==================== operand_fetch_flat
===== config.mk =====
export PLATFORM = sky130hd
export DESIGN_NAME = operand_fetch_flat
export DESIGN_NICKNAME = d
export VERILOG_FILES = /design/src/rtl/operand_fetch_if.sv /design/src/rtl/operand_fetch.sv /design/src/flat_wrapper.sv
export SDC_FILE = /design/constraint.sdc
export NUM_CORES = 1
export LEC_CHECK = 0
export CAP_MARGIN = 20
export CORE_MARGIN = 4
export CORE_UTILIZATION = 52
export DETAILED_ROUTE_END_ITERATION = 16
export PLACE_DENSITY = 0.85
export SLEW_MARGIN = 20
export SYNTH_ARGS = -nofsm -noshare
export SYNTH_HDL_FRONTEND = slang
export SYNTH_SLANG_ARGS = --single-unit

===== constraint.sdc =====
create_clock -name clk -period 2 [get_ports clk]
set_input_delay 0.4 -clock clk [delete_from_list [all_inputs] [get_ports clk]]
set_output_delay 0.4 -clock clk [all_outputs]
set_load 0.05 [all_outputs]

===== src/rtl/operand_fetch_if.sv =====
// Operand fetch bus: issue request, register file read port, writeback snoop, ALU operand handshake.
interface operand_fetch_if #(
    parameter int DATA_W = 20,
    parameter int ADDR_W = 10,
    parameter int TAG_W  = 4
);
    logic              issue_valid;
    logic              issue_ready;
    logic [ADDR_W-1:0] issue_src_a;
    logic [ADDR_W-1:0] issue_src_b;
    logic [1:0]        issue_sel_a;
    logic [1:0]        issue_sel_b;
    logic [TAG_W-1:0]  issue_tag;

    logic [ADDR_W-1:0] rf_addr;
    logic [1:0]        rf_addr_sel;
    logic [DATA_W-1:0] rf_rdata;

    logic              wb_valid;
    logic [ADDR_W-1:0] wb_addr;
    logic [DATA_W-1:0] wb_data;

    logic              op_valid;
    logic              op_ready;
    logic [DATA_W-1:0] op_a;
    logic [DATA_W-1:0] op_b;
    logic [TAG_W-1:0]  op_tag;
    logic              op_err;

    modport slave (
        input  issue_valid, issue_src_a, issue_src_b, issue_sel_a, issue_sel_b, issue_tag,
        output issue_ready,
        output rf_addr, rf_addr_sel,
        input  rf_rdata,
        input  wb_valid, wb_addr, wb_data,
        output op_valid, op_a, op_b, op_tag, op_err,
        input  op_ready
    );

    modport master (
        output issue_valid, issue_src_a, issue_src_b, issue_sel_a, issue_sel_b, issue_tag,
        input  issue_ready,
        input  rf_addr, rf_addr_sel,
        output rf_rdata,
        output wb_valid, wb_addr, wb_data,
        input  op_valid, op_a, op_b, op_tag, op_err,
        output op_ready
    );
endinterface


===== src/rtl/operand_fetch.sv =====
// Operand fetch: two sequential reads through a single RF read port, half-word extraction,
// writeback forwarding, and a valid/ready hand-off of the operand pair to the ALU.
module operand_fetch #(
    parameter int DATA_W   = 20,
    parameter int ADDR_W   = 10,
    parameter int NUM_REGS = 6,
    parameter int TAG_W    = 4
) (
    input  logic           clk,
    input  logic           rst,
    operand_fetch_if.slave bus
);
    localparam int HALF_W = DATA_W / 2;

    localparam logic [2:0] S_IDLE  = 3'd0;
    localparam logic [2:0] S_RD_A  = 3'd1;
    localparam logic [2:0] S_RD_B  = 3'd2;
    localparam logic [2:0] S_CAP_B = 3'd3;
    localparam logic [2:0] S_HOLD  = 3'd4;

    logic [2:0]        state_q, state_d;
    logic [ADDR_W-1:0] src_a_q, src_a_d, src_b_q, src_b_d;
    logic [1:0]        sel_a_q, sel_a_d, sel_b_q, sel_b_d;
    logic [TAG_W-1:0]  tag_q, tag_d;
    logic [ADDR_W-1:0] rf_addr_q, rf_addr_d;
    logic              fwd_a_q, fwd_a_d, fwd_b_q, fwd_b_d;
    logic [DATA_W-1:0] fwd_a_data_q, fwd_a_data_d, fwd_b_data_q, fwd_b_data_d;
    logic [DATA_W-1:0] a_q, a_d;
    logic              err_a_q, err_a_d;
    logic              op_valid_q, op_valid_d;
    logic [DATA_W-1:0] op_a_q, op_a_d, op_b_q, op_b_d;
    logic [TAG_W-1:0]  op_tag_q, op_tag_d;
    logic              op_err_q, op_err_d;

    logic              wb_hit_a, wb_hit_b;
    logic [DATA_W-1:0] raw_a, raw_b;
    logic [DATA_W:0]   ext_a, ext_b;

    // Returns {err, operand}; out-of-range indices read as zero regardless of the RF data.
    function automatic logic [DATA_W:0] extract(input logic [DATA_W-1:0] w,
                                                input logic [1:0]        sel,
                                                input logic [ADDR_W-1:0] idx);
        logic [DATA_W-1:0] v;
        logic              err;
        err = 1'b0;
        case (sel)
            2'b00:   v = w;
            2'b01:   v = DATA_W'(w[DATA_W-1:HALF_W]);
            2'b10:   v = DATA_W'(w[HALF_W-1:0]);
            default: begin
                v   = w;
                err = 1'b1;
            end
        endcase
        if (idx >= ADDR_W'(NUM_REGS)) begin
            v   = '0;
            err = 1'b1;
        end
        return {err, v};
    endfunction

    // A write in the capture cycle is newer than one recorded during the address cycle.
    assign wb_hit_a = bus.wb_valid && (bus.wb_addr == src_a_q);
    assign wb_hit_b = bus.wb_valid && (bus.wb_addr == src_b_q);
    assign raw_a    = wb_hit_a ? bus.wb_data : (fwd_a_q ? fwd_a_data_q : bus.rf_rdata);
    assign raw_b    = wb_hit_b ? bus.wb_data : (fwd_b_q ? fwd_b_data_q : bus.rf_rdata);
    assign ext_a    = extract(raw_a, sel_a_q, src_a_q);
    assign ext_b    = extract(raw_b, sel_b_q, src_b_q);

    always_comb begin
        state_d      = state_q;
        src_a_d      = src_a_q;
        src_b_d      = src_b_q;
        sel_a_d      = sel_a_q;
        sel_b_d      = sel_b_q;
        tag_d        = tag_q;
        rf_addr_d    = rf_addr_q;
        fwd_a_d      = fwd_a_q;
        fwd_b_d      = fwd_b_q;
        fwd_a_data_d = fwd_a_data_q;
        fwd_b_data_d = fwd_b_data_q;
        a_d          = a_q;
        err_a_d      = err_a_q;
        op_valid_d   = op_valid_q;
        op_a_d       = op_a_q;
        op_b_d       = op_b_q;
        op_tag_d     = op_tag_q;
        op_err_d     = op_err_q;
        case (state_q)
            S_IDLE: begin
                if (bus.issue_valid) begin
                    src_a_d   = bus.issue_src_a;
                    src_b_d   = bus.issue_src_b;
                    sel_a_d   = bus.issue_sel_a;
                    sel_b_d   = bus.issue_sel_b;
                    tag_d     = bus.issue_tag;
                    rf_addr_d = bus.issue_src_a;
                    state_d   = S_RD_A;
                end
            end
            S_RD_A: begin
                // The RF samples src_a at the end of this cycle and misses a same-edge write.
                rf_addr_d    = src_b_q;
                fwd_a_d      = wb_hit_a;
                fwd_a_data_d = bus.wb_data;
                state_d      = S_RD_B;
            end
            S_RD_B: begin
                a_d          = ext_a[DATA_W-1:0];
                err_a_d      = ext_a[DATA_W];
                fwd_b_d      = wb_hit_b;
                fwd_b_data_d = bus.wb_data;
                state_d      = S_CAP_B;
            end
            S_CAP_B: begin
                op_a_d     = a_q;
                op_b_d     = ext_b[DATA_W-1:0];
                op_err_d   = err_a_q | ext_b[DATA_W];
                op_tag_d   = tag_q;
                op_valid_d = 1'b1;
                state_d    = S_HOLD;
            end
            S_HOLD: begin
                if (bus.op_ready) begin
                    op_valid_d = 1'b0;
                    state_d    = S_IDLE;
                end
            end
            default: state_d = S_IDLE;
        endcase
    end

    always_ff @(posedge clk) begin
        if (rst) begin
            state_q      <= S_IDLE;
            src_a_q      <= '0;
            src_b_q      <= '0;
            sel_a_q      <= '0;
            sel_b_q      <= '0;
            tag_q        <= '0;
            rf_addr_q    <= '0;
            fwd_a_q      <= 1'b0;
            fwd_b_q      <= 1'b0;
            fwd_a_data_q <= '0;
            fwd_b_data_q <= '0;
            a_q          <= '0;
            err_a_q      <= 1'b0;
            op_valid_q   <= 1'b0;
            op_a_q       <= '0;
            op_b_q       <= '0;
            op_tag_q     <= '0;
            op_err_q     <= 1'b0;
        end else begin
            state_q      <= state_d;
            src_a_q      <= src_a_d;
            src_b_q      <= src_b_d;
            sel_a_q      <= sel_a_d;
            sel_b_q      <= sel_b_d;
            tag_q        <= tag_d;
            rf_addr_q    <= rf_addr_d;
            fwd_a_q      <= fwd_a_d;
            fwd_b_q      <= fwd_b_d;
            fwd_a_data_q <= fwd_a_data_d;
            fwd_b_data_q <= fwd_b_data_d;
            a_q          <= a_d;
            err_a_q      <= err_a_d;
            op_valid_q   <= op_valid_d;
            op_a_q       <= op_a_d;
            op_b_q       <= op_b_d;
            op_tag_q     <= op_tag_d;
            op_err_q     <= op_err_d;
        end
    end

    assign bus.issue_ready = (state_q == S_IDLE);
    assign bus.rf_addr     = rf_addr_q;
    assign bus.rf_addr_sel = 2'b00;
    assign bus.op_valid    = op_valid_q;
    assign bus.op_a        = op_a_q;
    assign bus.op_b        = op_b_q;
    assign bus.op_tag      = op_tag_q;
    assign bus.op_err      = op_err_q;
endmodule


===== src/flat_wrapper.sv =====
// flat-port wrapper written by rule: the top's interface ports become plain ports
module operand_fetch_flat 
#(
    parameter int DATA_W   = 20,
    parameter int ADDR_W   = 10,
    parameter int NUM_REGS = 6,
    parameter int TAG_W    = 4
)
  (clk, rst, bus_issue_valid, bus_issue_src_a, bus_issue_src_b, bus_issue_sel_a, bus_issue_sel_b, bus_issue_tag, bus_issue_ready, bus_rf_addr, bus_rf_addr_sel, bus_rf_rdata, bus_wb_valid, bus_wb_addr, bus_wb_data, bus_op_valid, bus_op_a, bus_op_b, bus_op_tag, bus_op_err, bus_op_ready);
  operand_fetch_if #(.DATA_W(DATA_W), .ADDR_W(ADDR_W), .TAG_W(TAG_W)) bus_i ();
  input  logic clk;
  input  logic rst;
  input wire logic [$bits(bus_i.issue_valid)-1:0] bus_issue_valid;
  input wire logic [$bits(bus_i.issue_src_a)-1:0] bus_issue_src_a;
  input wire logic [$bits(bus_i.issue_src_b)-1:0] bus_issue_src_b;
  input wire logic [$bits(bus_i.issue_sel_a)-1:0] bus_issue_sel_a;
  input wire logic [$bits(bus_i.issue_sel_b)-1:0] bus_issue_sel_b;
  input wire logic [$bits(bus_i.issue_tag)-1:0] bus_issue_tag;
  output wire logic [$bits(bus_i.issue_ready)-1:0] bus_issue_ready;
  output wire logic [$bits(bus_i.rf_addr)-1:0] bus_rf_addr;
  output wire logic [$bits(bus_i.rf_addr_sel)-1:0] bus_rf_addr_sel;
  input wire logic [$bits(bus_i.rf_rdata)-1:0] bus_rf_rdata;
  input wire logic [$bits(bus_i.wb_valid)-1:0] bus_wb_valid;
  input wire logic [$bits(bus_i.wb_addr)-1:0] bus_wb_addr;
  input wire logic [$bits(bus_i.wb_data)-1:0] bus_wb_data;
  output wire logic [$bits(bus_i.op_valid)-1:0] bus_op_valid;
  output wire logic [$bits(bus_i.op_a)-1:0] bus_op_a;
  output wire logic [$bits(bus_i.op_b)-1:0] bus_op_b;
  output wire logic [$bits(bus_i.op_tag)-1:0] bus_op_tag;
  output wire logic [$bits(bus_i.op_err)-1:0] bus_op_err;
  input wire logic [$bits(bus_i.op_ready)-1:0] bus_op_ready;
  assign bus_i.issue_valid = bus_issue_valid;
  assign bus_i.issue_src_a = bus_issue_src_a;
  assign bus_i.issue_src_b = bus_issue_src_b;
  assign bus_i.issue_sel_a = bus_issue_sel_a;
  assign bus_i.issue_sel_b = bus_issue_sel_b;
  assign bus_i.issue_tag = bus_issue_tag;
  assign bus_issue_ready = bus_i.issue_ready;
  assign bus_rf_addr = bus_i.rf_addr;
  assign bus_rf_addr_sel = bus_i.rf_addr_sel;
  assign bus_i.rf_rdata = bus_rf_rdata;
  assign bus_i.wb_valid = bus_wb_valid;
  assign bus_i.wb_addr = bus_wb_addr;
  assign bus_i.wb_data = bus_wb_data;
  assign bus_op_valid = bus_i.op_valid;
  assign bus_op_a = bus_i.op_a;
  assign bus_op_b = bus_i.op_b;
  assign bus_op_tag = bus_i.op_tag;
  assign bus_op_err = bus_i.op_err;
  assign bus_i.op_ready = bus_op_ready;
  operand_fetch #(.DATA_W(DATA_W), .ADDR_W(ADDR_W), .NUM_REGS(NUM_REGS), .TAG_W(TAG_W)) u_core (.clk(clk), .rst(rst), .bus(bus_i));
endmodule

operand_fetch_flat, clock distribution:
Bar = 20 um.
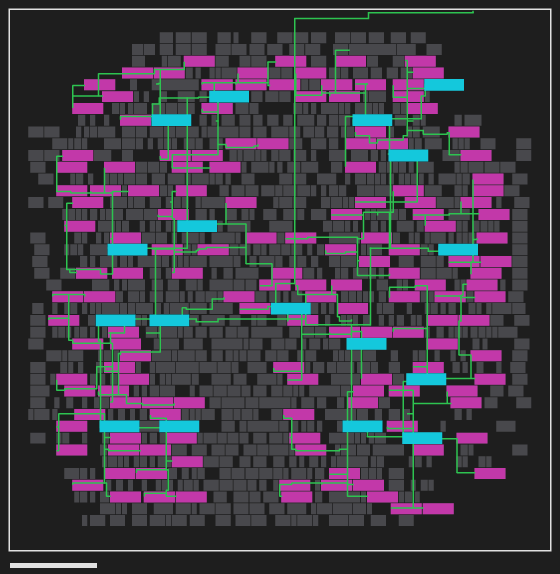
- clock wires: green (length 1700 um)
- flip-flops: magenta (count 150)
- cells driving clock nets: cyan (count 17)
- routed clock nets: 18
Clock Power Share: 0.400
power in the clock group: 3.09 mW

operand_fetch_flat, routed metal, one color a layer:
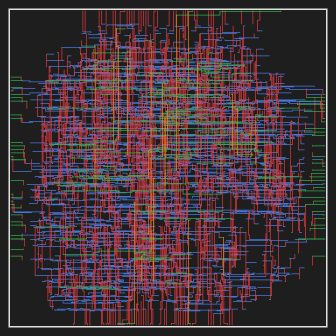
- met1: blue (wire length 8980 um)
- met3: green (wire length 1910 um)
- met2: red (wire length 10300 um)
- met4: orange (wire length 702 um)
routed len/inst: 18.2 um
total global routing track utilization: 0.272
Total Routed Length: 21.9 mm

==> summary.txt <==
Implementation progress

The most critical setup path has its startpoint at u_core.bus.op_b[10]. The parity-gate share of the synthesized area counting xor and xnor cells stands at 0.0260. In this run the worst path has a maximum fanout of 2. Checking hold timing, the worst path is listed with class input port to register.

Of the total power, combinational logic draws 0.178. The worst register-to-register path depth is 8. The core outline area stands at 13300 um2. The design draws about 7.7 mW. The total buffers and inverters traversed by the critical path stands at 1. The number of unique standard cell types used by synthesis stands at 50.

Of the synthesized area, sequential elements account for 0.424. As logged by OpenROAD, the buffers inserted on ports number 139. The total congestion overflow stands at 0. Counting pins that exceed their max-slew limit in the final report gives 0. The critical path required time stands at 1600 ps. The share of synthesized registers carrying an async set or reset stands at 0. STA classifies the critical path endpoint as an output pin. Across all checked pins, the minimum headroom to the slew limit is 0.486. The final timing report lists clock skew as 8.50 ps. The clock buffers instantiated in the layout total 23. The flop-to-flop setup slack stands at ~110 ps. The instance count after placement with tap cells included stands at 1168. Per STA, the highest per-stage delay on the worst path measures roughly 810 ps. In the routed design, unresolved DRC markers number 0. The top cell types in the final layout, fill and taps aside, are sky130_fd_sc_hd__nand2_1, sky130_fd_sc_hd__dfxtp_1, sky130_fd_sc_hd__clkdlybuf4s50_1, sky130_fd_sc_hd__a21oi_1, sky130_fd_sc_hd__buf_4. The transition time of the tightest slew-check pin stands at 772 ps. Summing all non-filler instances in the final layout gives an area of 9560 um2.

The total number of sequential cells stands at ~150. The detailed router used layers up to and including met4. The number of max-cap violations stands at 0. After technology mapping, the gate count stands at 860. Entering global routing, the biggest net connects around 73 pins. In this run the critical register-to-register path is launched from u_core.src_b_q[5]. The flow ran to the end, and the final reports show no timing, DRC or antenna violations. The post-CTS setup-driven buffer insertion count stands at 0. Of the cells placed in the final design, the portion with a size suffix greater than 1 is 0.155. The timing report attributes the biggest portion of critical-path delay to buffers and inverters. By instance count, the leading cell after synthesis is sky130_fd_sc_hd__nand2_1. No sink is reached through more buffers than the 2 on the longest clock path. Relative to the synthesized area, the layout overhead comes to 34.9%.

The wire length the detailed router placed on met1 stands at roughly 9 mm. TritonCTS built the clock tree. STA classifies the critical path startpoint as a register.

Setup total negative slack on the finished layout was measured at 0 ps. The final hold violation count recorded for this run is 0. For this run, the top clock speed supported by timing is 0.505 GHz. The yosys cell count stands at 860. For this run, global-route usage on met1 was measured as 0.355.

The post-CTS clock slew at the launch and capture registers of the worst setup and hold paths stands at about 60 ps. Summing all multi-input logic gate instances after layout gives 3750 um2. The internal power contribution stands at ~5.6 mW. The placement-stage cell area stands at 8960 um2. The area of the chip stands at between 15000 and 20000 um2. The CTS sink count stands at 150. Post-CTS repair ended up resizing 14 cells. The number of global-route vias before repair stands at 6700. Of the total synthesized cell area, the portion taken by full adders, half adders and majority gates is 0.0106. The fraction of the mapped netlist area in simple logic gates stands at 0.207.

The filler cells instantiated in the layout total 992. The design received a total of 176 well taps at floorplan.

==================== ntt_ctrl
ntt_ctrl, routed metal, one color a layer:
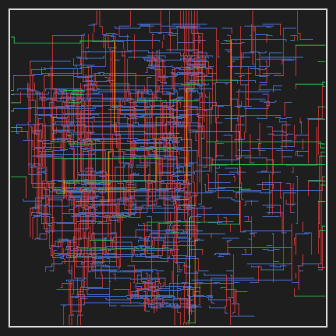
ntt_ctrl, track usage over the die:
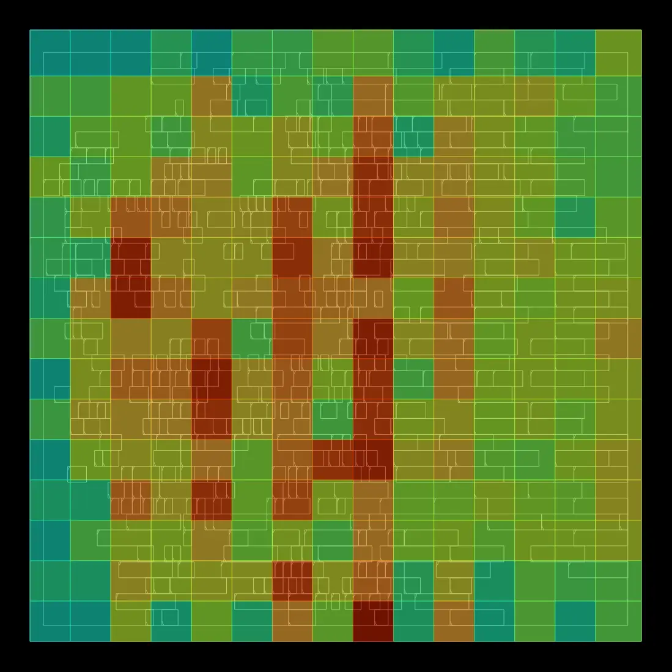
ntt_ctrl, metal 3:
Bar = 20 um.
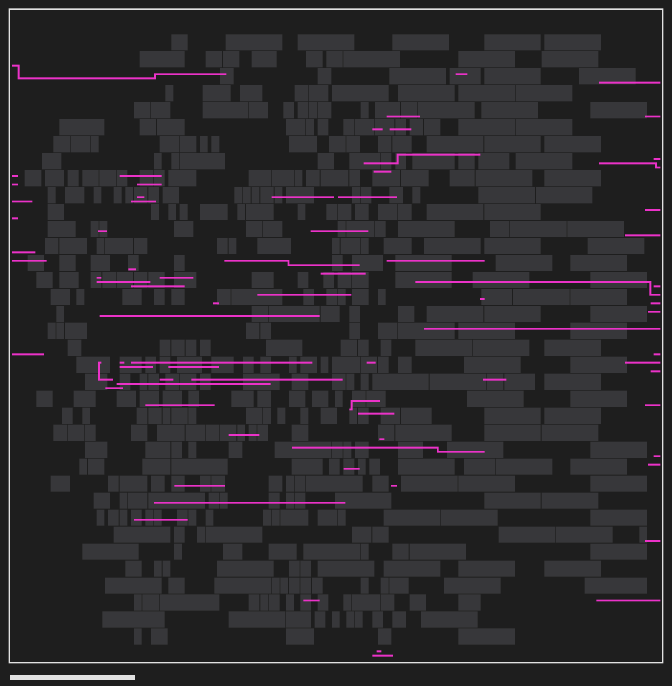
<file path="src/rtl/ntt_ctrl.sv">
`default_nettype none
// ============================================================================
// Module   : ntt_ctrl
// Purpose  : Single-BFU sequencer for in-place 256-point NTT/INTT (Kyber/Dilithium)
// Revision : 1.0
// ============================================================================
module ntt_ctrl #(
  parameter int N        = 256,
  parameter int LOGN     = 8,
  parameter int RD_LAT   = 1,
  parameter int BFU_LAT  = 4,
  parameter int PIPE_LAT = RD_LAT + BFU_LAT
) (
  input  logic            i_clk,
  input  logic            i_rst_n,
  input  logic            i_start,
  input  logic            i_intt,
  input  logic            i_algo,
  output logic            o_busy,
  output logic            o_done,
  output logic            o_rd_en,
  output logic [LOGN-1:0] o_rd_addr_a,
  output logic [LOGN-1:0] o_rd_addr_b,
  output logic [LOGN-1:0] o_tw_idx,
  output logic            o_bfu_intt,
  output logic            o_bfu_algo,
  output logic            o_bfu_skip,
  output logic            o_wr_en,
  output logic [LOGN-1:0] o_wr_addr_a,
  output logic [LOGN-1:0] o_wr_addr_b
);

  localparam int BFW = LOGN - 1;
  localparam int SW  = $clog2(LOGN);
  localparam int DW  = $clog2(PIPE_LAT);

  localparam logic [2:0] S_IDLE  = 3'd0;
  localparam logic [2:0] S_ISSUE = 3'd1;
  localparam logic [2:0] S_DRAIN = 3'd2;
  localparam logic [2:0] S_FLUSH = 3'd3;
  localparam logic [2:0] S_DONE  = 3'd4;

  localparam logic [LOGN:0] c_N   = (LOGN+1)'(N);
  localparam logic [LOGN:0] c_ONE = (LOGN+1)'(1);

  logic [2:0]      r_state;
  logic [2:0]      w_next;
  logic [BFW-1:0]  r_bf;
  logic [SW-1:0]   r_layer;
  logic [DW-1:0]   r_drain;
  logic            r_intt;
  logic            r_algo;

  logic [PIPE_LAT-1:0] r_pv;
  logic [LOGN-1:0]     r_pa [PIPE_LAT];
  logic [LOGN-1:0]     r_pb [PIPE_LAT];

  logic            w_bf_last;
  logic            w_last_layer;
  logic            w_drain_last;
  logic            w_flush_last;
  logic [SW-1:0]   w_shift;
  logic [LOGN-1:0] w_bf_x;
  logic [LOGN-1:0] w_len;
  logic [LOGN-1:0] w_grp;
  logic [LOGN-1:0] w_off;
  logic [LOGN-1:0] w_addr_a;
  logic [LOGN-1:0] w_addr_b;
  logic [LOGN-1:0] w_tw;

  assign w_bf_last    = &r_bf;
  assign w_last_layer = (r_layer == (r_algo ? SW'(LOGN-1) : SW'(LOGN-2)));
  assign w_drain_last = (r_drain == DW'(PIPE_LAT-1));
  // The final write is the only thing left in the delay line.
  assign w_flush_last = r_pv[PIPE_LAT-1] && (r_pv[PIPE_LAT-2:0] == '0);

  // Forward runs len from N/2 down; inverse runs up, Kyber starting at len=2.
  assign w_shift  = r_intt ? (r_layer + {{(SW-1){1'b0}}, ~r_algo})
                           : (SW'(LOGN-1) - r_layer);
  assign w_bf_x   = LOGN'(r_bf);
  assign w_len    = LOGN'(1) << w_shift;
  assign w_grp    = w_bf_x >> w_shift;
  assign w_off    = w_bf_x & (w_len - LOGN'(1));
  assign w_addr_a = ((w_grp << w_shift) << 1) | w_off;
  assign w_addr_b = w_addr_a + w_len;
  assign w_tw     = r_intt ? (LOGN'((c_N >> w_shift) - c_ONE) - w_grp)
                           : ((LOGN'(N/2) >> w_shift) + w_grp);

  always_ff @(posedge i_clk or negedge i_rst_n) begin
    if (!i_rst_n) begin
      r_state <= S_IDLE;
    end else begin
      r_state <= w_next;
    end
  end

  always_comb begin
    w_next = r_state;
    case (r_state)
      S_IDLE:  if (i_start) w_next = S_ISSUE;
      S_ISSUE: if (w_bf_last) w_next = w_last_layer ? S_FLUSH : S_DRAIN;
      S_DRAIN: if (w_drain_last) w_next = S_ISSUE;
      S_FLUSH: if (w_flush_last) w_next = S_DONE;
      S_DONE:  w_next = S_IDLE;
      default: w_next = S_IDLE;
    endcase
  end

  always_ff @(posedge i_clk or negedge i_rst_n) begin
    if (!i_rst_n) begin
      r_bf    <= '0;
      r_layer <= '0;
      r_drain <= '0;
      r_intt  <= 1'b0;
      r_algo  <= 1'b0;
    end else begin
      case (r_state)
        S_IDLE: begin
          if (i_start) begin
            r_intt  <= i_intt;
            r_algo  <= i_algo;
            r_bf    <= '0;
            r_layer <= '0;
            r_drain <= '0;
          end
        end
        S_ISSUE: begin
          r_bf <= r_bf + BFW'(1);
          if (w_bf_last && !w_last_layer) r_layer <= r_layer + SW'(1);
        end
        S_DRAIN: r_drain <= w_drain_last ? '0 : r_drain + DW'(1);
        S_DONE: begin
          r_intt <= 1'b0;
          r_algo <= 1'b0;
        end
        default: ;
      endcase
    end
  end

  always_ff @(posedge i_clk or negedge i_rst_n) begin
    if (!i_rst_n) begin
      r_pv <= '0;
      for (int i = 0; i < PIPE_LAT; i++) begin
        r_pa[i] <= '0;
        r_pb[i] <= '0;
      end
    end else begin
      r_pv    <= {r_pv[PIPE_LAT-2:0], o_rd_en};
      r_pa[0] <= o_rd_addr_a;
      r_pb[0] <= o_rd_addr_b;
      for (int i = 1; i < PIPE_LAT; i++) begin
        r_pa[i] <= r_pa[i-1];
        r_pb[i] <= r_pb[i-1];
      end
    end
  end

  always_comb begin
    o_busy      = (r_state != S_IDLE);
    o_done      = (r_state == S_DONE);
    o_rd_en     = (r_state == S_ISSUE);
    o_rd_addr_a = o_rd_en ? w_addr_a : '0;
    o_rd_addr_b = o_rd_en ? w_addr_b : '0;
    o_tw_idx    = o_rd_en ? w_tw : '0;
    o_bfu_intt  = r_intt;
    o_bfu_algo  = r_algo;
    o_bfu_skip  = 1'b0;
    o_wr_en     = r_pv[PIPE_LAT-1];
    o_wr_addr_a = r_pa[PIPE_LAT-1];
    o_wr_addr_b = r_pb[PIPE_LAT-1];
  end

endmodule
`default_nettype wire

</file>
<file path="config.mk">
export PLATFORM = sky130hd
export DESIGN_NAME = ntt_ctrl
export DESIGN_NICKNAME = d
export VERILOG_FILES = /design/src/rtl/ntt_ctrl.sv
export SDC_FILE = /design/constraint.sdc
export NUM_CORES = 1
export LEC_CHECK = 0
export CORE_MARGIN = 2
export CORE_UTILIZATION = 48
export DETAILED_ROUTE_END_ITERATION = 16
export DONT_BUFFER_PORTS = 1
export GPL_TIMING_DRIVEN = 1
export PLACE_DENSITY = 0.67
export SLEW_MARGIN = 10
export SYNTH_ARGS = -nofsm -noshare
export SYNTH_HDL_FRONTEND = slang
export SYNTH_SLANG_ARGS = --single-unit
</file>
<file path="constraint.sdc">
create_clock -name i_clk -period 5.7 [get_ports i_clk]
set_input_delay 0.57 -clock i_clk [delete_from_list [all_inputs] [get_ports i_clk]]
set_output_delay 0.57 -clock i_clk [all_outputs]
set_load 0.1 [all_outputs]
</file>
==> summary.txt <==
Implementation progress

The flow ran to the end, and the final reports show no timing, DRC or antenna violations. 299 cells are multi-input combinational gates. The maximum clock insertion buffer count stands at 2. The largest registers in the layout are r_pa (32), r_pb (32). The fmax stands at around 0.19 GHz. The final layout reports a setup TNS of 0 ps. Setup repair after global routing could not meet its margin everywhere. The first-pass GRT wire length stands at ~18 mm.

Counting only logic cells after layout, the most numerous master is sky130_fd_sc_hd__dfrtp_1. Note that the worst hold path type here is input port to async pin. Leaving out fill and tap cells, the most frequent cells in the layout are sky130_fd_sc_hd__dfrtp_1, sky130_fd_sc_hd__nand2_1, sky130_fd_sc_hd__nor2_1, sky130_fd_sc_hd__o21ai_0, sky130_fd_sc_hd__buf_4. The number of global-route vias before repair stands at 3395. The yosys cell count stands at 455. The clock tree has to reach approximately 100 sinks. The register cell area after layout stands at ~2600 um2. For this sky-water flow run, the detailed-routed wirelength per cell is reported as 17.9 um. The inserted tap cell count stands at 133.

Data arrives at the worst endpoint at 4820 ps. In this run the maximum-capacitance check reported violations numbering 0. The vertical die dimension stands at 104 um.

The number of resized instances in the post-cts repair step stands at 0. Yosys reports the multiplexer fraction of the synthesized area as 0.0271. Counting stages on the worst path, the most repeated cell is sky130_fd_sc_hd__ha_1.

The worst stage delay on the critical path stands at 530 ps. The final timing report lists a hold violation count of 0. The die is around 100 um wide.

The launch point of the worst register-to-register path is recorded as r_layer[0]. The final layout report lists a clock buffer count of 9. The post-CTS clock slew at the launch and capture registers of the worst setup and hold paths stands at 100 ps. The number of sequential cells reported for the layout is 103. The parity-gate share of the synthesized area counting xor and xnor cells stands at 0.0393. STA classifies the critical path endpoint as an output pin.

Synthesis produced 455 cells. Counting flops with an async set or reset pin after synthesis yields a share of 1.00. The area fraction of the largest cell type after synthesis is 0.532. The area reported by Yosys stat stands at 4840 um2. Yosys reports that the most numerous cell types are sky130_fd_sc_hd__dfrtp_1, sky130_fd_sc_hd__nand2_1, sky130_fd_sc_hd__nor2_1. Grouping non-sequential cells by family puts the most area in simple AND/OR/NAND/NOR gates. The tightest hold path in the finished design has a slack of ~120 ps. Detailed routing placed a total of 5.15 mm of wire on met2. In this run the layout overhead on the synthesized area is reported as 9.69%. The logic area stands at 2070 um2. The final layout report lists a filler cell count of 852. STA classifies the critical path startpoint as a register.

The script parses the final routing iteration and logs DRC violations as 0. The post-CTS setup-driven buffer insertion count stands at 0. Of the total synthesized cell area, the portion taken by AND, OR, NAND and NOR gates is 0.147. The flop and latch count out of synthesis stands at 103. The via count normalized by instance count stands at 5.63. After the first detailed-routing iteration, the DRC count stood at 177.

The number of antenna diodes in the final layout is 0. In this run the top signal layer used is met4. The number of antenna violations at the first check in global routing stands at 0.

Logic depth along the worst register-to-register path is recorded as 19. The area of the chip stands at 10900 um2. OpenSTA lists the critical path startpoint as r_layer[0].
Notes on 'routed metal, one color a layer' of ntt_ctrl above:
- met1: blue (wire length 4690 um)
- met3: green (wire length 605 um)
- met2: red (wire length 5150 um)
- met4: orange (wire length 231 um)
total global routing track utilization: 0.208
number of vias in the routed layout: 3351

Notes on 'track usage over the die' of ntt_ctrl above:
global-route track usage on met3: 0.0445
met2 Usage GRT: 0.341
GR Util met1: 0.276
GR peak layer: met2

Notes on 'metal 3' of ntt_ctrl above:
- nets with wire on the layer: 57
- wire length on this layer: 605 um
- share of all routed wire: 5.7%
- main direction: horizontal
Total Routed Length: 10.7 mm


==================== lc_trans_sequencer
lc_trans_sequencer, track usage over the die:
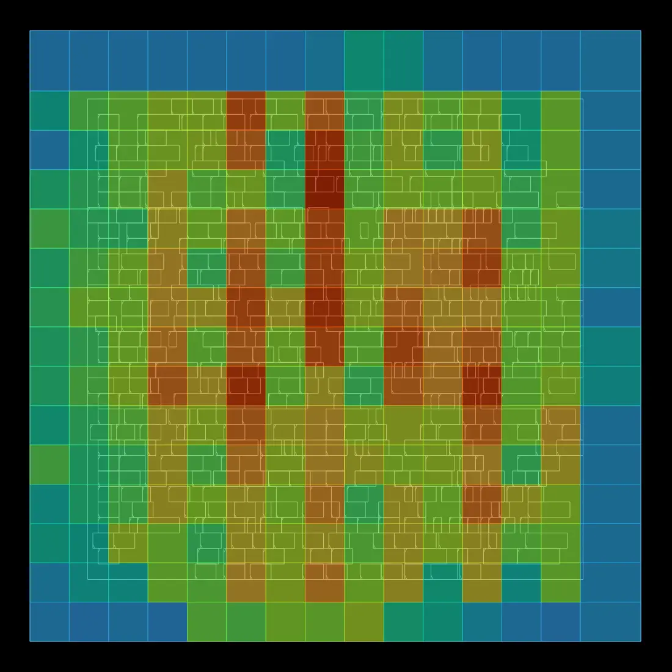
lc_trans_sequencer, signal wires on met2:
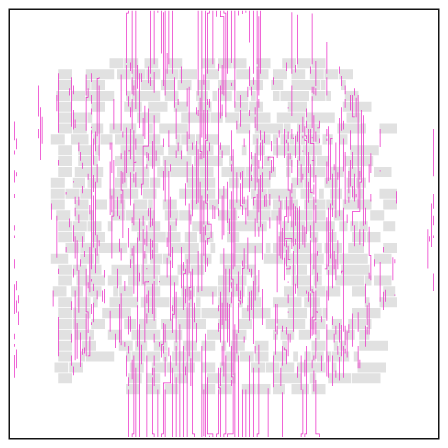
`src/rtl/lc_trans_sequencer.sv`:
```
// Life cycle transition sequencer: round-robin arbitration of transition
// requests, legality/token check, OTP program handshake with timeout,
// per-request status, and a sticky lock after the first successful transition.
module lc_trans_sequencer #(
  parameter int unsigned NUM_REQ     = 2,
  parameter int unsigned TOKEN_W     = 32,
  parameter int unsigned OTP_TIMEOUT = 64
) (
  input  logic                       clk,
  input  logic                       rst_n,
  input  logic [2:0]                 lc_state_i,
  input  logic [NUM_REQ-1:0]         req_valid_i,
  input  logic [3*NUM_REQ-1:0]       req_target_i,
  input  logic [TOKEN_W*NUM_REQ-1:0] req_token_i,
  input  logic [TOKEN_W-1:0]         exp_token_i,
  output logic [NUM_REQ-1:0]         gnt_o,
  output logic                       resp_valid_o,
  output logic [2:0]                 resp_err_o,
  output logic                       otp_req_o,
  output logic [2:0]                 otp_state_o,
  input  logic                       otp_ack_i,
  input  logic                       otp_err_i,
  output logic                       busy_o,
  output logic                       locked_o
);

  localparam int unsigned PW = (NUM_REQ > 1) ? $clog2(NUM_REQ) : 1;
  localparam int unsigned CW = $clog2(OTP_TIMEOUT + 1);

  localparam logic [2:0] ERR_OK      = 3'd0;
  localparam logic [2:0] ERR_ILLEGAL = 3'd1;
  localparam logic [2:0] ERR_TOKEN   = 3'd2;
  localparam logic [2:0] ERR_OTP     = 3'd3;
  localparam logic [2:0] ERR_TIMEOUT = 3'd4;
  localparam logic [2:0] ERR_LOCKED  = 3'd5;

  typedef enum logic [2:0] {
    ST_IDLE,
    ST_CHECK,
    ST_PROG,
    ST_RESP,
    ST_LOCKED
  } state_e;

  state_e               state_q, state_d;
  logic [NUM_REQ-1:0]   gnt_q, gnt_d;
  logic [PW-1:0]        ptr_q, ptr_d;
  logic [2:0]           tgt_q, tgt_d;
  logic [TOKEN_W-1:0]   tok_q, tok_d;
  logic [CW-1:0]        cnt_q, cnt_d;
  logic                 otp_req_q, otp_req_d;
  logic [2:0]           otp_state_q, otp_state_d;
  logic                 resp_valid_q, resp_valid_d;
  logic [2:0]           resp_err_q, resp_err_d;
  logic                 locked_q, locked_d;

  logic                 arb_found;
  logic [PW-1:0]        arb_sel;
  logic [PW-1:0]        arb_cand;
  logic [2:0]           chk_code;

  // Legal transition matrix; illegal pairs win over a token mismatch.
  function automatic logic [2:0] check_trans(input logic [2:0] src,
                                             input logic [2:0] dst,
                                             input logic       tok_ok);
    logic [2:0] r;
    r = ERR_ILLEGAL;
    case (src)
      3'd0: if (dst == 3'd1) r = ERR_OK;
      3'd1: if (dst == 3'd2 || dst == 3'd3) r = ERR_OK;
      3'd2: if (dst == 3'd1 || dst == 3'd3) r = tok_ok ? ERR_OK : ERR_TOKEN;
      default: r = ERR_ILLEGAL;
    endcase
    return r;
  endfunction

  // Round-robin search: first valid requester at or after the pointer.
  always_comb begin
    arb_found = 1'b0;
    arb_sel   = '0;
    arb_cand  = '0;
    for (int unsigned k = 0; k < NUM_REQ; k++) begin
      arb_cand = PW'((32'(ptr_q) + k) % NUM_REQ);
      if (!arb_found && req_valid_i[arb_cand]) begin
        arb_found = 1'b1;
        arb_sel   = arb_cand;
      end
    end
  end

  // Outcome of the check on the latched request; lc_state_i only matters here.
  always_comb begin
    chk_code = locked_q ? ERR_LOCKED
                        : check_trans(lc_state_i, tgt_q, tok_q == exp_token_i);
  end

  // Next-state and registered-output logic.
  always_comb begin
    state_d      = state_q;
    gnt_d        = gnt_q;
    ptr_d        = ptr_q;
    tgt_d        = tgt_q;
    tok_d        = tok_q;
    cnt_d        = cnt_q;
    otp_req_d    = otp_req_q;
    otp_state_d  = otp_state_q;
    resp_valid_d = 1'b0;
    resp_err_d   = '0;
    locked_d     = locked_q;

    case (state_q)
      ST_IDLE, ST_LOCKED: begin
        // Target and token are latched so a requester dropping its request
        // mid-operation cannot disturb the transaction.
        if (arb_found) begin
          gnt_d   = NUM_REQ'(1) << arb_sel;
          tgt_d   = req_target_i[3*arb_sel +: 3];
          tok_d   = req_token_i[TOKEN_W*arb_sel +: TOKEN_W];
          ptr_d   = (arb_sel == PW'(NUM_REQ - 1)) ? '0 : arb_sel + 1'b1;
          state_d = ST_CHECK;
        end
      end
      ST_CHECK: begin
        if (chk_code == ERR_OK) begin
          otp_req_d   = 1'b1;
          otp_state_d = tgt_q;
          cnt_d       = '0;
          state_d     = ST_PROG;
        end else begin
          resp_valid_d = 1'b1;
          resp_err_d   = chk_code;
          state_d      = ST_RESP;
        end
      end
      ST_PROG: begin
        if (otp_ack_i) begin
          otp_req_d    = 1'b0;
          otp_state_d  = '0;
          cnt_d        = '0;
          resp_valid_d = 1'b1;
          resp_err_d   = otp_err_i ? ERR_OTP : ERR_OK;
          state_d      = ST_RESP;
        end else if (cnt_q + 1'b1 == CW'(OTP_TIMEOUT)) begin
          otp_req_d    = 1'b0;
          otp_state_d  = '0;
          cnt_d        = '0;
          resp_valid_d = 1'b1;
          resp_err_d   = ERR_TIMEOUT;
          state_d      = ST_RESP;
        end else begin
          cnt_d = cnt_q + 1'b1;
        end
      end
      ST_RESP: begin
        gnt_d = '0;
        if (resp_err_q == ERR_OK || locked_q) begin
          locked_d = 1'b1;
          state_d  = ST_LOCKED;
        end else begin
          state_d  = ST_IDLE;
        end
      end
      default: state_d = ST_IDLE;
    endcase
  end

  // State and output registers with synchronous active-low reset.
  always_ff @(posedge clk) begin
    if (!rst_n) begin
      state_q      <= ST_IDLE;
      gnt_q        <= '0;
      ptr_q        <= '0;
      tgt_q        <= '0;
      tok_q        <= '0;
      cnt_q        <= '0;
      otp_req_q    <= 1'b0;
      otp_state_q  <= '0;
      resp_valid_q <= 1'b0;
      resp_err_q   <= '0;
      locked_q     <= 1'b0;
    end else begin
      state_q      <= state_d;
      gnt_q        <= gnt_d;
      ptr_q        <= ptr_d;
      tgt_q        <= tgt_d;
      tok_q        <= tok_d;
      cnt_q        <= cnt_d;
      otp_req_q    <= otp_req_d;
      otp_state_q  <= otp_state_d;
      resp_valid_q <= resp_valid_d;
      resp_err_q   <= resp_err_d;
      locked_q     <= locked_d;
    end
  end

  assign gnt_o        = gnt_q;
  assign resp_valid_o = resp_valid_q;
  assign resp_err_o   = resp_err_q;
  assign otp_req_o    = otp_req_q;
  assign otp_state_o  = otp_state_q;
  assign locked_o     = locked_q;
  assign busy_o       = (state_q != ST_IDLE) && (state_q != ST_LOCKED);

endmodule

```
`config.mk`:
```
export PLATFORM = sky130hd
export DESIGN_NAME = lc_trans_sequencer
export DESIGN_NICKNAME = d
export VERILOG_FILES = /design/src/rtl/lc_trans_sequencer.sv
export SDC_FILE = /design/constraint.sdc
export NUM_CORES = 1
export LEC_CHECK = 0
export CAP_MARGIN = 20
export CORE_MARGIN = 10
export CORE_UTILIZATION = 40
export DETAILED_ROUTE_END_ITERATION = 16
export HOLD_SLACK_MARGIN = 0.02
export PLACE_DENSITY_LB_ADDON = 0.08
export SYNTH_ARGS = -nofsm -noshare
export SYNTH_HDL_FRONTEND = slang
export SYNTH_SLANG_ARGS = --single-unit
```
`constraint.sdc`:
```
create_clock -name clk -period 1.7 [get_ports clk]
set_input_delay 0.34 -clock clk [delete_from_list [all_inputs] [get_ports clk]]
set_output_delay 0.34 -clock clk [all_outputs]
set_load 0.03 [all_outputs]
```
==> summary.txt <==
Implementation progress

The run finished, with violations left. The final reports fail on negative setup slack. The non-clock buffer contribution to total cell area stands at 0.302. The number of unique standard cell types used by synthesis stands at 49. The flop-to-flop setup slack stands at -130 ps. STA shows the worst min-delay path finishing at otp_state_o[2].

In the power breakdown, the biggest contributor is combinational logic. The detailed-routing iteration count for the pre-antenna-repair pass stands at 4. The pin count of the biggest net entering global routing stands at 62.

Looking at the reg2reg group, the worst path ends at cnt_q[4]. The total number of warnings across the stage logs stands at 28. The detailed router finished its first iteration with about 73 violations.

The layout inverter count without the clock tree stands at 2. Clock tree synthesis found a total of 57 sinks. The plain and repair buffers instantiated in the layout total 142. Summed over the clock group, the power is 1.08 mW.

Synthesis produced a netlist with a net count of 438. The global router reports that the layer with the highest usage is met2. The last timing report of the flow puts the setup violation total at 13.

The core outline area stands at 7330 um2. In the post-route analysis, the smallest setup slack over all paths is -136 ps. The synthesis-to-finish area growth stands at 57.3%. The leakage power stands at 2.51 nW. The number of global-route vias before repair stands at between 2000 and 3000.

The critical path goes through clkdlybuf4s50_1 -> xor2_1 -> nor4_1 -> nand4_1 -> or2_4 -> o21ai_4 -> a31oi_1. The sequential logic power stands at around 1.9 mW. The commonest register cell is sky130_fd_sc_hd__dfxtp_1. The area fraction in compound gates after synthesis stands at 0.200. The most critical setup path has its startpoint at exp_token_i[7]. The placement-stage worst setup slack stands at -701 ps. In the synthesized netlist, the cells that appear most often are sky130_fd_sc_hd__dfxtp_1, sky130_fd_sc_hd__nand2_1, sky130_fd_sc_hd__mux2i_1. Summed over all instances, the cell type with the most area after synthesis is sky130_fd_sc_hd__dfxtp_1. The yosys cell count stands at roughly 330.

The highest metal layer carrying signal wires in the routed design is met4. The share of synthesized registers carrying an async set or reset stands at 0. The multi-input logic portion of the cell area stands at 0.398. The register share after synthesis stands at 0.375. The area reported by Yosys stat stands at between 3000 and 4000 um2. The top cell type's share of synthesized area stands at 0.375. Counting flops per register, the top entry is tok_q. The antenna diode instance count stands at 0.

Wire segments on met2 add up to 4.50 mm in the final route. Per the slew report, the remaining headroom to the max-slew limit stands at 0.770. STA shows the worst reg2reg path with a cell count of 7. The routed design shows a via density per instance of around 5.1. Per the OpenROAD floorplan log, the height of the die is roughly 110 um.
Notes on 'track usage over the die' of lc_trans_sequencer above:
routed len/inst: 15.9 um
GR Util met1: 0.161
final core utilization: 0.653
met2 Usage GRT: 0.257
total global routing track utilization: 0.150

Notes on 'signal wires on met2' of lc_trans_sequencer above:
- longest straight run: 44.4 um
- main direction: vertical
- nets with wire on the layer: 493
- wire length on this layer: 4500 um
number of vias in the routed layout: 2860
Total Routed Length: 8.93 mm


==================== tcam_lookup_ctrl
**src/rtl/tcam_lookup_ctrl.sv**
```systemverilog
`default_nettype none
// +--------------------------------------------------------------------------+
// | tcam_lookup_ctrl : request/response sequencer for a ternary CAM with a   |
// |                    per-entry valid bitmap and saturating hit/miss stats. |
// | Revision         : 1.0                                                   |
// +--------------------------------------------------------------------------+
module tcam_lookup_ctrl #(
  parameter int KEY_W  = 16,
  parameter int ADDR_W = 4,
  parameter int CNT_W  = 16
) (
  input  logic                   clk,
  input  logic                   resetN,
  input  logic                   req_valid,
  output logic                   req_ready,
  input  logic [1:0]             req_op,
  input  logic [KEY_W-1:0]       req_key,
  input  logic [KEY_W-1:0]       req_mask,
  input  logic [ADDR_W-1:0]      req_addr,
  output logic                   rsp_valid,
  input  logic                   rsp_ready,
  output logic                   rsp_hit,
  output logic [ADDR_W-1:0]      rsp_addr,
  output logic [KEY_W-1:0]       tcam_data,
  output logic [KEY_W-1:0]       tcam_dontcare_mask,
  output logic [ADDR_W-1:0]      tcam_write_address,
  output logic                   tcam_write_readN,
  input  logic [ADDR_W-1:0]      tcam_found_address,
  input  logic                   tcam_hit,
  output logic [2**ADDR_W-1:0]   entry_valid,
  output logic [CNT_W-1:0]       hit_count,
  output logic [CNT_W-1:0]       miss_count
);

  localparam logic [1:0] OP_WRITE = 2'b01;
  localparam logic [1:0] OP_INV   = 2'b10;

  typedef enum logic [2:0] {
    S_IDLE    = 3'd0,
    S_LOOKUP  = 3'd1,
    S_CAPTURE = 3'd2,
    S_WRITE   = 3'd3,
    S_RESP    = 3'd4
  } state_e;

  state_e                 state_q, state_d;
  logic [1:0]             op_q, op_d;
  logic [ADDR_W-1:0]      addr_q, addr_d;
  logic                   req_ready_q, req_ready_d;
  logic                   rsp_valid_q, rsp_valid_d;
  logic                   rsp_hit_q, rsp_hit_d;
  logic [ADDR_W-1:0]      rsp_addr_q, rsp_addr_d;
  logic [KEY_W-1:0]       data_q, data_d;
  logic [KEY_W-1:0]       mask_q, mask_d;
  logic [ADDR_W-1:0]      waddr_q, waddr_d;
  logic                   wr_q, wr_d;
  logic [2**ADDR_W-1:0]   valid_q, valid_d;
  logic [CNT_W-1:0]       hit_cnt_q, hit_cnt_d;
  logic [CNT_W-1:0]       miss_cnt_q, miss_cnt_d;
  logic                   search_hit;

  // A raw TCAM hit on an entry we never wrote (or invalidated) counts as a miss.
  assign search_hit = tcam_hit & valid_q[tcam_found_address];

  always_comb begin
    state_d    = state_q;
    op_d       = op_q;
    addr_d     = addr_q;
    rsp_hit_d  = rsp_hit_q;
    rsp_addr_d = rsp_addr_q;
    data_d     = data_q;
    mask_d     = mask_q;
    waddr_d    = waddr_q;
    valid_d    = valid_q;
    hit_cnt_d  = hit_cnt_q;
    miss_cnt_d = miss_cnt_q;

    case (state_q)
      S_IDLE: begin
        if (req_valid && req_ready_q) begin
          op_d   = req_op;
          addr_d = req_addr;
          if (req_op == OP_WRITE || req_op == OP_INV) begin
            state_d = S_WRITE;
            waddr_d = req_addr;
            data_d  = (req_op == OP_WRITE) ? req_key  : '0;
            mask_d  = (req_op == OP_WRITE) ? req_mask : '0;
          end else begin
            state_d = S_LOOKUP;
            data_d  = req_key;
          end
        end
      end
      S_LOOKUP: state_d = S_CAPTURE;
      S_CAPTURE: begin
        state_d    = S_RESP;
        rsp_hit_d  = search_hit;
        rsp_addr_d = tcam_hit ? tcam_found_address : '0;
        if (search_hit) begin
          if (hit_cnt_q != '1) hit_cnt_d = hit_cnt_q + CNT_W'(1);
        end else begin
          if (miss_cnt_q != '1) miss_cnt_d = miss_cnt_q + CNT_W'(1);
        end
      end
      S_WRITE: begin
        state_d         = S_RESP;
        rsp_hit_d       = 1'b0;
        rsp_addr_d      = addr_q;
        valid_d[addr_q] = (op_q == OP_WRITE);
      end
      S_RESP: begin
        if (rsp_ready) state_d = S_IDLE;
      end
      default: state_d = S_IDLE;
    endcase

    // Handshake and strobe outputs are registered so they align with the state entered.
    req_ready_d = (state_d == S_IDLE);
    rsp_valid_d = (state_d == S_RESP);
    wr_d        = (state_d == S_WRITE);
  end

  always_ff @(posedge clk or negedge resetN) begin
    if (!resetN) begin
      state_q     <= S_IDLE;
      op_q        <= '0;
      addr_q      <= '0;
      req_ready_q <= 1'b0;
      rsp_valid_q <= 1'b0;
      rsp_hit_q   <= 1'b0;
      rsp_addr_q  <= '0;
      data_q      <= '0;
      mask_q      <= '0;
      waddr_q     <= '0;
      wr_q        <= 1'b0;
      valid_q     <= '0;
      hit_cnt_q   <= '0;
      miss_cnt_q  <= '0;
    end else begin
      state_q     <= state_d;
      op_q        <= op_d;
      addr_q      <= addr_d;
      req_ready_q <= req_ready_d;
      rsp_valid_q <= rsp_valid_d;
      rsp_hit_q   <= rsp_hit_d;
      rsp_addr_q  <= rsp_addr_d;
      data_q      <= data_d;
      mask_q      <= mask_d;
      waddr_q     <= waddr_d;
      wr_q        <= wr_d;
      valid_q     <= valid_d;
      hit_cnt_q   <= hit_cnt_d;
      miss_cnt_q  <= miss_cnt_d;
    end
  end

  assign req_ready          = req_ready_q;
  assign rsp_valid          = rsp_valid_q;
  assign rsp_hit            = rsp_hit_q;
  assign rsp_addr           = rsp_addr_q;
  assign tcam_data          = data_q;
  assign tcam_dontcare_mask = mask_q;
  assign tcam_write_address = waddr_q;
  assign tcam_write_readN   = wr_q;
  assign entry_valid        = valid_q;
  assign hit_count          = hit_cnt_q;
  assign miss_count         = miss_cnt_q;

endmodule
`default_nettype wire

```
**config.mk**
```make
export PLATFORM = sky130hd
export DESIGN_NAME = tcam_lookup_ctrl
export DESIGN_NICKNAME = d
export VERILOG_FILES = /design/src/rtl/tcam_lookup_ctrl.sv
export SDC_FILE = /design/constraint.sdc
export NUM_CORES = 1
export LEC_CHECK = 0
export CAP_MARGIN = 30
export CELL_PAD_IN_SITES_DETAIL_PLACEMENT = 1
export CELL_PAD_IN_SITES_GLOBAL_PLACEMENT = 2
export CORE_UTILIZATION = 29
export DETAILED_ROUTE_END_ITERATION = 10
export GPL_TIMING_DRIVEN = 0
export PLACE_DENSITY = 0.85
export SLEW_MARGIN = 10
export SYNTH_ARGS = -nofsm -noshare
export SYNTH_HDL_FRONTEND = slang
export SYNTH_SLANG_ARGS = --single-unit
```
**constraint.sdc**
```tcl
create_clock -name clk -period 2.3 [get_ports clk]
set_input_delay 0.46 -clock clk [delete_from_list [all_inputs] [get_ports clk]]
set_output_delay 0.46 -clock clk [all_outputs]
set_load 0.1 [all_outputs]
```
tcam_lookup_ctrl, signal wires on met2:
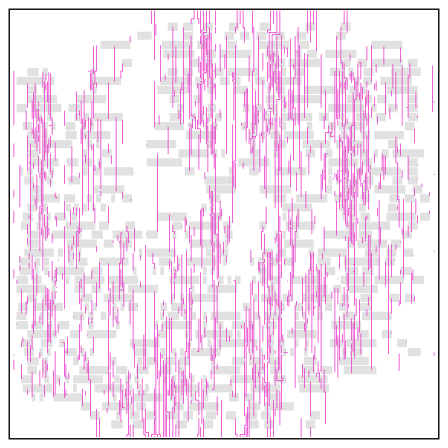
- share of all routed wire: 49%
- main direction: vertical
number of vias in the routed layout: 3867
Total Routed Length: 13.2 mm
met2 Usage GRT: 0.297

tcam_lookup_ctrl, track usage over the die:
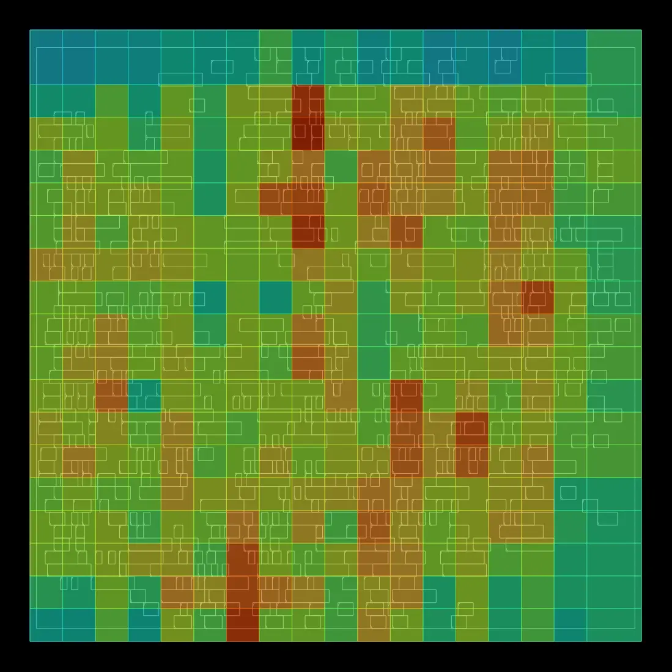
total global routing track utilization: 0.171
routed len/inst: 16.2 um
GR peak layer: met2
final core utilization: 0.427
global-route track usage on met3: 0.0707

tcam_lookup_ctrl, routed metal, one color a layer:
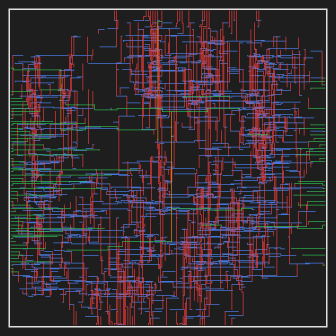
- met2: red (wire length 6420 um)
- met3: green (wire length 1150 um)
- met1: blue (wire length 5500 um)
- met4: orange (wire length 126 um)

==> summary.txt <==
Implementation progress

For this run, asynchronously set or reset flops after synthesis account for 1.00. The detailed router's first-iteration violation count stands at 119. The slowest stage of the critical path belongs to the cell sky130_fd_sc_hd__clkdlybuf4s50_1. Of the total synthesized cell area, the portion taken by full adders, half adders and majority gates is 0.00805.

Per the OpenROAD floorplan log, the area of the die is ~17000 um2. The share of total power consumed by net switching stands at 0.554. The antenna diode instance count stands at 0. The amount of wire on met3 after detailed routing stands at 1.15 mm.

For the worst setup path, the data arrival time is 2420 ps. The fmax stands at ~0.46 GHz. The worst path in the final design needs a cycle of 2190 ps, including I/O delays and setup. For the worst reg-to-reg path, the endpoint reported by OpenROAD is hit_count[1]. Per STA, the worst path is made up of clkdlybuf4s50_1 -> nor2b_1 -> a22oi_1 -> a22o_1 -> nor4_1 -> mux2_2. After global routing the overflow that remains totals 0. The number of CTS-inserted buffers stands at 9.

The multi-input logic portion of the cell area stands at 0.296. Per the timing report, the biggest fanout along the worst path comes to 5. In this run, the synthesized area fraction spent on AND-OR/OR-AND gates is recorded as 0.0419. The clock buffers instantiated in the layout total 11. The number of setup buffers added after CTS is 0. The final net count stands at 651. The H-tree generated during clock tree synthesis spans 3 levels. The placed wire-length estimate after detailed placement stands at 10.0 mm. The timing report gives the clock slew at the launch and capture registers of the worst setup and hold paths as ~70 ps.

The clock network latency to the later pin of the worst-skew pair stands at 350 ps. The flow ran to the end, and the final reports show no timing, DRC or antenna violations. The worst setup path is launched from an input port. Per STA, the highest per-stage delay on the worst path measures 580 ps. TritonCTS built the clock tree. The combinational power reported by the tool is between 5 and 6 mW. In the final timing run, aggregate negative setup slack is 0 ps.

The number of global-route vias before repair stands at 4194. According to the timing report, the data required time at the worst endpoint equals 2530 ps. The largest cell class by area is sequential cells.

==================== reg_file_mp_flat
reg_file_mp_flat, track usage over the die:
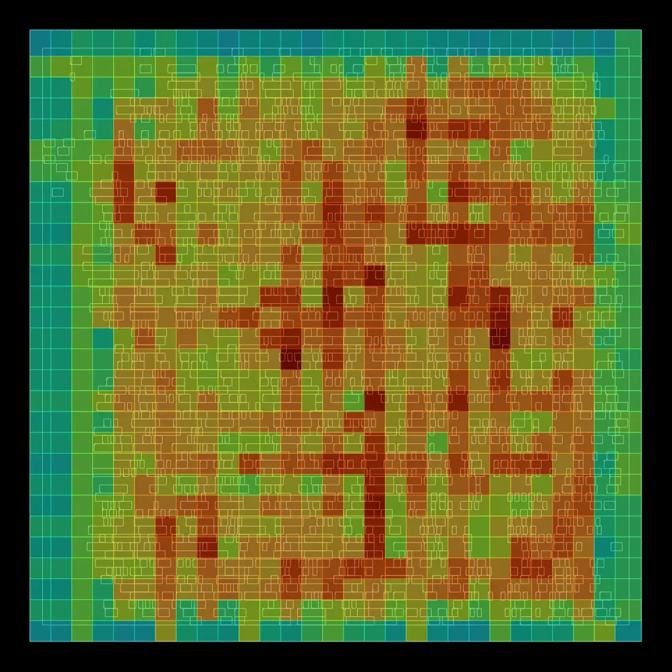
reg_file_mp_flat, routed metal, one color a layer:
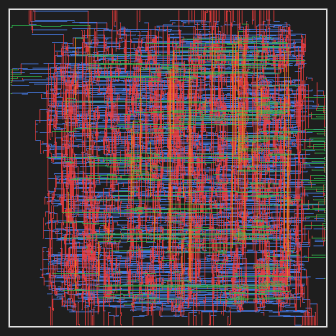
reg_file_mp_flat, clock distribution:
Bar = 50 um.
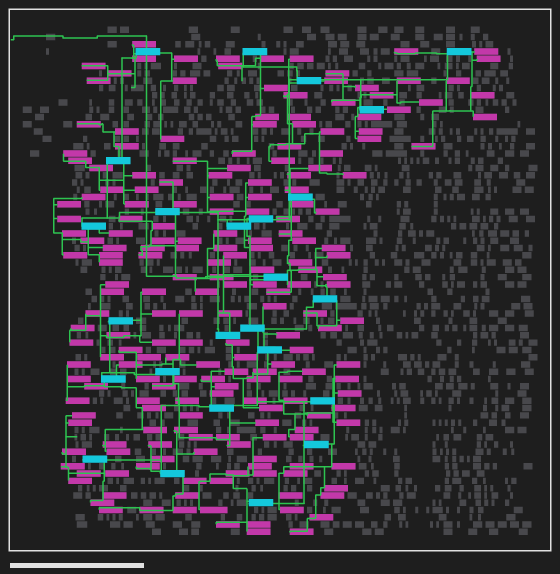
===== config.mk =====
export PLATFORM = sky130hd
export DESIGN_NAME = reg_file_mp_flat
export DESIGN_NICKNAME = d
export VERILOG_FILES = /design/src/rtl/reg_file_mp_if.sv /design/src/rtl/reg_file_mp.sv /design/src/flat_wrapper.sv
export SDC_FILE = /design/constraint.sdc
export NUM_CORES = 1
export LEC_CHECK = 0
export CELL_PAD_IN_SITES_DETAIL_PLACEMENT = 1
export CELL_PAD_IN_SITES_GLOBAL_PLACEMENT = 2
export CORE_MARGIN = 4
export CORE_UTILIZATION = 35
export CTS_CLUSTER_SIZE = 10
export DETAILED_ROUTE_END_ITERATION = 7
export PLACE_DENSITY_LB_ADDON = 0.25
export SLEW_MARGIN = 20
export SYNTH_ARGS = -nofsm -noshare
export SYNTH_HDL_FRONTEND = slang
export SYNTH_SLANG_ARGS = --single-unit

===== constraint.sdc =====
create_clock -name clk -period 8.3 [get_ports clk]
set_input_delay 0.83 -clock clk [delete_from_list [all_inputs] [get_ports clk]]
set_output_delay 0.83 -clock clk [all_outputs]
set_load 0.03 [all_outputs]

===== src/rtl/reg_file_mp_if.sv =====
// Register file bus: two write ports, PC count, bank swap, packed reads.
// Outputs: rdData, programCounter, bankSel, displayReg.
interface reg_file_mp_if #(
  parameter int DATA_WIDTH = 16,
  parameter int NUM_REGS   = 8,
  parameter int NUM_READ   = 3
);
  localparam int IW = $clog2(NUM_REGS);

  logic                         countEnable;
  logic                         wrEnA;
  logic [IW-1:0]                wrAddrA;
  logic [DATA_WIDTH-1:0]        wrDataA;
  logic                         wrEnB;
  logic [IW-1:0]                wrAddrB;
  logic [DATA_WIDTH-1:0]        wrDataB;
  logic                         bankSwap;
  logic [NUM_READ*IW-1:0]       rdAddr;
  logic [NUM_READ*DATA_WIDTH-1:0] rdData;
  logic [DATA_WIDTH-1:0]        programCounter;
  logic                         bankSel;
  logic [2*DATA_WIDTH-1:0]      displayReg;

  modport master (
    output countEnable, wrEnA, wrAddrA, wrDataA,
    output wrEnB, wrAddrB, wrDataB, bankSwap, rdAddr,
    input  rdData, programCounter, bankSel, displayReg
  );

  modport slave (
    input  countEnable, wrEnA, wrAddrA, wrDataA,
    input  wrEnB, wrAddrB, wrDataB, bankSwap, rdAddr,
    output rdData, programCounter, bankSel, displayReg
  );
endinterface


===== src/rtl/reg_file_mp.sv =====
// Banked multi-port register file: R0 zero, R1..N-2 banked, shared PC.
// Ports: clk, rst (async high), bus (slave); option REG_FILE_MP_BYPASS_EN.
module reg_file_mp #(
  parameter int DATA_WIDTH = 16,
  parameter int NUM_REGS   = 8,
  parameter int NUM_READ   = 3,
  parameter int PC_STEP    = 1
) (
  input logic         clk,
  input logic         rst,
  reg_file_mp_if.slave bus
);
  localparam int IW = $clog2(NUM_REGS);
  localparam int NB = NUM_REGS - 2;
  localparam logic [IW-1:0] PCI = IW'(NUM_REGS - 1);

  logic [DATA_WIDTH-1:0] bank0 [1:NB];
  logic [DATA_WIDTH-1:0] bank1 [1:NB];
  logic [DATA_WIDTH-1:0] pc;
  logic                  sel;

  logic [IW-1:0]                   a;
  logic [DATA_WIDTH-1:0]           v;
  logic [NUM_READ*DATA_WIDTH-1:0]  rd;

  // Port B is applied after port A so its write wins on a collision;
  // an explicit PC write overrides the increment the same way.
  always_ff @(posedge clk or posedge rst) begin
    if (rst) begin
      sel <= 1'b0;
      pc  <= '0;
      for (int i = 1; i <= NB; i++) begin
        bank0[i] <= '0;
        bank1[i] <= '0;
      end
    end else begin
      if (bus.bankSwap)
        sel <= ~sel;
      if (bus.countEnable)
        pc <= pc + DATA_WIDTH'(PC_STEP);
      if (bus.wrEnA && bus.wrAddrA == PCI)
        pc <= bus.wrDataA;
      if (bus.wrEnB && bus.wrAddrB == PCI)
        pc <= bus.wrDataB;
      for (int i = 1; i <= NB; i++) begin
        if (bus.wrEnA && bus.wrAddrA == IW'(i)) begin
          if (sel) bank1[i] <= bus.wrDataA;
          else     bank0[i] <= bus.wrDataA;
        end
        if (bus.wrEnB && bus.wrAddrB == IW'(i)) begin
          if (sel) bank1[i] <= bus.wrDataB;
          else     bank0[i] <= bus.wrDataB;
        end
      end
    end
  end

  always_comb begin
    rd = '0;
    a  = '0;
    v  = '0;
    for (int p = 0; p < NUM_READ; p++) begin
      a = bus.rdAddr[p*IW +: IW];
      v = '0;
      if (a == PCI)
        v = pc;
      for (int i = 1; i <= NB; i++) begin
        if (a == IW'(i))
          v = sel ? bank1[i] : bank0[i];
      end
`ifdef REG_FILE_MP_BYPASS_EN
      // Forward only real writes; held off in reset so reads stay 0.
      if (!rst && a != '0) begin
        if (bus.wrEnB && bus.wrAddrB == a)
          v = bus.wrDataB;
        else if (bus.wrEnA && bus.wrAddrA == a)
          v = bus.wrDataA;
      end
`endif
      rd[p*DATA_WIDTH +: DATA_WIDTH] = v;
    end
  end

  assign bus.rdData         = rd;
  assign bus.programCounter = pc;
  assign bus.bankSel        = sel;
  assign bus.displayReg     = sel ? {bank1[1], bank1[2]}
                                  : {bank0[1], bank0[2]};
endmodule

===== src/flat_wrapper.sv =====
// flat-port wrapper written by rule: the top's interface ports become plain ports
module reg_file_mp_flat 
#(
  parameter int DATA_WIDTH = 16,
  parameter int NUM_REGS   = 8,
  parameter int NUM_READ   = 3,
  parameter int PC_STEP    = 1
)
  (clk, rst, bus_countEnable, bus_wrEnA, bus_wrAddrA, bus_wrDataA, bus_wrEnB, bus_wrAddrB, bus_wrDataB, bus_bankSwap, bus_rdAddr, bus_rdData, bus_programCounter, bus_bankSel, bus_displayReg);
  reg_file_mp_if #(.DATA_WIDTH(DATA_WIDTH), .NUM_REGS(NUM_REGS), .NUM_READ(NUM_READ)) bus_i ();
  input logic clk;
  input logic rst;
  input wire logic [$bits(bus_i.countEnable)-1:0] bus_countEnable;
  input wire logic [$bits(bus_i.wrEnA)-1:0] bus_wrEnA;
  input wire logic [$bits(bus_i.wrAddrA)-1:0] bus_wrAddrA;
  input wire logic [$bits(bus_i.wrDataA)-1:0] bus_wrDataA;
  input wire logic [$bits(bus_i.wrEnB)-1:0] bus_wrEnB;
  input wire logic [$bits(bus_i.wrAddrB)-1:0] bus_wrAddrB;
  input wire logic [$bits(bus_i.wrDataB)-1:0] bus_wrDataB;
  input wire logic [$bits(bus_i.bankSwap)-1:0] bus_bankSwap;
  input wire logic [$bits(bus_i.rdAddr)-1:0] bus_rdAddr;
  output wire logic [$bits(bus_i.rdData)-1:0] bus_rdData;
  output wire logic [$bits(bus_i.programCounter)-1:0] bus_programCounter;
  output wire logic [$bits(bus_i.bankSel)-1:0] bus_bankSel;
  output wire logic [$bits(bus_i.displayReg)-1:0] bus_displayReg;
  assign bus_i.countEnable = bus_countEnable;
  assign bus_i.wrEnA = bus_wrEnA;
  assign bus_i.wrAddrA = bus_wrAddrA;
  assign bus_i.wrDataA = bus_wrDataA;
  assign bus_i.wrEnB = bus_wrEnB;
  assign bus_i.wrAddrB = bus_wrAddrB;
  assign bus_i.wrDataB = bus_wrDataB;
  assign bus_i.bankSwap = bus_bankSwap;
  assign bus_i.rdAddr = bus_rdAddr;
  assign bus_rdData = bus_i.rdData;
  assign bus_programCounter = bus_i.programCounter;
  assign bus_bankSel = bus_i.bankSel;
  assign bus_displayReg = bus_i.displayReg;
  reg_file_mp #(.DATA_WIDTH(DATA_WIDTH), .NUM_REGS(NUM_REGS), .NUM_READ(NUM_READ), .PC_STEP(PC_STEP)) u_core (.clk(clk), .rst(rst), .bus(bus_i));
endmodule

==> summary.txt <==
Implementation progress

The run finished with clean final reports. The multi-input combinational gate total stands at between 1000 and 1500. In this run the worst path has a maximum fanout of 93. met1 track demand over resource after global routing is 0.416.

After layout, the design draws a total of 6.39 mW. The area reported by Yosys stat stands at about 13000 um2. The worst setup path is captured at an output pin. The number of synthesized flops with an enable pin stands at 0. Setup repair after global routing left no endpoint under its margin.

The post-CTS setup-driven buffer insertion count stands at 0. The instance count along the most critical hold path stands at 2. The area fraction in full adders, half adders and majority gates stands at 0.000951. The total congestion overflow stands at 0. The type recorded for the worst min-delay path is register to register. The power report lists cell-internal power as between 3 and 4 mW.

According to the timing report, the data required time at the worst endpoint equals 7470 ps. The net switching power in the latest report is 3.13 mW. Of the total power, the share spent switching nets is 0.490. Per the synthesis report, the simple-gate share of the synthesized area is 0.128. The sequential fraction of total cell area stands at 0.337. Ranked by instance count, the synthesized netlist is headed by sky130_fd_sc_hd__dfrtp_1, sky130_fd_sc_hd__nand2_1, sky130_fd_sc_hd__o21ai_0. Among the non-sequential cells, AND-OR/OR-AND gates take the most area. A synthesized cell averages 8.48 um2. The number of unique standard cell types used by synthesis stands at 66.

The number of antenna violations at the first check in global routing stands at 1. The quantity of I/O buffers inserted on ports stands at 149. The finished cells cover 15500 um2. The share of total power dissipated in combinational logic is 0.554.

The portion of netlist area occupied by mux cells stands at 0.0933. Summing all placed instances gives a cell area of 14900 um2. In this run, the synthesized area fraction spent on AND-OR/OR-AND gates is recorded as 0.294. Entering global routing, the biggest net connects roughly 140 pins. TritonCTS built the clock tree. The synth_stat.txt file lists the number of cells as 1551. STA classifies the critical path startpoint as a register. The first global-routing pass estimated ~90 mm of wire. The number of max-cap violations stands at 0. The clock-cell share of area stands at 0.0427. The worst path meets setup with between 3000 and 4000 ps of slack. The routed layout reports a DRC error count of 0. Per the CTS log, the root buffer master is sky130_fd_sc_hd__clkbuf_16. As reported, the later end of the worst-skew pair has a clock insertion delay of 520 ps. The placement-stage worst setup slack stands at 3510 ps. The power density of the placed cells stands at slightly above 400 nW/um2.

The sequential logic power stands at 1.90 mW. The routed design shows a via density per instance of 6.24. The register share after synthesis stands at 0.398. The initial utilization of the core area, before any placement, comes to 0.357. The maximum clock insertion buffer count stands at 3. For this design the top-level I/O count stands at 150. The area of the mapped netlist stands at around 13000 um2. The register cell area after layout stands at 5230 um2.

By instance count, the leading cell after synthesis is sky130_fd_sc_hd__dfrtp_1. The number of nets at floorplan stands at 1605. The number of resized instances in the post-cts repair step stands at 0. The clock net in this run drives a total of 209 sinks. The count of endpoints failing hold in the final timing report stands at 0.

The remaining number of nets flagged by the antenna check after routing stands at 0.
Notes on 'track usage over the die' of reg_file_mp_flat above:
total global routing track utilization: 0.290
final core utilization: 0.422

Notes on 'routed metal, one color a layer' of reg_file_mp_flat above:
- met1: blue (wire length 27.0 mm)
- met2: red (wire length 26.9 mm)
- met3: green (wire length 5730 um)
- met4: orange (wire length 2120 um)
number of vias in the routed layout: 13300
routed len/inst: 29.0 um
Total Routed Length: 61.8 mm

Notes on 'clock distribution' of reg_file_mp_flat above:
- flip-flops: magenta (count 209)
- cells driving clock nets: cyan (count 25)
- clock wires: green (length 2910 um)
- routed clock nets: 26
setup clock skew after layout: 13.7 ps
power in the clock group: 0.953 mW
Clock Power Share: 0.149


==================== dram_ctrl
--- src/rtl/dram_ctrl.sv ---
// Data-memory controller: turns one cache-side byte/half/word/double access into a
// single aligned 64-bit req/ack bus transaction and returns extended read data.
module dram_ctrl #(
  parameter logic [63:0] MEM_BASE = 64'h0000_0000_8000_0000,
  parameter logic [63:0] MEM_SIZE = 64'h0000_0000_0100_0000,
  parameter int          TIMEOUT  = 64
) (
  input  logic        clk,
  input  logic        rst,
  input  logic [63:0] addr,
  input  logic [63:0] din,
  output logic [63:0] dout,
  input  logic [2:0]  rd_ctrl,
  input  logic [2:0]  wr_ctrl,
  output logic [1:0]  state,
  output logic        mem_req,
  output logic        mem_we,
  output logic [63:0] mem_addr,
  output logic [63:0] mem_wdata,
  output logic [7:0]  mem_wstrb,
  input  logic [63:0] mem_rdata,
  input  logic        mem_ack
);
  localparam int            CW      = $clog2(TIMEOUT) + 1;
  localparam logic [CW-1:0] TO_LAST = CW'(TIMEOUT - 1);

  typedef enum logic [1:0] {
    S_READY = 2'b00,
    S_RD    = 2'b01,
    S_WR    = 2'b10,
    S_ERR   = 2'b11
  } state_t;

  state_t        r_state;
  logic [2:0]    r_off, r_rd_ctrl;
  logic [CW-1:0] r_cnt;
  logic [63:0]   r_dout, r_mem_addr, r_mem_wdata;
  logic [7:0]    r_mem_wstrb;
  logic          r_mem_req, r_mem_we;

  logic          w_rd, w_wr, w_err;
  logic [3:0]    w_size;
  logic [7:0]    w_mask;
  logic [64:0]   w_end, w_lim;
  logic [63:0]   w_lane, w_ext;

  // Request decode; range math is 65 bits wide so addr+size cannot wrap.
  always_comb begin
    w_rd   = |rd_ctrl;
    w_wr   = |wr_ctrl;
    w_size = 4'd1;
    w_mask = 8'h01;
    if (w_wr) begin
      case (wr_ctrl)
        3'd2:    w_size = 4'd2;
        3'd3:    w_size = 4'd4;
        3'd4:    w_size = 4'd8;
        default: w_size = 4'd1;
      endcase
    end else begin
      case (rd_ctrl)
        3'd3, 3'd4: w_size = 4'd2;
        3'd5, 3'd7: w_size = 4'd4;
        3'd6:       w_size = 4'd8;
        default:    w_size = 4'd1;
      endcase
    end
    case (w_size)
      4'd2:    w_mask = 8'h03;
      4'd4:    w_mask = 8'h0F;
      4'd8:    w_mask = 8'hFF;
      default: w_mask = 8'h01;
    endcase
    w_end = {1'b0, addr} + {61'd0, w_size};
    w_lim = {1'b0, MEM_BASE} + {1'b0, MEM_SIZE};
    w_err = (w_rd && w_wr) || (wr_ctrl > 3'd4) ||
            ((addr[2:0] & (w_size[2:0] - 3'd1)) != 3'd0) ||
            (addr < MEM_BASE) || (w_end > w_lim);
  end

  always_comb begin
    w_lane = mem_rdata >> {r_off, 3'b000};
    case (r_rd_ctrl)
      3'd1:    w_ext = {{56{w_lane[7]}}, w_lane[7:0]};
      3'd2:    w_ext = {56'd0, w_lane[7:0]};
      3'd3:    w_ext = {{48{w_lane[15]}}, w_lane[15:0]};
      3'd4:    w_ext = {48'd0, w_lane[15:0]};
      3'd5:    w_ext = {{32{w_lane[31]}}, w_lane[31:0]};
      3'd7:    w_ext = {32'd0, w_lane[31:0]};
      default: w_ext = w_lane;
    endcase
  end

  always_ff @(posedge clk or negedge rst) begin
    if (!rst) begin
      r_state     <= S_READY;
      r_off       <= 3'd0;
      r_rd_ctrl   <= 3'd0;
      r_cnt       <= '0;
      r_dout      <= 64'd0;
      r_mem_req   <= 1'b0;
      r_mem_we    <= 1'b0;
      r_mem_addr  <= 64'd0;
      r_mem_wdata <= 64'd0;
      r_mem_wstrb <= 8'd0;
    end else begin
      case (r_state)
        S_READY: begin
          if (w_rd || w_wr) begin
            if (w_err) begin
              r_state <= S_ERR;
            end else begin
              r_off      <= addr[2:0];
              r_rd_ctrl  <= rd_ctrl;
              r_mem_addr <= {addr[63:3], 3'b000};
              r_mem_req  <= 1'b1;
              r_cnt      <= '0;
              if (w_wr) begin
                r_mem_we    <= 1'b1;
                r_mem_wstrb <= w_mask << addr[2:0];
                r_mem_wdata <= din << {addr[2:0], 3'b000};
                r_state     <= S_WR;
              end else begin
                r_mem_we    <= 1'b0;
                r_mem_wstrb <= 8'd0;
                r_state     <= S_RD;
              end
            end
          end
        end
        S_RD, S_WR: begin
          // Ack wins over timeout when both land on the same edge.
          if (mem_ack) begin
            r_mem_req <= 1'b0;
            r_cnt     <= '0;
            r_state   <= S_READY;
            if (r_state == S_RD) r_dout <= w_ext;
          end else if (r_cnt == TO_LAST) begin
            r_mem_req <= 1'b0;
            r_cnt     <= '0;
            r_state   <= S_ERR;
          end else begin
            r_cnt <= r_cnt + CW'(1);
          end
        end
        default: r_state <= S_READY;
      endcase
    end
  end

  assign state     = r_state;
  assign dout      = r_dout;
  assign mem_req   = r_mem_req;
  assign mem_we    = r_mem_we;
  assign mem_addr  = r_mem_addr;
  assign mem_wdata = r_mem_wdata;
  assign mem_wstrb = r_mem_wstrb;
endmodule

--- config.mk ---
export PLATFORM = sky130hd
export DESIGN_NAME = dram_ctrl
export DESIGN_NICKNAME = d
export VERILOG_FILES = /design/src/rtl/dram_ctrl.sv
export SDC_FILE = /design/constraint.sdc
export NUM_CORES = 1
export LEC_CHECK = 0
export ABC_CLOCK_PERIOD_IN_PS = 7900
export CAP_MARGIN = 30
export CORE_MARGIN = 5
export CORE_UTILIZATION = 48
export CTS_BUF_LIST = sky130_fd_sc_hd__clkbuf_8
export DETAILED_ROUTE_END_ITERATION = 8
export GPL_TIMING_DRIVEN = 1
export PLACE_DENSITY = 0.91
export SYNTH_ARGS = -nofsm -noshare
export SYNTH_HDL_FRONTEND = slang
export SYNTH_SLANG_ARGS = --single-unit
--- constraint.sdc ---
create_clock -name clk -period 7.9 [get_ports clk]
set_input_delay 1.58 -clock clk [delete_from_list [all_inputs] [get_ports clk]]
set_output_delay 1.58 -clock clk [all_outputs]
set_load 0.1 [all_outputs]
dram_ctrl, clock distribution:
Bar = 50 um.
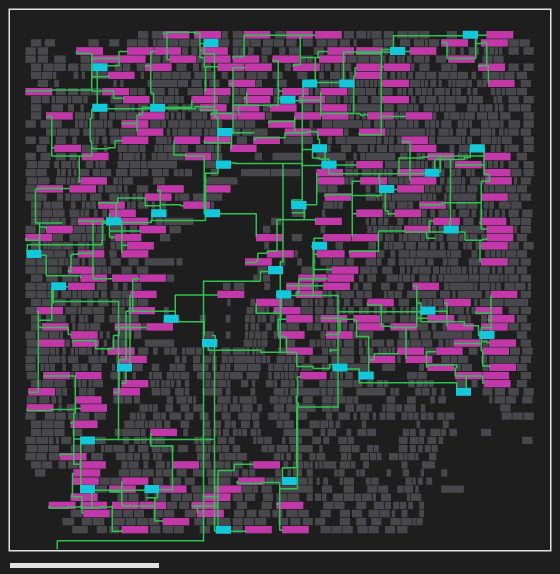
- flip-flops: magenta (count 214)
- clock wires: green (length 3390 um)
- cells driving clock nets: cyan (count 39)
- flops lie: widely spread
- routed clock nets: 40
clk latency of the worst-skew pair: 550 ps
power in the clock group: 1.10 mW
setup clock skew after layout: 13.3 ps
Clock Power Share: 0.219

dram_ctrl, signal wires on met2:
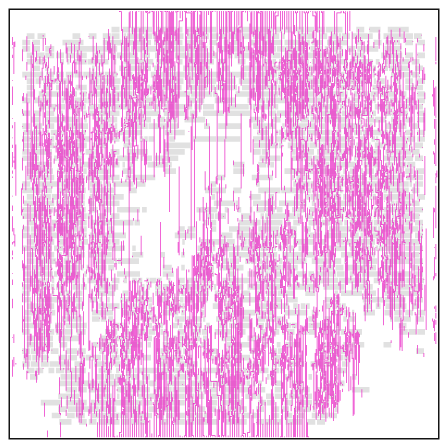
- main direction: vertical
- wire length on this layer: 25.2 mm
- nets with wire on the layer: 1913
number of vias in the routed layout: 14400
Total Routed Length: 52.3 mm
met2 Usage GRT: 0.521

==> summary.txt <==
Implementation progress

In the synthesized netlist, the cells that appear most often are sky130_fd_sc_hd__dfrtp_1, sky130_fd_sc_hd__a21oi_1, sky130_fd_sc_hd__nor2_1. For reference, the critical path cell chain is clkdlybuf4s50_1 -> a31oi_1 -> nor3_1 -> ha_1 -> nand3_1 -> o2bb2ai_2 -> nand2_1 -> nor4_1 -> xnor2_1 -> nand3_1 -> nor4_2 -> nand4_1 -> buf_4 -> nand2_1 -> mux2_2. After floorplanning, the die was sized to cover between 30000 and 40000 um2. Looking at the clock tree report, the root buffer type is sky130_fd_sc_hd__clkbuf_8. Across all stage logs, warnings added up to 30. For this run, design rule violations remaining after detail routing come to 0.

The area of the mapped netlist stands at 14000 um2. The number of global-route vias before repair was 14300. The run finished with clean final reports. The die outline width stands at 181 um.

The most critical min-delay path falls under register to register. After layout, the buffer instance count without clock buffers stands at 445. The layout inverter count without the clock tree stands at 32.

Including well taps, the total number of placed cells is around 2300. The first-pass GRT wire length stands at around 81 mm. The CTS sink count stands at ~210. The total track usage stands at 0.303. In the post-synthesis netlist, the cell with the most instances is sky130_fd_sc_hd__dfrtp_1. The fraction of the core area covered by cells at the end of the flow stands at 0.685. After floorplanning, the core was sized to cover between 20000 and 30000 um2. The layout contains a multi-input combinational cell count of 1196. The congestion estimate from routability-driven global placement came to 0.976.
dram_ctrl, metal 3:
Bar = 50 um.
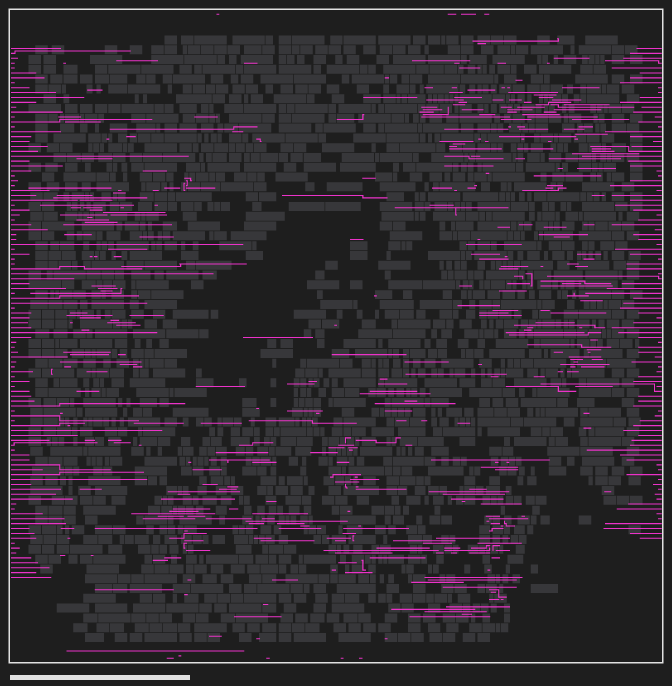
- wire length on this layer: 5040 um
- share of all routed wire: 9.7%
- main direction: horizontal
global-route track usage on met3: 0.0736


==================== action_executor_flat
`config.mk`:
```
export PLATFORM = sky130hd
export DESIGN_NAME = action_executor_flat
export DESIGN_NICKNAME = d
export VERILOG_FILES = /design/src/rtl/action_executor_if.sv /design/src/rtl/action_executor.sv /design/src/flat_wrapper.sv
export SDC_FILE = /design/constraint.sdc
export NUM_CORES = 1
export LEC_CHECK = 0
export CORE_UTILIZATION = 55
export CTS_CLUSTER_DIAMETER = 150
export DETAILED_ROUTE_END_ITERATION = 6
export PLACE_DENSITY = 0.89
export SYNTH_ARGS = -nofsm -noshare
export SYNTH_HDL_FRONTEND = slang
export SYNTH_SLANG_ARGS = --single-unit
```
`constraint.sdc`:
```
create_clock -name clk -period 2.9 [get_ports clk]
set_clock_uncertainty 0.2 [all_clocks]
set_input_delay 0.435 -clock clk [delete_from_list [all_inputs] [get_ports clk]]
set_output_delay 0.435 -clock clk [all_outputs]
set_load 0.01 [all_outputs]
```
`src/rtl/action_executor_if.sv`:
```
// rtl/action_executor_if.sv - byte link from the action executor to the kitchen transmitter
//   tx_data   command byte (master -> slave)
//   tx_valid  tx_data valid (master -> slave)
//   tx_ready  slave accepts the byte this cycle (slave -> master)
interface action_executor_if;
    logic [7:0] tx_data;
    logic       tx_valid;
    logic       tx_ready;

    modport master (output tx_data, output tx_valid, input tx_ready);
    modport slave  (input tx_data, input tx_valid, output tx_ready);
endinterface

```
`src/rtl/action_executor.sv`:
```
// rtl/action_executor.sv - issues one-hot action commands as opcode/target byte pairs and awaits kitchen feedback
//   clk           system clock, rising edge
//   rst_n         asynchronous active-low reset
//   control_data  {move,get,put,interact,throw} level command, one-hot or zero
//   i_num         target machine number
//   feedbak_sig   kitchen state, bit2 = chef in front of target machine
//   tx            byte link master (tx_data, tx_valid, tx_ready)
//   busy          high whenever not IDLE
//   done          one-cycle pulse on successful completion
//   err           one-cycle pulse on timeout or illegal command
module action_executor #(
    parameter int TIMEOUT_CYC = 1_000_000,
    parameter int CNT_W       = 20
) (
    input  logic                 clk,
    input  logic                 rst_n,
    input  logic [4:0]           control_data,
    input  logic [7:0]           i_num,
    input  logic [7:0]           feedbak_sig,
    action_executor_if.master    tx,
    output logic                 busy,
    output logic                 done,
    output logic                 err
);

    typedef enum logic [2:0] {
        IDLE, SEND_OP, SEND_ARG, WAIT_FB, DONE, ERR
    } state_t;

    localparam logic [CNT_W-1:0] CNT_LAST = CNT_W'(TIMEOUT_CYC - 1);

    state_t           state;
    logic             cmd_move;
    logic [7:0]       tgt;
    logic [7:0]       fb_ref;
    logic [4:0]       last_cmd;
    logic [CNT_W-1:0] counter;
    logic             armed;

    logic accept;
    logic legal;
    logic complete;
    logic handshake;

    assign accept    = (state == IDLE) && (control_data != 5'd0) && armed;
    assign legal     = (control_data & (control_data - 5'd1)) == 5'd0;
    // Move completes when the chef reaches the machine; every other action
    // completes on any change of kitchen state since the arg byte went out.
    assign complete  = cmd_move ? feedbak_sig[2] : (feedbak_sig != fb_ref);
    assign handshake = tx.tx_valid && tx.tx_ready;

    always_ff @(posedge clk or negedge rst_n) begin
        if (!rst_n) begin
            state       <= IDLE;
            tx.tx_data  <= 8'd0;
            tx.tx_valid <= 1'b0;
            busy        <= 1'b0;
            done        <= 1'b0;
            err         <= 1'b0;
            counter     <= '0;
            armed       <= 1'b1;
            last_cmd    <= 5'd0;
            cmd_move    <= 1'b0;
            tgt         <= 8'd0;
            fb_ref      <= 8'd0;
        end else begin
            done <= 1'b0;
            err  <= 1'b0;

            // A held level must drop or change before it can be accepted again.
            if (accept)
                armed <= 1'b0;
            else if (control_data == 5'd0 || control_data != last_cmd)
                armed <= 1'b1;

            case (state)
                IDLE: begin
                    if (accept) begin
                        // Illegal values are remembered too, so a held illegal
                        // level raises err only once.
                        last_cmd <= control_data;
                        if (legal) begin
                            cmd_move    <= control_data[4];
                            tgt         <= i_num;
                            tx.tx_data  <= {3'b101, control_data};
                            tx.tx_valid <= 1'b1;
                            busy        <= 1'b1;
                            state       <= SEND_OP;
                        end else begin
                            err <= 1'b1;
                        end
                    end
                end
                SEND_OP: begin
                    if (handshake) begin
                        tx.tx_data <= tgt;
                        state      <= SEND_ARG;
                    end
                end
                SEND_ARG: begin
                    if (handshake) begin
                        tx.tx_valid <= 1'b0;
                        fb_ref      <= feedbak_sig;
                        counter     <= '0;
                        state       <= WAIT_FB;
                    end
                end
                WAIT_FB: begin
                    // Completion is checked first so it wins over a coincident timeout.
                    if (complete) begin
                        done  <= 1'b1;
                        state <= DONE;
                    end else if (counter == CNT_LAST) begin
                        err   <= 1'b1;
                        state <= ERR;
                    end else begin
                        counter <= counter + 1'b1;
                    end
                end
                DONE, ERR: begin
                    busy  <= 1'b0;
                    state <= IDLE;
                end
                default: begin
                    tx.tx_valid <= 1'b0;
                    busy        <= 1'b0;
                    state       <= IDLE;
                end
            endcase
        end
    end

endmodule

```
`src/flat_wrapper.sv`:
```
// flat-port wrapper written by rule: the top's interface ports become plain ports
module action_executor_flat 
#(
    parameter int TIMEOUT_CYC = 1_000_000,
    parameter int CNT_W       = 20
)
  (clk, rst_n, control_data, i_num, feedbak_sig, busy, done, err, tx_tx_data, tx_tx_valid, tx_tx_ready);
  action_executor_if tx_i ();
  input  logic clk;
  input  logic rst_n;
  input  logic [4:0] control_data;
  input  logic [7:0] i_num;
  input  logic [7:0] feedbak_sig;
  output logic busy;
  output logic done;
  output logic err;
  output wire logic [$bits(tx_i.tx_data)-1:0] tx_tx_data;
  output wire logic [$bits(tx_i.tx_valid)-1:0] tx_tx_valid;
  input wire logic [$bits(tx_i.tx_ready)-1:0] tx_tx_ready;
  assign tx_tx_data = tx_i.tx_data;
  assign tx_tx_valid = tx_i.tx_valid;
  assign tx_i.tx_ready = tx_tx_ready;
  action_executor #(.TIMEOUT_CYC(TIMEOUT_CYC), .CNT_W(CNT_W)) u_core (.clk(clk), .rst_n(rst_n), .control_data(control_data), .i_num(i_num), .feedbak_sig(feedbak_sig), .tx(tx_i), .busy(busy), .done(done), .err(err));
endmodule
```
action_executor_flat, clock distribution:
Bar = 20 um.
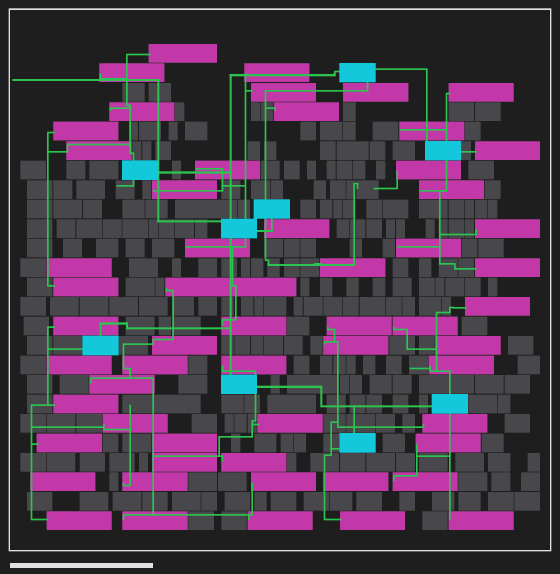
- cells driving clock nets: cyan (count 9)
- flip-flops: magenta (count 58)
- clock wires: green (length 793 um)
- routed clock nets: 10
- flops lie: widely spread
Clock Power Share: 0.247
power in the clock group: 0.767 mW
clk latency of the worst-skew pair: 350 ps

==> summary.txt <==
Implementation progress

Once placement completed, the tool counted placed cells totaling 381. The die outline width stands at 75.4 um. The sequential fraction of total cell area stands at 0.397. Compared with the post-synthesis result, the final layout area differs by 23.5%. On met1, the global router reports a usage of 0.298. The transition time of the tightest slew-check pin stands at around 500 ps. After synthesis the netlist holds a flip-flop and latch count of 58. The flop-to-flop setup slack stands at 210 ps. The first global-routing pass estimated 10.9 mm of wire.

The layout inverter count without the clock tree stands at 4. The number of CTS-inserted buffers stands at 9. The number of buffers and inverters on the critical path is 1. Switching power as a fraction of the total was reported as 0.331. For this run, the script counts the antenna cells in the layout as 0. The amount of wire on met3 after detailed routing stands at 312 um.

The switching power stands at 1.03 mW. The tree is rooted in a sky130_fd_sc_hd__clkbuf_8. The flow ran to the end, and the final reports show no timing, DRC or antenna violations. The largest fanout on the critical path stands at 26. The core outline area stands at around 5100 um2.

The worst setup path is of the register to register kind. Per the post-synthesis report, the number of cells in the design is 272. The logic area stands at between 1000 and 1500 um2. The detailed-routing iteration count for the pre-antenna-repair pass stands at 4. The post-CTS setup-driven buffer insertion count stands at 0.

The largest part of the power goes to sequential cells. The area of the mapped netlist stands at 2960 um2. Summing all flip-flop and latch instances after layout gives 1450 um2. The fill cell total of the finished layout stands at 371.

Looking at the area split, the leading class of cells is sequential cells. TritonCTS built the clock tree. The sequential logic power stands at about 1.3 mW.

The part of the cycle the worst path needs stands at 0.929. The inserted tap cell count stands at 70. The slowest stage of the critical path is the sky130_fd_sc_hd__or4_4 cell. Dividing the detail-routed via count by the number of cells gives 5.97. The synthesis report gives the async set-or-reset register share as 1.00. After detailed routing, the number of remaining DRC violations is 0.

Counting the warning lines in the Yosys log gives 0. The number of buffers inserted by hold repair at cts stands at 1.

==================== parking_ctrl_n_flat
parking_ctrl_n_flat, routed metal, one color a layer:
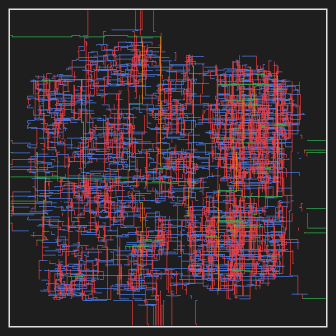
parking_ctrl_n_flat, signal wires on met2:
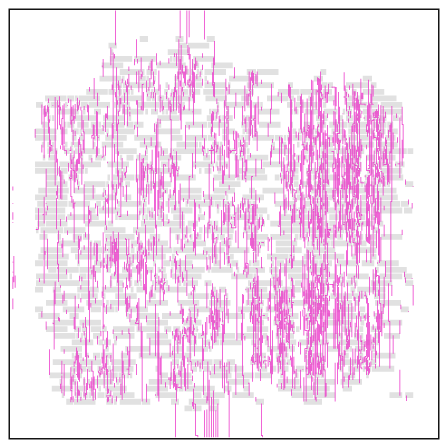
==> src/rtl/parking_ctrl_n_if.sv <==
// Parking controller signal bundle: raw sensors and buttons toward the
// controller, spot LEDs, gate drives and lot status back from it.
interface parking_ctrl_n_if #(
    parameter int N_SPOTS = 6,
    parameter int CNT_W   = 8
);
    logic [N_SPOTS-1:0] iSENSOR;
    logic               iBTN_IN;
    logic               iBTN_OUT;
    logic [N_SPOTS-1:0] oLED_GREEN;
    logic [N_SPOTS-1:0] oLED_RED;
    logic               oMOTOR_IN;
    logic               oMOTOR_OUT;
    logic               oGATE_IN_GREEN;
    logic               oGATE_IN_RED;
    logic               oGATE_OUT_GREEN;
    logic               oGATE_OUT_RED;
    logic [CNT_W-1:0]   oFREE_CNT;
    logic               oFULL;
    logic               oDENY;

    // Stimulus / environment side.
    modport master (
        output iSENSOR, iBTN_IN, iBTN_OUT,
        input  oLED_GREEN, oLED_RED, oMOTOR_IN, oMOTOR_OUT,
               oGATE_IN_GREEN, oGATE_IN_RED, oGATE_OUT_GREEN, oGATE_OUT_RED,
               oFREE_CNT, oFULL, oDENY
    );

    // Controller side.
    modport slave (
        input  iSENSOR, iBTN_IN, iBTN_OUT,
        output oLED_GREEN, oLED_RED, oMOTOR_IN, oMOTOR_OUT,
               oGATE_IN_GREEN, oGATE_IN_RED, oGATE_OUT_GREEN, oGATE_OUT_RED,
               oFREE_CNT, oFULL, oDENY
    );
endinterface

==> src/rtl/parking_ctrl_n.sv <==
// Parametrised parking-lot controller: debounced spot sensors and request
// buttons, spot LEDs, free-space count / full flag, and two independent
// timed barrier FSMs (entry gate refuses requests while the lot is full).

// One barrier: IDLE -> OPEN (motor on) -> HOLD (open, motor off) -> IDLE.
module parking_gate_fsm #(
    parameter int OPEN_CYC = 10,
    parameter int HOLD_CYC = 20
) (
    input  logic iCLK,
    input  logic iRST_N,
    input  logic ev,      // one-cycle request event
    input  logic full,    // refuse requests while high
    output logic motor,
    output logic green,
    output logic red,
    output logic deny
);
    localparam int TMR_MAX = (OPEN_CYC > HOLD_CYC) ? OPEN_CYC : HOLD_CYC;
    localparam int TMR_W   = (TMR_MAX > 1) ? $clog2(TMR_MAX) : 1;
    localparam logic [TMR_W-1:0] OPEN_LOAD = TMR_W'(OPEN_CYC - 1);
    localparam logic [TMR_W-1:0] HOLD_LOAD = TMR_W'(HOLD_CYC - 1);

    typedef enum logic [1:0] {
        G_IDLE,
        G_OPEN,
        G_HOLD
    } gate_state_t;

    gate_state_t      state_q, state_d;
    logic [TMR_W-1:0] timer_q, timer_d;
    logic             motor_d, green_d, red_d, deny_d;

    // Next state, timer and the registered outputs that follow the next state.
    always_comb begin
        // NOTE: every variable gets a default first so no path leaves it
        // unassigned, which would otherwise infer a latch.
        state_d = state_q;
        timer_d = timer_q;
        deny_d  = 1'b0;
        unique case (state_q)
            G_IDLE: begin
                if (ev) begin
                    if (full) begin
                        deny_d = 1'b1;
                    end else begin
                        state_d = G_OPEN;
                        timer_d = OPEN_LOAD;
                    end
                end
            end
            G_OPEN: begin
                if (timer_q == '0) begin
                    state_d = G_HOLD;
                    timer_d = HOLD_LOAD;
                end else begin
                    timer_d = timer_q - 1'b1;
                end
            end
            G_HOLD: begin
                if (timer_q == '0) begin
                    state_d = G_IDLE;
                end else begin
                    timer_d = timer_q - 1'b1;
                end
            end
            default: begin
                state_d = G_IDLE;
                timer_d = '0;
            end
        endcase
        motor_d = (state_d == G_OPEN);
        green_d = (state_d != G_IDLE);
        red_d   = (state_d == G_IDLE);
    end

    // State, timer and output registers; reset drops the motor at once.
    always_ff @(posedge iCLK or negedge iRST_N) begin
        if (!iRST_N) begin
            state_q <= G_IDLE;
            timer_q <= '0;
            motor   <= 1'b0;
            green   <= 1'b0;
            red     <= 1'b1;
            deny    <= 1'b0;
        end else begin
            // NOTE: sequential state uses non-blocking assignments so every
            // register samples pre-edge values regardless of statement order.
            state_q <= state_d;
            timer_q <= timer_d;
            motor   <= motor_d;
            green   <= green_d;
            red     <= red_d;
            deny    <= deny_d;
        end
    end
endmodule

module parking_ctrl_n #(
    parameter int N_SPOTS       = 6,
    parameter int CNT_W         = 8,
    parameter int DEBOUNCE_CYC  = 50000,
    parameter int GATE_OPEN_CYC = 2500000,
    parameter int GATE_HOLD_CYC = 5000000
) (
    input  logic             iCLK,
    input  logic             iRST_N,
    parking_ctrl_n_if.slave  bus
);
    // Conditioned inputs: spots in [N_SPOTS-1:0], then entry and exit button.
    localparam int N_IN   = N_SPOTS + 2;
    localparam int BTN_IN = N_SPOTS;
    localparam int BTN_OT = N_SPOTS + 1;
    localparam int DB_W   = $clog2(DEBOUNCE_CYC);
    localparam logic [DB_W-1:0] DB_LAST = DB_W'(DEBOUNCE_CYC - 1);

    logic [N_IN-1:0]            raw;
    logic [N_IN-1:0]            sync1_q, sync2_q;
    logic [N_IN-1:0]            db_q;
    logic [N_IN-1:0][DB_W-1:0]  db_cnt_q;
    logic [N_SPOTS-1:0]         occ;
    logic [CNT_W-1:0]           popcnt;
    logic [CNT_W-1:0]           free_d;
    logic                       btn_in_prev_q, btn_out_prev_q;
    logic                       ev_in, ev_out;
    logic                       deny_in, deny_out;

    assign raw = {bus.iBTN_OUT, bus.iBTN_IN, bus.iSENSOR};
    assign occ = db_q[N_SPOTS-1:0];

    // Two-flop synchroniser on every raw input.
    always_ff @(posedge iCLK or negedge iRST_N) begin
        if (!iRST_N) begin
            sync1_q <= '0;
            sync2_q <= '0;
        end else begin
            sync1_q <= raw;
            sync2_q <= sync1_q;
        end
    end

    // Debounce: count consecutive disagreeing cycles, flip after DEBOUNCE_CYC.
    always_ff @(posedge iCLK or negedge iRST_N) begin
        if (!iRST_N) begin
            // NOTE: the counter array is a bank of flops, not a RAM, so it is
            // cleared by reset like any other state; a RAM would not be.
            db_cnt_q <= '0;
            db_q     <= '0;
        end else begin
            for (int i = 0; i < N_IN; i++) begin
                if (sync2_q[i] == db_q[i]) begin
                    db_cnt_q[i] <= '0;
                end else if (db_cnt_q[i] == DB_LAST) begin
                    db_q[i]     <= sync2_q[i];
                    db_cnt_q[i] <= '0;
                end else begin
                    db_cnt_q[i] <= db_cnt_q[i] + 1'b1;
                end
            end
        end
    end

    // Spot LEDs follow the debounced occupancy one cycle later.
    always_ff @(posedge iCLK or negedge iRST_N) begin
        if (!iRST_N) begin
            bus.oLED_RED   <= '0;
            bus.oLED_GREEN <= '1;
        end else begin
            bus.oLED_RED   <= occ;
            bus.oLED_GREEN <= ~occ;
        end
    end

    // Free count is recomputed from the occupancy vector each cycle, so
    // several spots changing at once land in one update with no saturation.
    always_comb begin
        popcnt = '0;
        for (int i = 0; i < N_SPOTS; i++) begin
            popcnt = popcnt + CNT_W'(occ[i]);
        end
        free_d = CNT_W'(N_SPOTS) - popcnt;
    end

    // Registered free count and full flag, updated together.
    always_ff @(posedge iCLK or negedge iRST_N) begin
        if (!iRST_N) begin
            bus.oFREE_CNT <= CNT_W'(N_SPOTS);
            bus.oFULL     <= (N_SPOTS == 0);
        end else begin
            bus.oFREE_CNT <= free_d;
            bus.oFULL     <= (free_d == '0);
        end
    end

    // Previous debounced button levels for rising-edge detection.
    always_ff @(posedge iCLK or negedge iRST_N) begin
        if (!iRST_N) begin
            btn_in_prev_q  <= 1'b0;
            btn_out_prev_q <= 1'b0;
        end else begin
            btn_in_prev_q  <= db_q[BTN_IN];
            btn_out_prev_q <= db_q[BTN_OT];
        end
    end

    assign ev_in  = db_q[BTN_IN] & ~btn_in_prev_q;
    assign ev_out = db_q[BTN_OT] & ~btn_out_prev_q;

    parking_gate_fsm #(
        .OPEN_CYC (GATE_OPEN_CYC),
        .HOLD_CYC (GATE_HOLD_CYC)
    ) u_gate_in (
        .iCLK   (iCLK),
        .iRST_N (iRST_N),
        .ev     (ev_in),
        .full   (bus.oFULL),
        .motor  (bus.oMOTOR_IN),
        .green  (bus.oGATE_IN_GREEN),
        .red    (bus.oGATE_IN_RED),
        .deny   (deny_in)
    );

    // The exit gate is never refused, so its full input is tied low and its
    // deny output stays 0.
    parking_gate_fsm #(
        .OPEN_CYC (GATE_OPEN_CYC),
        .HOLD_CYC (GATE_HOLD_CYC)
    ) u_gate_out (
        .iCLK   (iCLK),
        .iRST_N (iRST_N),
        .ev     (ev_out),
        .full   (1'b0),
        .motor  (bus.oMOTOR_OUT),
        .green  (bus.oGATE_OUT_GREEN),
        .red    (bus.oGATE_OUT_RED),
        .deny   (deny_out)
    );

    assign bus.oDENY = deny_in | deny_out;
endmodule

==> src/flat_wrapper.sv <==
// flat-port wrapper written by rule: the top's interface ports become plain ports
module parking_ctrl_n_flat 
#(
    parameter int N_SPOTS       = 6,
    parameter int CNT_W         = 8,
    parameter int DEBOUNCE_CYC  = 50000,
    parameter int GATE_OPEN_CYC = 2500000,
    parameter int GATE_HOLD_CYC = 5000000
)
  (iCLK, iRST_N, bus_iSENSOR, bus_iBTN_IN, bus_iBTN_OUT, bus_oLED_GREEN, bus_oLED_RED, bus_oMOTOR_IN, bus_oMOTOR_OUT, bus_oGATE_IN_GREEN, bus_oGATE_IN_RED, bus_oGATE_OUT_GREEN, bus_oGATE_OUT_RED, bus_oFREE_CNT, bus_oFULL, bus_oDENY);
  parking_ctrl_n_if #(.N_SPOTS(N_SPOTS), .CNT_W(CNT_W)) bus_i ();
  input  logic iCLK;
  input  logic iRST_N;
  input wire logic [$bits(bus_i.iSENSOR)-1:0] bus_iSENSOR;
  input wire logic [$bits(bus_i.iBTN_IN)-1:0] bus_iBTN_IN;
  input wire logic [$bits(bus_i.iBTN_OUT)-1:0] bus_iBTN_OUT;
  output wire logic [$bits(bus_i.oLED_GREEN)-1:0] bus_oLED_GREEN;
  output wire logic [$bits(bus_i.oLED_RED)-1:0] bus_oLED_RED;
  output wire logic [$bits(bus_i.oMOTOR_IN)-1:0] bus_oMOTOR_IN;
  output wire logic [$bits(bus_i.oMOTOR_OUT)-1:0] bus_oMOTOR_OUT;
  output wire logic [$bits(bus_i.oGATE_IN_GREEN)-1:0] bus_oGATE_IN_GREEN;
  output wire logic [$bits(bus_i.oGATE_IN_RED)-1:0] bus_oGATE_IN_RED;
  output wire logic [$bits(bus_i.oGATE_OUT_GREEN)-1:0] bus_oGATE_OUT_GREEN;
  output wire logic [$bits(bus_i.oGATE_OUT_RED)-1:0] bus_oGATE_OUT_RED;
  output wire logic [$bits(bus_i.oFREE_CNT)-1:0] bus_oFREE_CNT;
  output wire logic [$bits(bus_i.oFULL)-1:0] bus_oFULL;
  output wire logic [$bits(bus_i.oDENY)-1:0] bus_oDENY;
  assign bus_i.iSENSOR = bus_iSENSOR;
  assign bus_i.iBTN_IN = bus_iBTN_IN;
  assign bus_i.iBTN_OUT = bus_iBTN_OUT;
  assign bus_oLED_GREEN = bus_i.oLED_GREEN;
  assign bus_oLED_RED = bus_i.oLED_RED;
  assign bus_oMOTOR_IN = bus_i.oMOTOR_IN;
  assign bus_oMOTOR_OUT = bus_i.oMOTOR_OUT;
  assign bus_oGATE_IN_GREEN = bus_i.oGATE_IN_GREEN;
  assign bus_oGATE_IN_RED = bus_i.oGATE_IN_RED;
  assign bus_oGATE_OUT_GREEN = bus_i.oGATE_OUT_GREEN;
  assign bus_oGATE_OUT_RED = bus_i.oGATE_OUT_RED;
  assign bus_oFREE_CNT = bus_i.oFREE_CNT;
  assign bus_oFULL = bus_i.oFULL;
  assign bus_oDENY = bus_i.oDENY;
  parking_ctrl_n #(.N_SPOTS(N_SPOTS), .CNT_W(CNT_W), .DEBOUNCE_CYC(DEBOUNCE_CYC), .GATE_OPEN_CYC(GATE_OPEN_CYC), .GATE_HOLD_CYC(GATE_HOLD_CYC)) u_core (.iCLK(iCLK), .iRST_N(iRST_N), .bus(bus_i));
endmodule
==> config.mk <==
export PLATFORM = sky130hd
export DESIGN_NAME = parking_ctrl_n_flat
export DESIGN_NICKNAME = d
export VERILOG_FILES = /design/src/rtl/parking_ctrl_n_if.sv /design/src/rtl/parking_ctrl_n.sv /design/src/flat_wrapper.sv
export SDC_FILE = /design/constraint.sdc
export NUM_CORES = 1
export LEC_CHECK = 0
export CORE_MARGIN = 10
export CORE_UTILIZATION = 45
export DETAILED_ROUTE_END_ITERATION = 8
export HOLD_SLACK_MARGIN = 0.1
export MAX_ROUTING_LAYER = met4
export PLACE_DENSITY_LB_ADDON = 0.2
export SETUP_SLACK_MARGIN = 0.5
export SYNTH_ARGS = -nofsm -noshare
export SYNTH_HDL_FRONTEND = slang
export SYNTH_SLANG_ARGS = --single-unit
==> constraint.sdc <==
create_clock -name iCLK -period 2.65 [get_ports iCLK]
set_input_delay 0.265 -clock iCLK [delete_from_list [all_inputs] [get_ports iCLK]]
set_output_delay 0.265 -clock iCLK [all_outputs]
set_load 0.01 [all_outputs]
==> summary.txt <==
Implementation progress

The run finished with clean final reports. The max-slew headroom at the worst pin stands at 0.467. The flip-flop count of the largest register after layout stands at between 100 and 150. By area, sequential cells come first. Among cell families on the critical path, the largest total delay comes from simple AND/OR/NAND/NOR gates. The total congestion overflow stands at 0. The count of cells in the finished layout, fillers not included, comes to 1589.

The final layout report lists a clock buffer count of 36. For this run, the register share of the synthesized area comes to 0.519. The non-clock inverters instantiated in the layout total 27. OpenSTA, run right after detailed placement, puts the worst setup slack at 174 ps. The cell count after synthesis stands at about 1100.

The post-CTS setup-driven buffer insertion count stands at 35. The DRC violation total left in the routed layout is recorded as 0. The switching power stands at 1.57 mW. The required time at the worst endpoint is listed as 3070 ps. The count of nets left with antenna violations once routing finished came out at 0. Of the post-synthesis cell area, the dominant cell type holds 0.495. For this design, the slowest cell found on the critical path is sky130_fd_sc_hd__or4_4. The met1 global-route usage stands at 0.207. The area fraction in full adders, half adders and majority gates stands at 0.0229. Per the gpl log, the routability congestion estimate is 0.824.

The power dissipated in combinational cells stands at 0.171 mW. Per the CTS log, the buffer count on the longest clock path is 3. In this run the vertical extent of the chip is 177 um. The highest layer touched by signal routing is met4. Per the synthesis report, the XOR/XNOR share of the synthesized area is 0.102. Clock skew on the completed layout was measured at 16.7 ps. The sequential cells in the finished layout cover a total of 5730 um2. Of the total power, the clock network draws 0.497. The number of unique standard cell types used by synthesis stands at 63. The number of max-cap violations stands at 0. Sequential cells consume a total of 3.55 mW. Setup repair after global routing could not meet its margin everywhere. The routed length on met2 stands at 11.3 mm. The min-delay analysis places its worst path in the category input port to register. Total power normalized to cell area comes to 536 nW/um2. The fraction of cell area in multi-input combinational cells is reported as 0.403. The critical path is of the register to register type. The antenna diode instance count stands at 0. Detailed-route iteration 0 reported a violation count of just under 500. The part of the cycle the worst path needs stands at 0.889. The number of antenna violations at the first check in global routing was 0. The most common logic cells in the final layout are sky130_fd_sc_hd__dfrtp_1, sky130_fd_sc_hd__nor2_1, sky130_fd_sc_hd__nand2_1, sky130_fd_sc_hd__xor2_1, sky130_fd_sc_hd__buf_4.

The amount of wire on met3 after detailed routing stands at just over 800 um. The quantity of I/O buffers inserted on ports stands at 37. In the post-synthesis netlist, the biggest area contributors are sky130_fd_sc_hd__dfrtp_1, sky130_fd_sc_hd__nor2_1, sky130_fd_sc_hd__xor2_1, sky130_fd_sc_hd__xnor2_1, sky130_fd_sc_hd__nand2_1.

The peak ir drop on the vdd network stands at about 500 uV. For the worst min-delay path, the startpoint reported by OpenROAD is bus_iBTN_IN. The total track usage stands at 0.155. The number of hold buffers added after CTS was 1. Of all cell types, the one taking the most synthesized area is sky130_fd_sc_hd__dfrtp_1. The report gives the cell count of the worst hold path as 1.

Post-CTS repair ended up resizing 33 cells. The finished cells cover 13800 um2. Counting cells, the worst reg-to-reg path comes to 6. Looking at the group totals, the largest power group turns out to be the clock network. The floorplan utilization stands at 0.455. Once detailed placement completed, the half-perimeter wirelength came to 15.2 mm. The cell that appears most often on the critical path is sky130_fd_sc_hd__or3_4.

The synthesis report names the predominant flop master as sky130_fd_sc_hd__dfrtp_1. The number of clock sinks came to 228. Of the total power, registers draw 0.480.

The portion of netlist area occupied by mux cells stands at 0.0109. TritonCTS built the clock tree. In the finished design the tool counted flip-flops and latches totalling 228. The clock-cell share of area stands at 0.0654. The post-synthesis average cell area stands at 9.74 um2.

Yosys shows that the main logic family after synthesis is simple AND/OR/NAND/NOR gates. The layout report gives the register share of total cell area as 0.414.
Notes on 'routed metal, one color a layer' of parking_ctrl_n_flat above:
- met2: red (wire length 11300 um)
- met1: blue (wire length 11500 um)
- met4: orange (wire length 615 um)
- met3: green (wire length 825 um)
routed len/inst: 15.3 um
number of vias in the routed layout: 8506

Notes on 'signal wires on met2' of parking_ctrl_n_flat above:
- main direction: vertical
- share of all routed wire: 47%
- nets with wire on the layer: 1040
- longest straight run: 42.8 um
- wire length on this layer: 11300 um
Total Routed Length: 24.2 mm
met2 Usage GRT: 0.243


==================== spike_encoder_flat
File: config.mk
export PLATFORM = sky130hd
export DESIGN_NAME = spike_encoder_flat
export DESIGN_NICKNAME = d
export VERILOG_FILES = /design/src/rtl/spike_enc_pkg.sv /design/src/rtl/spike_encoder_if.sv /design/src/rtl/spike_encoder_phase_acc.sv /design/src/rtl/spike_encoder.sv /design/src/flat_wrapper.sv
export SDC_FILE = /design/constraint.sdc
export NUM_CORES = 1
export LEC_CHECK = 0
export CAP_MARGIN = 20
export CORE_MARGIN = 5
export CORE_UTILIZATION = 40
export DETAILED_ROUTE_END_ITERATION = 8
export SLEW_MARGIN = 0
export SYNTH_ARGS = -nofsm -noshare
export SYNTH_HDL_FRONTEND = slang
export SYNTH_SLANG_ARGS = --single-unit
File: constraint.sdc
create_clock -name clk -period 1.9 [get_ports clk]
set_input_delay 0.285 -clock clk [delete_from_list [all_inputs] [get_ports clk]]
set_output_delay 0.285 -clock clk [all_outputs]
set_load 0.01 [all_outputs]
File: src/rtl/spike_enc_pkg.sv
// Shared definitions for the spike encoder: FSM states, channel default,
// and the dithering LFSR constants used when SPIKE_ENC_LFSR_EN is defined.
package spike_enc_pkg;

  typedef enum logic [1:0] {
    ST_IDLE = 2'd0,
    ST_RUN  = 2'd1,
    ST_DONE = 2'd2
  } state_t;

  localparam int          NCH_DEFAULT = 8;
  localparam logic [15:0] LFSR_SEED   = 16'hACE1;
  // Taps 16,14,13,11 expressed as bit positions 15,13,12,10.
  localparam logic [15:0] LFSR_TAPS   = 16'hB400;

  // One Fibonacci step: shift left, feedback is the XOR of the tapped bits.
  function automatic logic [15:0] lfsr_next(input logic [15:0] s);
    return {s[14:0], ^(s & LFSR_TAPS)};
  endfunction

endpackage

File: src/rtl/spike_encoder_if.sv
// Spike encoder bus: rate-load handshake, run control and spike outputs.
// Handshake: a rate load transfers on a rising clk edge where load_valid and
// load_ready are both high; load_chan/load_value must be stable while
// load_valid is high, and load_valid may be held across cycles where
// load_ready is low without any transfer taking place.
interface spike_encoder_if #(
  parameter int NCH = 8
);
  logic           load_valid;
  logic           load_ready;
  logic [2:0]     load_chan;
  logic [7:0]     load_value;
  logic           start;
  logic [0:NCH-1] spikes;
  logic           busy;
  logic           done;

  modport master (
    output load_valid, load_chan, load_value, start,
    input  load_ready, spikes, busy, done
  );

  modport slave (
    input  load_valid, load_chan, load_value, start,
    output load_ready, spikes, busy, done
  );
endinterface

File: src/rtl/spike_encoder_phase_acc.sv
// One rate channel: holds the 8-bit rate and phase accumulator; the carry
// out of each accumulate becomes the registered spike for that update.
module phase_acc (
  input  logic       clk,
  input  logic       reset,
  input  logic       load_en,
  input  logic [7:0] load_value,
  input  logic       init_en,
  input  logic [7:0] init_val,
  input  logic       step_en,
  input  logic       clr_en,
  output logic       spike
);

  logic [7:0] rate_q, rate_d;
  logic [7:0] acc_q, acc_d;
  logic       spike_q, spike_d;
  logic [8:0] sum;

  // Next rate, accumulator and spike; init has priority over step.
  always_comb begin
    rate_d  = rate_q;
    acc_d   = acc_q;
    spike_d = spike_q;
    sum     = {1'b0, acc_q} + {1'b0, rate_q};
    if (load_en) rate_d = load_value;
    if (init_en) begin
      acc_d = init_val;
    end else if (step_en) begin
      spike_d = sum[8];
      acc_d   = sum[7:0];
    end else if (clr_en) begin
      spike_d = 1'b0;
    end
  end

  // Channel state registers.
  always_ff @(posedge clk or negedge reset) begin
    if (!reset) begin
      rate_q  <= '0;
      acc_q   <= '0;
      spike_q <= 1'b0;
    end else begin
      rate_q  <= rate_d;
      acc_q   <= acc_d;
      spike_q <= spike_d;
    end
  end

  assign spike = spike_q;

endmodule

File: src/rtl/spike_encoder.sv
// Rate-to-spike encoder: NCH phase accumulators run for WINDOW updates after
// start; each accumulator carry is a spike. Optional phase dithering of the
// initial accumulators is enabled by defining SPIKE_ENC_LFSR_EN.
module spike_encoder
  import spike_enc_pkg::*;
#(
  parameter int WINDOW = 256,
  parameter int NCH    = NCH_DEFAULT
) (
  input  logic             clk,
  input  logic             reset,
  spike_encoder_if.slave   bus,
  output state_t           dbg_state
);

  localparam logic [15:0] LAST_CNT = 16'(WINDOW - 1);

  state_t      state_q, state_d;
  logic [15:0] win_cnt_q, win_cnt_d;
  logic        busy_q, busy_d;
  logic        done_q, done_d;

  logic           in_idle;
  logic           load_fire;
  logic           init_en;
  logic [0:NCH-1] spk;

  assign in_idle   = (state_q == ST_IDLE);
  assign load_fire = bus.load_valid && in_idle;
  assign init_en   = in_idle && bus.start;

  // FSM next-state; busy/done are registered copies of the next state.
  always_comb begin
    state_d   = state_q;
    win_cnt_d = win_cnt_q;
    case (state_q)
      ST_IDLE: begin
        if (bus.start) begin
          state_d   = ST_RUN;
          win_cnt_d = '0;
        end
      end
      ST_RUN: begin
        win_cnt_d = win_cnt_q + 16'd1;
        if (win_cnt_q == LAST_CNT) state_d = ST_DONE;
      end
      ST_DONE: state_d = ST_IDLE;
      default: state_d = ST_IDLE;
    endcase
    busy_d = (state_d == ST_RUN);
    done_d = (state_d == ST_DONE);
  end

  // FSM and window counter registers.
  always_ff @(posedge clk or negedge reset) begin
    if (!reset) begin
      state_q   <= ST_IDLE;
      win_cnt_q <= '0;
      busy_q    <= 1'b0;
      done_q    <= 1'b0;
    end else begin
      state_q   <= state_d;
      win_cnt_q <= win_cnt_d;
      busy_q    <= busy_d;
      done_q    <= done_d;
    end
  end

`ifdef SPIKE_ENC_LFSR_EN
  logic [15:0] lfsr_q, lfsr_d;
  assign lfsr_d = lfsr_next(lfsr_q);

  // Free-running dither source, advancing every cycle.
  always_ff @(posedge clk or negedge reset) begin
    if (!reset) lfsr_q <= LFSR_SEED;
    else        lfsr_q <= lfsr_d;
  end
`endif

  for (genvar i = 0; i < NCH; i++) begin : g_ch
    logic [7:0] seed;
`ifdef SPIKE_ENC_LFSR_EN
    // Seed byte for channel i taken from LFSR bit indices wrapped mod 16.
    for (genvar b = 0; b < 8; b++) begin : g_bit
      assign seed[b] = lfsr_q[(8 * i + b) % 16];
    end
`else
    assign seed = '0;
`endif

    phase_acc u_acc (
      .clk        (clk),
      .reset      (reset),
      .load_en    (load_fire && (int'(bus.load_chan) == i)),
      .load_value (bus.load_value),
      .init_en    (init_en),
      .init_val   (seed),
      .step_en    (state_q == ST_RUN),
      .clr_en     (state_q == ST_DONE),
      .spike      (spk[i])
    );
  end

  assign bus.load_ready = in_idle;
  assign bus.spikes     = spk;
  assign bus.busy       = busy_q;
  assign bus.done       = done_q;
  assign dbg_state      = state_q;

endmodule
File: src/flat_wrapper.sv
// flat-port wrapper written by rule: the top's interface ports become plain ports
module spike_encoder_flat import spike_enc_pkg::*;
#(
  parameter int WINDOW = 256,
  parameter int NCH    = NCH_DEFAULT
)
  (clk, reset, dbg_state, bus_load_valid, bus_load_chan, bus_load_value, bus_start, bus_load_ready, bus_spikes, bus_busy, bus_done);
  spike_encoder_if #(.NCH(NCH)) bus_i ();
  input  logic clk;
  input  logic reset;
  output state_t dbg_state;
  input wire logic [$bits(bus_i.load_valid)-1:0] bus_load_valid;
  input wire logic [$bits(bus_i.load_chan)-1:0] bus_load_chan;
  input wire logic [$bits(bus_i.load_value)-1:0] bus_load_value;
  input wire logic [$bits(bus_i.start)-1:0] bus_start;
  output wire logic [$bits(bus_i.load_ready)-1:0] bus_load_ready;
  output wire logic [$bits(bus_i.spikes)-1:0] bus_spikes;
  output wire logic [$bits(bus_i.busy)-1:0] bus_busy;
  output wire logic [$bits(bus_i.done)-1:0] bus_done;
  assign bus_i.load_valid = bus_load_valid;
  assign bus_i.load_chan = bus_load_chan;
  assign bus_i.load_value = bus_load_value;
  assign bus_i.start = bus_start;
  assign bus_load_ready = bus_i.load_ready;
  assign bus_spikes = bus_i.spikes;
  assign bus_busy = bus_i.busy;
  assign bus_done = bus_i.done;
  spike_encoder #(.WINDOW(WINDOW), .NCH(NCH)) u_core (.clk(clk), .reset(reset), .bus(bus_i), .dbg_state(dbg_state));
endmodule
spike_encoder_flat, routed metal, one color a layer:
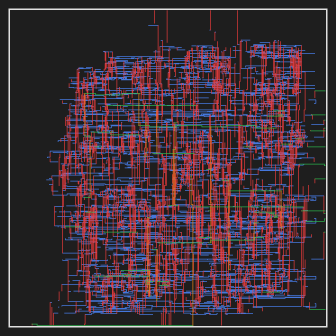
- met2: red (wire length 11100 um)
- met1: blue (wire length 10300 um)
- met3: green (wire length 691 um)
- met4: orange (wire length 466 um)
routed len/inst: 17.9 um
Total Routed Length: 22.6 mm
total global routing track utilization: 0.175
number of vias in the routed layout: 7245

spike_encoder_flat, metal 3:
Bar = 50 um.
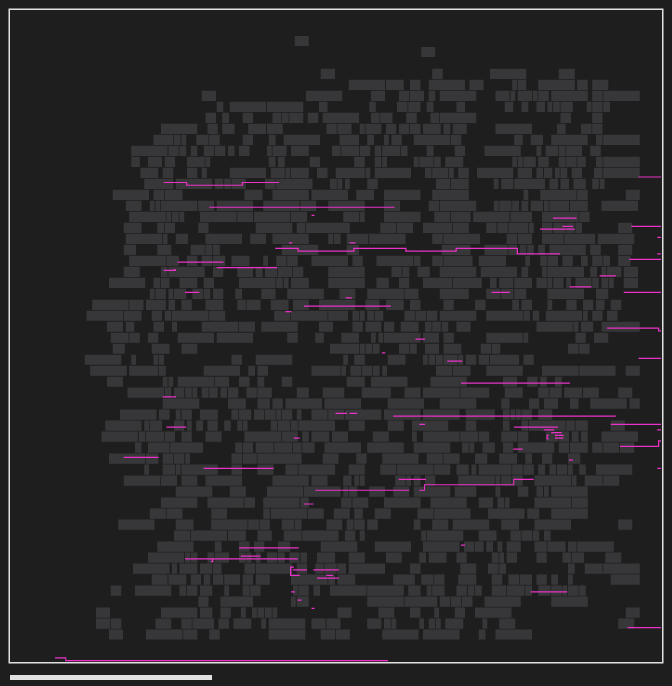
- share of all routed wire: 3.1%
- nets with wire on the layer: 48
- wire length on this layer: 691 um
- longest straight run: 79.6 um
- main direction: horizontal
global-route track usage on met3: 0.0306

==> summary.txt <==
Implementation progress

The run finished with clean final reports. The die outline width stands at 161 um. The worst setup path is launched from a register. The registers of the reported paths see a clock transition of 70 ps. The count of endpoints failing hold in the final timing report stands at 0. The final net count stands at 1054.

The placement-stage cell area stands at 10400 um2. The minimum period implied by the final worst setup slack stands at 1890 ps. The flop-to-flop setup slack stands at 6 ps. The maximum level of the CTS H-tree stands at 4. Derived from the worst setup path, the maximum achievable clock frequency is 0.528 GHz. Yosys stat counts 868 cells in the synthesized netlist. The post-CTS setup-driven buffer insertion count stands at 3. The setup slack after layout stands at between 6 and 7 ps. The largest fanout on the critical path stands at 3.

The tool flagged a number of max-cap violations equal to 0. Yosys shows that the main logic family after synthesis is AND-OR/OR-AND gates. Row generation in the floorplan step produced 55 rows. The CTS sink count stands at 156. Per the final layout report, the fraction of cells sized above drive strength 1 comes to 0.228.

The cell-mix breakdown from Yosys lists the compound-gate area share as 0.189. RePlAce ended its routability-driven mode at a weighted congestion of 0.823. The cell count after synthesis stands at 868. The fill cell total of the finished layout stands at 2032.

The routed layout reports a DRC error count of 0. OpenSTA lists the critical path endpoint as u_core.g_ch[2].u_acc.acc_q[6]. The number of nets in the synthesized netlist is 958.

Of the total power, the clock network draws 0.163. For this design, the slowest cell found on the critical path is sky130_fd_sc_hd__or4_1. The leakage power stands at around 5 nW. Per the placement log, port buffering inserted 27 buffers.

The registers reported with the highest flop counts are u_core.g_ch.u_acc.acc_q (64), u_core.g_ch.u_acc.rate_q (64), u_core.win_cnt_q (16). The total number of sequential cells stands at ~160. Internal power comes to about 13 mW. The total number of warnings across the stage logs stands at 29. Summing all multi-input logic gate instances after layout gives 5120 um2. The multi-input logic portion of the cell area stands at 0.455. In this run the standard cell core region covers 22600 um2. The top cell type's share of synthesized area stands at 0.426.

The critical path required time stands at 2220 ps. The area of the chip stands at 26000 um2. The clock skew stands at 7.75 ps. Entering global routing, the biggest net connects between 40 and 50 pins. The detailed router's first-iteration violation count stands at between 400 and 500. The mapped netlist covers 9160 um2.

The share of power burned in registers stands at 0.277. OpenSTA, run right after detailed placement, puts the worst setup slack at -18.8 ps. The placed wire-length estimate after detailed placement stands at about 15 mm. The area reported by Yosys stat stands at approximately 9200 um2. Post-CTS repair changed the size of 4 cells. The antenna diode instance count stands at 0. The synthesis-to-finish area growth stands at 22.8%. In the post-synthesis netlist, the biggest area contributors are sky130_fd_sc_hd__dfrtp_1, sky130_fd_sc_hd__ha_1, sky130_fd_sc_hd__mux2_2, sky130_fd_sc_hd__o21ai_0, sky130_fd_sc_hd__a32o_1.

The tightest hold path in the finished design has a slack of 327 ps. The count of nets left with antenna violations once routing finished came out at 0. The combinational cell fraction of total power stands at 0.560.

==================== serial_port
serial_port, track usage over the die:
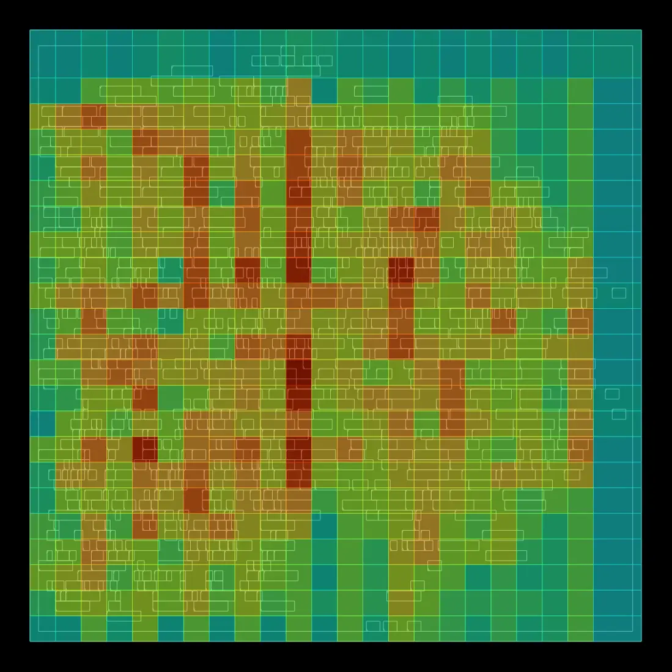
serial_port, metal 3:
Bar = 50 um.
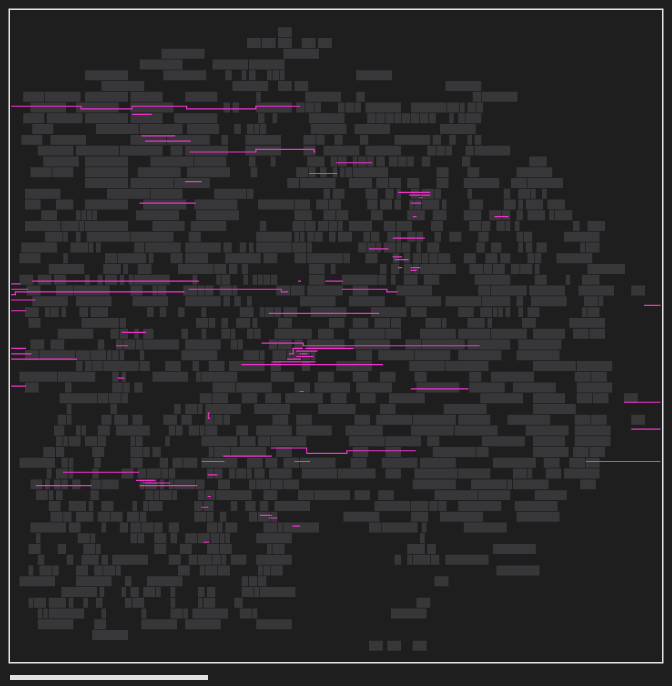
## src/rtl/serial_port_pkg.sv

```systemverilog
// Shared constants and types for the memory-mapped 8N1 serial port.
package serial_port_pkg;

  // Register offsets within the 16-byte window
  localparam logic [3:0] REG_DATA   = 4'h0;
  localparam logic [3:0] REG_STATUS = 4'h1;
  localparam logic [3:0] REG_DIV_LO = 4'h2;
  localparam logic [3:0] REG_DIV_HI = 4'h3;

  // STATUS bit positions
  localparam int ST_RX_AVAIL   = 0;
  localparam int ST_TX_FULL    = 1;
  localparam int ST_TX_IDLE    = 2;
  localparam int ST_RX_OVERRUN = 3;
  localparam int ST_FRAME_ERR  = 4;

  // Shortest usable bit period; the RX mid-bit sample needs period/2 >= 2
  localparam logic [15:0] MIN_DIV = 16'd4;

  typedef enum logic [1:0] {TX_IDLE, TX_START, TX_DATA, TX_STOP} tx_state_t;
  typedef enum logic [2:0] {RX_IDLE, RX_START, RX_DATA, RX_STOP, RX_WAIT_HIGH} rx_state_t;

  // Bit period actually used for a frame: max(DIV, MIN_DIV)
  function automatic logic [15:0] eff_div(input logic [15:0] d);
    return (d < MIN_DIV) ? MIN_DIV : d;
  endfunction

endpackage

```

## src/rtl/sync_fifo.sv

```systemverilog
// Small first-word-fall-through FIFO, 8-bit wide, 2**DEPTH_LOG2 entries.
// Pop on empty is ignored; push on full is accepted only if a pop frees a slot.
module sync_fifo #(
  parameter int DEPTH_LOG2 = 2
) (
  input  logic       clk,
  input  logic       reset,
  input  logic       push,
  input  logic [7:0] din,
  input  logic       pop,
  output logic       full,
  output logic       empty,
  output logic [7:0] dout
);

  localparam int DEPTH = 1 << DEPTH_LOG2;

  logic [7:0]            mem [DEPTH];
  logic [DEPTH_LOG2-1:0] wr_ptr, rd_ptr;
  logic [DEPTH_LOG2:0]   count;
  logic                  do_push, do_pop;

  assign empty   = (count == '0);
  assign full    = (count == (DEPTH_LOG2+1)'(DEPTH));
  assign do_pop  = pop & ~empty;
  assign do_push = push & (~full | do_pop);
  assign dout    = mem[rd_ptr];

  // Pointers and occupancy
  always_ff @(posedge clk or posedge reset) begin
    if (reset) begin
      wr_ptr <= '0;
      rd_ptr <= '0;
      count  <= '0;
    end else begin
      if (do_push) wr_ptr <= wr_ptr + 1'b1;
      if (do_pop)  rd_ptr <= rd_ptr + 1'b1;
      case ({do_push, do_pop})
        2'b10:   count <= count + 1'b1;
        2'b01:   count <= count - 1'b1;
        default: ;
      endcase
    end
  end

  // Storage; contents are don't-care while empty, so no reset
  always_ff @(posedge clk) begin
    if (do_push) mem[wr_ptr] <= din;
  end

endmodule

```

## src/rtl/serial_port.sv

```systemverilog
// Memory-mapped 8N1 UART: TX/RX FIFOs, programmable divisor, sticky errors.
// Each frame latches its own bit period at start, so DIV writes never
// disturb a frame already on the wire.
module serial_port
  import serial_port_pkg::*;
#(
  parameter int          DEPTH_LOG2 = 2,
  parameter logic [15:0] DIV_RESET  = 16'd434
) (
  input  logic       clk,
  input  logic       reset,
  input  logic       sp_cs,
  input  logic       rw,
  input  logic [3:0] addr,
  input  logic [7:0] di,
  output logic [7:0] sp_do,
  output logic       txd,
  input  logic       rxd,
  output logic       irq
);

  logic        wr, rd, stat_rd;
  logic [15:0] div;
  logic        rx_overrun, frame_err;
  logic [7:0]  status, rd_data;

  logic        tx_push, tx_pop, tx_full, tx_empty;
  logic [7:0]  tx_dout, tx_shift;
  logic [15:0] tx_per, tx_cnt;
  logic [2:0]  tx_bit;
  logic        tx_tick;
  tx_state_t   tx_state, tx_next;

  logic        rx_s1, rx_s2, rx_prev, rx_fall;
  logic        rx_push, rx_pop, rx_full, rx_empty;
  logic [7:0]  rx_dout, rx_shift;
  logic [15:0] rx_per, rx_cnt;
  logic [2:0]  rx_bit;
  logic        rx_tick, rx_half, ovr_ev, ferr_ev;
  rx_state_t   rx_state, rx_next;

  assign wr      = sp_cs & rw;
  assign rd      = sp_cs & ~rw;
  assign stat_rd = rd & (addr == REG_STATUS);
  assign tx_push = wr & (addr == REG_DATA) & ~tx_full;
  assign rx_pop  = rd & (addr == REG_DATA) & ~rx_empty;
  assign irq     = ~rx_empty;

  sync_fifo #(.DEPTH_LOG2(DEPTH_LOG2)) u_tx_fifo (
    .clk(clk), .reset(reset), .push(tx_push), .din(di), .pop(tx_pop),
    .full(tx_full), .empty(tx_empty), .dout(tx_dout)
  );

  sync_fifo #(.DEPTH_LOG2(DEPTH_LOG2)) u_rx_fifo (
    .clk(clk), .reset(reset), .push(rx_push), .din(rx_shift), .pop(rx_pop),
    .full(rx_full), .empty(rx_empty), .dout(rx_dout)
  );

  // STATUS register image
  always_comb begin
    status                = '0;
    status[ST_RX_AVAIL]   = ~rx_empty;
    status[ST_TX_FULL]    = tx_full;
    status[ST_TX_IDLE]    = tx_empty & (tx_state == TX_IDLE);
    status[ST_RX_OVERRUN] = rx_overrun;
    status[ST_FRAME_ERR]  = frame_err;
  end

  // Read data mux; empty DATA reads return zero
  always_comb begin
    rd_data = 8'h00;
    case (addr)
      REG_DATA:   rd_data = rx_empty ? 8'h00 : rx_dout;
      REG_STATUS: rd_data = status;
      REG_DIV_LO: rd_data = div[7:0];
      REG_DIV_HI: rd_data = div[15:8];
      default:    rd_data = 8'h00;
    endcase
  end

  // CPU-side state: divisor, registered read data, sticky flags.
  // A new error event in the clearing cycle wins over the clear.
  always_ff @(posedge clk or posedge reset) begin
    if (reset) begin
      div        <= DIV_RESET;
      sp_do      <= 8'h00;
      rx_overrun <= 1'b0;
      frame_err  <= 1'b0;
    end else begin
      if (wr && addr == REG_DIV_LO) div[7:0]  <= di;
      if (wr && addr == REG_DIV_HI) div[15:8] <= di;
      if (rd) sp_do <= rd_data;
      rx_overrun <= ovr_ev  | (rx_overrun & ~stat_rd);
      frame_err  <= ferr_ev | (frame_err  & ~stat_rd);
    end
  end

  // ---------------- transmitter ----------------
  assign tx_tick = (tx_cnt == tx_per - 16'd1);

  // TX state register
  always_ff @(posedge clk or posedge reset) begin
    if (reset) tx_state <= TX_IDLE;
    else       tx_state <= tx_next;
  end

  // TX next state; STOP chains straight into START when more data waits
  always_comb begin
    tx_next = tx_state;
    tx_pop  = 1'b0;
    case (tx_state)
      TX_IDLE:  if (!tx_empty) begin tx_pop = 1'b1; tx_next = TX_START; end
      TX_START: if (tx_tick) tx_next = TX_DATA;
      TX_DATA:  if (tx_tick && tx_bit == 3'd7) tx_next = TX_STOP;
      TX_STOP:  if (tx_tick) begin
                  if (!tx_empty) begin tx_pop = 1'b1; tx_next = TX_START; end
                  else tx_next = TX_IDLE;
                end
      default:  tx_next = TX_IDLE;
    endcase
  end

  // TX datapath; txd is registered, so the pin lags the state by one clock
  always_ff @(posedge clk or posedge reset) begin
    if (reset) begin
      tx_shift <= '0;
      tx_per   <= MIN_DIV;
      tx_cnt   <= '0;
      tx_bit   <= '0;
      txd      <= 1'b1;
    end else begin
      if (tx_pop) begin
        tx_shift <= tx_dout;
        tx_per   <= eff_div(div);
        tx_cnt   <= '0;
        tx_bit   <= '0;
      end else if (tx_state != TX_IDLE) begin
        if (tx_tick) begin
          tx_cnt <= '0;
          if (tx_state == TX_DATA) begin
            tx_shift <= tx_shift >> 1;
            tx_bit   <= tx_bit + 3'd1;
          end
        end else begin
          tx_cnt <= tx_cnt + 16'd1;
        end
      end
      txd <= (tx_state == TX_START) ? 1'b0 :
             (tx_state == TX_DATA)  ? tx_shift[0] : 1'b1;
    end
  end

  // ---------------- receiver ----------------
  assign rx_fall = rx_prev & ~rx_s2;
  assign rx_tick = (rx_cnt == rx_per - 16'd1);
  assign rx_half = (rx_cnt == (rx_per >> 1) - 16'd1);

  // Two-flop synchronizer plus previous-sample for edge detect
  always_ff @(posedge clk or posedge reset) begin
    if (reset) begin
      rx_s1   <= 1'b1;
      rx_s2   <= 1'b1;
      rx_prev <= 1'b1;
    end else begin
      rx_s1   <= rxd;
      rx_s2   <= rx_s1;
      rx_prev <= rx_s2;
    end
  end

  // RX state register
  always_ff @(posedge clk or posedge reset) begin
    if (reset) rx_state <= RX_IDLE;
    else       rx_state <= rx_next;
  end

  // RX next state, FIFO push and error events
  always_comb begin
    rx_next = rx_state;
    rx_push = 1'b0;
    ovr_ev  = 1'b0;
    ferr_ev = 1'b0;
    case (rx_state)
      RX_IDLE:      if (rx_fall) rx_next = RX_START;
      RX_START:     if (rx_half) rx_next = rx_s2 ? RX_IDLE : RX_DATA;
      RX_DATA:      if (rx_tick && rx_bit == 3'd7) rx_next = RX_STOP;
      RX_STOP:      if (rx_tick) begin
                      if (rx_s2) begin
                        rx_next = RX_IDLE;
                        if (rx_full) ovr_ev  = 1'b1;
                        else         rx_push = 1'b1;
                      end else begin
                        ferr_ev = 1'b1;
                        rx_next = RX_WAIT_HIGH;
                      end
                    end
      RX_WAIT_HIGH: if (rx_s2) rx_next = RX_IDLE;
      default:      rx_next = RX_IDLE;
    endcase
  end

  // RX datapath: period latched at the falling edge, LSB-first shift-in
  always_ff @(posedge clk or posedge reset) begin
    if (reset) begin
      rx_per   <= MIN_DIV;
      rx_cnt   <= '0;
      rx_bit   <= '0;
      rx_shift <= '0;
    end else begin
      case (rx_state)
        RX_IDLE: begin
          rx_cnt <= '0;
          rx_bit <= '0;
          if (rx_fall) rx_per <= eff_div(div);
        end
        RX_START: rx_cnt <= rx_half ? 16'd0 : rx_cnt + 16'd1;
        RX_DATA, RX_STOP: begin
          if (rx_tick) begin
            rx_cnt <= '0;
            if (rx_state == RX_DATA) begin
              rx_shift <= {rx_s2, rx_shift[7:1]};
              rx_bit   <= rx_bit + 3'd1;
            end
          end else begin
            rx_cnt <= rx_cnt + 16'd1;
          end
        end
        default: rx_cnt <= '0;
      endcase
    end
  end

endmodule

```

## config.mk

```make
export PLATFORM = sky130hd
export DESIGN_NAME = serial_port
export DESIGN_NICKNAME = d
export VERILOG_FILES = /design/src/rtl/serial_port_pkg.sv /design/src/rtl/sync_fifo.sv /design/src/rtl/serial_port.sv
export SDC_FILE = /design/constraint.sdc
export NUM_CORES = 1
export LEC_CHECK = 0
export CAP_MARGIN = 10
export CORE_MARGIN = 2
export CORE_UTILIZATION = 40
export CTS_CLUSTER_SIZE = 40
export DETAILED_ROUTE_END_ITERATION = 16
export SYNTH_ARGS = -nofsm -noshare
export SYNTH_HDL_FRONTEND = slang
export SYNTH_SLANG_ARGS = --single-unit
```

## constraint.sdc

```tcl
create_clock -name clk -period 5.7 [get_ports clk]
set_input_delay 0.855 -clock clk [delete_from_list [all_inputs] [get_ports clk]]
set_output_delay 0.855 -clock clk [all_outputs]
set_load 0.01 [all_outputs]
```

==> summary.txt <==
Implementation progress

In the final layout, the registers with the most flip-flops are u_rx_fifo.mem (32), u_tx_fifo.mem (32). The area reported by Yosys stat stands at 10300 um2. The max-slew violation count stands at 0. The number of antenna violations at the first check in global routing stands at 0. For reference, the critical path is captured by u_tx_fifo.count[2]. Yosys reported a register bit count of 199. In this design, the stage delay of the slowest critical-path cell is approximately 670 ps.

The die covers 27100 um2. Global routing finished with a remaining overflow of 0. STA lists the startpoint of the worst register-to-register path as tx_per[0]. Entering global routing, the biggest net connects 104 pins. The area fraction in full adders, half adders and majority gates stands at 0.0341.

In the layout the tool counted multi-input logic cells amounting to 610. Leaving out buffers and inverters, the combinational logic in the layout accounts for 4690 um2. The final layout contains roughly 940 nets. Post-synth the commonest register cell is sky130_fd_sc_hd__dfrtp_1.

The floorplan utilization stands at 0.409. Routing resource usage on met2 recorded by global route was 0.277. Per the final report, the share of cell area in clock cells is 0.0525. The peak ir drop on the vdd network stands at 230 uV.

The placement summary gives the final routability congestion estimate as 0.900. Dividing the detail-routed via count by the number of cells gives ~5.4. According to the timing report, the data required time at the worst endpoint equals roughly 6100 ps. Across the run, the number of max-cap violations was 0.

The number of CTS-inserted buffers stands at 17. The script reports the combined buffer and inverter count of the critical path as 3. TritonCTS built the clock tree. The highest layer touched by signal routing is met4.

Among all cell types in the netlist, the one instantiated most often is sky130_fd_sc_hd__dfrtp_1. In the final layout, the fill cell count is between 2000 and 2500. In this run the register-to-register setup slack is roughly 1200 ps. The report puts the cell count of the worst reg-to-reg path at 16.

Note that the worst hold path type here is register to register. Among the non-sequential cells, simple AND/OR/NAND/NOR gates take the most area. After layout, the minimum clock period comes to about 4500 ps. sky130_fd_sc_hd__dfrtp_1 takes more of the synthesized area than any other cell. The layout clock buffer count stands at 17. The detailed router's first-iteration violation count stands at 389. Measured along the y axis, the die boundary spans 165 um.

The flow ran to the end, and the final reports show no timing, DRC or antenna violations.
## Picture notes: 'track usage over the die' of serial_port
global-route track usage on met3: 0.0352
total global routing track utilization: 0.171

## Picture notes: 'metal 3' of serial_port
- share of all routed wire: 3.4%
- main direction: horizontal
- longest straight run: 44.4 um
- nets with wire on the layer: 54
Total Routed Length: 21.9 mm
number of vias in the routed layout: 6694


==================== key_schedule_gen_flat
key_schedule_gen_flat, clock distribution:
Bar = 50 um.
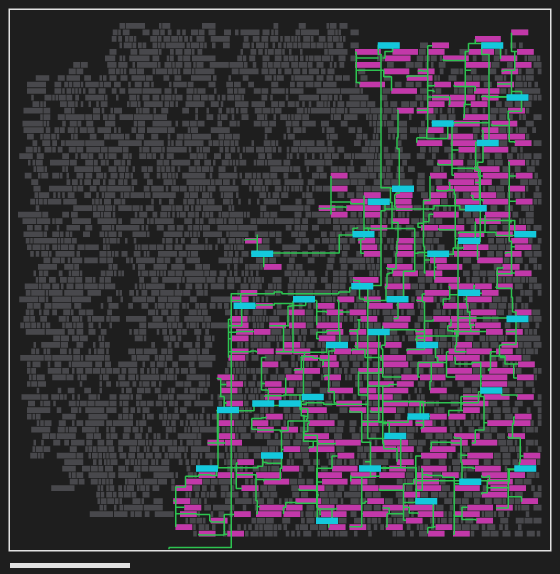
key_schedule_gen_flat, routed metal, one color a layer:
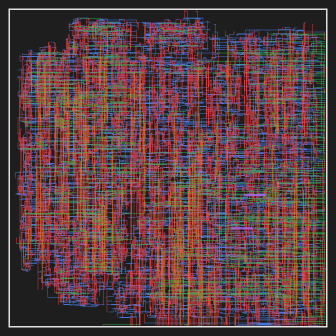
`config.mk`:
```
export PLATFORM = sky130hd
export DESIGN_NAME = key_schedule_gen_flat
export DESIGN_NICKNAME = d
export VERILOG_FILES = /design/src/rtl/key_schedule_gen_if.sv /design/src/rtl/key_schedule_gen.sv /design/src/flat_wrapper.sv
export SDC_FILE = /design/constraint.sdc
export NUM_CORES = 1
export LEC_CHECK = 0
export CAP_MARGIN = 25
export CORE_MARGIN = 3
export CORE_UTILIZATION = 60
export CTS_CLUSTER_DIAMETER = 40
export DETAILED_ROUTE_END_ITERATION = 16
export PLACE_DENSITY = 0.82
export SLEW_MARGIN = 40
export SYNTH_ARGS = -nofsm -noshare
export SYNTH_HDL_FRONTEND = slang
export SYNTH_SLANG_ARGS = --single-unit
```
`constraint.sdc`:
```
create_clock -name clk -period 32.7 [get_ports clk]
set_input_delay 4.905 -clock clk [delete_from_list [all_inputs] [get_ports clk]]
set_output_delay 4.905 -clock clk [all_outputs]
set_load 0.1 [all_outputs]
```
`src/rtl/key_schedule_gen_if.sv`:
```
// Bus bundle between a round-key consumer and key_schedule_gen.
// Handshake: start is taken only while the generator is idle and not busy (otherwise it is dropped).
// rk_valid is a one-cycle strobe with no ready and no backpressure, so the consumer takes every strobe.
interface key_schedule_gen_if #(
  parameter int NK = 4
);
  logic             start;
  logic [32*NK-1:0] key_in;
  logic [127:0]     rk_out;
  logic             rk_valid;
  logic [3:0]       rk_index;
  logic             busy;
  logic             done;

  modport master (output start, key_in, input rk_out, rk_valid, rk_index, busy, done);
  modport slave  (input start, key_in, output rk_out, rk_valid, rk_index, busy, done);
endinterface

```
`src/rtl/key_schedule_gen.sv`:
```
// AES key-schedule generator (AES-128/192/256 via NK) streaming round keys 0..Nr,
// using one byte-serial S-box with a registered output.
module sbox (
  input  logic       clk,
  input  logic [7:0] i_in,
  output logic [7:0] o_out
);
  logic [7:0] r_out;

  function automatic logic [7:0] gf_xtime(input logic [7:0] a);
    return {a[6:0], 1'b0} ^ (a[7] ? 8'h1b : 8'h00);
  endfunction

  function automatic logic [7:0] gf_mul(input logic [7:0] a, input logic [7:0] b);
    logic [7:0] p;
    logic [7:0] t;
    p = 8'h00;
    t = a;
    for (int k = 0; k < 8; k++) begin
      if (b[k]) p = p ^ t;
      t = gf_xtime(t);
    end
    return p;
  endfunction

  // Multiplicative inverse as a^254 (maps 0 to 0), followed by the FIPS-197 affine map.
  function automatic logic [7:0] sbox_f(input logic [7:0] a);
    logic [7:0] r;
    logic [7:0] b;
    r = a;
    for (int k = 0; k < 6; k++) r = gf_mul(gf_mul(r, r), a);
    b = gf_mul(r, r);
    return b ^ {b[6:0], b[7]} ^ {b[5:0], b[7:6]} ^ {b[4:0], b[7:5]} ^ {b[3:0], b[7:4]} ^ 8'h63;
  endfunction

  always_ff @(posedge clk) begin
    r_out <= sbox_f(i_in);
  end

  assign o_out = r_out;
endmodule

module key_schedule_gen #(
  parameter int NK = 4
) (
  input  logic               clk,
  input  logic               rst,
  key_schedule_gen_if.slave  bus,
  output logic [1:0]         o_state
);
  if (!(NK == 4 || NK == 6 || NK == 8)) begin : g_bad_nk
    $error("key_schedule_gen: NK must be 4, 6 or 8");
  end

  localparam logic [5:0] I_FIRST   = 6'(NK);
  localparam logic [5:0] I_LAST    = 6'(4 * (NK + 7) - 1);
  localparam logic [2:0] IMOD_LAST = 3'(NK - 1);
  localparam logic       INIT_LAST = (NK == 8) ? 1'b1 : 1'b0;

  typedef enum logic [1:0] {
    ST_IDLE = 2'd0,
    ST_INIT = 2'd1,
    ST_SUB  = 2'd2,
    ST_GEN  = 2'd3
  } state_t;

  state_t       r_state;
  state_t       w_state_nxt;
  logic [31:0]  r_w [NK];
  logic [5:0]   r_i;
  logic [2:0]   r_imod;
  logic [2:0]   r_cnt;
  logic         r_j;
  logic [7:0]   r_rcon;
  logic [31:0]  r_s;
  logic [127:0] r_rk_out;
  logic [3:0]   r_rk_index;
  logic         r_rk_valid;
  logic         r_done;

  logic         w_accept;
  logic [31:0]  w_newest;
  logic [31:0]  w_x;
  logic [7:0]   w_sbox_in;
  logic [7:0]   w_sbox_out;
  logic [31:0]  w_t;
  logic [31:0]  w_new;
  logic [2:0]   w_imod_nxt;
  logic [7:0]   w_rcon_nxt;
  logic [127:0] w_init_rk;

  function automatic logic needs_sub(input logic [2:0] imod);
    return (imod == 3'd0) || ((NK == 8) && (imod == 3'd4));
  endfunction

  // Start is dropped in the done cycle too, so a new run begins no earlier than the cycle after done.
  assign w_accept   = (r_state == ST_IDLE) && bus.start && !r_done;
  assign w_newest   = r_w[NK-1];
  assign w_x        = (r_imod == 3'd0) ? {w_newest[23:0], w_newest[31:24]} : w_newest;
  assign w_sbox_in  = w_x[{r_cnt[1:0], 3'b000} +: 8];
  assign w_imod_nxt = (r_imod == IMOD_LAST) ? 3'd0 : r_imod + 3'd1;
  assign w_rcon_nxt = {r_rcon[6:0], 1'b0} ^ (r_rcon[7] ? 8'h1b : 8'h00);

  always_comb begin
    w_t = w_newest;
    if (r_imod == 3'd0) w_t = r_s ^ {r_rcon, 24'h000000};
    else if ((NK == 8) && (r_imod == 3'd4)) w_t = r_s;
  end

  assign w_new = r_w[0] ^ w_t;

  if (NK == 8) begin : g_init_two
    assign w_init_rk = r_j ? {r_w[7], r_w[6], r_w[5], r_w[4]}
                           : {r_w[3], r_w[2], r_w[1], r_w[0]};
  end else begin : g_init_one
    assign w_init_rk = {r_w[3], r_w[2], r_w[1], r_w[0]};
  end

  sbox u_sbox (
    .clk   (clk),
    .i_in  (w_sbox_in),
    .o_out (w_sbox_out)
  );

  always_comb begin
    w_state_nxt = r_state;
    case (r_state)
      ST_IDLE: if (w_accept) w_state_nxt = ST_INIT;
      ST_INIT: if (r_j == INIT_LAST) w_state_nxt = needs_sub(r_imod) ? ST_SUB : ST_GEN;
      ST_SUB:  if (r_cnt == 3'd4) w_state_nxt = ST_GEN;
      ST_GEN: begin
        if (r_i == I_LAST) w_state_nxt = ST_IDLE;
        else w_state_nxt = needs_sub(w_imod_nxt) ? ST_SUB : ST_GEN;
      end
      default: w_state_nxt = ST_IDLE;
    endcase
  end

  always_ff @(posedge clk) begin
    if (rst) begin
      r_state    <= ST_IDLE;
      for (int k = 0; k < NK; k++) r_w[k] <= '0;
      r_i        <= I_FIRST;
      r_imod     <= 3'd0;
      r_cnt      <= 3'd0;
      r_j        <= 1'b0;
      r_rcon     <= 8'h01;
      r_s        <= '0;
      r_rk_out   <= '0;
      r_rk_index <= 4'd0;
      r_rk_valid <= 1'b0;
      r_done     <= 1'b0;
    end else begin
      r_state    <= w_state_nxt;
      r_rk_valid <= 1'b0;
      r_done     <= 1'b0;
      case (r_state)
        ST_IDLE: begin
          if (w_accept) begin
            for (int k = 0; k < NK; k++) r_w[k] <= bus.key_in[32*k +: 32];
            r_i    <= I_FIRST;
            r_imod <= 3'd0;
            r_rcon <= 8'h01;
            r_j    <= 1'b0;
            r_cnt  <= 3'd0;
          end
        end
        ST_INIT: begin
          r_rk_out   <= w_init_rk;
          r_rk_index <= {3'b000, r_j};
          r_rk_valid <= 1'b1;
          r_j        <= r_j + 1'b1;
        end
        ST_SUB: begin
          // S-box result lags its select by one cycle, so byte k-1 lands at cnt k.
          case (r_cnt)
            3'd1: r_s[7:0]   <= w_sbox_out;
            3'd2: r_s[15:8]  <= w_sbox_out;
            3'd3: r_s[23:16] <= w_sbox_out;
            3'd4: r_s[31:24] <= w_sbox_out;
            default: ;
          endcase
          r_cnt <= (r_cnt == 3'd4) ? 3'd0 : r_cnt + 3'd1;
        end
        ST_GEN: begin
          for (int k = 0; k < NK - 1; k++) r_w[k] <= r_w[k+1];
          r_w[NK-1] <= w_new;
          r_i       <= r_i + 6'd1;
          r_imod    <= w_imod_nxt;
          if (r_imod == 3'd0) r_rcon <= w_rcon_nxt;
          if (r_i[1:0] == 2'd3) begin
            r_rk_out   <= {w_new, r_w[NK-1], r_w[NK-2], r_w[NK-3]};
            r_rk_index <= r_i[5:2];
            r_rk_valid <= 1'b1;
          end
          if (r_i == I_LAST) r_done <= 1'b1;
        end
        default: ;
      endcase
    end
  end

  assign bus.rk_out   = r_rk_out;
  assign bus.rk_index = r_rk_index;
  assign bus.rk_valid = r_rk_valid;
  assign bus.done     = r_done;
  assign bus.busy     = (r_state != ST_IDLE) || r_done;
  assign o_state      = r_state;
endmodule

```
`src/flat_wrapper.sv`:
```
// flat-port wrapper written by rule: the top's interface ports become plain ports
module key_schedule_gen_flat 
#(
  parameter int NK = 4
)
  (clk, rst, o_state, bus_start, bus_key_in, bus_rk_out, bus_rk_valid, bus_rk_index, bus_busy, bus_done);
  key_schedule_gen_if #(.NK(NK)) bus_i ();
  input  logic clk;
  input  logic rst;
  output logic [1:0] o_state;
  input wire logic [$bits(bus_i.start)-1:0] bus_start;
  input wire logic [$bits(bus_i.key_in)-1:0] bus_key_in;
  output wire logic [$bits(bus_i.rk_out)-1:0] bus_rk_out;
  output wire logic [$bits(bus_i.rk_valid)-1:0] bus_rk_valid;
  output wire logic [$bits(bus_i.rk_index)-1:0] bus_rk_index;
  output wire logic [$bits(bus_i.busy)-1:0] bus_busy;
  output wire logic [$bits(bus_i.done)-1:0] bus_done;
  assign bus_i.start = bus_start;
  assign bus_i.key_in = bus_key_in;
  assign bus_rk_out = bus_i.rk_out;
  assign bus_rk_valid = bus_i.rk_valid;
  assign bus_rk_index = bus_i.rk_index;
  assign bus_busy = bus_i.busy;
  assign bus_done = bus_i.done;
  key_schedule_gen #(.NK(NK)) u_core (.clk(clk), .rst(rst), .bus(bus_i), .o_state(o_state));
endmodule
```
==> summary.txt <==
Implementation progress

The flow ran to the end, and the final reports show no timing, DRC or antenna violations. The synthesis run shows the most used standard cells to be sky130_fd_sc_hd__nor2_1, sky130_fd_sc_hd__xnor2_1, sky130_fd_sc_hd__nand2_1. The post-CTS clock slew at the launch and capture registers of the worst setup and hold paths stands at roughly 60 ps. Following the worst setup path forward leads to its endpoint at u_core.u_sbox.o_out[6]. In this run the maximum-capacitance check reported violations numbering 0. The most used flip-flop cell after synthesis is sky130_fd_sc_hd__dfxtp_1. The wire length the detailed router placed on met1 stands at 36.4 mm. The cell that appears most often on the critical path is sky130_fd_sc_hd__xnor2_1. After routing the design area is 32500 um2. The floorplan report gives the top-level pin count as 268. The instance count after placement with tap cells included stands at 3835. The global routing stage identified its most utilized layer as met2. The arrival time of the worst setup path stands at 27850 ps. The worst hold-check slack stands at 454 ps. sky130_fd_sc_hd__dfxtp_1 takes more of the synthesized area than any other cell. The critical path contains buffers and inverters numbering 9 combined. The quantity of I/O buffers inserted on ports stands at about 270. Among logic cells in the layout, the one with the most instances is sky130_fd_sc_hd__nor2_1. The final weighted congestion in routability-driven placement stands at 0.937. The area fraction in compound gates after synthesis stands at 0.184. The top cell type's share of synthesized area stands at 0.136. The placement-stage worst setup slack stands at 5100 ps. The part of the cycle the worst path needs stands at 0.839. The worst setup path is of the register to register kind. Using the TritonRoute via totals, the vias-per-cell ratio works out to 6.69.

The maximum clock insertion buffer count stands at 3. The minimum period implied by the final worst setup slack stands at around 27000 ps. The fmax stands at approximately 0.036 GHz.

The number of resized instances in the post-cts repair step stands at 0. The remaining number of nets flagged by the antenna check after routing stands at 0. The number of synthesized flops with an enable pin stands at 128. The largest fanout on the critical path stands at around 47. At the pin with the least slew margin, the transition time is 882 ps. The count of standard-cell rows stands at 79. The number of antenna diodes in the final layout is 8. The cell-mix breakdown from Yosys lists the adder-cell area share as 0.00899. Per the cell usage report, the commonest logic cells after layout are sky130_fd_sc_hd__nor2_1, sky130_fd_sc_hd__xnor2_1, sky130_fd_sc_hd__nand2_1, sky130_fd_sc_hd__dfxtp_1, sky130_fd_sc_hd__mux2i_1. The multi-input combinational gate total stands at between 2000 and 3000. The global routing report lists met1 layer usage as 0.463. The worst hold path begins at u_core.bus.rk_out[109].

The total congestion overflow stands at 0. The cell family contributing the most delay on the critical path is XOR/XNOR gates. The inserted tap cell count stands at 607. Setup repair after global routing left no endpoint under its margin. The amount of wire on met3 after detailed routing stands at ~10 mm. In the hold report, the worst path ends at u_core.bus.rk_out[109].

The worst register-to-register path has a setup slack of 5250 ps. Of all the cell area in the finished design, the clock network holds 0.0369. In the final design, more cell area goes to multi-input combinational cells than to any other class.
Notes on 'clock distribution' of key_schedule_gen_flat above:
- flip-flops: magenta (count 325)
- cells driving clock nets: cyan (count 36)
- clock wires: green (length 3880 um)
- routed clock nets: 37
clk latency of the worst-skew pair: 540 ps
setup clock skew after layout: 22.1 ps

Notes on 'routed metal, one color a layer' of key_schedule_gen_flat above:
- met1: blue (wire length 36.4 mm)
- met5: purple (wire length 27.6 um)
- met2: red (wire length 46.3 mm)
- met3: green (wire length 10500 um)
- met4: orange (wire length 6190 um)
number of vias in the routed layout: 26200
total global routing track utilization: 0.376
routed len/inst: 25.4 um
Total Routed Length: 99.5 mm


==================== imu_axis_filter_flat
===== config.mk =====
export PLATFORM = sky130hd
export DESIGN_NAME = imu_axis_filter_flat
export DESIGN_NICKNAME = d
export VERILOG_FILES = /design/src/rtl/imu_axis_filter_if.sv /design/src/rtl/imu_axis_filter.sv /design/src/flat_wrapper.sv
export SDC_FILE = /design/constraint.sdc
export NUM_CORES = 1
export LEC_CHECK = 0
export ABC_AREA = 1
export CAP_MARGIN = 0
export CORE_MARGIN = 3
export CORE_UTILIZATION = 62
export CTS_CLUSTER_SIZE = 16
export DETAILED_ROUTE_END_ITERATION = 7
export GPL_TIMING_DRIVEN = 0
export PLACE_DENSITY = 0.79
export SETUP_SLACK_MARGIN = 0.2
export SYNTH_ARGS = -nofsm -noshare
export SYNTH_HDL_FRONTEND = slang
export SYNTH_SLANG_ARGS = --single-unit
export TNS_END_PERCENT = 1

===== constraint.sdc =====
create_clock -name clk -period 20.8 [get_ports clk]
set_input_delay 4.16 -clock clk [delete_from_list [all_inputs] [get_ports clk]]
set_output_delay 4.16 -clock clk [all_outputs]
set_load 0.03 [all_outputs]

===== src/rtl/imu_axis_filter_if.sv =====
// IMU filter bus: raw frame input from the SPI reader and the filtered
// three-axis result toward the consumer.
interface imu_axis_filter_if;
  logic [47:0]        raw_data;
  logic               raw_valid;
  logic               recal;
  logic signed [15:0] x_out;
  logic signed [15:0] y_out;
  logic signed [15:0] z_out;
  logic               out_valid;
  logic               calibrated;

  modport master (
    output raw_data, raw_valid, recal,
    input  x_out, y_out, z_out, out_valid, calibrated
  );

  modport slave (
    input  raw_data, raw_valid, recal,
    output x_out, y_out, z_out, out_valid, calibrated
  );
endinterface


===== src/rtl/imu_axis_filter.sv =====
// Per-sensor IMU axis conditioning: frame split, zero-bias calibration,
// saturating bias removal and power-of-two boxcar smoothing.
module imu_axis_filter #(
  parameter int CAL_SHIFT = 6,
  parameter int AVG_SHIFT = 2,
  parameter bit BYTE_SWAP = 1'b1
) (
  input  logic             clk,
  input  logic             reset,
  imu_axis_filter_if.slave bus
);
  localparam int DATA_W = 16;
  localparam int ACC_W  = DATA_W + CAL_SHIFT;
  localparam int SUM_W  = DATA_W + AVG_SHIFT;
  localparam int HIST_N = 1 << AVG_SHIFT;
  localparam int CNT_W  = CAL_SHIFT + 1;
  localparam logic [CNT_W-1:0]         CNT_LAST = CNT_W'((1 << CAL_SHIFT) - 1);
  localparam logic signed [DATA_W:0]   SAT_HI   = 17'sh07FFF;
  localparam logic signed [DATA_W:0]   SAT_LO   = 17'sh18000;

  typedef enum logic {ST_CAL, ST_RUN} state_t;

  state_t                   state_q, state_d;
  logic                     rv_q, rv_d;
  logic [CNT_W-1:0]         cnt_q, cnt_d;
  logic signed [ACC_W-1:0]  acc_q [3];
  logic signed [ACC_W-1:0]  acc_d [3];
  logic signed [DATA_W-1:0] bias_q [3];
  logic signed [DATA_W-1:0] bias_d [3];
  logic signed [DATA_W-1:0] corr_p1_q [3];
  logic signed [DATA_W-1:0] corr_p1_d [3];
  logic                     vld_p1_q, vld_p1_d;
  logic signed [SUM_W-1:0]  sum_p2_q [3];
  logic signed [SUM_W-1:0]  sum_p2_d [3];
  logic signed [DATA_W-1:0] hist_p2_q [3][HIST_N];
  logic signed [DATA_W-1:0] hist_p2_d [3][HIST_N];
  logic signed [DATA_W-1:0] out_p2_q [3];
  logic signed [DATA_W-1:0] out_p2_d [3];
  logic                     vld_p2_q, vld_p2_d;

  logic                     accept, take, cal_done, calibrated;
  logic signed [DATA_W-1:0] axis_p0 [3];
  logic signed [ACC_W-1:0]  acc_new [3];
  logic signed [SUM_W-1:0]  sum_new [3];

  function automatic logic signed [DATA_W-1:0] order_bytes(input logic [7:0] b0,
                                                          input logic [7:0] b1);
    return BYTE_SWAP ? {b1, b0} : {b0, b1};
  endfunction

  function automatic logic signed [DATA_W-1:0] sat_sub(input logic signed [DATA_W-1:0] a,
                                                      input logic signed [DATA_W-1:0] b);
    logic signed [DATA_W:0] diff;
    diff = $signed({a[DATA_W-1], a}) - $signed({b[DATA_W-1], b});
    if (diff > SAT_HI) return SAT_HI[DATA_W-1:0];
    if (diff < SAT_LO) return SAT_LO[DATA_W-1:0];
    return diff[DATA_W-1:0];
  endfunction

  // Stage 0: rising-edge frame acceptance and axis split
  always_comb begin
    rv_d       = bus.raw_valid;
    accept     = bus.raw_valid & ~rv_q;
    take       = accept & ~bus.recal;
    cal_done   = take && (state_q == ST_CAL) && (cnt_q == CNT_LAST);
    axis_p0[0] = order_bytes(bus.raw_data[47:40], bus.raw_data[39:32]);
    axis_p0[1] = order_bytes(bus.raw_data[31:24], bus.raw_data[23:16]);
    axis_p0[2] = order_bytes(bus.raw_data[15:8],  bus.raw_data[7:0]);
  end

  always_comb begin
    state_d = state_q;
    if (bus.recal)     state_d = ST_CAL;
    else if (cal_done) state_d = ST_RUN;
  end

  always_comb begin
    calibrated = (state_q == ST_RUN);
  end

  always_comb begin
    cnt_d    = cnt_q;
    vld_p1_d = 1'b0;
    vld_p2_d = 1'b0;
    for (int i = 0; i < 3; i++) begin
      acc_d[i]     = acc_q[i];
      bias_d[i]    = bias_q[i];
      corr_p1_d[i] = corr_p1_q[i];
      sum_p2_d[i]  = sum_p2_q[i];
      out_p2_d[i]  = out_p2_q[i];
      for (int k = 0; k < HIST_N; k++) hist_p2_d[i][k] = hist_p2_q[i][k];
      acc_new[i] = acc_q[i] + ACC_W'(axis_p0[i]);
      sum_new[i] = sum_p2_q[i] + SUM_W'(corr_p1_q[i]) - SUM_W'(hist_p2_q[i][HIST_N-1]);
    end

    // recal squashes anything in flight; bias survives until the next window completes
    if (bus.recal) begin
      cnt_d = '0;
      for (int i = 0; i < 3; i++) acc_d[i] = '0;
    end else begin
      if (take && state_q == ST_CAL) begin
        cnt_d = cnt_q + CNT_W'(1);
        for (int i = 0; i < 3; i++) acc_d[i] = acc_new[i];
        if (cal_done) begin
          cnt_d = '0;
          for (int i = 0; i < 3; i++) begin
            acc_d[i]    = '0;
            bias_d[i]   = DATA_W'(acc_new[i] >>> CAL_SHIFT);
            sum_p2_d[i] = '0;
            for (int k = 0; k < HIST_N; k++) hist_p2_d[i][k] = '0;
          end
        end
      end

      // Stage 1: bias removal with saturation
      if (take && state_q == ST_RUN) begin
        vld_p1_d = 1'b1;
        for (int i = 0; i < 3; i++) corr_p1_d[i] = sat_sub(axis_p0[i], bias_q[i]);
      end

      // Stage 2: running boxcar sum; history index 0 is newest
      if (vld_p1_q) begin
        vld_p2_d = 1'b1;
        for (int i = 0; i < 3; i++) begin
          sum_p2_d[i] = sum_new[i];
          out_p2_d[i] = DATA_W'(sum_new[i] >>> AVG_SHIFT);
          for (int k = HIST_N - 1; k > 0; k--) hist_p2_d[i][k] = hist_p2_q[i][k-1];
          hist_p2_d[i][0] = corr_p1_q[i];
        end
      end
    end
  end

  always_ff @(posedge clk or posedge reset) begin
    if (reset) state_q <= ST_CAL;
    else       state_q <= state_d;
  end

  always_ff @(posedge clk or posedge reset) begin
    if (reset) begin
      rv_q     <= 1'b0;
      cnt_q    <= '0;
      vld_p1_q <= 1'b0;
      vld_p2_q <= 1'b0;
      for (int i = 0; i < 3; i++) begin
        acc_q[i]     <= '0;
        bias_q[i]    <= '0;
        corr_p1_q[i] <= '0;
        sum_p2_q[i]  <= '0;
        out_p2_q[i]  <= '0;
        for (int k = 0; k < HIST_N; k++) hist_p2_q[i][k] <= '0;
      end
    end else begin
      rv_q     <= rv_d;
      cnt_q    <= cnt_d;
      vld_p1_q <= vld_p1_d;
      vld_p2_q <= vld_p2_d;
      for (int i = 0; i < 3; i++) begin
        acc_q[i]     <= acc_d[i];
        bias_q[i]    <= bias_d[i];
        corr_p1_q[i] <= corr_p1_d[i];
        sum_p2_q[i]  <= sum_p2_d[i];
        out_p2_q[i]  <= out_p2_d[i];
        for (int k = 0; k < HIST_N; k++) hist_p2_q[i][k] <= hist_p2_d[i][k];
      end
    end
  end

  assign bus.x_out      = out_p2_q[0];
  assign bus.y_out      = out_p2_q[1];
  assign bus.z_out      = out_p2_q[2];
  assign bus.out_valid  = vld_p2_q;
  assign bus.calibrated = calibrated;
endmodule


===== src/flat_wrapper.sv =====
// flat-port wrapper written by rule: the top's interface ports become plain ports
module imu_axis_filter_flat 
#(
  parameter int CAL_SHIFT = 6,
  parameter int AVG_SHIFT = 2,
  parameter bit BYTE_SWAP = 1'b1
)
  (clk, reset, bus_raw_data, bus_raw_valid, bus_recal, bus_x_out, bus_y_out, bus_z_out, bus_out_valid, bus_calibrated);
  imu_axis_filter_if bus_i ();
  input  logic clk;
  input  logic reset;
  input wire logic [$bits(bus_i.raw_data)-1:0] bus_raw_data;
  input wire logic [$bits(bus_i.raw_valid)-1:0] bus_raw_valid;
  input wire logic [$bits(bus_i.recal)-1:0] bus_recal;
  output wire logic [$bits(bus_i.x_out)-1:0] bus_x_out;
  output wire logic [$bits(bus_i.y_out)-1:0] bus_y_out;
  output wire logic [$bits(bus_i.z_out)-1:0] bus_z_out;
  output wire logic [$bits(bus_i.out_valid)-1:0] bus_out_valid;
  output wire logic [$bits(bus_i.calibrated)-1:0] bus_calibrated;
  assign bus_i.raw_data = bus_raw_data;
  assign bus_i.raw_valid = bus_raw_valid;
  assign bus_i.recal = bus_recal;
  assign bus_x_out = bus_i.x_out;
  assign bus_y_out = bus_i.y_out;
  assign bus_z_out = bus_i.z_out;
  assign bus_out_valid = bus_i.out_valid;
  assign bus_calibrated = bus_i.calibrated;
  imu_axis_filter #(.CAL_SHIFT(CAL_SHIFT), .AVG_SHIFT(AVG_SHIFT), .BYTE_SWAP(BYTE_SWAP)) u_core (.clk(clk), .reset(reset), .bus(bus_i));
endmodule

imu_axis_filter_flat, clock distribution:
Bar = 50 um.
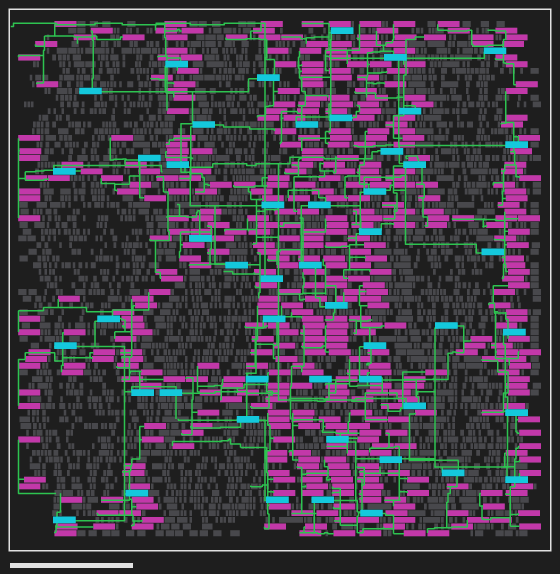
- flip-flops: magenta (count 467)
- cells driving clock nets: cyan (count 49)
- clock wires: green (length 5630 um)
- routed clock nets: 50
- flops lie: widely spread
power in the clock group: 0.885 mW
Clock Power Share: 0.347
clk latency of the worst-skew pair: 610 ps

==> summary.txt <==
Implementation progress

Compared with the post-synthesis result, the final layout area differs by 12.4%. The final-layout setup total negative slack stands at 0 ps. The met1 global-route usage stands at 0.435. Internal power comes to 1.71 mW. Routing resource usage on met3 recorded by global route was 0.0439. During I/O placement, the number of pins put on the boundary was 102.

The routed length on met2 stands at approximately 33 mm. The number of nets at floorplan stands at 3914. TritonCTS built the clock tree. The number of stages on the worst setup path stands at 6.

The flow ran to the end, and the final reports show no timing, DRC or antenna violations. IR analysis of the VDD net gives a maximum drop of around 65 uV. The final standard cell count with taps included and fillers excluded stands at 4427. Entering global routing, the biggest net connects 126 pins.

The instance count after placement with tap cells included stands at 4335. The critical path goes through clkdlybuf4s50_1 -> inv_2 -> nand2_1 -> clkbuf_1 -> buf_1 -> o22ai_1. Setup violations remaining at the end of the flow were counted as 0. The biggest slice of the total power is consumed by sequential cells.

Grouping stages by cell kind, the critical path spends the most delay in buffers and inverters. The sequential logic power stands at 1.00 mW. Summing all non-filler instances in the final layout gives an area of 31700 um2.

The setup slack after layout stands at 14490 ps. The register share after synthesis stands at 0.415. Per the detail_route report, DRC violations left total 0. The post-CTS setup-driven buffer insertion count stands at 0. The register with the most flip-flops in the layout has around 190 of them. The most common logic cells in the final layout are sky130_fd_sc_hd__nand2_1, sky130_fd_sc_hd__inv_1, sky130_fd_sc_hd__dfrtp_1, sky130_fd_sc_hd__nand3_1, sky130_fd_sc_hd__o21ai_0. The cell-mix breakdown from Yosys lists the compound-gate area share as 0.123. Measured on the final layout, the clock distribution area share stands at 0.0524.

There are 467 flip-flops and latches. Yosys attributes the largest share of cell area to sky130_fd_sc_hd__dfrtp_1, sky130_fd_sc_hd__nand2_1, sky130_fd_sc_hd__inv_1, sky130_fd_sc_hd__ha_1, sky130_fd_sc_hd__fa_1. The total buffers and inverters traversed by the critical path stands at 4. Setup repair after global routing left no endpoint under its margin. u_core.hist_p2_q holds more flip-flops than any other register. The number of buffers inserted by hold repair at cts stands at 0. The layout clock buffer count stands at 67.

The highest metal layer carrying signal wires in the routed design is met4. The multi-input logic portion of the cell area stands at 0.435. Counting every sink on the clock net gives 467.

The area fraction in full adders, half adders and majority gates stands at 0.114. The synth_stat.txt file lists the number of cells as 3639. The routed design could run at a clock period as short as 6310 ps. Per the post-CTS timing run, clock transition at the registers of the reported paths is 60 ps. The routed design shows a via density per instance of 5.46. Post-synth the commonest register cell is sky130_fd_sc_hd__dfrtp_1. Nets still carrying antenna violations after routing amount to 0. The total power after layout stands at ~2.5 mW.

The parity-gate share of the synthesized area counting xor and xnor cells stands at 0.0177. The number of global-route vias before repair stands at 23100. The fraction of the mapped netlist area in simple logic gates stands at 0.235.

The inserted tap cell count stands at 592. Summed over all nets, wire length on met3 after detailed routing comes to 4.11 mm. The most critical setup path has its endpoint at u_core.hist_p2_q[176]. The instance count along the most critical hold path stands at 2. The sequential fraction of total cell area stands at 0.369. The worst hold-check slack stands at about 480 ps. STA lists the startpoint of the worst hold path as u_core.bus.y_out[12]. The antenna diode instance count stands at 0. The max-slew headroom at the worst pin stands at 0.408.

In the hold report, the worst path ends at u_core.bus.y_out[12]. The synthesis stats list as the most numerous cell sky130_fd_sc_hd__nand2_1. The total congestion overflow stands at 0. The power dissipated in combinational cells stands at 0.657 mW.

The worst setup path is launched from an input port.
imu_axis_filter_flat, signal wires on met2:
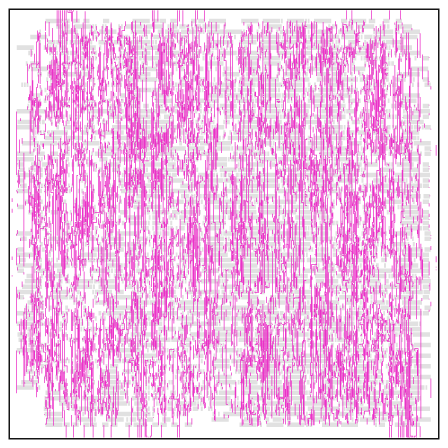
- wire length on this layer: 32.9 mm
- nets with wire on the layer: 3264
- share of all routed wire: 46%
number of vias in the routed layout: 24200
met2 Usage GRT: 0.495
Total Routed Length: 72.2 mm


==================== sensor_conditioner
sensor_conditioner, signal wires on met2:
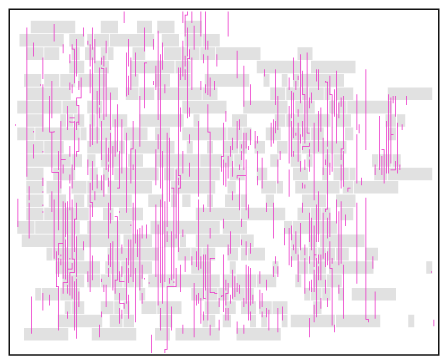
sensor_conditioner, routed metal, one color a layer:
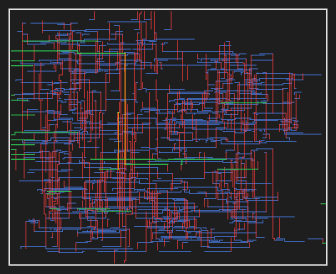
--- src/rtl/sensor_conditioner.sv ---
// Vehicle-detector conditioning: 2-flop sync, debounce, hold-stretch FSM, saturating arrival count.
// Optional stuck-presence detector is built when SENSOR_COND_STUCK_DET_EN is defined.
module sensor_conditioner #(
    parameter int DEBOUNCE_CYCLES = 16,
    parameter int HOLD_CYCLES     = 1000,
    parameter int CWIDTH          = 16,
    parameter int COUNT_BITS      = 16,
    parameter int STUCK_CYCLES    = 60000
) (
    input  logic                  clk,
    input  logic                  rst,
    input  logic                  raw_sensor,
    input  logic                  clear,
    output logic                  sensor,
    output logic                  arrival,
    output logic [COUNT_BITS-1:0] vehicle_count,
    output logic                  stuck
);

    typedef enum logic [1:0] {IDLE, PRESENT, HOLD} state_t;

    localparam logic [CWIDTH-1:0]     ONE       = CWIDTH'(1);
    localparam logic [COUNT_BITS-1:0] COUNT_ONE = COUNT_BITS'(1);
    localparam logic [CWIDTH-1:0]     DEB_LAST  = CWIDTH'(DEBOUNCE_CYCLES - 1);
    localparam logic [CWIDTH-1:0]     HOLD_LAST = CWIDTH'((HOLD_CYCLES > 0) ? HOLD_CYCLES - 1 : 0);
    localparam int MAX_CNT = (DEBOUNCE_CYCLES > HOLD_CYCLES)
                           ? ((DEBOUNCE_CYCLES > STUCK_CYCLES) ? DEBOUNCE_CYCLES : STUCK_CYCLES)
                           : ((HOLD_CYCLES > STUCK_CYCLES) ? HOLD_CYCLES : STUCK_CYCLES);

    if (DEBOUNCE_CYCLES < 1) begin : g_bad_debounce
        $error("sensor_conditioner: DEBOUNCE_CYCLES must be at least 1");
    end
    if (longint'(MAX_CNT) >= (longint'(1) << CWIDTH)) begin : g_bad_cwidth
        $error("sensor_conditioner: CWIDTH too narrow for the configured cycle counts");
    end

    function automatic logic [COUNT_BITS-1:0] sat_inc(input logic [COUNT_BITS-1:0] v);
        return (&v) ? v : v + COUNT_ONE;
    endfunction

    logic              s1, s2, deb;
    logic [CWIDTH-1:0] dcnt;
    logic [CWIDTH-1:0] hcnt, hcnt_nxt;
    state_t            state, state_nxt;
    logic              entering;

    // Stage: synchronizer and debounce
    always_ff @(posedge clk or negedge rst) begin
        if (!rst) begin
            s1   <= 1'b0;
            s2   <= 1'b0;
            deb  <= 1'b0;
            dcnt <= '0;
        end else begin
            s1 <= raw_sensor;
            s2 <= s1;
            if (s2 != deb) begin
                if (dcnt == DEB_LAST) begin
                    deb  <= ~deb;
                    dcnt <= '0;
                end else begin
                    dcnt <= dcnt + ONE;
                end
            end else begin
                dcnt <= '0;
            end
        end
    end

    // Stage: presence/hold FSM; re-arrival in HOLD takes priority over clear and expiry
    always_comb begin
        state_nxt = state;
        hcnt_nxt  = hcnt;
        case (state)
            IDLE: begin
                if (deb) state_nxt = PRESENT;
            end
            PRESENT: begin
                if (!deb) begin
                    state_nxt = (HOLD_CYCLES == 0) ? IDLE : HOLD;
                    hcnt_nxt  = '0;
                end
            end
            HOLD: begin
                if (deb)                    state_nxt = PRESENT;
                else if (clear)             state_nxt = IDLE;
                else if (hcnt == HOLD_LAST) state_nxt = IDLE;
                else                        hcnt_nxt  = hcnt + ONE;
            end
            default: state_nxt = IDLE;
        endcase
    end

    assign entering = (state_nxt == PRESENT) && (state != PRESENT);

    always_ff @(posedge clk or negedge rst) begin
        if (!rst) begin
            state         <= IDLE;
            hcnt          <= '0;
            arrival       <= 1'b0;
            vehicle_count <= '0;
        end else begin
            state   <= state_nxt;
            hcnt    <= hcnt_nxt;
            arrival <= entering;
            if (entering) vehicle_count <= sat_inc(vehicle_count);
        end
    end

`ifdef SENSOR_COND_STUCK_DET_EN
    localparam logic [CWIDTH-1:0] STUCK_LAST = CWIDTH'(STUCK_CYCLES - 1);
    logic [CWIDTH-1:0] scnt;

    // Stage: stuck detector; a new stuck event outranks a simultaneous clear
    always_ff @(posedge clk or negedge rst) begin
        if (!rst) begin
            scnt  <= '0;
            stuck <= 1'b0;
        end else begin
            scnt <= (state == PRESENT) ? scnt + ONE : '0;
            if ((state == PRESENT) && (scnt == STUCK_LAST)) stuck <= 1'b1;
            else if (clear)                                 stuck <= 1'b0;
        end
    end
`else
    assign stuck = 1'b0;
`endif

    assign sensor = (state != IDLE) || stuck;

endmodule

--- config.mk ---
export PLATFORM = sky130hd
export DESIGN_NAME = sensor_conditioner
export DESIGN_NICKNAME = d
export VERILOG_FILES = /design/src/rtl/sensor_conditioner.sv
export SDC_FILE = /design/constraint.sdc
export NUM_CORES = 1
export LEC_CHECK = 0
export CAP_MARGIN = 20
export CORE_ASPECT_RATIO = 0.8
export CORE_UTILIZATION = 45
export DETAILED_ROUTE_END_ITERATION = 10
export PLACE_DENSITY = 0.67
export RECOVER_POWER = 100
export SYNTH_ARGS = -nofsm -noshare
export SYNTH_HDL_FRONTEND = slang
export SYNTH_SLANG_ARGS = --single-unit
--- constraint.sdc ---
create_clock -name clk -period 2 [get_ports clk]
set_input_delay 0.4 -clock clk [delete_from_list [all_inputs] [get_ports clk]]
set_output_delay 0.4 -clock clk [all_outputs]
set_load 0.005 [all_outputs]
==> summary.txt <==
Implementation progress

Setup slack closes at 4.09 ps. In this run the critical register-to-register path is launched from hcnt[13]. Measured against the total synthesized area, the mux share comes to 0.0202.

The count of endpoints failing hold in the final timing report stands at 0. The proportion of power drawn by the clock network stands at 0.336. The yosys cell count stands at 251. By area, sequential cells come first.

The number of nets at floorplan stands at 258. STA classifies the critical path endpoint as a register. The quantity of I/O buffers inserted on ports stands at 21. Timing analysis after detailed placement gives a worst setup slack of -481 ps. The combinational cell fraction of total power stands at 0.044.

Among the stages of the critical path, the cell type that occurs most often is sky130_fd_sc_hd__or4_4. For this run, the detailed router reports a per-instance via density of ~5.4. The transition time of the tightest slew-check pin stands at between 1000 and 1500 ps. The count of endpoints failing setup in the final report stands at 0. The clock network latency to the later pin of the worst-skew pair stands at between 300 and 400 ps.

The total I/O pin count stands at 23. Yosys instantiated no cell more often than sky130_fd_sc_hd__dfrtp_1. The cell sitting at the root of the clock tree is a sky130_fd_sc_hd__clkbuf_8.

The flow ran to the end, and the final reports show no timing, DRC or antenna violations. The maximum level of the CTS H-tree stands at 2. Per the detail_route log, met2 wirelength is approximately 2.4 mm. The largest individual stage delay along the critical path comes from the cell sky130_fd_sc_hd__or4_4. Detailed routing placed a total of 230 um of wire on met3. The number of unique standard cell types used by synthesis stands at 41. The layout clock buffer count stands at 5.

The dominant power group in this design is sequential cells. In this run, synthesis inferred 0 flip-flops with an integrated enable. The post-CTS setup-driven buffer insertion count stands at 0. The placed wire-length estimate after detailed placement stands at 3.89 mm. In the synthesized netlist the async set-or-reset flop fraction comes to 1.00. In this run the top signal layer used is met4.

The worst register-to-register path depth is 4. In the final layout, the registers with the most flip-flops are dcnt (16), hcnt (16), vehicle_count (16).
## Picture notes: 'signal wires on met2' of sensor_conditioner
- share of all routed wire: 43%
- longest straight run: 30.9 um
- nets with wire on the layer: 264
- main direction: vertical
- wire length on this layer: 2360 um
met2 Usage GRT: 0.269
Total Routed Length: 5.44 mm
number of vias in the routed layout: 2005

## Picture notes: 'routed metal, one color a layer' of sensor_conditioner
- met1: blue (wire length 2800 um)
- met3: green (wire length 231 um)
- met4: orange (wire length 46.2 um)
- met2: red (wire length 2360 um)
total global routing track utilization: 0.197
routed len/inst: 14.6 um


==================== sap1_datapath
sap1_datapath, routed metal, one color a layer:
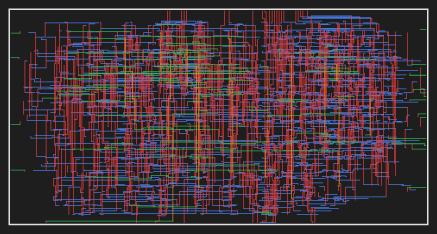
sap1_datapath, clock distribution:
Bar = 50 um.
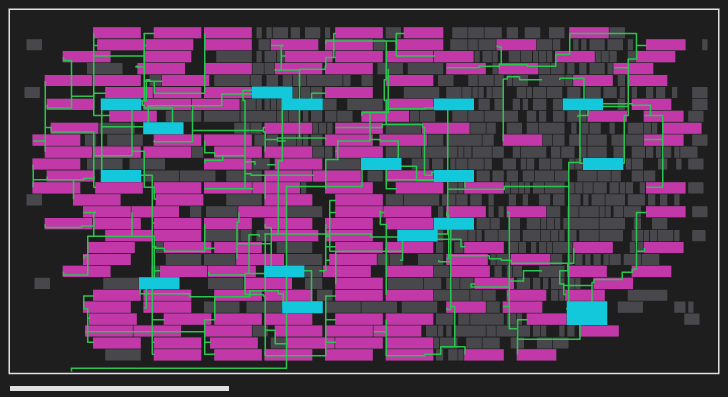
`config.mk`:
```
export PLATFORM = sky130hd
export DESIGN_NAME = sap1_datapath
export DESIGN_NICKNAME = d
export VERILOG_FILES = /design/src/rtl/sap1_pkg.sv /design/src/rtl/sap1_ram16x8.sv /design/src/rtl/sap1_datapath.sv
export SDC_FILE = /design/constraint.sdc
export NUM_CORES = 1
export LEC_CHECK = 0
export CORE_ASPECT_RATIO = 0.5
export CORE_MARGIN = 2
export CORE_UTILIZATION = 59
export DETAILED_ROUTE_END_ITERATION = 10
export PLACE_DENSITY = 0.83
export SYNTH_ARGS = -nofsm -noshare
export SYNTH_HDL_FRONTEND = slang
export SYNTH_SLANG_ARGS = --single-unit
```
`constraint.sdc`:
```
create_clock -name clk -period 3.2 [get_ports clk]
set_clock_uncertainty 0.1 [all_clocks]
set_input_delay 0.64 -clock clk [delete_from_list [all_inputs] [get_ports clk]]
set_output_delay 0.64 -clock clk [all_outputs]
set_load 0.03 [all_outputs]
```
`src/rtl/sap1_pkg.sv`:
```
// Shared SAP-1 definitions: widths, control-word bit positions and opcodes.
package sap1_pkg;
   localparam int DATA_W = 8;
   localparam int ADDR_W = 4;
   localparam int CW_W   = 13;

   localparam int CW_EP  = 12;
   localparam int CW_HLT = 11;
   localparam int CW_LM  = 10;
   localparam int CW_CP  = 9;
   localparam int CW_CE  = 8;
   localparam int CW_EI  = 7;
   localparam int CW_LI  = 6;
   localparam int CW_LA  = 5;
   localparam int CW_EA  = 4;
   localparam int CW_EU  = 3;
   localparam int CW_SU  = 2;
   localparam int CW_LB  = 1;
   localparam int CW_LO  = 0;

   typedef enum logic [3:0] {
      OP_LDA = 4'h0,
      OP_ADD = 4'h1,
      OP_SUB = 4'h2,
      OP_OUT = 4'hE,
      OP_HLT = 4'hF
   } opcode_e;
endpackage

```
`src/rtl/sap1_ram16x8.sv`:
```
// 16x8 program/data RAM: asynchronous read, synchronous write with enable.
module sap1_ram16x8
   import sap1_pkg::*;
(
   input  logic              clk,
   input  logic              we,
   input  logic [ADDR_W-1:0] waddr,
   input  logic [DATA_W-1:0] wdata,
   input  logic [ADDR_W-1:0] raddr,
   output logic [DATA_W-1:0] rdata
);
   logic [DATA_W-1:0] mem [2**ADDR_W];

   always_ff @(posedge clk) begin
      if (we) mem[waddr] <= wdata;
   end

   // Read-during-write returns the old word; the new one appears next cycle.
   assign rdata = mem[raddr];
endmodule

```
`src/rtl/sap1_datapath.sv`:
```
// SAP-1 register/bus datapath driven by the 13-bit control word.
// Optional contention checker enabled by defining SAP1_BUS_CHECK_EN.
module sap1_datapath
   import sap1_pkg::*;
(
   input  logic              clk,
   input  logic              rst,
   input  logic [CW_W-1:0]   cw,
   input  logic              prog_we,
   input  logic [ADDR_W-1:0] prog_addr,
   input  logic [DATA_W-1:0] prog_data,
   output logic [3:0]        opcode,
   output logic [DATA_W-1:0] out_data,
   output logic [DATA_W-1:0] bus,
   output logic              halted,
   output logic              bus_err
);
   logic [ADDR_W-1:0] pc;
   logic [ADDR_W-1:0] mar;
   logic [DATA_W-1:0] ir;
   logic [DATA_W-1:0] a;
   logic [DATA_W-1:0] b;
   logic [DATA_W-1:0] ram_rd;
   logic [DATA_W-1:0] alu_y;

   function automatic logic [DATA_W-1:0] alu_op(input logic signed [DATA_W-1:0] x,
                                                input logic signed [DATA_W-1:0] y,
                                                input logic su);
      logic signed [DATA_W-1:0] r;
      r = su ? (x - y) : (x + y);
      return r;
   endfunction

   sap1_ram16x8 u_ram (
      .clk   (clk),
      .we    (prog_we & ~halted),
      .waddr (prog_addr),
      .wdata (prog_data),
      .raddr (mar),
      .rdata (ram_rd)
   );

   assign alu_y = alu_op(a, b, cw[CW_SU]);

   // Fixed driver priority resolves any contention deterministically.
   always_comb begin
      bus = '0;
      if (cw[CW_EP])      bus = {{(DATA_W-ADDR_W){1'b0}}, pc};
      else if (cw[CW_CE]) bus = ram_rd;
      else if (cw[CW_EI]) bus = {{(DATA_W-ADDR_W){1'b0}}, ir[ADDR_W-1:0]};
      else if (cw[CW_EA]) bus = a;
      else if (cw[CW_EU]) bus = alu_y;
   end

   always_ff @(posedge clk or posedge rst) begin
      if (rst) begin
         pc       <= '0;
         mar      <= '0;
         ir       <= '0;
         a        <= '0;
         b        <= '0;
         out_data <= '0;
         halted   <= 1'b0;
      end else if (!halted) begin
         if (cw[CW_HLT]) halted   <= 1'b1;
         if (cw[CW_CP])  pc       <= pc + 4'd1;
         if (cw[CW_LM])  mar      <= bus[ADDR_W-1:0];
         if (cw[CW_LI])  ir       <= bus;
         if (cw[CW_LA])  a        <= bus;
         if (cw[CW_LB])  b        <= bus;
         if (cw[CW_LO])  out_data <= bus;
      end
   end

   assign opcode = ir[DATA_W-1:DATA_W-4];

`ifdef SAP1_BUS_CHECK_EN
   logic [2:0] n_drv;

   always_comb begin
      n_drv = {2'b00, cw[CW_EP]} + {2'b00, cw[CW_CE]} + {2'b00, cw[CW_EI]}
            + {2'b00, cw[CW_EA]} + {2'b00, cw[CW_EU]};
   end

   always_ff @(posedge clk or posedge rst) begin
      if (rst)               bus_err <= 1'b0;
      else if (n_drv > 3'd1) bus_err <= 1'b1;
   end
`else
   assign bus_err = 1'b0;
`endif
endmodule

```
==> summary.txt <==
Implementation progress

The flow ran to the end, but the final reports show violations. The final reports fail on negative setup slack. The most common cell in the synthesized netlist is sky130_fd_sc_hd__edfxtp_1. STA lists the endpoint of the worst register-to-register path as b[6].

The power report lists cell-internal power as 3.86 mW. The number of unique standard cell types used by synthesis stands at around 50. The fmax stands at 0.274 GHz. The post-synth register bit count is 169. The number of CTS-inserted buffers stands at 17. met3 track demand over resource after global routing is 0.0669. The biggest slice of the total power is consumed by sequential cells. Per the CTS log, the root buffer master is sky130_fd_sc_hd__clkbuf_16. The flop-to-flop setup slack stands at 360 ps. The multi-input logic portion of the cell area stands at 0.261. The fraction of the mapped netlist area in simple logic gates stands at 0.0767.

Synthesis produced a netlist with a net count of between 500 and 600. The die is 161 um wide. The total track usage stands at 0.284. The area fraction in compound gates after synthesis stands at 0.0614. Leaving out the clock tree, the finished layout contains a buffer count of 109. STA lists the startpoint of the worst register-to-register path as b[0].

The placed wire-length estimate after detailed placement stands at 10.7 mm. After technology mapping, the gate count stands at 483. The fraction of cell area in sequential cells is reported as 0.533.

The count of cells in the finished layout, fillers not included, comes to ~770. The summed area of non-filler cells in the final layout stands at 9140 um2. The design has 169 sequential cells.

The power density of the placed cells stands at 582 nW/um2. In this run the most critical hold path is launched from ir[0]. The instance count along the most critical hold path stands at 2.

The portion of netlist area occupied by mux cells stands at 0.137. The area reported by Yosys stat stands at 7310 um2. In this run the worst setup path terminates at bus[7]. The max-slew violation count stands at 0. In the synthesized netlist the async set-or-reset flop fraction comes to 0.243. The number of cells on the worst reg-to-reg path stands at 13.

The area fraction in full adders, half adders and majority gates stands at 0.0181. Per the layout report, the design carries 22 non-clock inverters. The via count normalized by instance count stands at around 6.1. Counting I/O delays and the setup requirement, the final critical path takes between 3000 and 4000 ps. Setup slack on the critical path of the routed design comes to -449 ps. After global routing, the most crowded layer is met2. On the critical path the largest part of the delay comes from buffers and inverters. Measured on the final layout, buffering overhead outside the clock network stands at 0.110. The number of antenna violations at the first check in global routing stands at 0.

The transition time of the tightest slew-check pin stands at 674 ps. In the routed design, unresolved DRC markers number 0. The logic area stands at around 2400 um2. The biggest slice of the area belongs to sequential cells.

Per the synth stats, the flop cell with the highest instance count is sky130_fd_sc_hd__edfxtp_1. Of the combinational cells, the family taking the most area is multiplexers. The count of endpoints failing setup in the final report stands at 8. Of the total power, the share spent switching nets is 0.275. The detailed router reports a met2 wire length of ~8.8 mm. The number of maximum-capacitance violations recorded for the run is 0. STA classifies the critical path endpoint as an output pin.

In this run the tightest slew margin relative to its limit is 0.551. The register with the most flip-flops in the layout has 128 of them. The synthesized design contains 128 enable-type register cells. The CTS sink count stands at 169.

After floorplanning, the die was sized to cover roughly 13000 um2. The leakage power stands at 3.37 nW. Ranked by instance count, the synthesized netlist is headed by sky130_fd_sc_hd__edfxtp_1, sky130_fd_sc_hd__nand2_1, sky130_fd_sc_hd__dfrtp_1. The analysis reports a worst IR drop on VDD of 326 uV. In this run the top signal layer used is met4. For reference, the critical path cell chain is dlygate4sd2_1 -> buf_6 -> nor2_2 -> xnor2_1 -> ha_1 -> buf_4 -> a21oi_1 -> nand2_1 -> a21oi_2 -> xnor2_1 -> mux2i_1 -> a21boi_1 -> buf_4. The detailed router's first-iteration violation count stands at 431. The slowest stage of the critical path belongs to the cell sky130_fd_sc_hd__dlygate4sd2_1. The antenna diode instance count stands at 0. The area of the mapped netlist stands at approximately 7300 um2.
About 'routed metal, one color a layer' of sap1_datapath:
- met4: orange (wire length 479 um)
- met3: green (wire length 1480 um)
- met1: blue (wire length 7080 um)
- met2: red (wire length 8830 um)
number of vias in the routed layout: 4697
Total Routed Length: 17.9 mm
routed len/inst: 23.4 um

About 'clock distribution' of sap1_datapath:
- flip-flops: magenta (count 169)
- cells driving clock nets: cyan (count 17)
- clock wires: green (length 1990 um)
- routed clock nets: 18
- flops lie: widely spread
clk latency of the worst-skew pair: 430 ps
power in the clock group: 2.02 mW
Clock Power Share: 0.380


==================== button_debouncer
button_debouncer, signal wires on met2:
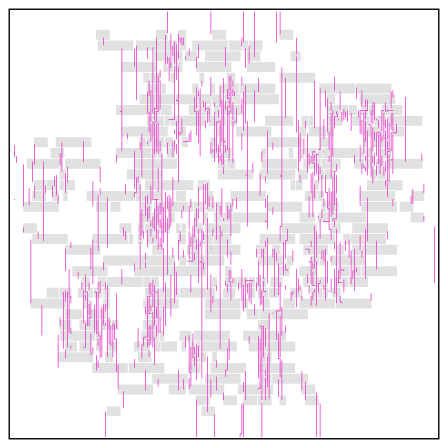
button_debouncer, track usage over the die:
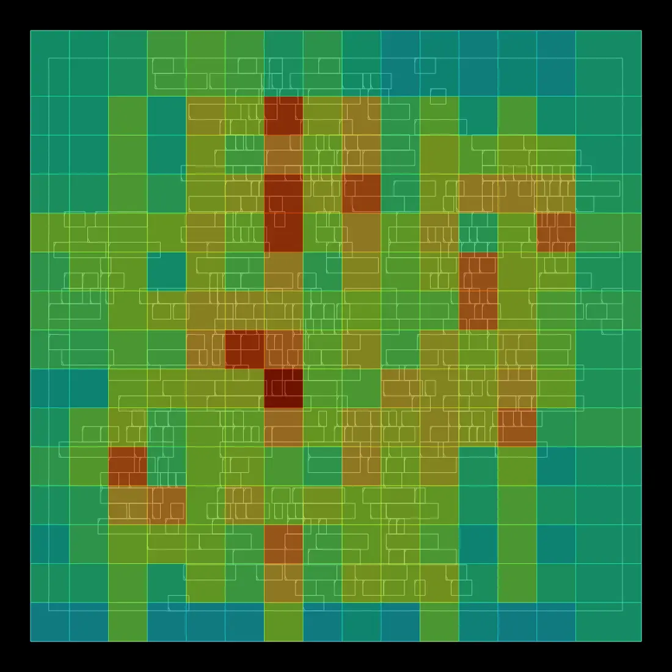
button_debouncer, metal 3:
Bar = 20 um.
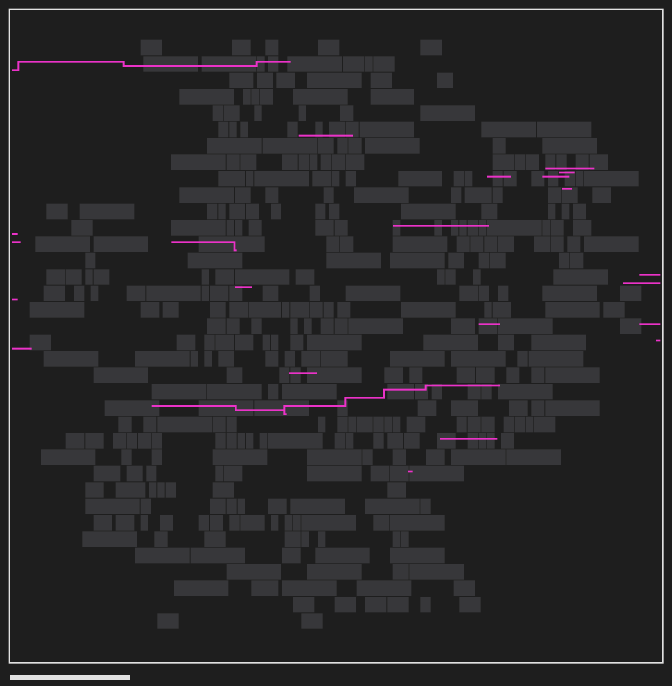
===== config.mk =====
export PLATFORM = sky130hd
export DESIGN_NAME = button_debouncer
export DESIGN_NICKNAME = d
export VERILOG_FILES = /design/src/rtl/button_debouncer_pkg.sv /design/src/rtl/button_debouncer_channel.sv /design/src/rtl/button_debouncer.sv
export SDC_FILE = /design/constraint.sdc
export NUM_CORES = 1
export LEC_CHECK = 0
export CAP_MARGIN = 20
export CORE_MARGIN = 3
export CORE_UTILIZATION = 35
export CTS_BUF_LIST = sky130_fd_sc_hd__clkbuf_16
export DETAILED_ROUTE_END_ITERATION = 8
export GPL_ROUTABILITY_DRIVEN = 0
export PLACE_DENSITY = 0.58
export SYNTH_ARGS = -nofsm -noshare
export SYNTH_HDL_FRONTEND = slang
export SYNTH_SLANG_ARGS = --single-unit

===== constraint.sdc =====
create_clock -name clk_in -period 2.81 [get_ports clk_in]
set_input_delay 0.562 -clock clk_in [delete_from_list [all_inputs] [get_ports clk_in]]
set_output_delay 0.562 -clock clk_in [all_outputs]
set_load 0.02 [all_outputs]

===== src/rtl/button_debouncer_pkg.sv =====
// Shared definitions for the push-button debouncer.
// Contents: per-channel state enum, board button index constants and a
// width helper for the auto-repeat counter.
// Optional feature macro: AUTO_REPEAT_EN (uses rep_cnt_width).
package btn_pkg;

    // Per-channel debounce state
    typedef enum logic [1:0] {
        UP     = 2'd0,
        ARM_DN = 2'd1,
        DOWN   = 2'd2,
        ARM_UP = 2'd3
    } btn_state_e;

    // Bit positions of the board buttons within btn_raw / btn_level
    localparam int unsigned BTN_UP    = 0;
    localparam int unsigned BTN_DOWN  = 1;
    localparam int unsigned BTN_LEFT  = 2;
    localparam int unsigned BTN_RIGHT = 3;
    localparam int unsigned BTN_SEL   = 4;

    // Width needed to count up to the larger of the two repeat intervals
    function automatic int unsigned rep_cnt_width(input int unsigned delay,
                                                  input int unsigned period);
        int unsigned m;
        m = (delay > period) ? delay : period;
        return (m < 2) ? 1 : $clog2(m + 1);
    endfunction

endpackage


===== src/rtl/button_debouncer_channel.sv =====
// One debounce channel: 2-flop synchroniser, 4-state debounce FSM with a
// stability counter, registered level / press / release outputs.
// Ports:
//   clk_in      - system clock
//   rst         - asynchronous active-high reset
//   tick_in     - sampling enable (FSM and counters advance only on it)
//   btn_raw     - raw asynchronous pin, 1 = pressed
//   btn_level   - debounced level
//   btn_press   - one-cycle pulse on accepted press (and auto-repeat)
//   btn_release - one-cycle pulse on accepted release
// Macro AUTO_REPEAT_EN adds press auto-repeat while the button is held.
module debounce_channel
    import btn_pkg::*;
#(
    parameter int unsigned STABLE_TICKS  = 4,
    parameter int unsigned CNT_W         = 8,
    parameter int unsigned REPEAT_DELAY  = 50,
    parameter int unsigned REPEAT_PERIOD = 10
) (
    input  logic clk_in,
    input  logic rst,
    input  logic tick_in,
    input  logic btn_raw,
    output logic btn_level,
    output logic btn_press,
    output logic btn_release
);

    localparam logic [CNT_W-1:0] CNT_LAST = CNT_W'(STABLE_TICKS - 1);

    logic             r_sync1;
    logic             r_sync2;
    logic             w_samp;
    btn_state_e       r_state;
    btn_state_e       w_state_nxt;
    logic [CNT_W-1:0] r_cnt;
    logic [CNT_W-1:0] w_cnt_nxt;
    logic             r_level;
    logic             r_press;
    logic             r_release;
    logic             w_level_nxt;
    logic             w_press_nxt;
    logic             w_release_nxt;
    logic             w_press_d;

    assign w_samp = r_sync2;

    // Next-state logic: advance only on ticks, pulses default low
    always_comb begin
        w_state_nxt   = r_state;
        w_cnt_nxt     = r_cnt;
        w_level_nxt   = r_level;
        w_press_nxt   = 1'b0;
        w_release_nxt = 1'b0;
        if (tick_in) begin
            case (r_state)
                UP: begin
                    if (w_samp) begin
                        if (STABLE_TICKS == 1) begin
                            w_state_nxt = DOWN;
                            w_level_nxt = 1'b1;
                            w_press_nxt = 1'b1;
                        end else begin
                            w_state_nxt = ARM_DN;
                            w_cnt_nxt   = CNT_W'(1);
                        end
                    end
                end
                ARM_DN: begin
                    if (!w_samp) begin
                        w_state_nxt = UP;
                        w_cnt_nxt   = '0;
                    end else if (r_cnt == CNT_LAST) begin
                        w_state_nxt = DOWN;
                        w_cnt_nxt   = '0;
                        w_level_nxt = 1'b1;
                        w_press_nxt = 1'b1;
                    end else begin
                        w_cnt_nxt = r_cnt + CNT_W'(1);
                    end
                end
                DOWN: begin
                    if (!w_samp) begin
                        if (STABLE_TICKS == 1) begin
                            w_state_nxt   = UP;
                            w_level_nxt   = 1'b0;
                            w_release_nxt = 1'b1;
                        end else begin
                            w_state_nxt = ARM_UP;
                            w_cnt_nxt   = CNT_W'(1);
                        end
                    end
                end
                ARM_UP: begin
                    if (w_samp) begin
                        w_state_nxt = DOWN;
                        w_cnt_nxt   = '0;
                    end else if (r_cnt == CNT_LAST) begin
                        w_state_nxt   = UP;
                        w_cnt_nxt     = '0;
                        w_level_nxt   = 1'b0;
                        w_release_nxt = 1'b1;
                    end else begin
                        w_cnt_nxt = r_cnt + CNT_W'(1);
                    end
                end
                default: begin
                    w_state_nxt = UP;
                    w_cnt_nxt   = '0;
                end
            endcase
        end
    end

`ifdef AUTO_REPEAT_EN
    localparam int unsigned REP_W = rep_cnt_width(REPEAT_DELAY, REPEAT_PERIOD);

    logic [REP_W-1:0] r_rep;
    logic [REP_W-1:0] w_rep_nxt;
    logic [REP_W-1:0] w_rep_target;
    logic             r_rep_phase;
    logic             w_rep_phase_nxt;
    logic             w_rep_fire;

    // Repeat timer: first interval is the delay, later ones the period.
    // Leaving the held states clears it, so it never fires with a release.
    always_comb begin
        w_rep_nxt       = r_rep;
        w_rep_phase_nxt = r_rep_phase;
        w_rep_fire      = 1'b0;
        w_rep_target    = r_rep_phase ? REP_W'(REPEAT_PERIOD) : REP_W'(REPEAT_DELAY);
        if (w_state_nxt == UP || w_state_nxt == ARM_DN) begin
            w_rep_nxt       = '0;
            w_rep_phase_nxt = 1'b0;
        end else if (tick_in && (r_state == DOWN || r_state == ARM_UP)) begin
            if (r_rep + REP_W'(1) == w_rep_target) begin
                w_rep_fire      = 1'b1;
                w_rep_nxt       = '0;
                w_rep_phase_nxt = 1'b1;
            end else begin
                w_rep_nxt = r_rep + REP_W'(1);
            end
        end
    end

    always_ff @(posedge clk_in or posedge rst) begin
        if (rst) begin
            r_rep       <= '0;
            r_rep_phase <= 1'b0;
        end else begin
            r_rep       <= w_rep_nxt;
            r_rep_phase <= w_rep_phase_nxt;
        end
    end

    assign w_press_d = w_press_nxt | w_rep_fire;
`else
    logic w_unused_rep;
    assign w_unused_rep = ^{REPEAT_DELAY, REPEAT_PERIOD};
    assign w_press_d    = w_press_nxt;
`endif

    // Synchroniser runs every cycle; FSM registers follow next-state logic
    always_ff @(posedge clk_in or posedge rst) begin
        if (rst) begin
            r_sync1   <= 1'b0;
            r_sync2   <= 1'b0;
            r_state   <= UP;
            r_cnt     <= '0;
            r_level   <= 1'b0;
            r_press   <= 1'b0;
            r_release <= 1'b0;
        end else begin
            r_sync1   <= btn_raw;
            r_sync2   <= r_sync1;
            r_state   <= w_state_nxt;
            r_cnt     <= w_cnt_nxt;
            r_level   <= w_level_nxt;
            r_press   <= w_press_d;
            r_release <= w_release_nxt;
        end
    end

    assign btn_level   = r_level;
    assign btn_press   = r_press;
    assign btn_release = r_release;

endmodule


===== src/rtl/button_debouncer.sv =====
// Debounces NUM_BTN raw push-buttons into clean levels plus one-cycle
// press/release pulses, sampling on the divider's tick_in enable.
// Ports:
//   clk_in      - system clock
//   rst         - asynchronous active-high reset
//   tick_in     - sampling enable pulse, synchronous to clk_in
//   btn_raw     - raw asynchronous button pins, 1 = pressed
//   btn_level   - debounced levels
//   btn_press   - one-cycle press pulses
//   btn_release - one-cycle release pulses
// Macro AUTO_REPEAT_EN enables press auto-repeat in every channel.
module button_debouncer
    import btn_pkg::*;
#(
    parameter int unsigned NUM_BTN       = 5,
    parameter int unsigned STABLE_TICKS  = 4,
    parameter int unsigned CNT_W         = 8,
    parameter int unsigned REPEAT_DELAY  = 50,
    parameter int unsigned REPEAT_PERIOD = 10
) (
    input  logic               clk_in,
    input  logic               rst,
    input  logic               tick_in,
    input  logic [NUM_BTN-1:0] btn_raw,
    output logic [NUM_BTN-1:0] btn_level,
    output logic [NUM_BTN-1:0] btn_press,
    output logic [NUM_BTN-1:0] btn_release
);

    // One fully independent channel per button
    for (genvar g = 0; g < NUM_BTN; g++) begin : g_ch
        debounce_channel #(
            .STABLE_TICKS (STABLE_TICKS),
            .CNT_W        (CNT_W),
            .REPEAT_DELAY (REPEAT_DELAY),
            .REPEAT_PERIOD(REPEAT_PERIOD)
        ) u_ch (
            .clk_in     (clk_in),
            .rst        (rst),
            .tick_in    (tick_in),
            .btn_raw    (btn_raw[g]),
            .btn_level  (btn_level[g]),
            .btn_press  (btn_press[g]),
            .btn_release(btn_release[g])
        );
    end

endmodule


==> summary.txt <==
Implementation progress

The flow ran to the end, and the final reports show no timing, DRC or antenna violations. The quantity of I/O buffers inserted on ports stands at 22. The number of unique standard cell types used by synthesis stands at ~51. The flow inserted between 100 and 150 tap cells. The number of synthesized flops with an enable pin stands at 0. For the worst-skew pair, the clock arrives at the later sink with an insertion delay of ~330 ps. Setup repair after global routing left no endpoint under its margin. The number of buffers inserted by hold repair at cts stands at 0. The antenna diode instance count stands at 0.

The total power after layout stands at 3.53 mW. Of the total synthesized cell area, the portion taken by XOR and XNOR cells is 0.0359. Multi-input combinational cells in the finished layout were counted as around 250. The post-CTS setup-driven buffer insertion count stands at 0. The most common logic cell in the final layout is sky130_fd_sc_hd__dfrtp_1. The synthesis-to-finish area growth stands at 16.0%. The share of synthesized area in the top cell type comes to 0.513. The internal power of the cells totals 2.34 mW. Summed over the clock group, the power is 1.12 mW. By area the synthesized netlist is led by sky130_fd_sc_hd__dfrtp_1, sky130_fd_sc_hd__a31oi_1, sky130_fd_sc_hd__buf_4, sky130_fd_sc_hd__nand3_1, sky130_fd_sc_hd__nand2_1. According to the floorplan report, the total die area is 11700 um2. The amount of wire on met3 after detailed routing stands at 205 um. Detailed placement reports a standard cell area of ~3900 um2. The power report lists the combinational group at roughly 0.9 mW. Setup slack on the worst reg-to-reg path comes out at 850 ps. Per the layout area report, the sequential fraction of cell area is 0.442. In the CTS report, the clock slew at the register clock pins of the worst setup and hold paths is listed as 60 ps. Looking at the cell usage after synthesis, the top flip-flop cell is sky130_fd_sc_hd__dfrtp_1. The die outline width stands at 108 um. The cell-mix breakdown from Yosys lists the simple-gate area share as 0.176. Setup violations remaining at the end of the flow were counted as 0. The first global-routing pass estimated 11.9 mm of wire. The worst register-to-register path begins at g_ch[2].u_ch.r_cnt[0].

STA classifies the critical path endpoint as a register. The sequential logic power stands at 1.53 mW. The yosys cell count stands at ~360. The tree built by TritonCTS fans out to 75 sinks. The first detailed-routing pass took 4 iterations. The largest cell class by area is sequential cells.
Notes on 'signal wires on met2' of button_debouncer above:
- wire length on this layer: 3100 um
- nets with wire on the layer: 318
Total Routed Length: 6.74 mm
met2 Usage GRT: 0.200
number of vias in the routed layout: 2713

Notes on 'track usage over the die' of button_debouncer above:
final core utilization: 0.426
GR peak layer: met2

Notes on 'metal 3' of button_debouncer above:
- longest straight run: 22.1 um
- share of all routed wire: 3.1%
global-route track usage on met3: 0.0340


==================== ebpc_znz_decoder
## src/rtl/ebpc_pkg.sv

```systemverilog
// Shared EBPC constants and types: stream widths, ZNZ run field, decoder state and bit-buffer shift codes.
package ebpc_pkg;

    localparam int DATA_W = 8;
    localparam int ZRL_W  = 4;
    localparam int CNT_W  = 24;
    localparam int BUF_W  = DATA_W + ZRL_W;
    localparam int FILL_W = $clog2(BUF_W + 1);
    localparam int RUN_W  = ZRL_W + 1;

    typedef enum logic [1:0] {
        IDLE = 2'd0,
        RUN  = 2'd1,
        ZERO = 2'd2
    } znz_dec_state_t;

    typedef enum logic [1:0] {
        SHIFT_NONE = 2'd0,
        SHIFT_ONE  = 2'd1,
        SHIFT_ZSYM = 2'd2
    } bitbuf_shift_t;

    // A zero symbol's field r encodes a run of r+1 zero words.
    function automatic logic [RUN_W-1:0] run_len(input logic [ZRL_W-1:0] r);
        return RUN_W'(r) + RUN_W'(1);
    endfunction

endpackage

```

## src/rtl/ebpc_znz_bitbuf.sv

```systemverilog
// MSB-aligned ZNZ bit buffer: consumes 0, 1 or 1+ZRL_W head bits and appends a whole ZNZ word below the remaining bits.
module ebpc_znz_bitbuf
    import ebpc_pkg::*;
(
    input  logic                clk_i,
    input  logic                rst_ni,
    input  logic                flush_i,
    input  bitbuf_shift_t       shift_i,
    input  logic                app_i,
    input  logic [DATA_W-1:0]   app_data_i,
    output logic                head_o,
    output logic [ZRL_W-1:0]    run_bits_o,
    output logic [FILL_W-1:0]   fill_o
);

    logic [BUF_W-1:0]  buf_r;
    logic [BUF_W-1:0]  shifted_s;
    logic [BUF_W-1:0]  app_ext_s;
    logic [FILL_W-1:0] fill_r;
    logic [FILL_W-1:0] fill_sh_s;

    // Consume head bits first; bits below the fill level are kept zero so the append can simply OR in.
    always_comb begin
        shifted_s = buf_r;
        fill_sh_s = fill_r;
        case (shift_i)
            SHIFT_ONE: begin
                shifted_s = {buf_r[BUF_W-2:0], 1'b0};
                fill_sh_s = fill_r - FILL_W'(1);
            end
            SHIFT_ZSYM: begin
                shifted_s = {buf_r[BUF_W-RUN_W-1:0], {RUN_W{1'b0}}};
                fill_sh_s = fill_r - FILL_W'(RUN_W);
            end
            default: begin
                shifted_s = buf_r;
                fill_sh_s = fill_r;
            end
        endcase
        app_ext_s = {app_data_i, {ZRL_W{1'b0}}} >> fill_sh_s;
    end

    // Buffer storage and fill level; flush discards stream padding.
    always_ff @(posedge clk_i or negedge rst_ni) begin
        if (!rst_ni) begin
            buf_r  <= {BUF_W{1'b0}};
            fill_r <= {FILL_W{1'b0}};
        end else if (flush_i) begin
            buf_r  <= {BUF_W{1'b0}};
            fill_r <= {FILL_W{1'b0}};
        end else if (app_i) begin
            buf_r  <= shifted_s | app_ext_s;
            fill_r <= fill_sh_s + FILL_W'(DATA_W);
        end else begin
            buf_r  <= shifted_s;
            fill_r <= fill_sh_s;
        end
    end

    assign head_o     = buf_r[BUF_W-1];
    assign run_bits_o = buf_r[BUF_W-2 -: ZRL_W];
    assign fill_o     = fill_r;

endmodule

```

## src/rtl/ebpc_znz_decoder.sv

```systemverilog
// ZNZ run-length decoder: merges zero runs and non-zero words into the final stream with last.
// Optional EBPC_ZNZ_DEC_ERR_EN adds a sticky err_o for truncated runs and zero-valued non-zero words.
module ebpc_znz_decoder
    import ebpc_pkg::*;
(
    input  logic                clk_i,
    input  logic                rst_ni,
`ifdef EBPC_ZNZ_DEC_ERR_EN
    output logic                err_o,
`endif
    input  logic [CNT_W-1:0]    num_words_i,
    input  logic [DATA_W-1:0]   znz_data_i,
    input  logic                znz_vld_i,
    output logic                znz_rdy_o,
    input  logic [DATA_W-1:0]   nz_data_i,
    input  logic                nz_vld_i,
    output logic                nz_rdy_o,
    output logic [DATA_W-1:0]   data_o,
    output logic                last_o,
    output logic                vld_o,
    input  logic                rdy_i
);

    znz_dec_state_t    state_r;
    logic [CNT_W-1:0]  remaining_r;
    logic [RUN_W-1:0]  zcnt_r;
    logic              started_r;
    logic              vld_r;
    logic              last_r;
    logic [DATA_W-1:0] data_r;

    logic              head_s;
    logic [ZRL_W-1:0]  run_bits_s;
    logic [FILL_W-1:0] fill_s;
    logic [RUN_W-1:0]  run_s;
    logic              out_free_s;
    logic              znz_rdy_s;
    logic              znz_acc_s;
    logic              one_rdy_s;
    logic              zsym_rdy_s;
    logic              final_s;
    logic              pop_s;
    logic              emit_s;
    logic              zsym_go_s;
    logic              flush_s;
    logic [DATA_W-1:0] emit_data_s;
    bitbuf_shift_t     shift_s;

    ebpc_znz_bitbuf u_bitbuf (
        .clk_i      (clk_i),
        .rst_ni     (rst_ni),
        .flush_i    (flush_s),
        .shift_i    (shift_s),
        .app_i      (znz_acc_s),
        .app_data_i (znz_data_i),
        .head_o     (head_s),
        .run_bits_o (run_bits_s),
        .fill_o     (fill_s)
    );

    assign run_s      = run_len(run_bits_s);
    assign out_free_s = !vld_r || rdy_i;
    assign znz_rdy_s  = started_r && (fill_s <= FILL_W'(ZRL_W));
    assign znz_acc_s  = znz_vld_i && znz_rdy_s;
    assign one_rdy_s  = (state_r == RUN) && (fill_s >= FILL_W'(1)) && head_s;
    assign zsym_rdy_s = (state_r == RUN) && (fill_s >= FILL_W'(RUN_W)) && !head_s;
    assign final_s    = (remaining_r <= CNT_W'(1));

    // Decode decision; a zero symbol emits its first zero in the same cycle to keep one word per cycle.
    always_comb begin
        pop_s       = 1'b0;
        emit_s      = 1'b0;
        zsym_go_s   = 1'b0;
        emit_data_s = {DATA_W{1'b0}};
        shift_s     = SHIFT_NONE;
        case (state_r)
            RUN: begin
                if (out_free_s && one_rdy_s && nz_vld_i) begin
                    pop_s       = 1'b1;
                    emit_s      = 1'b1;
                    emit_data_s = nz_data_i;
                    shift_s     = SHIFT_ONE;
                end else if (out_free_s && zsym_rdy_s) begin
                    emit_s    = 1'b1;
                    zsym_go_s = 1'b1;
                    shift_s   = SHIFT_ZSYM;
                end else begin
                    emit_s = 1'b0;
                end
            end
            ZERO: begin
                if (out_free_s) begin
                    emit_s = 1'b1;
                end else begin
                    emit_s = 1'b0;
                end
            end
            default: begin
                emit_s = 1'b0;
            end
        endcase
        flush_s = emit_s && final_s;
    end

    // Control FSM, counters and the registered output slice.
    always_ff @(posedge clk_i or negedge rst_ni) begin
        if (!rst_ni) begin
            state_r     <= IDLE;
            remaining_r <= {CNT_W{1'b0}};
            zcnt_r      <= {RUN_W{1'b0}};
            started_r   <= 1'b0;
            vld_r       <= 1'b0;
            last_r      <= 1'b0;
            data_r      <= {DATA_W{1'b0}};
        end else begin
            started_r <= 1'b1;
            if (out_free_s) begin
                vld_r  <= emit_s;
                last_r <= emit_s && final_s;
                if (emit_s) begin
                    data_r <= emit_data_s;
                end
            end
            if ((state_r == IDLE) && znz_acc_s) begin
                remaining_r <= num_words_i;
            end else if (emit_s && (remaining_r != {CNT_W{1'b0}})) begin
                remaining_r <= remaining_r - CNT_W'(1);
            end
            case (state_r)
                IDLE: begin
                    if (znz_acc_s) begin
                        state_r <= RUN;
                    end
                end
                RUN: begin
                    if (flush_s) begin
                        state_r <= IDLE;
                    end else if (zsym_go_s && (run_s != RUN_W'(1))) begin
                        zcnt_r  <= run_s - RUN_W'(1);
                        state_r <= ZERO;
                    end
                end
                ZERO: begin
                    if (emit_s) begin
                        zcnt_r <= zcnt_r - RUN_W'(1);
                        if (final_s || (zcnt_r == RUN_W'(1))) begin
                            state_r <= final_s ? IDLE : RUN;
                        end
                    end
                end
                default: begin
                    state_r <= IDLE;
                end
            endcase
        end
    end

`ifdef EBPC_ZNZ_DEC_ERR_EN
    logic err_r;

    // Sticky stream error, cleared when the next stream starts.
    always_ff @(posedge clk_i or negedge rst_ni) begin
        if (!rst_ni) begin
            err_r <= 1'b0;
        end else if ((state_r == IDLE) && znz_acc_s) begin
            err_r <= 1'b0;
        end else if (zsym_go_s && (CNT_W'(run_s) > remaining_r)) begin
            err_r <= 1'b1;
        end else if (pop_s && (nz_data_i == {DATA_W{1'b0}})) begin
            err_r <= 1'b1;
        end
    end

    assign err_o = err_r;
`endif

    assign znz_rdy_o = znz_rdy_s;
    assign nz_rdy_o  = pop_s;
    assign vld_o     = vld_r;
    assign last_o    = last_r;
    assign data_o    = data_r;

endmodule

```

## config.mk

```make
export PLATFORM = sky130hd
export DESIGN_NAME = ebpc_znz_decoder
export DESIGN_NICKNAME = d
export VERILOG_FILES = /design/src/rtl/ebpc_pkg.sv /design/src/rtl/ebpc_znz_bitbuf.sv /design/src/rtl/ebpc_znz_decoder.sv
export SDC_FILE = /design/constraint.sdc
export NUM_CORES = 1
export LEC_CHECK = 0
export ABC_AREA = 1
export CORE_MARGIN = 5
export CORE_UTILIZATION = 40
export DETAILED_ROUTE_END_ITERATION = 8
export PLACE_DENSITY = 0.63
export RECOVER_POWER = 100
export SLEW_MARGIN = 20
export SYNTH_ARGS = -nofsm -noshare
export SYNTH_HDL_FRONTEND = slang
export SYNTH_SLANG_ARGS = --single-unit
export TNS_END_PERCENT = 50
```

## constraint.sdc

```tcl
create_clock -name clk_i -period 3.5 [get_ports clk_i]
set_clock_uncertainty 0.1 [all_clocks]
set_input_delay 0.875 -clock clk_i [delete_from_list [all_inputs] [get_ports clk_i]]
set_output_delay 0.875 -clock clk_i [all_outputs]
set_load 0.03 [all_outputs]
```

==> summary.txt <==
Implementation progress

The area of the chip stands at 13400 um2. The sequential logic power stands at 1.14 mW. TritonCTS built the clock tree.

The post-CTS setup-driven buffer insertion count stands at 0. The number of antenna violations at the first check in global routing is 0. The worst stage delay on the critical path stands at 750 ps. The total number of yosys warnings stands at 0.

Of the total synthesized cell area, the portion taken by AND, OR, NAND and NOR gates is 0.386. The remaining number of nets flagged by the antenna check after routing stands at 0. The number of cells on the worst reg-to-reg path stands at 14. After layout, the clock buffer instance count stands at 12. Looking at the reg2reg group, the worst path ends at remaining_r[6]. In the layout the commonest cells are sky130_fd_sc_hd__nand2_1, sky130_fd_sc_hd__inv_1, sky130_fd_sc_hd__nor2_1, sky130_fd_sc_hd__nand3_1, sky130_fd_sc_hd__o21ai_0. For this run, global-route usage on met1 was measured as 0.229. The total overflow left after global routing is 0. After legalization and detailed placement, the total HPWL measured 8.35 mm.

The final timing report lists a max-slew violation count of 28. For reference, the critical path cell chain is inv_1 -> ha_1 -> inv_1 -> nand2_2 -> nand2_1 -> nor2_2 -> dlygate4sd3_1. The quantity of I/O buffers inserted on ports stands at roughly 56. The dominant power group in this design is combinational logic. The count of endpoints failing setup in the final report stands at 0. Dividing the detail-routed via count by the number of cells gives between 4 and 5. The amount of wire on met3 after detailed routing stands at 529 um.

The total I/O pin count stands at about 57. The routed layout reports a DRC error count of 0. The worst hold-check slack stands at 379 ps.

Per the cell usage report, the commonest logic cell in the layout is sky130_fd_sc_hd__nand2_1. The smallest clock period supported by the final layout is computed as 3230 ps. The share of synthesized registers carrying an async set or reset stands at 1.00.

The number of synthesized flops with an enable pin stands at 0. The inserted tap cell count stands at 140. The leakage power stands at 2.64 nW. The area fraction in full adders, half adders and majority gates stands at 0.0393. For reference, the post-synthesis area per instance comes to 6.76 um2.

Checking max transition, the worst relative margin is -0.170. The final reports fail on max-capacitance violations, max-slew violations. The parity-gate share of the synthesized area counting xor and xnor cells stands at 0.0196.

According to the floorplan log, the row count is 38. The flow ran to the end, but the final reports show violations. Leaving out buffers and inverters, the combinational logic in the layout accounts for between 2000 and 3000 um2. The total buffers and inverters traversed by the critical path stands at 3. Setup repair after global routing left no endpoint under its margin. The flop and latch count out of synthesis stands at between 50 and 60.

Per the synth stats, the flop cell with the highest instance count is sky130_fd_sc_hd__dfrtp_1. The placement-stage worst setup slack stands at 16.9 ps. Grouping non-sequential cells by family puts the most area in simple AND/OR/NAND/NOR gates.

The placement stage leaves a total instance area of roughly 5200 um2. In the hold report, the worst path ends at last_o. The synthesized netlist has a Yosys-reported chip area of 4460 um2.

In the final timing run, aggregate negative setup slack is 0 ps. For flop-to-flop paths, the worst setup slack is 450 ps. In this run the worst hold path is classified as register to register. The slowest stage of the critical path belongs to the cell sky130_fd_sc_hd__dlygate4sd3_1. The wire length the detailed router placed on met1 stands at just over 5 mm. Non-clock buffers in the final layout number 72. Of all the cell area in the finished design, non-clock buffers hold 0.125. The area of the mapped netlist stands at 4460 um2. The number of max-cap violations stands at 1. Per the gpl log, the routability congestion estimate is 0.896.

The core region is 10900 um2. The yosys cell count stands at 659. The detailed router's first-iteration violation count stands at between 150 and 200. The fraction of the core area covered by cells at the end of the flow stands at 0.490. Entering global routing, the biggest net connects 35 pins. The script computed a power per unit cell area of 828 nW/um2. The portion of netlist area occupied by mux cells stands at 0.
ebpc_znz_decoder, signal wires on met2:
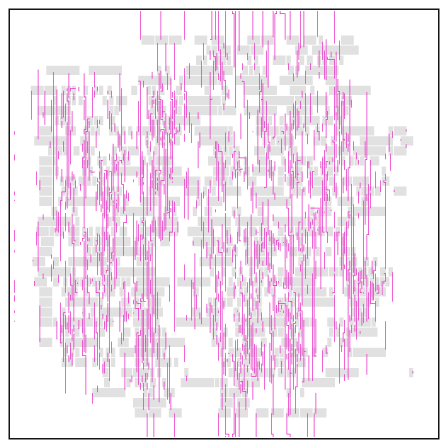
- main direction: vertical
- wire length on this layer: 5420 um
met2 Usage GRT: 0.300
Total Routed Length: 11.1 mm
number of vias in the routed layout: 4341

ebpc_znz_decoder, routed metal, one color a layer:
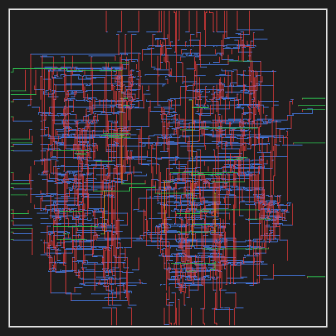
- met2: red (wire length 5420 um)
- met4: orange (wire length 143 um)
- met1: blue (wire length 5040 um)
- met3: green (wire length 530 um)
total global routing track utilization: 0.176
routed len/inst: 12.8 um

ebpc_znz_decoder, metal 3:
Bar = 20 um.
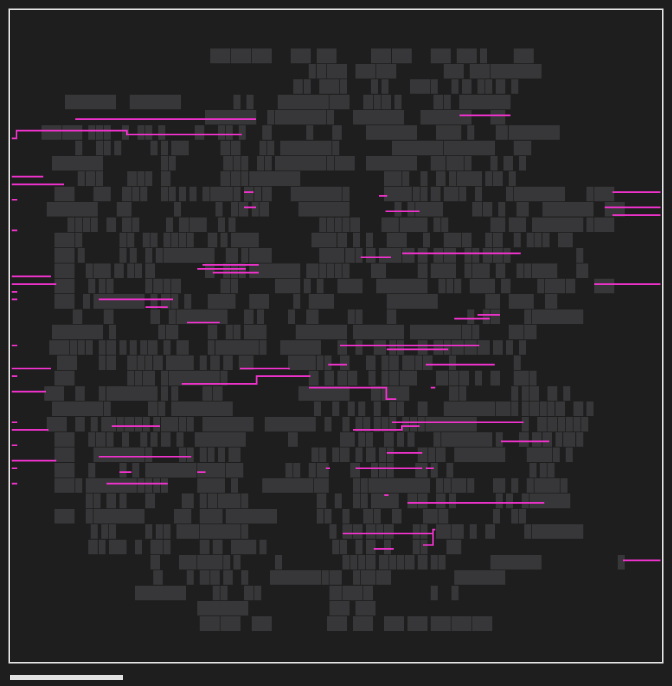
- main direction: horizontal
- share of all routed wire: 4.8%
- longest straight run: 31.7 um
global-route track usage on met3: 0.0261


==================== vga_pixel_fetch
vga_pixel_fetch, routed metal, one color a layer:
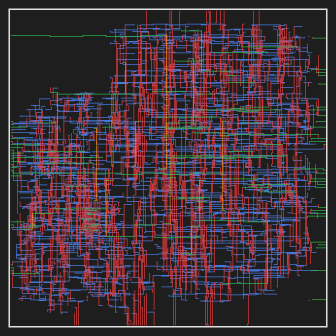
vga_pixel_fetch, track usage over the die:
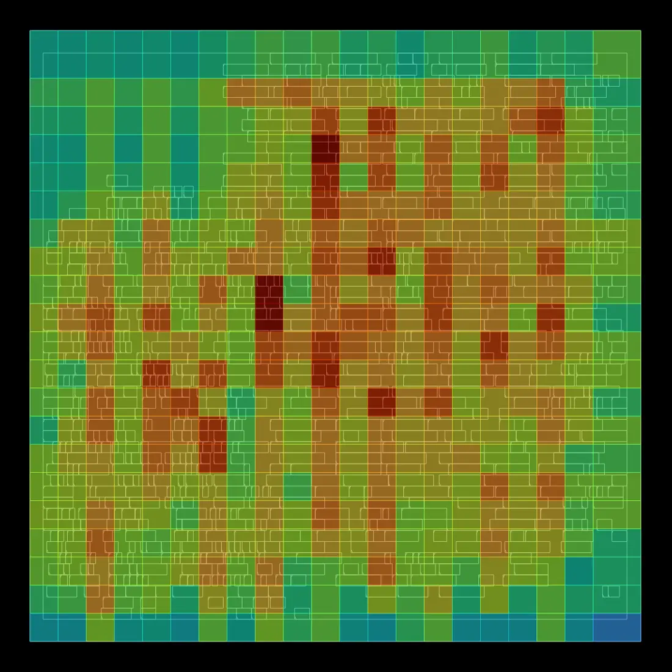
File: config.mk
export PLATFORM = sky130hd
export DESIGN_NAME = vga_pixel_fetch
export DESIGN_NICKNAME = d
export VERILOG_FILES = /design/src/rtl/vga_pkg.sv /design/src/rtl/sync_fifo.sv /design/src/rtl/vga_pixel_fetch.sv
export SDC_FILE = /design/constraint.sdc
export NUM_CORES = 1
export LEC_CHECK = 0
export CAP_MARGIN = 20
export CORE_MARGIN = 3
export CORE_UTILIZATION = 54
export CTS_BUF_LIST = sky130_fd_sc_hd__clkbuf_2 sky130_fd_sc_hd__clkbuf_4 sky130_fd_sc_hd__clkbuf_8
export CTS_CLUSTER_DIAMETER = 40
export CTS_CLUSTER_SIZE = 25
export DETAILED_ROUTE_END_ITERATION = 16
export GPL_TIMING_DRIVEN = 0
export PLACE_DENSITY = 0.78
export SYNTH_ARGS = -nofsm -noshare
export SYNTH_HDL_FRONTEND = slang
export SYNTH_SLANG_ARGS = --single-unit
export TNS_END_PERCENT = 50
File: constraint.sdc
create_clock -name clk -period 4.7 [get_ports clk]
set_input_delay 0.94 -clock clk [delete_from_list [all_inputs] [get_ports clk]]
set_output_delay 0.94 -clock clk [all_outputs]
set_load 0.05 [all_outputs]
File: src/rtl/vga_pkg.sv
// Shared types and default geometry for the VGA framebuffer fetch path.
package vga_pkg;

    localparam int          DEF_H_ACTIVE   = 640;
    localparam int          DEF_V_ACTIVE   = 480;
    localparam logic [31:0] DEF_BASE_ADDR  = 32'h0000_0000;
    localparam int          DEF_FIFO_DEPTH = 8;

    typedef struct packed {
        logic [7:0] r;
        logic [7:0] g;
        logic [7:0] b;
    } rgb_t;

    typedef enum logic [1:0] {IDLE, REQ, DRAIN} fetch_state_t;

endpackage

File: src/rtl/sync_fifo.sv
// Small synchronous FIFO with flush; head data is presented combinationally.
module sync_fifo #(
    parameter int WIDTH = 24,
    parameter int DEPTH = 8,
    localparam int AW = $clog2(DEPTH)
) (
    input  logic             clk,
    input  logic             rst,
    input  logic             push,
    input  logic             pop,
    input  logic             flush,
    input  logic [WIDTH-1:0] wdata,
    output logic [WIDTH-1:0] rdata,
    output logic [AW:0]      count,
    output logic             empty,
    output logic             full
);

    logic [WIDTH-1:0] mem [DEPTH];
    logic [AW-1:0]    wr_ptr;
    logic [AW-1:0]    rd_ptr;
    logic             do_push;
    logic             do_pop;

    assign empty   = (count == '0);
    assign full    = (count == (AW+1)'(DEPTH));
    assign do_push = push && !full;
    assign do_pop  = pop && !empty;
    assign rdata   = mem[rd_ptr];

    always_ff @(posedge clk) begin
        if (rst || flush) begin
            wr_ptr <= '0;
            rd_ptr <= '0;
            count  <= '0;
        end else begin
            if (do_push) wr_ptr <= wr_ptr + AW'(1);
            if (do_pop)  rd_ptr <= rd_ptr + AW'(1);
            case ({do_push, do_pop})
                2'b10:   count <= count + (AW+1)'(1);
                2'b01:   count <= count - (AW+1)'(1);
                default: count <= count;
            endcase
        end
    end

    always_ff @(posedge clk) begin
        if (do_push) mem[wr_ptr] <= wdata;
    end

endmodule

File: src/rtl/vga_pixel_fetch.sv
// Framebuffer scan engine: linear word reads over req/ack into a prefetch FIFO.
// Define VGA_FETCH_STATS_EN to add the saturating underflow_cnt output.
module vga_pixel_fetch
    import vga_pkg::*;
#(
    parameter int          H_ACTIVE   = DEF_H_ACTIVE,
    parameter int          V_ACTIVE   = DEF_V_ACTIVE,
    parameter logic [31:0] BASE_ADDR  = DEF_BASE_ADDR,
    parameter int          FIFO_DEPTH = DEF_FIFO_DEPTH
) (
    input  logic         clk,
    input  logic         rst,
    input  logic         frame_start,
    input  logic         pix_rd,
    output logic [23:0]  pix_data,
    output logic         underflow,
    output logic         mem_req,
    output logic [31:0]  mem_addr,
    input  logic         mem_ack,
    input  logic [31:0]  mem_rdata,
`ifdef VGA_FETCH_STATS_EN
    output logic [15:0]  underflow_cnt,
`endif
    output fetch_state_t fsm_state
);

    localparam int          AW        = $clog2(FIFO_DEPTH);
    localparam logic [31:0] LAST_ADDR = BASE_ADDR + 32'((H_ACTIVE * V_ACTIVE - 1) * 4);

    // Memory handshake: mem_req/mem_addr stay constant from request until the
    // cycle mem_ack is high; that cycle completes the transfer and carries data.
    fetch_state_t state, state_nxt;
    logic [31:0]  ptr;
    logic [31:0]  addr_q;
    rgb_t         pix_q;
    rgb_t         head;
    logic [AW:0]  count;
    logic         empty;
    logic         full;
    logic         accept;
    logic         rd_ok;
    logic         uf_hit;
    logic         pop;

    wire unused_ok = &{1'b0, mem_rdata[31:24], count};

    always_comb begin
        rd_ok  = pix_rd && !frame_start;
        accept = mem_ack && (state == REQ) && !frame_start;
        pop    = rd_ok && !empty;
        uf_hit = rd_ok && empty;
    end

    sync_fifo #(
        .WIDTH ($bits(rgb_t)),
        .DEPTH (FIFO_DEPTH)
    ) u_fifo (
        .clk   (clk),
        .rst   (rst),
        .push  (accept),
        .pop   (pop),
        .flush (frame_start),
        .wdata (mem_rdata[23:0]),
        .rdata (head),
        .count (count),
        .empty (empty),
        .full  (full)
    );

    // An ack coinciding with frame_start completes the transfer; its data is dropped.
    always_comb begin
        state_nxt = state;
        case (state)
            IDLE:    if (!frame_start && !full) state_nxt = REQ;
            REQ: begin
                if (mem_ack)          state_nxt = IDLE;
                else if (frame_start) state_nxt = DRAIN;
            end
            DRAIN:   if (mem_ack) state_nxt = IDLE;
            default: state_nxt = IDLE;
        endcase
    end

    always_ff @(posedge clk) begin
        if (rst) begin
            state     <= IDLE;
            ptr       <= BASE_ADDR;
            addr_q    <= BASE_ADDR;
            pix_q     <= '0;
            underflow <= 1'b0;
        end else begin
            state     <= state_nxt;
            underflow <= uf_hit;
            if (state == IDLE && state_nxt == REQ) addr_q <= ptr;
            if (frame_start)  ptr <= BASE_ADDR;
            else if (accept)  ptr <= (ptr == LAST_ADDR) ? BASE_ADDR : ptr + 32'd4;
            if (rd_ok)        pix_q <= empty ? '0 : head;
        end
    end

`ifdef VGA_FETCH_STATS_EN
    always_ff @(posedge clk) begin
        if (rst)                                   underflow_cnt <= '0;
        else if (uf_hit && underflow_cnt != 16'hFFFF) underflow_cnt <= underflow_cnt + 16'd1;
    end
`endif

    assign mem_req   = (state != IDLE);
    assign mem_addr  = addr_q;
    assign pix_data  = pix_q;
    assign fsm_state = state;

endmodule

==> summary.txt <==
Implementation progress

Of all cell types, the one taking the most synthesized area is sky130_fd_sc_hd__edfxtp_1. STA classifies the critical path endpoint as a register. Setup repair after global routing left no endpoint under its margin. The total number of yosys warnings stands at 0.

Signal routing reaches up to met4. The floorplan utilization stands at 0.562. The total congestion overflow stands at 0. Wire segments on met2 add up to 11.2 mm in the final route.

The commonest cells after synthesis are sky130_fd_sc_hd__edfxtp_1, sky130_fd_sc_hd__dfxtp_1, sky130_fd_sc_hd__nand2_1. The portion of netlist area occupied by mux cells stands at 0.122. Among logic cells in the layout, the one with the most instances is sky130_fd_sc_hd__edfxtp_1.

The logic area stands at 3220 um2. The run finished with clean final reports. The layout clock buffer count stands at 38.

Ranked by total cell area, the synthesized netlist is headed by sky130_fd_sc_hd__edfxtp_1, sky130_fd_sc_hd__dfxtp_1, sky130_fd_sc_hd__mux4_2, sky130_fd_sc_hd__nand2_1, sky130_fd_sc_hd__mux2i_1. The critical path in this run is classified as input port to register. Per the synth stats, the proportion of register bits with asynchronous set or reset is 0. The placement-stage worst setup slack stands at 757 ps. The largest single stage delay on the critical path is a little over 500 ps. By instance count after routing, the leading logic cell types are sky130_fd_sc_hd__edfxtp_1, sky130_fd_sc_hd__dfxtp_1, sky130_fd_sc_hd__nand2_1, sky130_fd_sc_hd__clkdlybuf4s50_1, sky130_fd_sc_hd__mux4_2. For reference, the placement row count at floorplan is 51. Post-CTS timing repair inserted 0 buffers for setup. The parity-gate share of the synthesized area counting xor and xnor cells stands at 0.0275. The clock period could shrink to 3380 ps. The clock-cell share of area stands at 0.0548.

For this run the top cell type by instance count after synthesis was sky130_fd_sc_hd__edfxtp_1. For the worst reg-to-reg path, the endpoint reported by OpenROAD is u_fifo.count[2]. The area reported by Yosys stat stands at around 11000 um2. The share of synthesized area in the top cell type comes to 0.517. Detailed routing placed a total of 1.40 mm of wire on met3.

Endpoints failing hold in the final report were tallied at 0. The number of CTS-inserted buffers stands at 34. Once detail routing completed, the nets flagged for antenna violations numbered 0. Hold repair after CTS inserted 0 buffers. The count of endpoints failing setup in the final report stands at 0. In this run, the synthesized area fraction spent on AND-OR/OR-AND gates is recorded as 0.0328.
Notes on 'routed metal, one color a layer' of vga_pixel_fetch above:
- met4: orange (wire length 412 um)
- met3: green (wire length 1400 um)
- met1: blue (wire length 9910 um)
- met2: red (wire length 11200 um)
total global routing track utilization: 0.210
number of vias in the routed layout: 6543
Total Routed Length: 22.9 mm

Notes on 'track usage over the die' of vga_pixel_fetch above:
final core utilization: 0.667
met2 Usage GRT: 0.343
GR Util met1: 0.292
global-route track usage on met3: 0.0382


==================== menu_nav_engine
menu_nav_engine, metal 3:
Bar = 20 um.
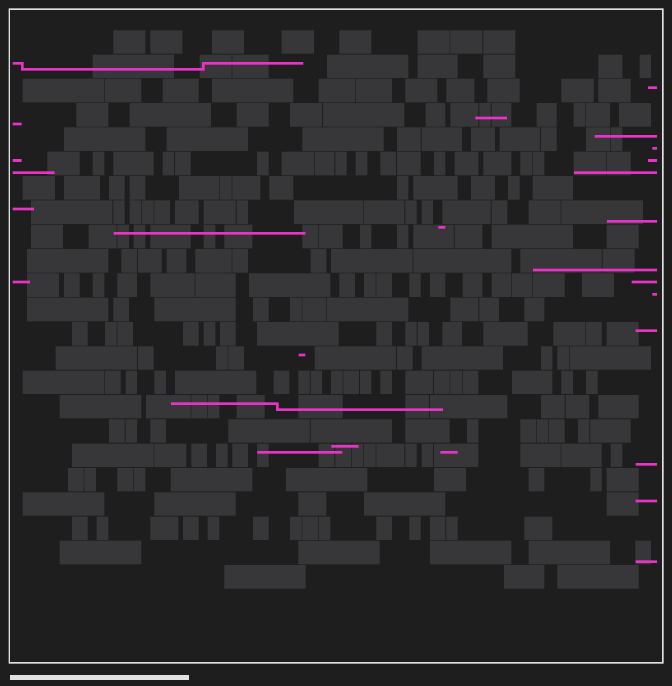
`src/rtl/menu_nav_engine.sv`:
```
// Multi-level menu navigator: page/item cursor with a return stack
// for child pages and an optional inactivity return to the root.
module menu_nav_engine #(
  parameter int NUM_PAGES      = 8,
  parameter int PAGE_WIDTH     = 3,
  parameter int MAX_ITEMS      = 8,
  parameter int ITEM_WIDTH     = 3,
  parameter int STACK_DEPTH    = 4,
  parameter int DEPTH_WIDTH    = 3,
  parameter bit WRAP_EN        = 1'b1,
  parameter int TIMEOUT_CYCLES = 0,
  parameter int TO_WIDTH       = 32
) (
  input  logic                             clk,
  input  logic                             rst_n,
  input  logic                             btn_up,
  input  logic                             btn_down,
  input  logic                             btn_left,
  input  logic                             btn_right,
  input  logic                             btn_select,
  input  logic                             btn_back,
  input  logic [ITEM_WIDTH:0]              item_count_i,
  input  logic                             child_en_i,
  input  logic [PAGE_WIDTH-1:0]            child_page_i,
  output logic [PAGE_WIDTH-1:0]            current_page,
  output logic [ITEM_WIDTH-1:0]            current_item,
  output logic [DEPTH_WIDTH-1:0]           depth,
  output logic [PAGE_WIDTH+ITEM_WIDTH-1:0] selected_id,
  output logic                             item_selected,
  output logic                             stack_overflow,
  output logic                             timeout_evt
);

  localparam int SW = PAGE_WIDTH + ITEM_WIDTH;
  localparam logic [ITEM_WIDTH:0] MAXI =
    (ITEM_WIDTH+1)'(MAX_ITEMS);
  localparam logic [PAGE_WIDTH-1:0] PLAST =
    PAGE_WIDTH'(NUM_PAGES - 1);
  localparam logic [DEPTH_WIDTH-1:0] DFULL =
    DEPTH_WIDTH'(STACK_DEPTH);

  logic [PAGE_WIDTH-1:0]  page_q, page_d;
  logic [ITEM_WIDTH-1:0]  item_q, item_d;
  logic [DEPTH_WIDTH-1:0] depth_q, depth_d;
  logic [SW-1:0]          sid_q, sid_d;
  logic                   isel_q, isel_d;
  logic                   ovf_q, ovf_d;
  logic                   tevt_q, tevt_d;
  logic [TO_WIDTH-1:0]    idle_q, idle_d;
  logic [SW-1:0]          stk_q [STACK_DEPTH];
  logic [SW-1:0]          stk_d [STACK_DEPTH];

  logic [ITEM_WIDTH:0]   cnt_eff;
  logic [ITEM_WIDTH-1:0] last;
  logic [SW-1:0]         top;
  logic                  any_btn;
  logic                  at_root;

  // Effective item count (1..MAX_ITEMS) and last valid item index
  always_comb begin
    cnt_eff = item_count_i;
    if (item_count_i == '0) cnt_eff = (ITEM_WIDTH+1)'(1);
    else if (item_count_i > MAXI) cnt_eff = MAXI;
    last = ITEM_WIDTH'(cnt_eff - (ITEM_WIDTH+1)'(1));
  end

  // Top-of-stack entry, selected without a variable array index
  always_comb begin
    top = '0;
    for (int i = 0; i < STACK_DEPTH; i++) begin
      if (depth_q == DEPTH_WIDTH'(i + 1)) top = stk_q[i];
    end
  end

  assign any_btn = btn_up | btn_down | btn_left | btn_right |
                   btn_select | btn_back;
  assign at_root = (depth_q == '0) && (page_q == '0) &&
                   (item_q == '0);

  // Next-state: prioritised button decode, then idle timeout
  always_comb begin
    page_d  = page_q;
    item_d  = item_q;
    depth_d = depth_q;
    sid_d   = sid_q;
    isel_d  = 1'b0;
    ovf_d   = 1'b0;
    tevt_d  = 1'b0;
    idle_d  = idle_q;
    stk_d   = stk_q;
    if (any_btn) idle_d = '0;
    if (btn_back) begin
      if (depth_q != '0) begin
        page_d  = top[SW-1:ITEM_WIDTH];
        item_d  = top[ITEM_WIDTH-1:0];
        depth_d = depth_q - DEPTH_WIDTH'(1);
      end
    end else if (btn_select) begin
      if (!child_en_i) begin
        sid_d  = {page_q, item_q};
        isel_d = 1'b1;
      end else if (depth_q < DFULL) begin
        for (int i = 0; i < STACK_DEPTH; i++) begin
          if (depth_q == DEPTH_WIDTH'(i)) stk_d[i] = {page_q, item_q};
        end
        page_d  = child_page_i;
        item_d  = '0;
        depth_d = depth_q + DEPTH_WIDTH'(1);
      end else begin
        ovf_d = 1'b1;
      end
    end else if (btn_up) begin
      if (item_q == '0) item_d = WRAP_EN ? last : '0;
      else item_d = item_q - ITEM_WIDTH'(1);
    end else if (btn_down) begin
      if (item_q >= last) item_d = WRAP_EN ? '0 : last;
      else item_d = item_q + ITEM_WIDTH'(1);
    end else if (btn_left) begin
      if (depth_q == '0) begin
        if (page_q == '0) page_d = WRAP_EN ? PLAST : '0;
        else page_d = page_q - PAGE_WIDTH'(1);
        item_d = '0;
      end
    end else if (btn_right) begin
      if (depth_q == '0) begin
        if (page_q >= PLAST) page_d = WRAP_EN ? '0 : PLAST;
        else page_d = page_q + PAGE_WIDTH'(1);
        item_d = '0;
      end
    end else if ((TIMEOUT_CYCLES > 0) && !at_root) begin
      if (idle_q == TO_WIDTH'(TIMEOUT_CYCLES - 1)) begin
        page_d  = '0;
        item_d  = '0;
        depth_d = '0;
        tevt_d  = 1'b1;
        idle_d  = '0;
        for (int i = 0; i < STACK_DEPTH; i++) stk_d[i] = '0;
      end else begin
        idle_d = idle_q + TO_WIDTH'(1);
      end
    end
  end

  // State registers with asynchronous clear
  always_ff @(posedge clk or negedge rst_n) begin
    if (!rst_n) begin
      page_q  <= '0;
      item_q  <= '0;
      depth_q <= '0;
      sid_q   <= '0;
      isel_q  <= 1'b0;
      ovf_q   <= 1'b0;
      tevt_q  <= 1'b0;
      idle_q  <= '0;
      for (int i = 0; i < STACK_DEPTH; i++) stk_q[i] <= '0;
    end else begin
      page_q  <= page_d;
      item_q  <= item_d;
      depth_q <= depth_d;
      sid_q   <= sid_d;
      isel_q  <= isel_d;
      ovf_q   <= ovf_d;
      tevt_q  <= tevt_d;
      idle_q  <= idle_d;
      for (int i = 0; i < STACK_DEPTH; i++) stk_q[i] <= stk_d[i];
    end
  end

  assign current_page   = page_q;
  assign current_item   = item_q;
  assign depth          = depth_q;
  assign selected_id    = sid_q;
  assign item_selected  = isel_q;
  assign stack_overflow = ovf_q;
  assign timeout_evt    = tevt_q;

endmodule

```
`config.mk`:
```
export PLATFORM = sky130hd
export DESIGN_NAME = menu_nav_engine
export DESIGN_NICKNAME = d
export VERILOG_FILES = /design/src/rtl/menu_nav_engine.sv
export SDC_FILE = /design/constraint.sdc
export NUM_CORES = 1
export LEC_CHECK = 0
export CORE_UTILIZATION = 46
export CTS_CLUSTER_SIZE = 8
export DETAILED_ROUTE_END_ITERATION = 12
export HOLD_SLACK_MARGIN = 0.06
export PLACE_DENSITY = 0.69
export SLEW_MARGIN = 20
export SYNTH_ARGS = -nofsm -noshare
export SYNTH_HDL_FRONTEND = slang
export SYNTH_SLANG_ARGS = --single-unit
```
`constraint.sdc`:
```
create_clock -name clk -period 6.1 [get_ports clk]
set_clock_uncertainty 0.15 [all_clocks]
set_input_delay 0.61 -clock clk [delete_from_list [all_inputs] [get_ports clk]]
set_output_delay 0.61 -clock clk [all_outputs]
set_load 0.005 [all_outputs]
```
==> summary.txt <==
Implementation progress

The worst register-to-register path depth is 6. In this run, post-CTS hold repair placed 0 buffers. The final timing report lists a max-slew violation count of 0.

The non-clock buffer contribution to total cell area stands at 0.114. The fraction of the mapped netlist area in simple logic gates stands at 0.152. During synthesis, Yosys emitted a total of 0 warnings. The synthesis-to-finish area growth stands at 19.5%. The layout report lists the clock-cell share of area as 0.0421. The capture point of the critical path was reported as current_item[0]. The flow ran to the end, and the final reports show no timing, DRC or antenna violations. Per the post-run analysis, buffers plus inverters along the critical path come to 1. The maximum clock insertion buffer count stands at 2. The cell sitting at the root of the clock tree is a sky130_fd_sc_hd__clkbuf_8. The worst hold-check slack stands at 289 ps. The kind of cell with the highest combined delay along the critical path is simple AND/OR/NAND/NOR gates. The wire length the detailed router placed on met1 stands at roughly 2.4 mm. The placement-stage cell area stands at roughly 2700 um2.
About 'metal 3' of menu_nav_engine:
- nets with wire on the layer: 24
- share of all routed wire: 3.3%
- wire length on this layer: 159 um
global-route track usage on met3: 0.0345
Total Routed Length: 4.83 mm
number of vias in the routed layout: 1796


==================== cla8_sat_out
**config.mk**
```make
export PLATFORM = sky130hd
export DESIGN_NAME = cla8_sat_out
export DESIGN_NICKNAME = d
export VERILOG_FILES = /design/src/rtl/cla8_pkg.sv /design/src/rtl/cla8_sat_out_cla4_group.sv /design/src/rtl/cla8_sat_out.sv
export SDC_FILE = /design/constraint.sdc
export NUM_CORES = 1
export LEC_CHECK = 0
export ABC_AREA = 1
export CAP_MARGIN = 0
export CORE_AREA = 8 8 49 51
export DETAILED_ROUTE_END_ITERATION = 7
export DIE_AREA = 0 0 57 59
export HOLD_SLACK_MARGIN = 0.15
export PLACE_DENSITY = 0.69
export SETUP_SLACK_MARGIN = 0.02
export SKIP_CTS_REPAIR_TIMING = 1
export SYNTH_ARGS = -nofsm -noshare
export SYNTH_HDL_FRONTEND = slang
export SYNTH_SLANG_ARGS = --single-unit
```
**constraint.sdc**
```tcl
create_clock -name clk -period 0.8 [get_ports clk]
set_input_delay 0.24 -clock clk [delete_from_list [all_inputs] [get_ports clk]]
set_output_delay 0.24 -clock clk [all_outputs]
set_load 0.005 [all_outputs]
```
**src/rtl/cla8_pkg.sv**
```systemverilog
// Shared types and constants for the 8-bit saturating carry-lookahead adder.
package cla8_pkg;

    typedef logic signed [7:0] s8_t;

    localparam s8_t S8_MAX  = 8'sh7F;
    localparam s8_t S8_MIN  = 8'sh80;
    localparam int  CLA_GRP = 4;

endpackage

```
**src/rtl/cla8_sat_out_cla4_group.sv**
```systemverilog
// 4-bit carry-lookahead group: flattened carries, raw sum, and group generate/propagate.
module cla4_group
    import cla8_pkg::*;
(
    input  logic [CLA_GRP-1:0] a,
    input  logic [CLA_GRP-1:0] b,
    input  logic               cin,
    output logic [CLA_GRP-1:0] sum,
    output logic               grp_gen,
    output logic               grp_prop
);

    logic [CLA_GRP-1:0] g;
    logic [CLA_GRP-1:0] p;
    logic [CLA_GRP-1:0] c;

    // Every carry is a two-level sum of products, so no carry waits on its neighbour.
    always_comb begin
        g = a & b;
        p = a ^ b;

        c[0] = cin;
        c[1] = g[0] | (p[0] & cin);
        c[2] = g[1] | (p[1] & g[0]) | (p[1] & p[0] & cin);
        c[3] = g[2] | (p[2] & g[1]) | (p[2] & p[1] & g[0])
             | (p[2] & p[1] & p[0] & cin);

        grp_gen  = g[3] | (p[3] & g[2]) | (p[3] & p[2] & g[1])
                 | (p[3] & p[2] & p[1] & g[0]);
        grp_prop = &p;

        sum = p ^ c;
    end

endmodule

```
**src/rtl/cla8_sat_out.sv**
```systemverilog
// Registered 8-bit signed saturating adder on two 4-bit lookahead groups.
// Define CLA8_IN_REG_EN to register the operands first (2-cycle latency).
module cla8_sat_out
    import cla8_pkg::*;
(
    input  logic        clk,
    input  logic        rst_n,
    input  s8_t         a,
    input  s8_t         b,
    output s8_t         sum,
    output logic        ovf,
    output logic        uvf
);

    s8_t  op_a;
    s8_t  op_b;
    s8_t  raw;
    logic lo_gen;
    logic unused_lo_prop;
    logic unused_hi_gen;
    logic unused_hi_prop;

    s8_t  sum_d, sum_q;
    logic ovf_d, ovf_q;
    logic uvf_d, uvf_q;

`ifdef CLA8_IN_REG_EN
    s8_t  a_d, a_q;
    s8_t  b_d, b_q;

    always_comb begin
        a_d = a;
        b_d = b;
    end

    always_ff @(posedge clk or negedge rst_n) begin
        if (!rst_n) begin
            a_q <= '0;
            b_q <= '0;
        end else begin
            a_q <= a_d;
            b_q <= b_d;
        end
    end

    assign op_a = a_q;
    assign op_b = b_q;
`else
    assign op_a = a;
    assign op_b = b;
`endif

    // Carry-in is zero, so the low group's generate is the carry into the high group.
    cla4_group u_lo (
        .a        (op_a[3:0]),
        .b        (op_b[3:0]),
        .cin      (1'b0),
        .sum      (raw[3:0]),
        .grp_gen  (lo_gen),
        .grp_prop (unused_lo_prop)
    );

    cla4_group u_hi (
        .a        (op_a[7:4]),
        .b        (op_b[7:4]),
        .cin      (lo_gen),
        .sum      (raw[7:4]),
        .grp_gen  (unused_hi_gen),
        .grp_prop (unused_hi_prop)
    );

    // Overflow is only possible when both operands share a sign the raw result lost.
    always_comb begin
        sum_d = raw;
        ovf_d = 1'b0;
        uvf_d = 1'b0;
        if (!op_a[7] && !op_b[7] && raw[7]) begin
            sum_d = S8_MAX;
            ovf_d = 1'b1;
        end else if (op_a[7] && op_b[7] && !raw[7]) begin
            sum_d = S8_MIN;
            uvf_d = 1'b1;
        end
    end

    always_ff @(posedge clk or negedge rst_n) begin
        if (!rst_n) begin
            sum_q <= '0;
            ovf_q <= 1'b0;
            uvf_q <= 1'b0;
        end else begin
            sum_q <= sum_d;
            ovf_q <= ovf_d;
            uvf_q <= uvf_d;
        end
    end

    assign sum = sum_q;
    assign ovf = ovf_q;
    assign uvf = uvf_q;

endmodule

```
cla8_sat_out, metal 3:
Bar = 20 um.
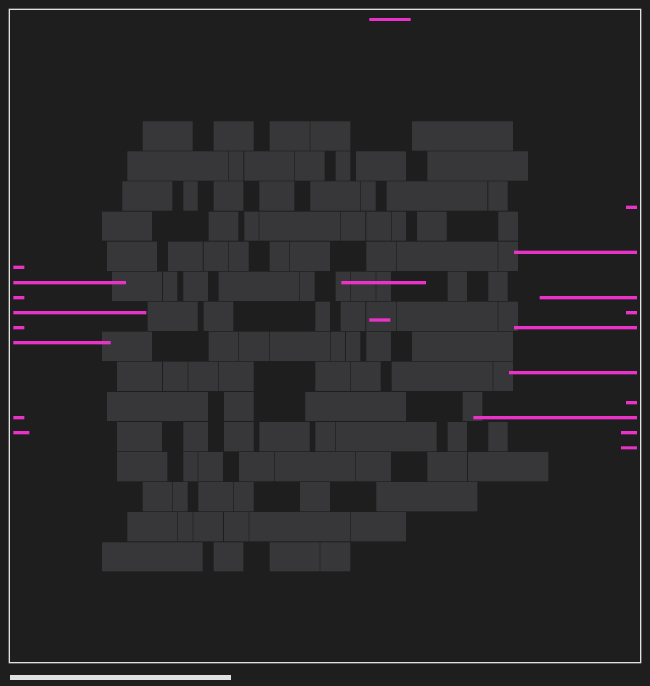
- main direction: horizontal
- nets with wire on the layer: 20
Total Routed Length: 1.43 mm
global-route track usage on met3: 0.0322
number of vias in the routed layout: 571

==> summary.txt <==
Implementation progress

Looking at area per cell type in the netlist, the leader is sky130_fd_sc_hd__dfrtp_1. The minimum period implied by the final worst setup slack stands at around 1800 ps. In this run, power in combinational logic comes to 0.625 mW. The cell family contributing the most delay on the critical path is adder cells. The total power after layout stands at about 1.7 mW. The total number of warnings across the stage logs stands at 30. Multi-input logic gates represent a cell area share of 0.371. The share of synthesized registers carrying an async set or reset stands at 1.00. The quantity of I/O buffers inserted on ports stands at 27.

The script computed the net switching share of total power as 0.268. Summing every instance area after synthesis gives a little over 600 um2. On the critical path, the stage with the largest delay is an instance of sky130_fd_sc_hd__fa_1. Looking at the setup timing report, the critical path kind is input port to register. Post-route period utilization is reported as 2.21. The detailed-routing iteration count for the pre-antenna-repair pass stands at 2. The register with the most flip-flops in the layout has 8 of them. The power drawn by the clock network stands at 0.432 mW. The count of endpoints failing setup in the final report stands at 20. 44 cells are multi-input combinational gates. After synthesis, the most frequently instantiated cells are sky130_fd_sc_hd__nand2_1, sky130_fd_sc_hd__dfrtp_1, sky130_fd_sc_hd__ha_1. The wire length the detailed router placed on met1 stands at 561 um.

The total number of sequential cells stands at 10. The worst setup path is captured at a register. The floorplan has 15 rows.

The flow ran to the end, but the final reports show violations. The area fraction of the largest cell type after synthesis is 0.408. TritonCTS built the clock tree.

The placement-stage cell area stands at ~1000 um2. The highest layer touched by signal routing is met4. The detailed router's first-iteration violation count stands at 4. Setup slack on the critical path of the routed design comes to -968 ps. Per the CTS log, the root buffer master is sky130_fd_sc_hd__clkbuf_4. The floorplan utilization stands at 0.371. Tracing the worst setup path back leads to its startpoint at b[3]. The routed design shows a via density per instance of 4.60.

At the end of the flow the core is filled with cells to 0.680. Yosys printed 0 warnings. The final reports fail on negative setup slack. For this run the top cell type by instance count after synthesis was sky130_fd_sc_hd__nand2_1. The cell count after synthesis stands at 61. The final-layout setup total negative slack stands at -10520 ps. The share of total power dissipated in sequential elements is 0.367. The longest incremental delay of any stage on the critical path is reported as around 460 ps.

TritonCTS created 3 clock buffers. The worst hold-check slack stands at just under 300 ps. The final net count stands at 138. The global router reports that the layer with the highest usage is met2. Measured against its own limit, the worst slew margin works out to 0.875. The global routing report lists combined usage of all routing layers as 0.0820. The switching power stands at 0.447 mW. The cell-mix breakdown from Yosys lists the compound-gate area share as 0.0408. The highest clock rate this design can be run at is 0.566 GHz. The parity-gate share of the synthesized area counting xor and xnor cells stands at 0.0429. The amount of wire on met3 after detailed routing stands at 106 um. The antenna diode instance count stands at 0.

During I/O placement, the number of pins put on the boundary was 28. The synthesized design contains 0 enable-type register cells. The final layout report lists a filler cell count of 137.

==================== lobster_ptw
<file path="src/rtl/lobster_mmu_pkg.sv">
// Shared definitions for the lobster MMU and its page-table walker.
// Covers PTE/TLB-entry field positions, address-width helpers and the walker state type.
package lobster_mmu_pkg;

  localparam int unsigned PAGE_SHIFT     = 12;
  localparam int unsigned VPN0_BITS      = 12;
  localparam int unsigned TABLE_SHIFT    = 15;
  localparam int unsigned PTE_SHIFT      = 3;
  localparam int unsigned PTE_BITS       = 64;
  localparam int unsigned TLB_ENTRY_BITS = 64;

  // PTE bit positions
  localparam int unsigned PTE_V          = 0;
  localparam int unsigned PTE_R          = 1;
  localparam int unsigned PTE_W          = 2;
  localparam int unsigned PTE_X          = 3;
  localparam int unsigned PTE_L          = 4;
  localparam int unsigned PTE_SW_LSB     = 5;
  localparam int unsigned PTE_FLAGS_BITS = 12;
  localparam int unsigned PTE_PPN_LSB    = 12;

  // TLB entry field offsets; the VPN field sits directly above the PPN
  localparam int unsigned TLB_FLAGS_LSB  = 0;
  localparam int unsigned TLB_PPN_LSB    = 12;

  function automatic int unsigned vpn_bits(input int unsigned aw);
    return aw - PAGE_SHIFT;
  endfunction

  function automatic int unsigned ppn_bits(input int unsigned aw);
    return aw - PAGE_SHIFT;
  endfunction

  function automatic int unsigned tlb_vpn_lsb(input int unsigned aw);
    return TLB_PPN_LSB + ppn_bits(aw);
  endfunction

  typedef enum logic [2:0] {
    IDLE,
    L1,
    L2,
    WRITE,
    FAULT
  } ptw_state_t;

endpackage

</file>
<file path="src/rtl/lobster_ptw.sv">
// Two-level hardware page-table walker feeding lobster_mmu.
// Walks one TLB miss at a time and emits either a TLB entry write or a fault pulse.
module lobster_ptw
  import lobster_mmu_pkg::*;
#(
  parameter int unsigned ADDR_WIDTH = 36
) (
  input  logic                  clk,
  input  logic                  rst,
  input  logic                  miss_valid,
  output logic                  miss_ready,
  input  logic [ADDR_WIDTH-1:0] miss_vaddr,
  input  logic [ADDR_WIDTH-1:0] ptbr,
  output logic                  mem_req,
  output logic [ADDR_WIDTH-1:0] mem_addr,
  input  logic                  mem_ack,
  input  logic [PTE_BITS-1:0]   mem_rdata,
  input  logic                  mem_err,
  output logic                  tlb_we,
  output logic [TLB_ENTRY_BITS-1:0] tlb_entry,
  output logic                  fault,
  output logic [ADDR_WIDTH-1:0] fault_vaddr
);

  localparam int unsigned VPN_W   = vpn_bits(ADDR_WIDTH);
  localparam int unsigned PPN_W   = ppn_bits(ADDR_WIDTH);
  localparam int unsigned BASE_W  = ADDR_WIDTH - TABLE_SHIFT;
  localparam int unsigned VPN_LSB = tlb_vpn_lsb(ADDR_WIDTH);

  ptw_state_t               state;
  logic [VPN_W-1:0]         vpn;
  logic [BASE_W-1:0]        l2_base;

  logic [PPN_W-1:0]         pte_ppn;
  logic                     pte_v;
  logic                     pte_leaf;
  logic [PTE_FLAGS_BITS-1:0] leaf_flags;
  logic [PPN_W-1:0]         super_ppn;
  logic                     unused_bits;

  assign pte_ppn   = mem_rdata[PTE_PPN_LSB +: PPN_W];
  assign pte_v     = mem_rdata[PTE_V];
  assign pte_leaf  = mem_rdata[PTE_L];
  assign super_ppn = {pte_ppn[PPN_W-1:VPN0_BITS], vpn[VPN0_BITS-1:0]};
  assign unused_bits = ^{mem_rdata[PTE_BITS-1:PTE_PPN_LSB+PPN_W],
                         miss_vaddr[PAGE_SHIFT-1:0], ptbr[TABLE_SHIFT-1:0]};

  // Every installed entry is a leaf, so L is always set in the written flags
  always_comb begin
    leaf_flags        = mem_rdata[PTE_FLAGS_BITS-1:0];
    leaf_flags[PTE_L] = 1'b1;
  end

  function automatic logic [TLB_ENTRY_BITS-1:0] pack_entry(
    input logic [VPN_W-1:0]          v,
    input logic [PPN_W-1:0]          p,
    input logic [PTE_FLAGS_BITS-1:0] f
  );
    logic [TLB_ENTRY_BITS-1:0] e;
    e = '0;
    e[VPN_LSB +: VPN_W]                = v;
    e[TLB_PPN_LSB +: PPN_W]            = p;
    e[TLB_FLAGS_LSB +: PTE_FLAGS_BITS] = f;
    return e;
  endfunction

  // ptbr feeds the L1 address combinationally; the L2 base is captured from the L1 PTE
  always_comb begin
    mem_addr = '0;
    case (state)
      L1:      mem_addr = {ptbr[ADDR_WIDTH-1:TABLE_SHIFT], vpn[VPN_W-1:VPN0_BITS], 3'b000};
      L2:      mem_addr = {l2_base, vpn[VPN0_BITS-1:0], 3'b000};
      default: mem_addr = '0;
    endcase
  end

  always_ff @(posedge clk or posedge rst) begin
    if (rst) begin
      state       <= IDLE;
      miss_ready  <= 1'b1;
      mem_req     <= 1'b0;
      tlb_we      <= 1'b0;
      fault       <= 1'b0;
      vpn         <= '0;
      l2_base     <= '0;
      tlb_entry   <= '0;
      fault_vaddr <= '0;
    end else begin
      tlb_we <= 1'b0;
      fault  <= 1'b0;
      case (state)
        IDLE: begin
          if (miss_valid) begin
            fault_vaddr <= miss_vaddr;
            vpn         <= miss_vaddr[ADDR_WIDTH-1:PAGE_SHIFT];
            miss_ready  <= 1'b0;
            mem_req     <= 1'b1;
            state       <= L1;
          end
        end
        L1: begin
          if (mem_ack) begin
            if (mem_err || !pte_v) begin
              mem_req <= 1'b0;
              fault   <= 1'b1;
              state   <= FAULT;
            end else if (pte_leaf) begin
              mem_req   <= 1'b0;
              tlb_we    <= 1'b1;
              tlb_entry <= pack_entry(vpn, super_ppn, leaf_flags);
              state     <= WRITE;
            end else begin
              l2_base <= pte_ppn[PPN_W-1:PTE_SHIFT];
              state   <= L2;
            end
          end
        end
        L2: begin
          if (mem_ack) begin
            mem_req <= 1'b0;
            if (mem_err || !pte_v) begin
              fault <= 1'b1;
              state <= FAULT;
            end else begin
              tlb_we    <= 1'b1;
              tlb_entry <= pack_entry(vpn, pte_ppn, leaf_flags);
              state     <= WRITE;
            end
          end
        end
        WRITE, FAULT: begin
          miss_ready <= 1'b1;
          state      <= IDLE;
        end
        default: begin
          mem_req    <= 1'b0;
          miss_ready <= 1'b1;
          state      <= IDLE;
        end
      endcase
    end
  end

endmodule

</file>
<file path="config.mk">
export PLATFORM = sky130hd
export DESIGN_NAME = lobster_ptw
export DESIGN_NICKNAME = d
export VERILOG_FILES = /design/src/rtl/lobster_mmu_pkg.sv /design/src/rtl/lobster_ptw.sv
export SDC_FILE = /design/constraint.sdc
export NUM_CORES = 1
export LEC_CHECK = 0
export CAP_MARGIN = 25
export CORE_UTILIZATION = 42
export CTS_CLUSTER_DIAMETER = 30
export CTS_CLUSTER_SIZE = 25
export DETAILED_ROUTE_END_ITERATION = 8
export PLACE_DENSITY = 0.86
export SKIP_LAST_GASP = 1
export SLEW_MARGIN = 5
export SYNTH_ARGS = -nofsm -noshare
export SYNTH_HDL_FRONTEND = slang
export SYNTH_SLANG_ARGS = --single-unit
</file>
<file path="constraint.sdc">
create_clock -name clk -period 6.4 [get_ports clk]
set_input_delay 1.28 -clock clk [delete_from_list [all_inputs] [get_ports clk]]
set_output_delay 1.28 -clock clk [all_outputs]
set_load 0.1 [all_outputs]
</file>
==> summary.txt <==
Implementation progress

The run finished with clean final reports. The skew report gives the latency at the later pin of the worst-skew pair as 410 ps. 212 cells are multi-input combinational gates. Of the combinational cells, the family taking the most area is multiplexers. The part of the cycle the worst path needs stands at 0.746.

The flip-flop count of the largest register after layout stands at approximately 60. The number of sequential cells reported for the layout is roughly 120. For this run, the leading register cell type out of synthesis is sky130_fd_sc_hd__dfrtp_1. Per the final report, the share of cell area in clock cells is 0.0681. The smallest clock period supported by the final layout is computed as between 4000 and 5000 ps.

The area of the mapped netlist stands at between 5000 and 6000 um2. The top cell types in the final layout, fill and taps aside, are sky130_fd_sc_hd__clkdlybuf4s50_1, sky130_fd_sc_hd__dfrtp_1, sky130_fd_sc_hd__mux2_2, sky130_fd_sc_hd__a22o_1, sky130_fd_sc_hd__clkbuf_16. The worst setup path is captured at an output pin. Per the synthesis report, the simple-gate share of the synthesized area is 0.0408. TritonCTS built the clock tree. The fraction of cell area in sequential cells is reported as 0.378. The layout inverter count without the clock tree stands at 2.

The finished layout holds 776 standard cells, fillers aside. In this run the critical register-to-register path is captured at l2_base[7]. From bottom edge to top edge, the die measures 113 um. Once the clock tree was built, the setup fixing pass inserted 0 buffers. Among cell families on the critical path, the largest total delay comes from buffers and inverters. Yosys reports that the most numerous cell types are sky130_fd_sc_hd__dfrtp_1, sky130_fd_sc_hd__mux2_2, sky130_fd_sc_hd__a22o_1. The number of antenna violations at the first check in global routing was 0. The total number of warnings across the stage logs stands at 69. The area fraction in compound gates after synthesis stands at 0.0761. The non-clock buffer contribution to total cell area stands at 0.290.

The number of stages on the worst setup path stands at 5. The instance count after placement with tap cells included stands at between 700 and 800. The parity-gate share of the synthesized area counting xor and xnor cells stands at 0.00168. The final net count stands at 736.
lobster_ptw, routed metal, one color a layer:
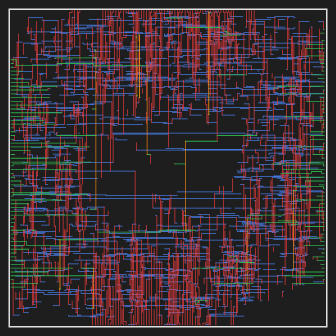
- met2: red (wire length 6970 um)
- met3: green (wire length 1130 um)
- met4: orange (wire length 288 um)
- met1: blue (wire length 5380 um)
routed len/inst: 17.7 um
Total Routed Length: 13.8 mm
total global routing track utilization: 0.223
number of vias in the routed layout: 3979



## Gallery

Clock distribution.
picture 1
Bar = 20 um.
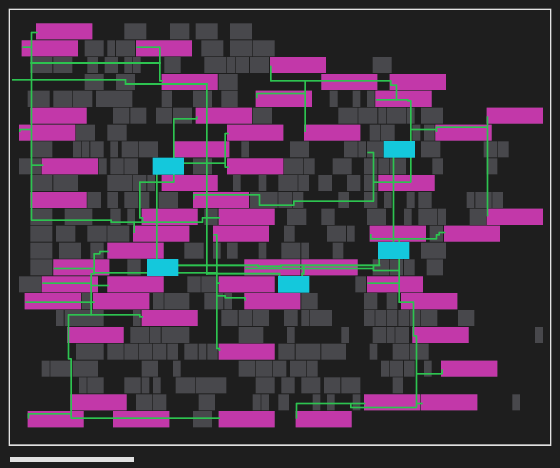
picture 2
Bar = 20 um.
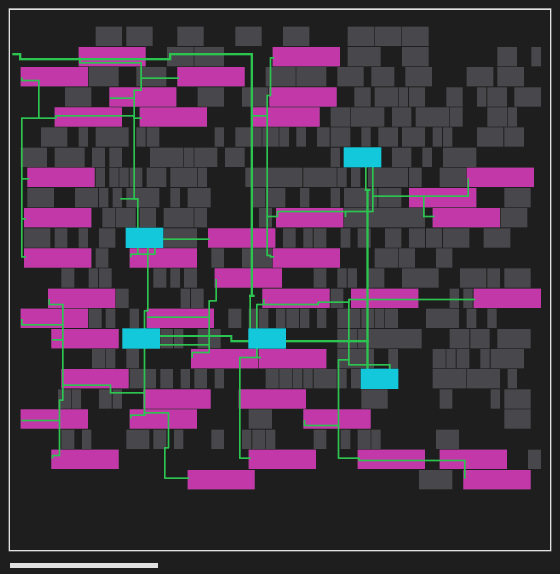
picture 3
Bar = 50 um.
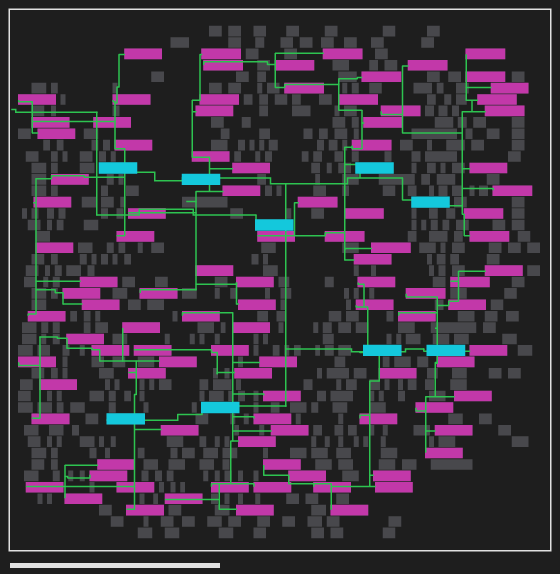
picture 4
Bar = 20 um.
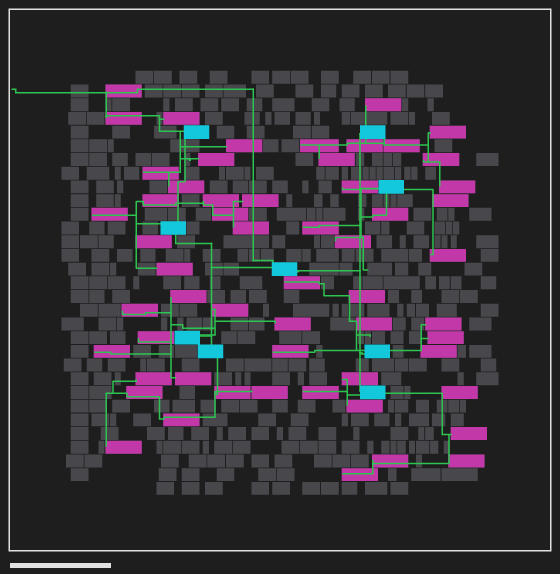
picture 5
Bar = 20 um.
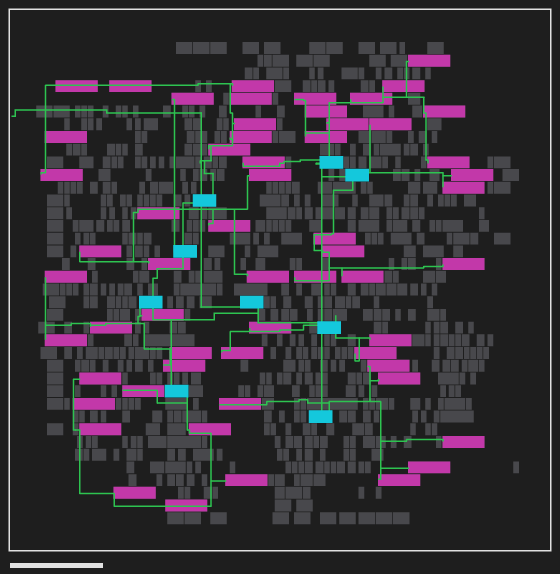
picture 6
Bar = 50 um.
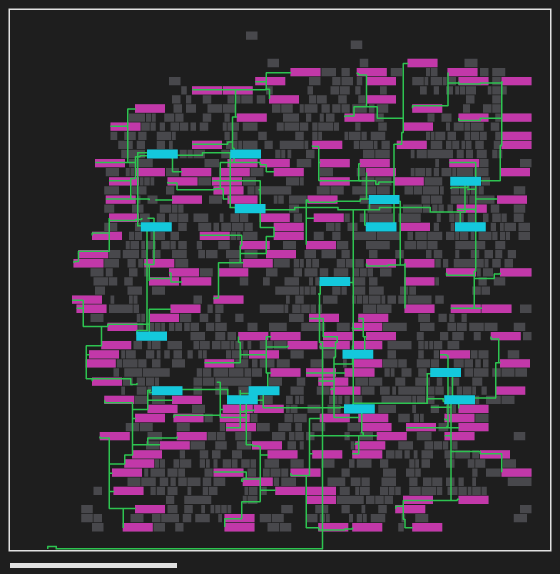
sensor_conditioner -> picture 1
tcam_lookup_ctrl -> picture 3
menu_nav_engine -> picture 2
lc_trans_sequencer -> picture 4
ebpc_znz_decoder -> picture 5
spike_encoder_flat -> picture 6
Of these, most sequential cells: picture 6
Of these, largest die: picture 6

Key to picture 6:
- cells driving clock nets: cyan (count 17)
- clock wires: green (length 2150 um)
- flip-flops: magenta (count 156)
- flops lie: widely spread


==> notes/layouts.md <==
Pictures saved along the way, in no particular order.

Track usage over the die.
Plate I
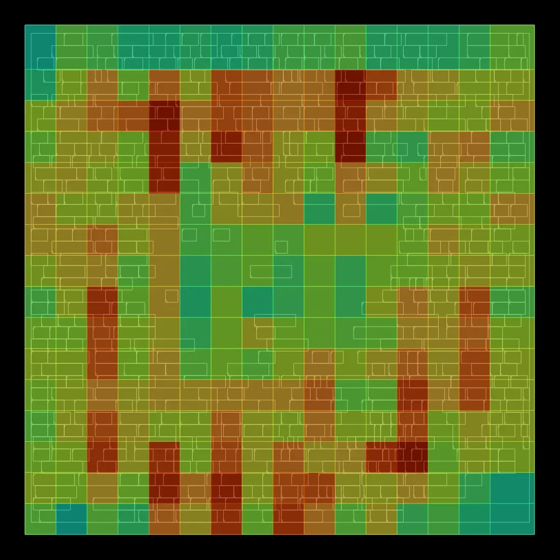
Plate II
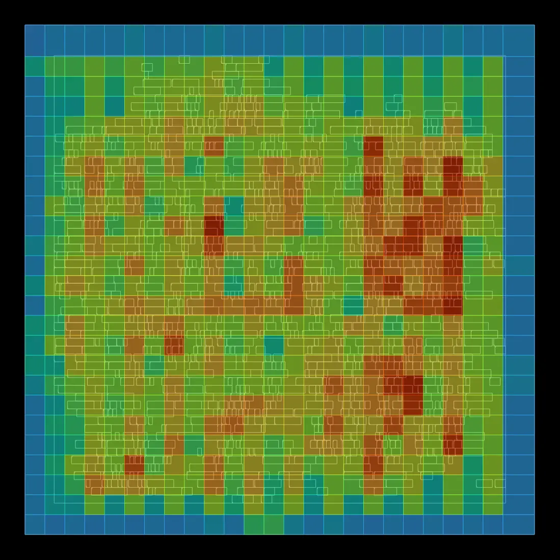
Plate III
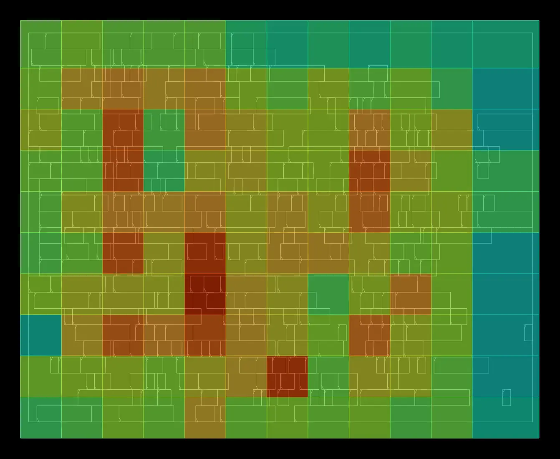
Plate IV
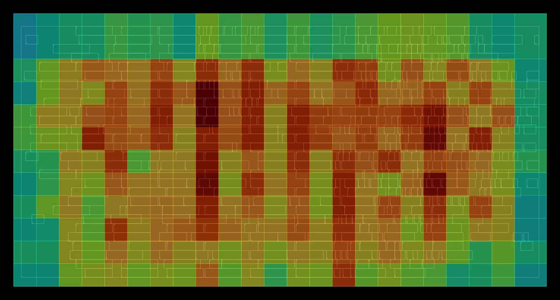
Plate V
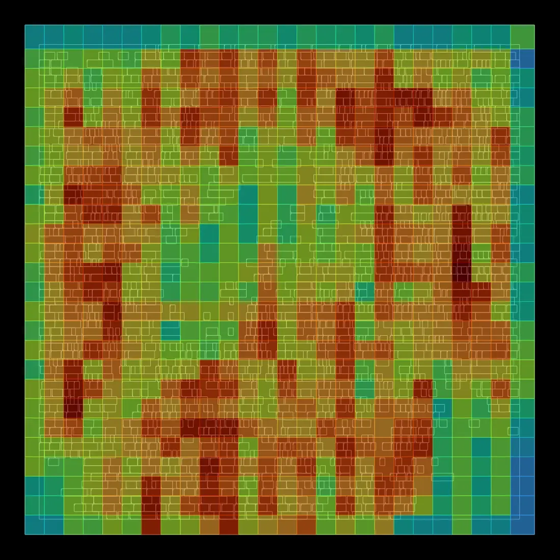
Plate VI
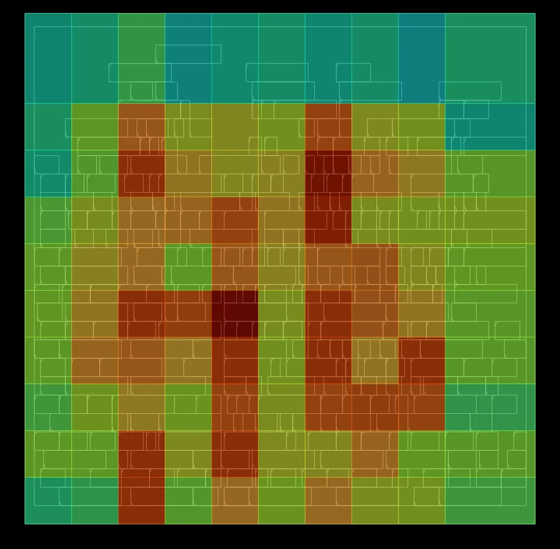
- lowest track usage: Plate II
Plate IV comes from sap1_datapath.
Plate I comes from lobster_ptw.
Plate II comes from parking_ctrl_n_flat.
Plate III comes from sensor_conditioner.
Plate VI comes from action_executor_flat.
Plate V comes from dram_ctrl.

No activity file was given, so power comes from the tool's default toggle rates.
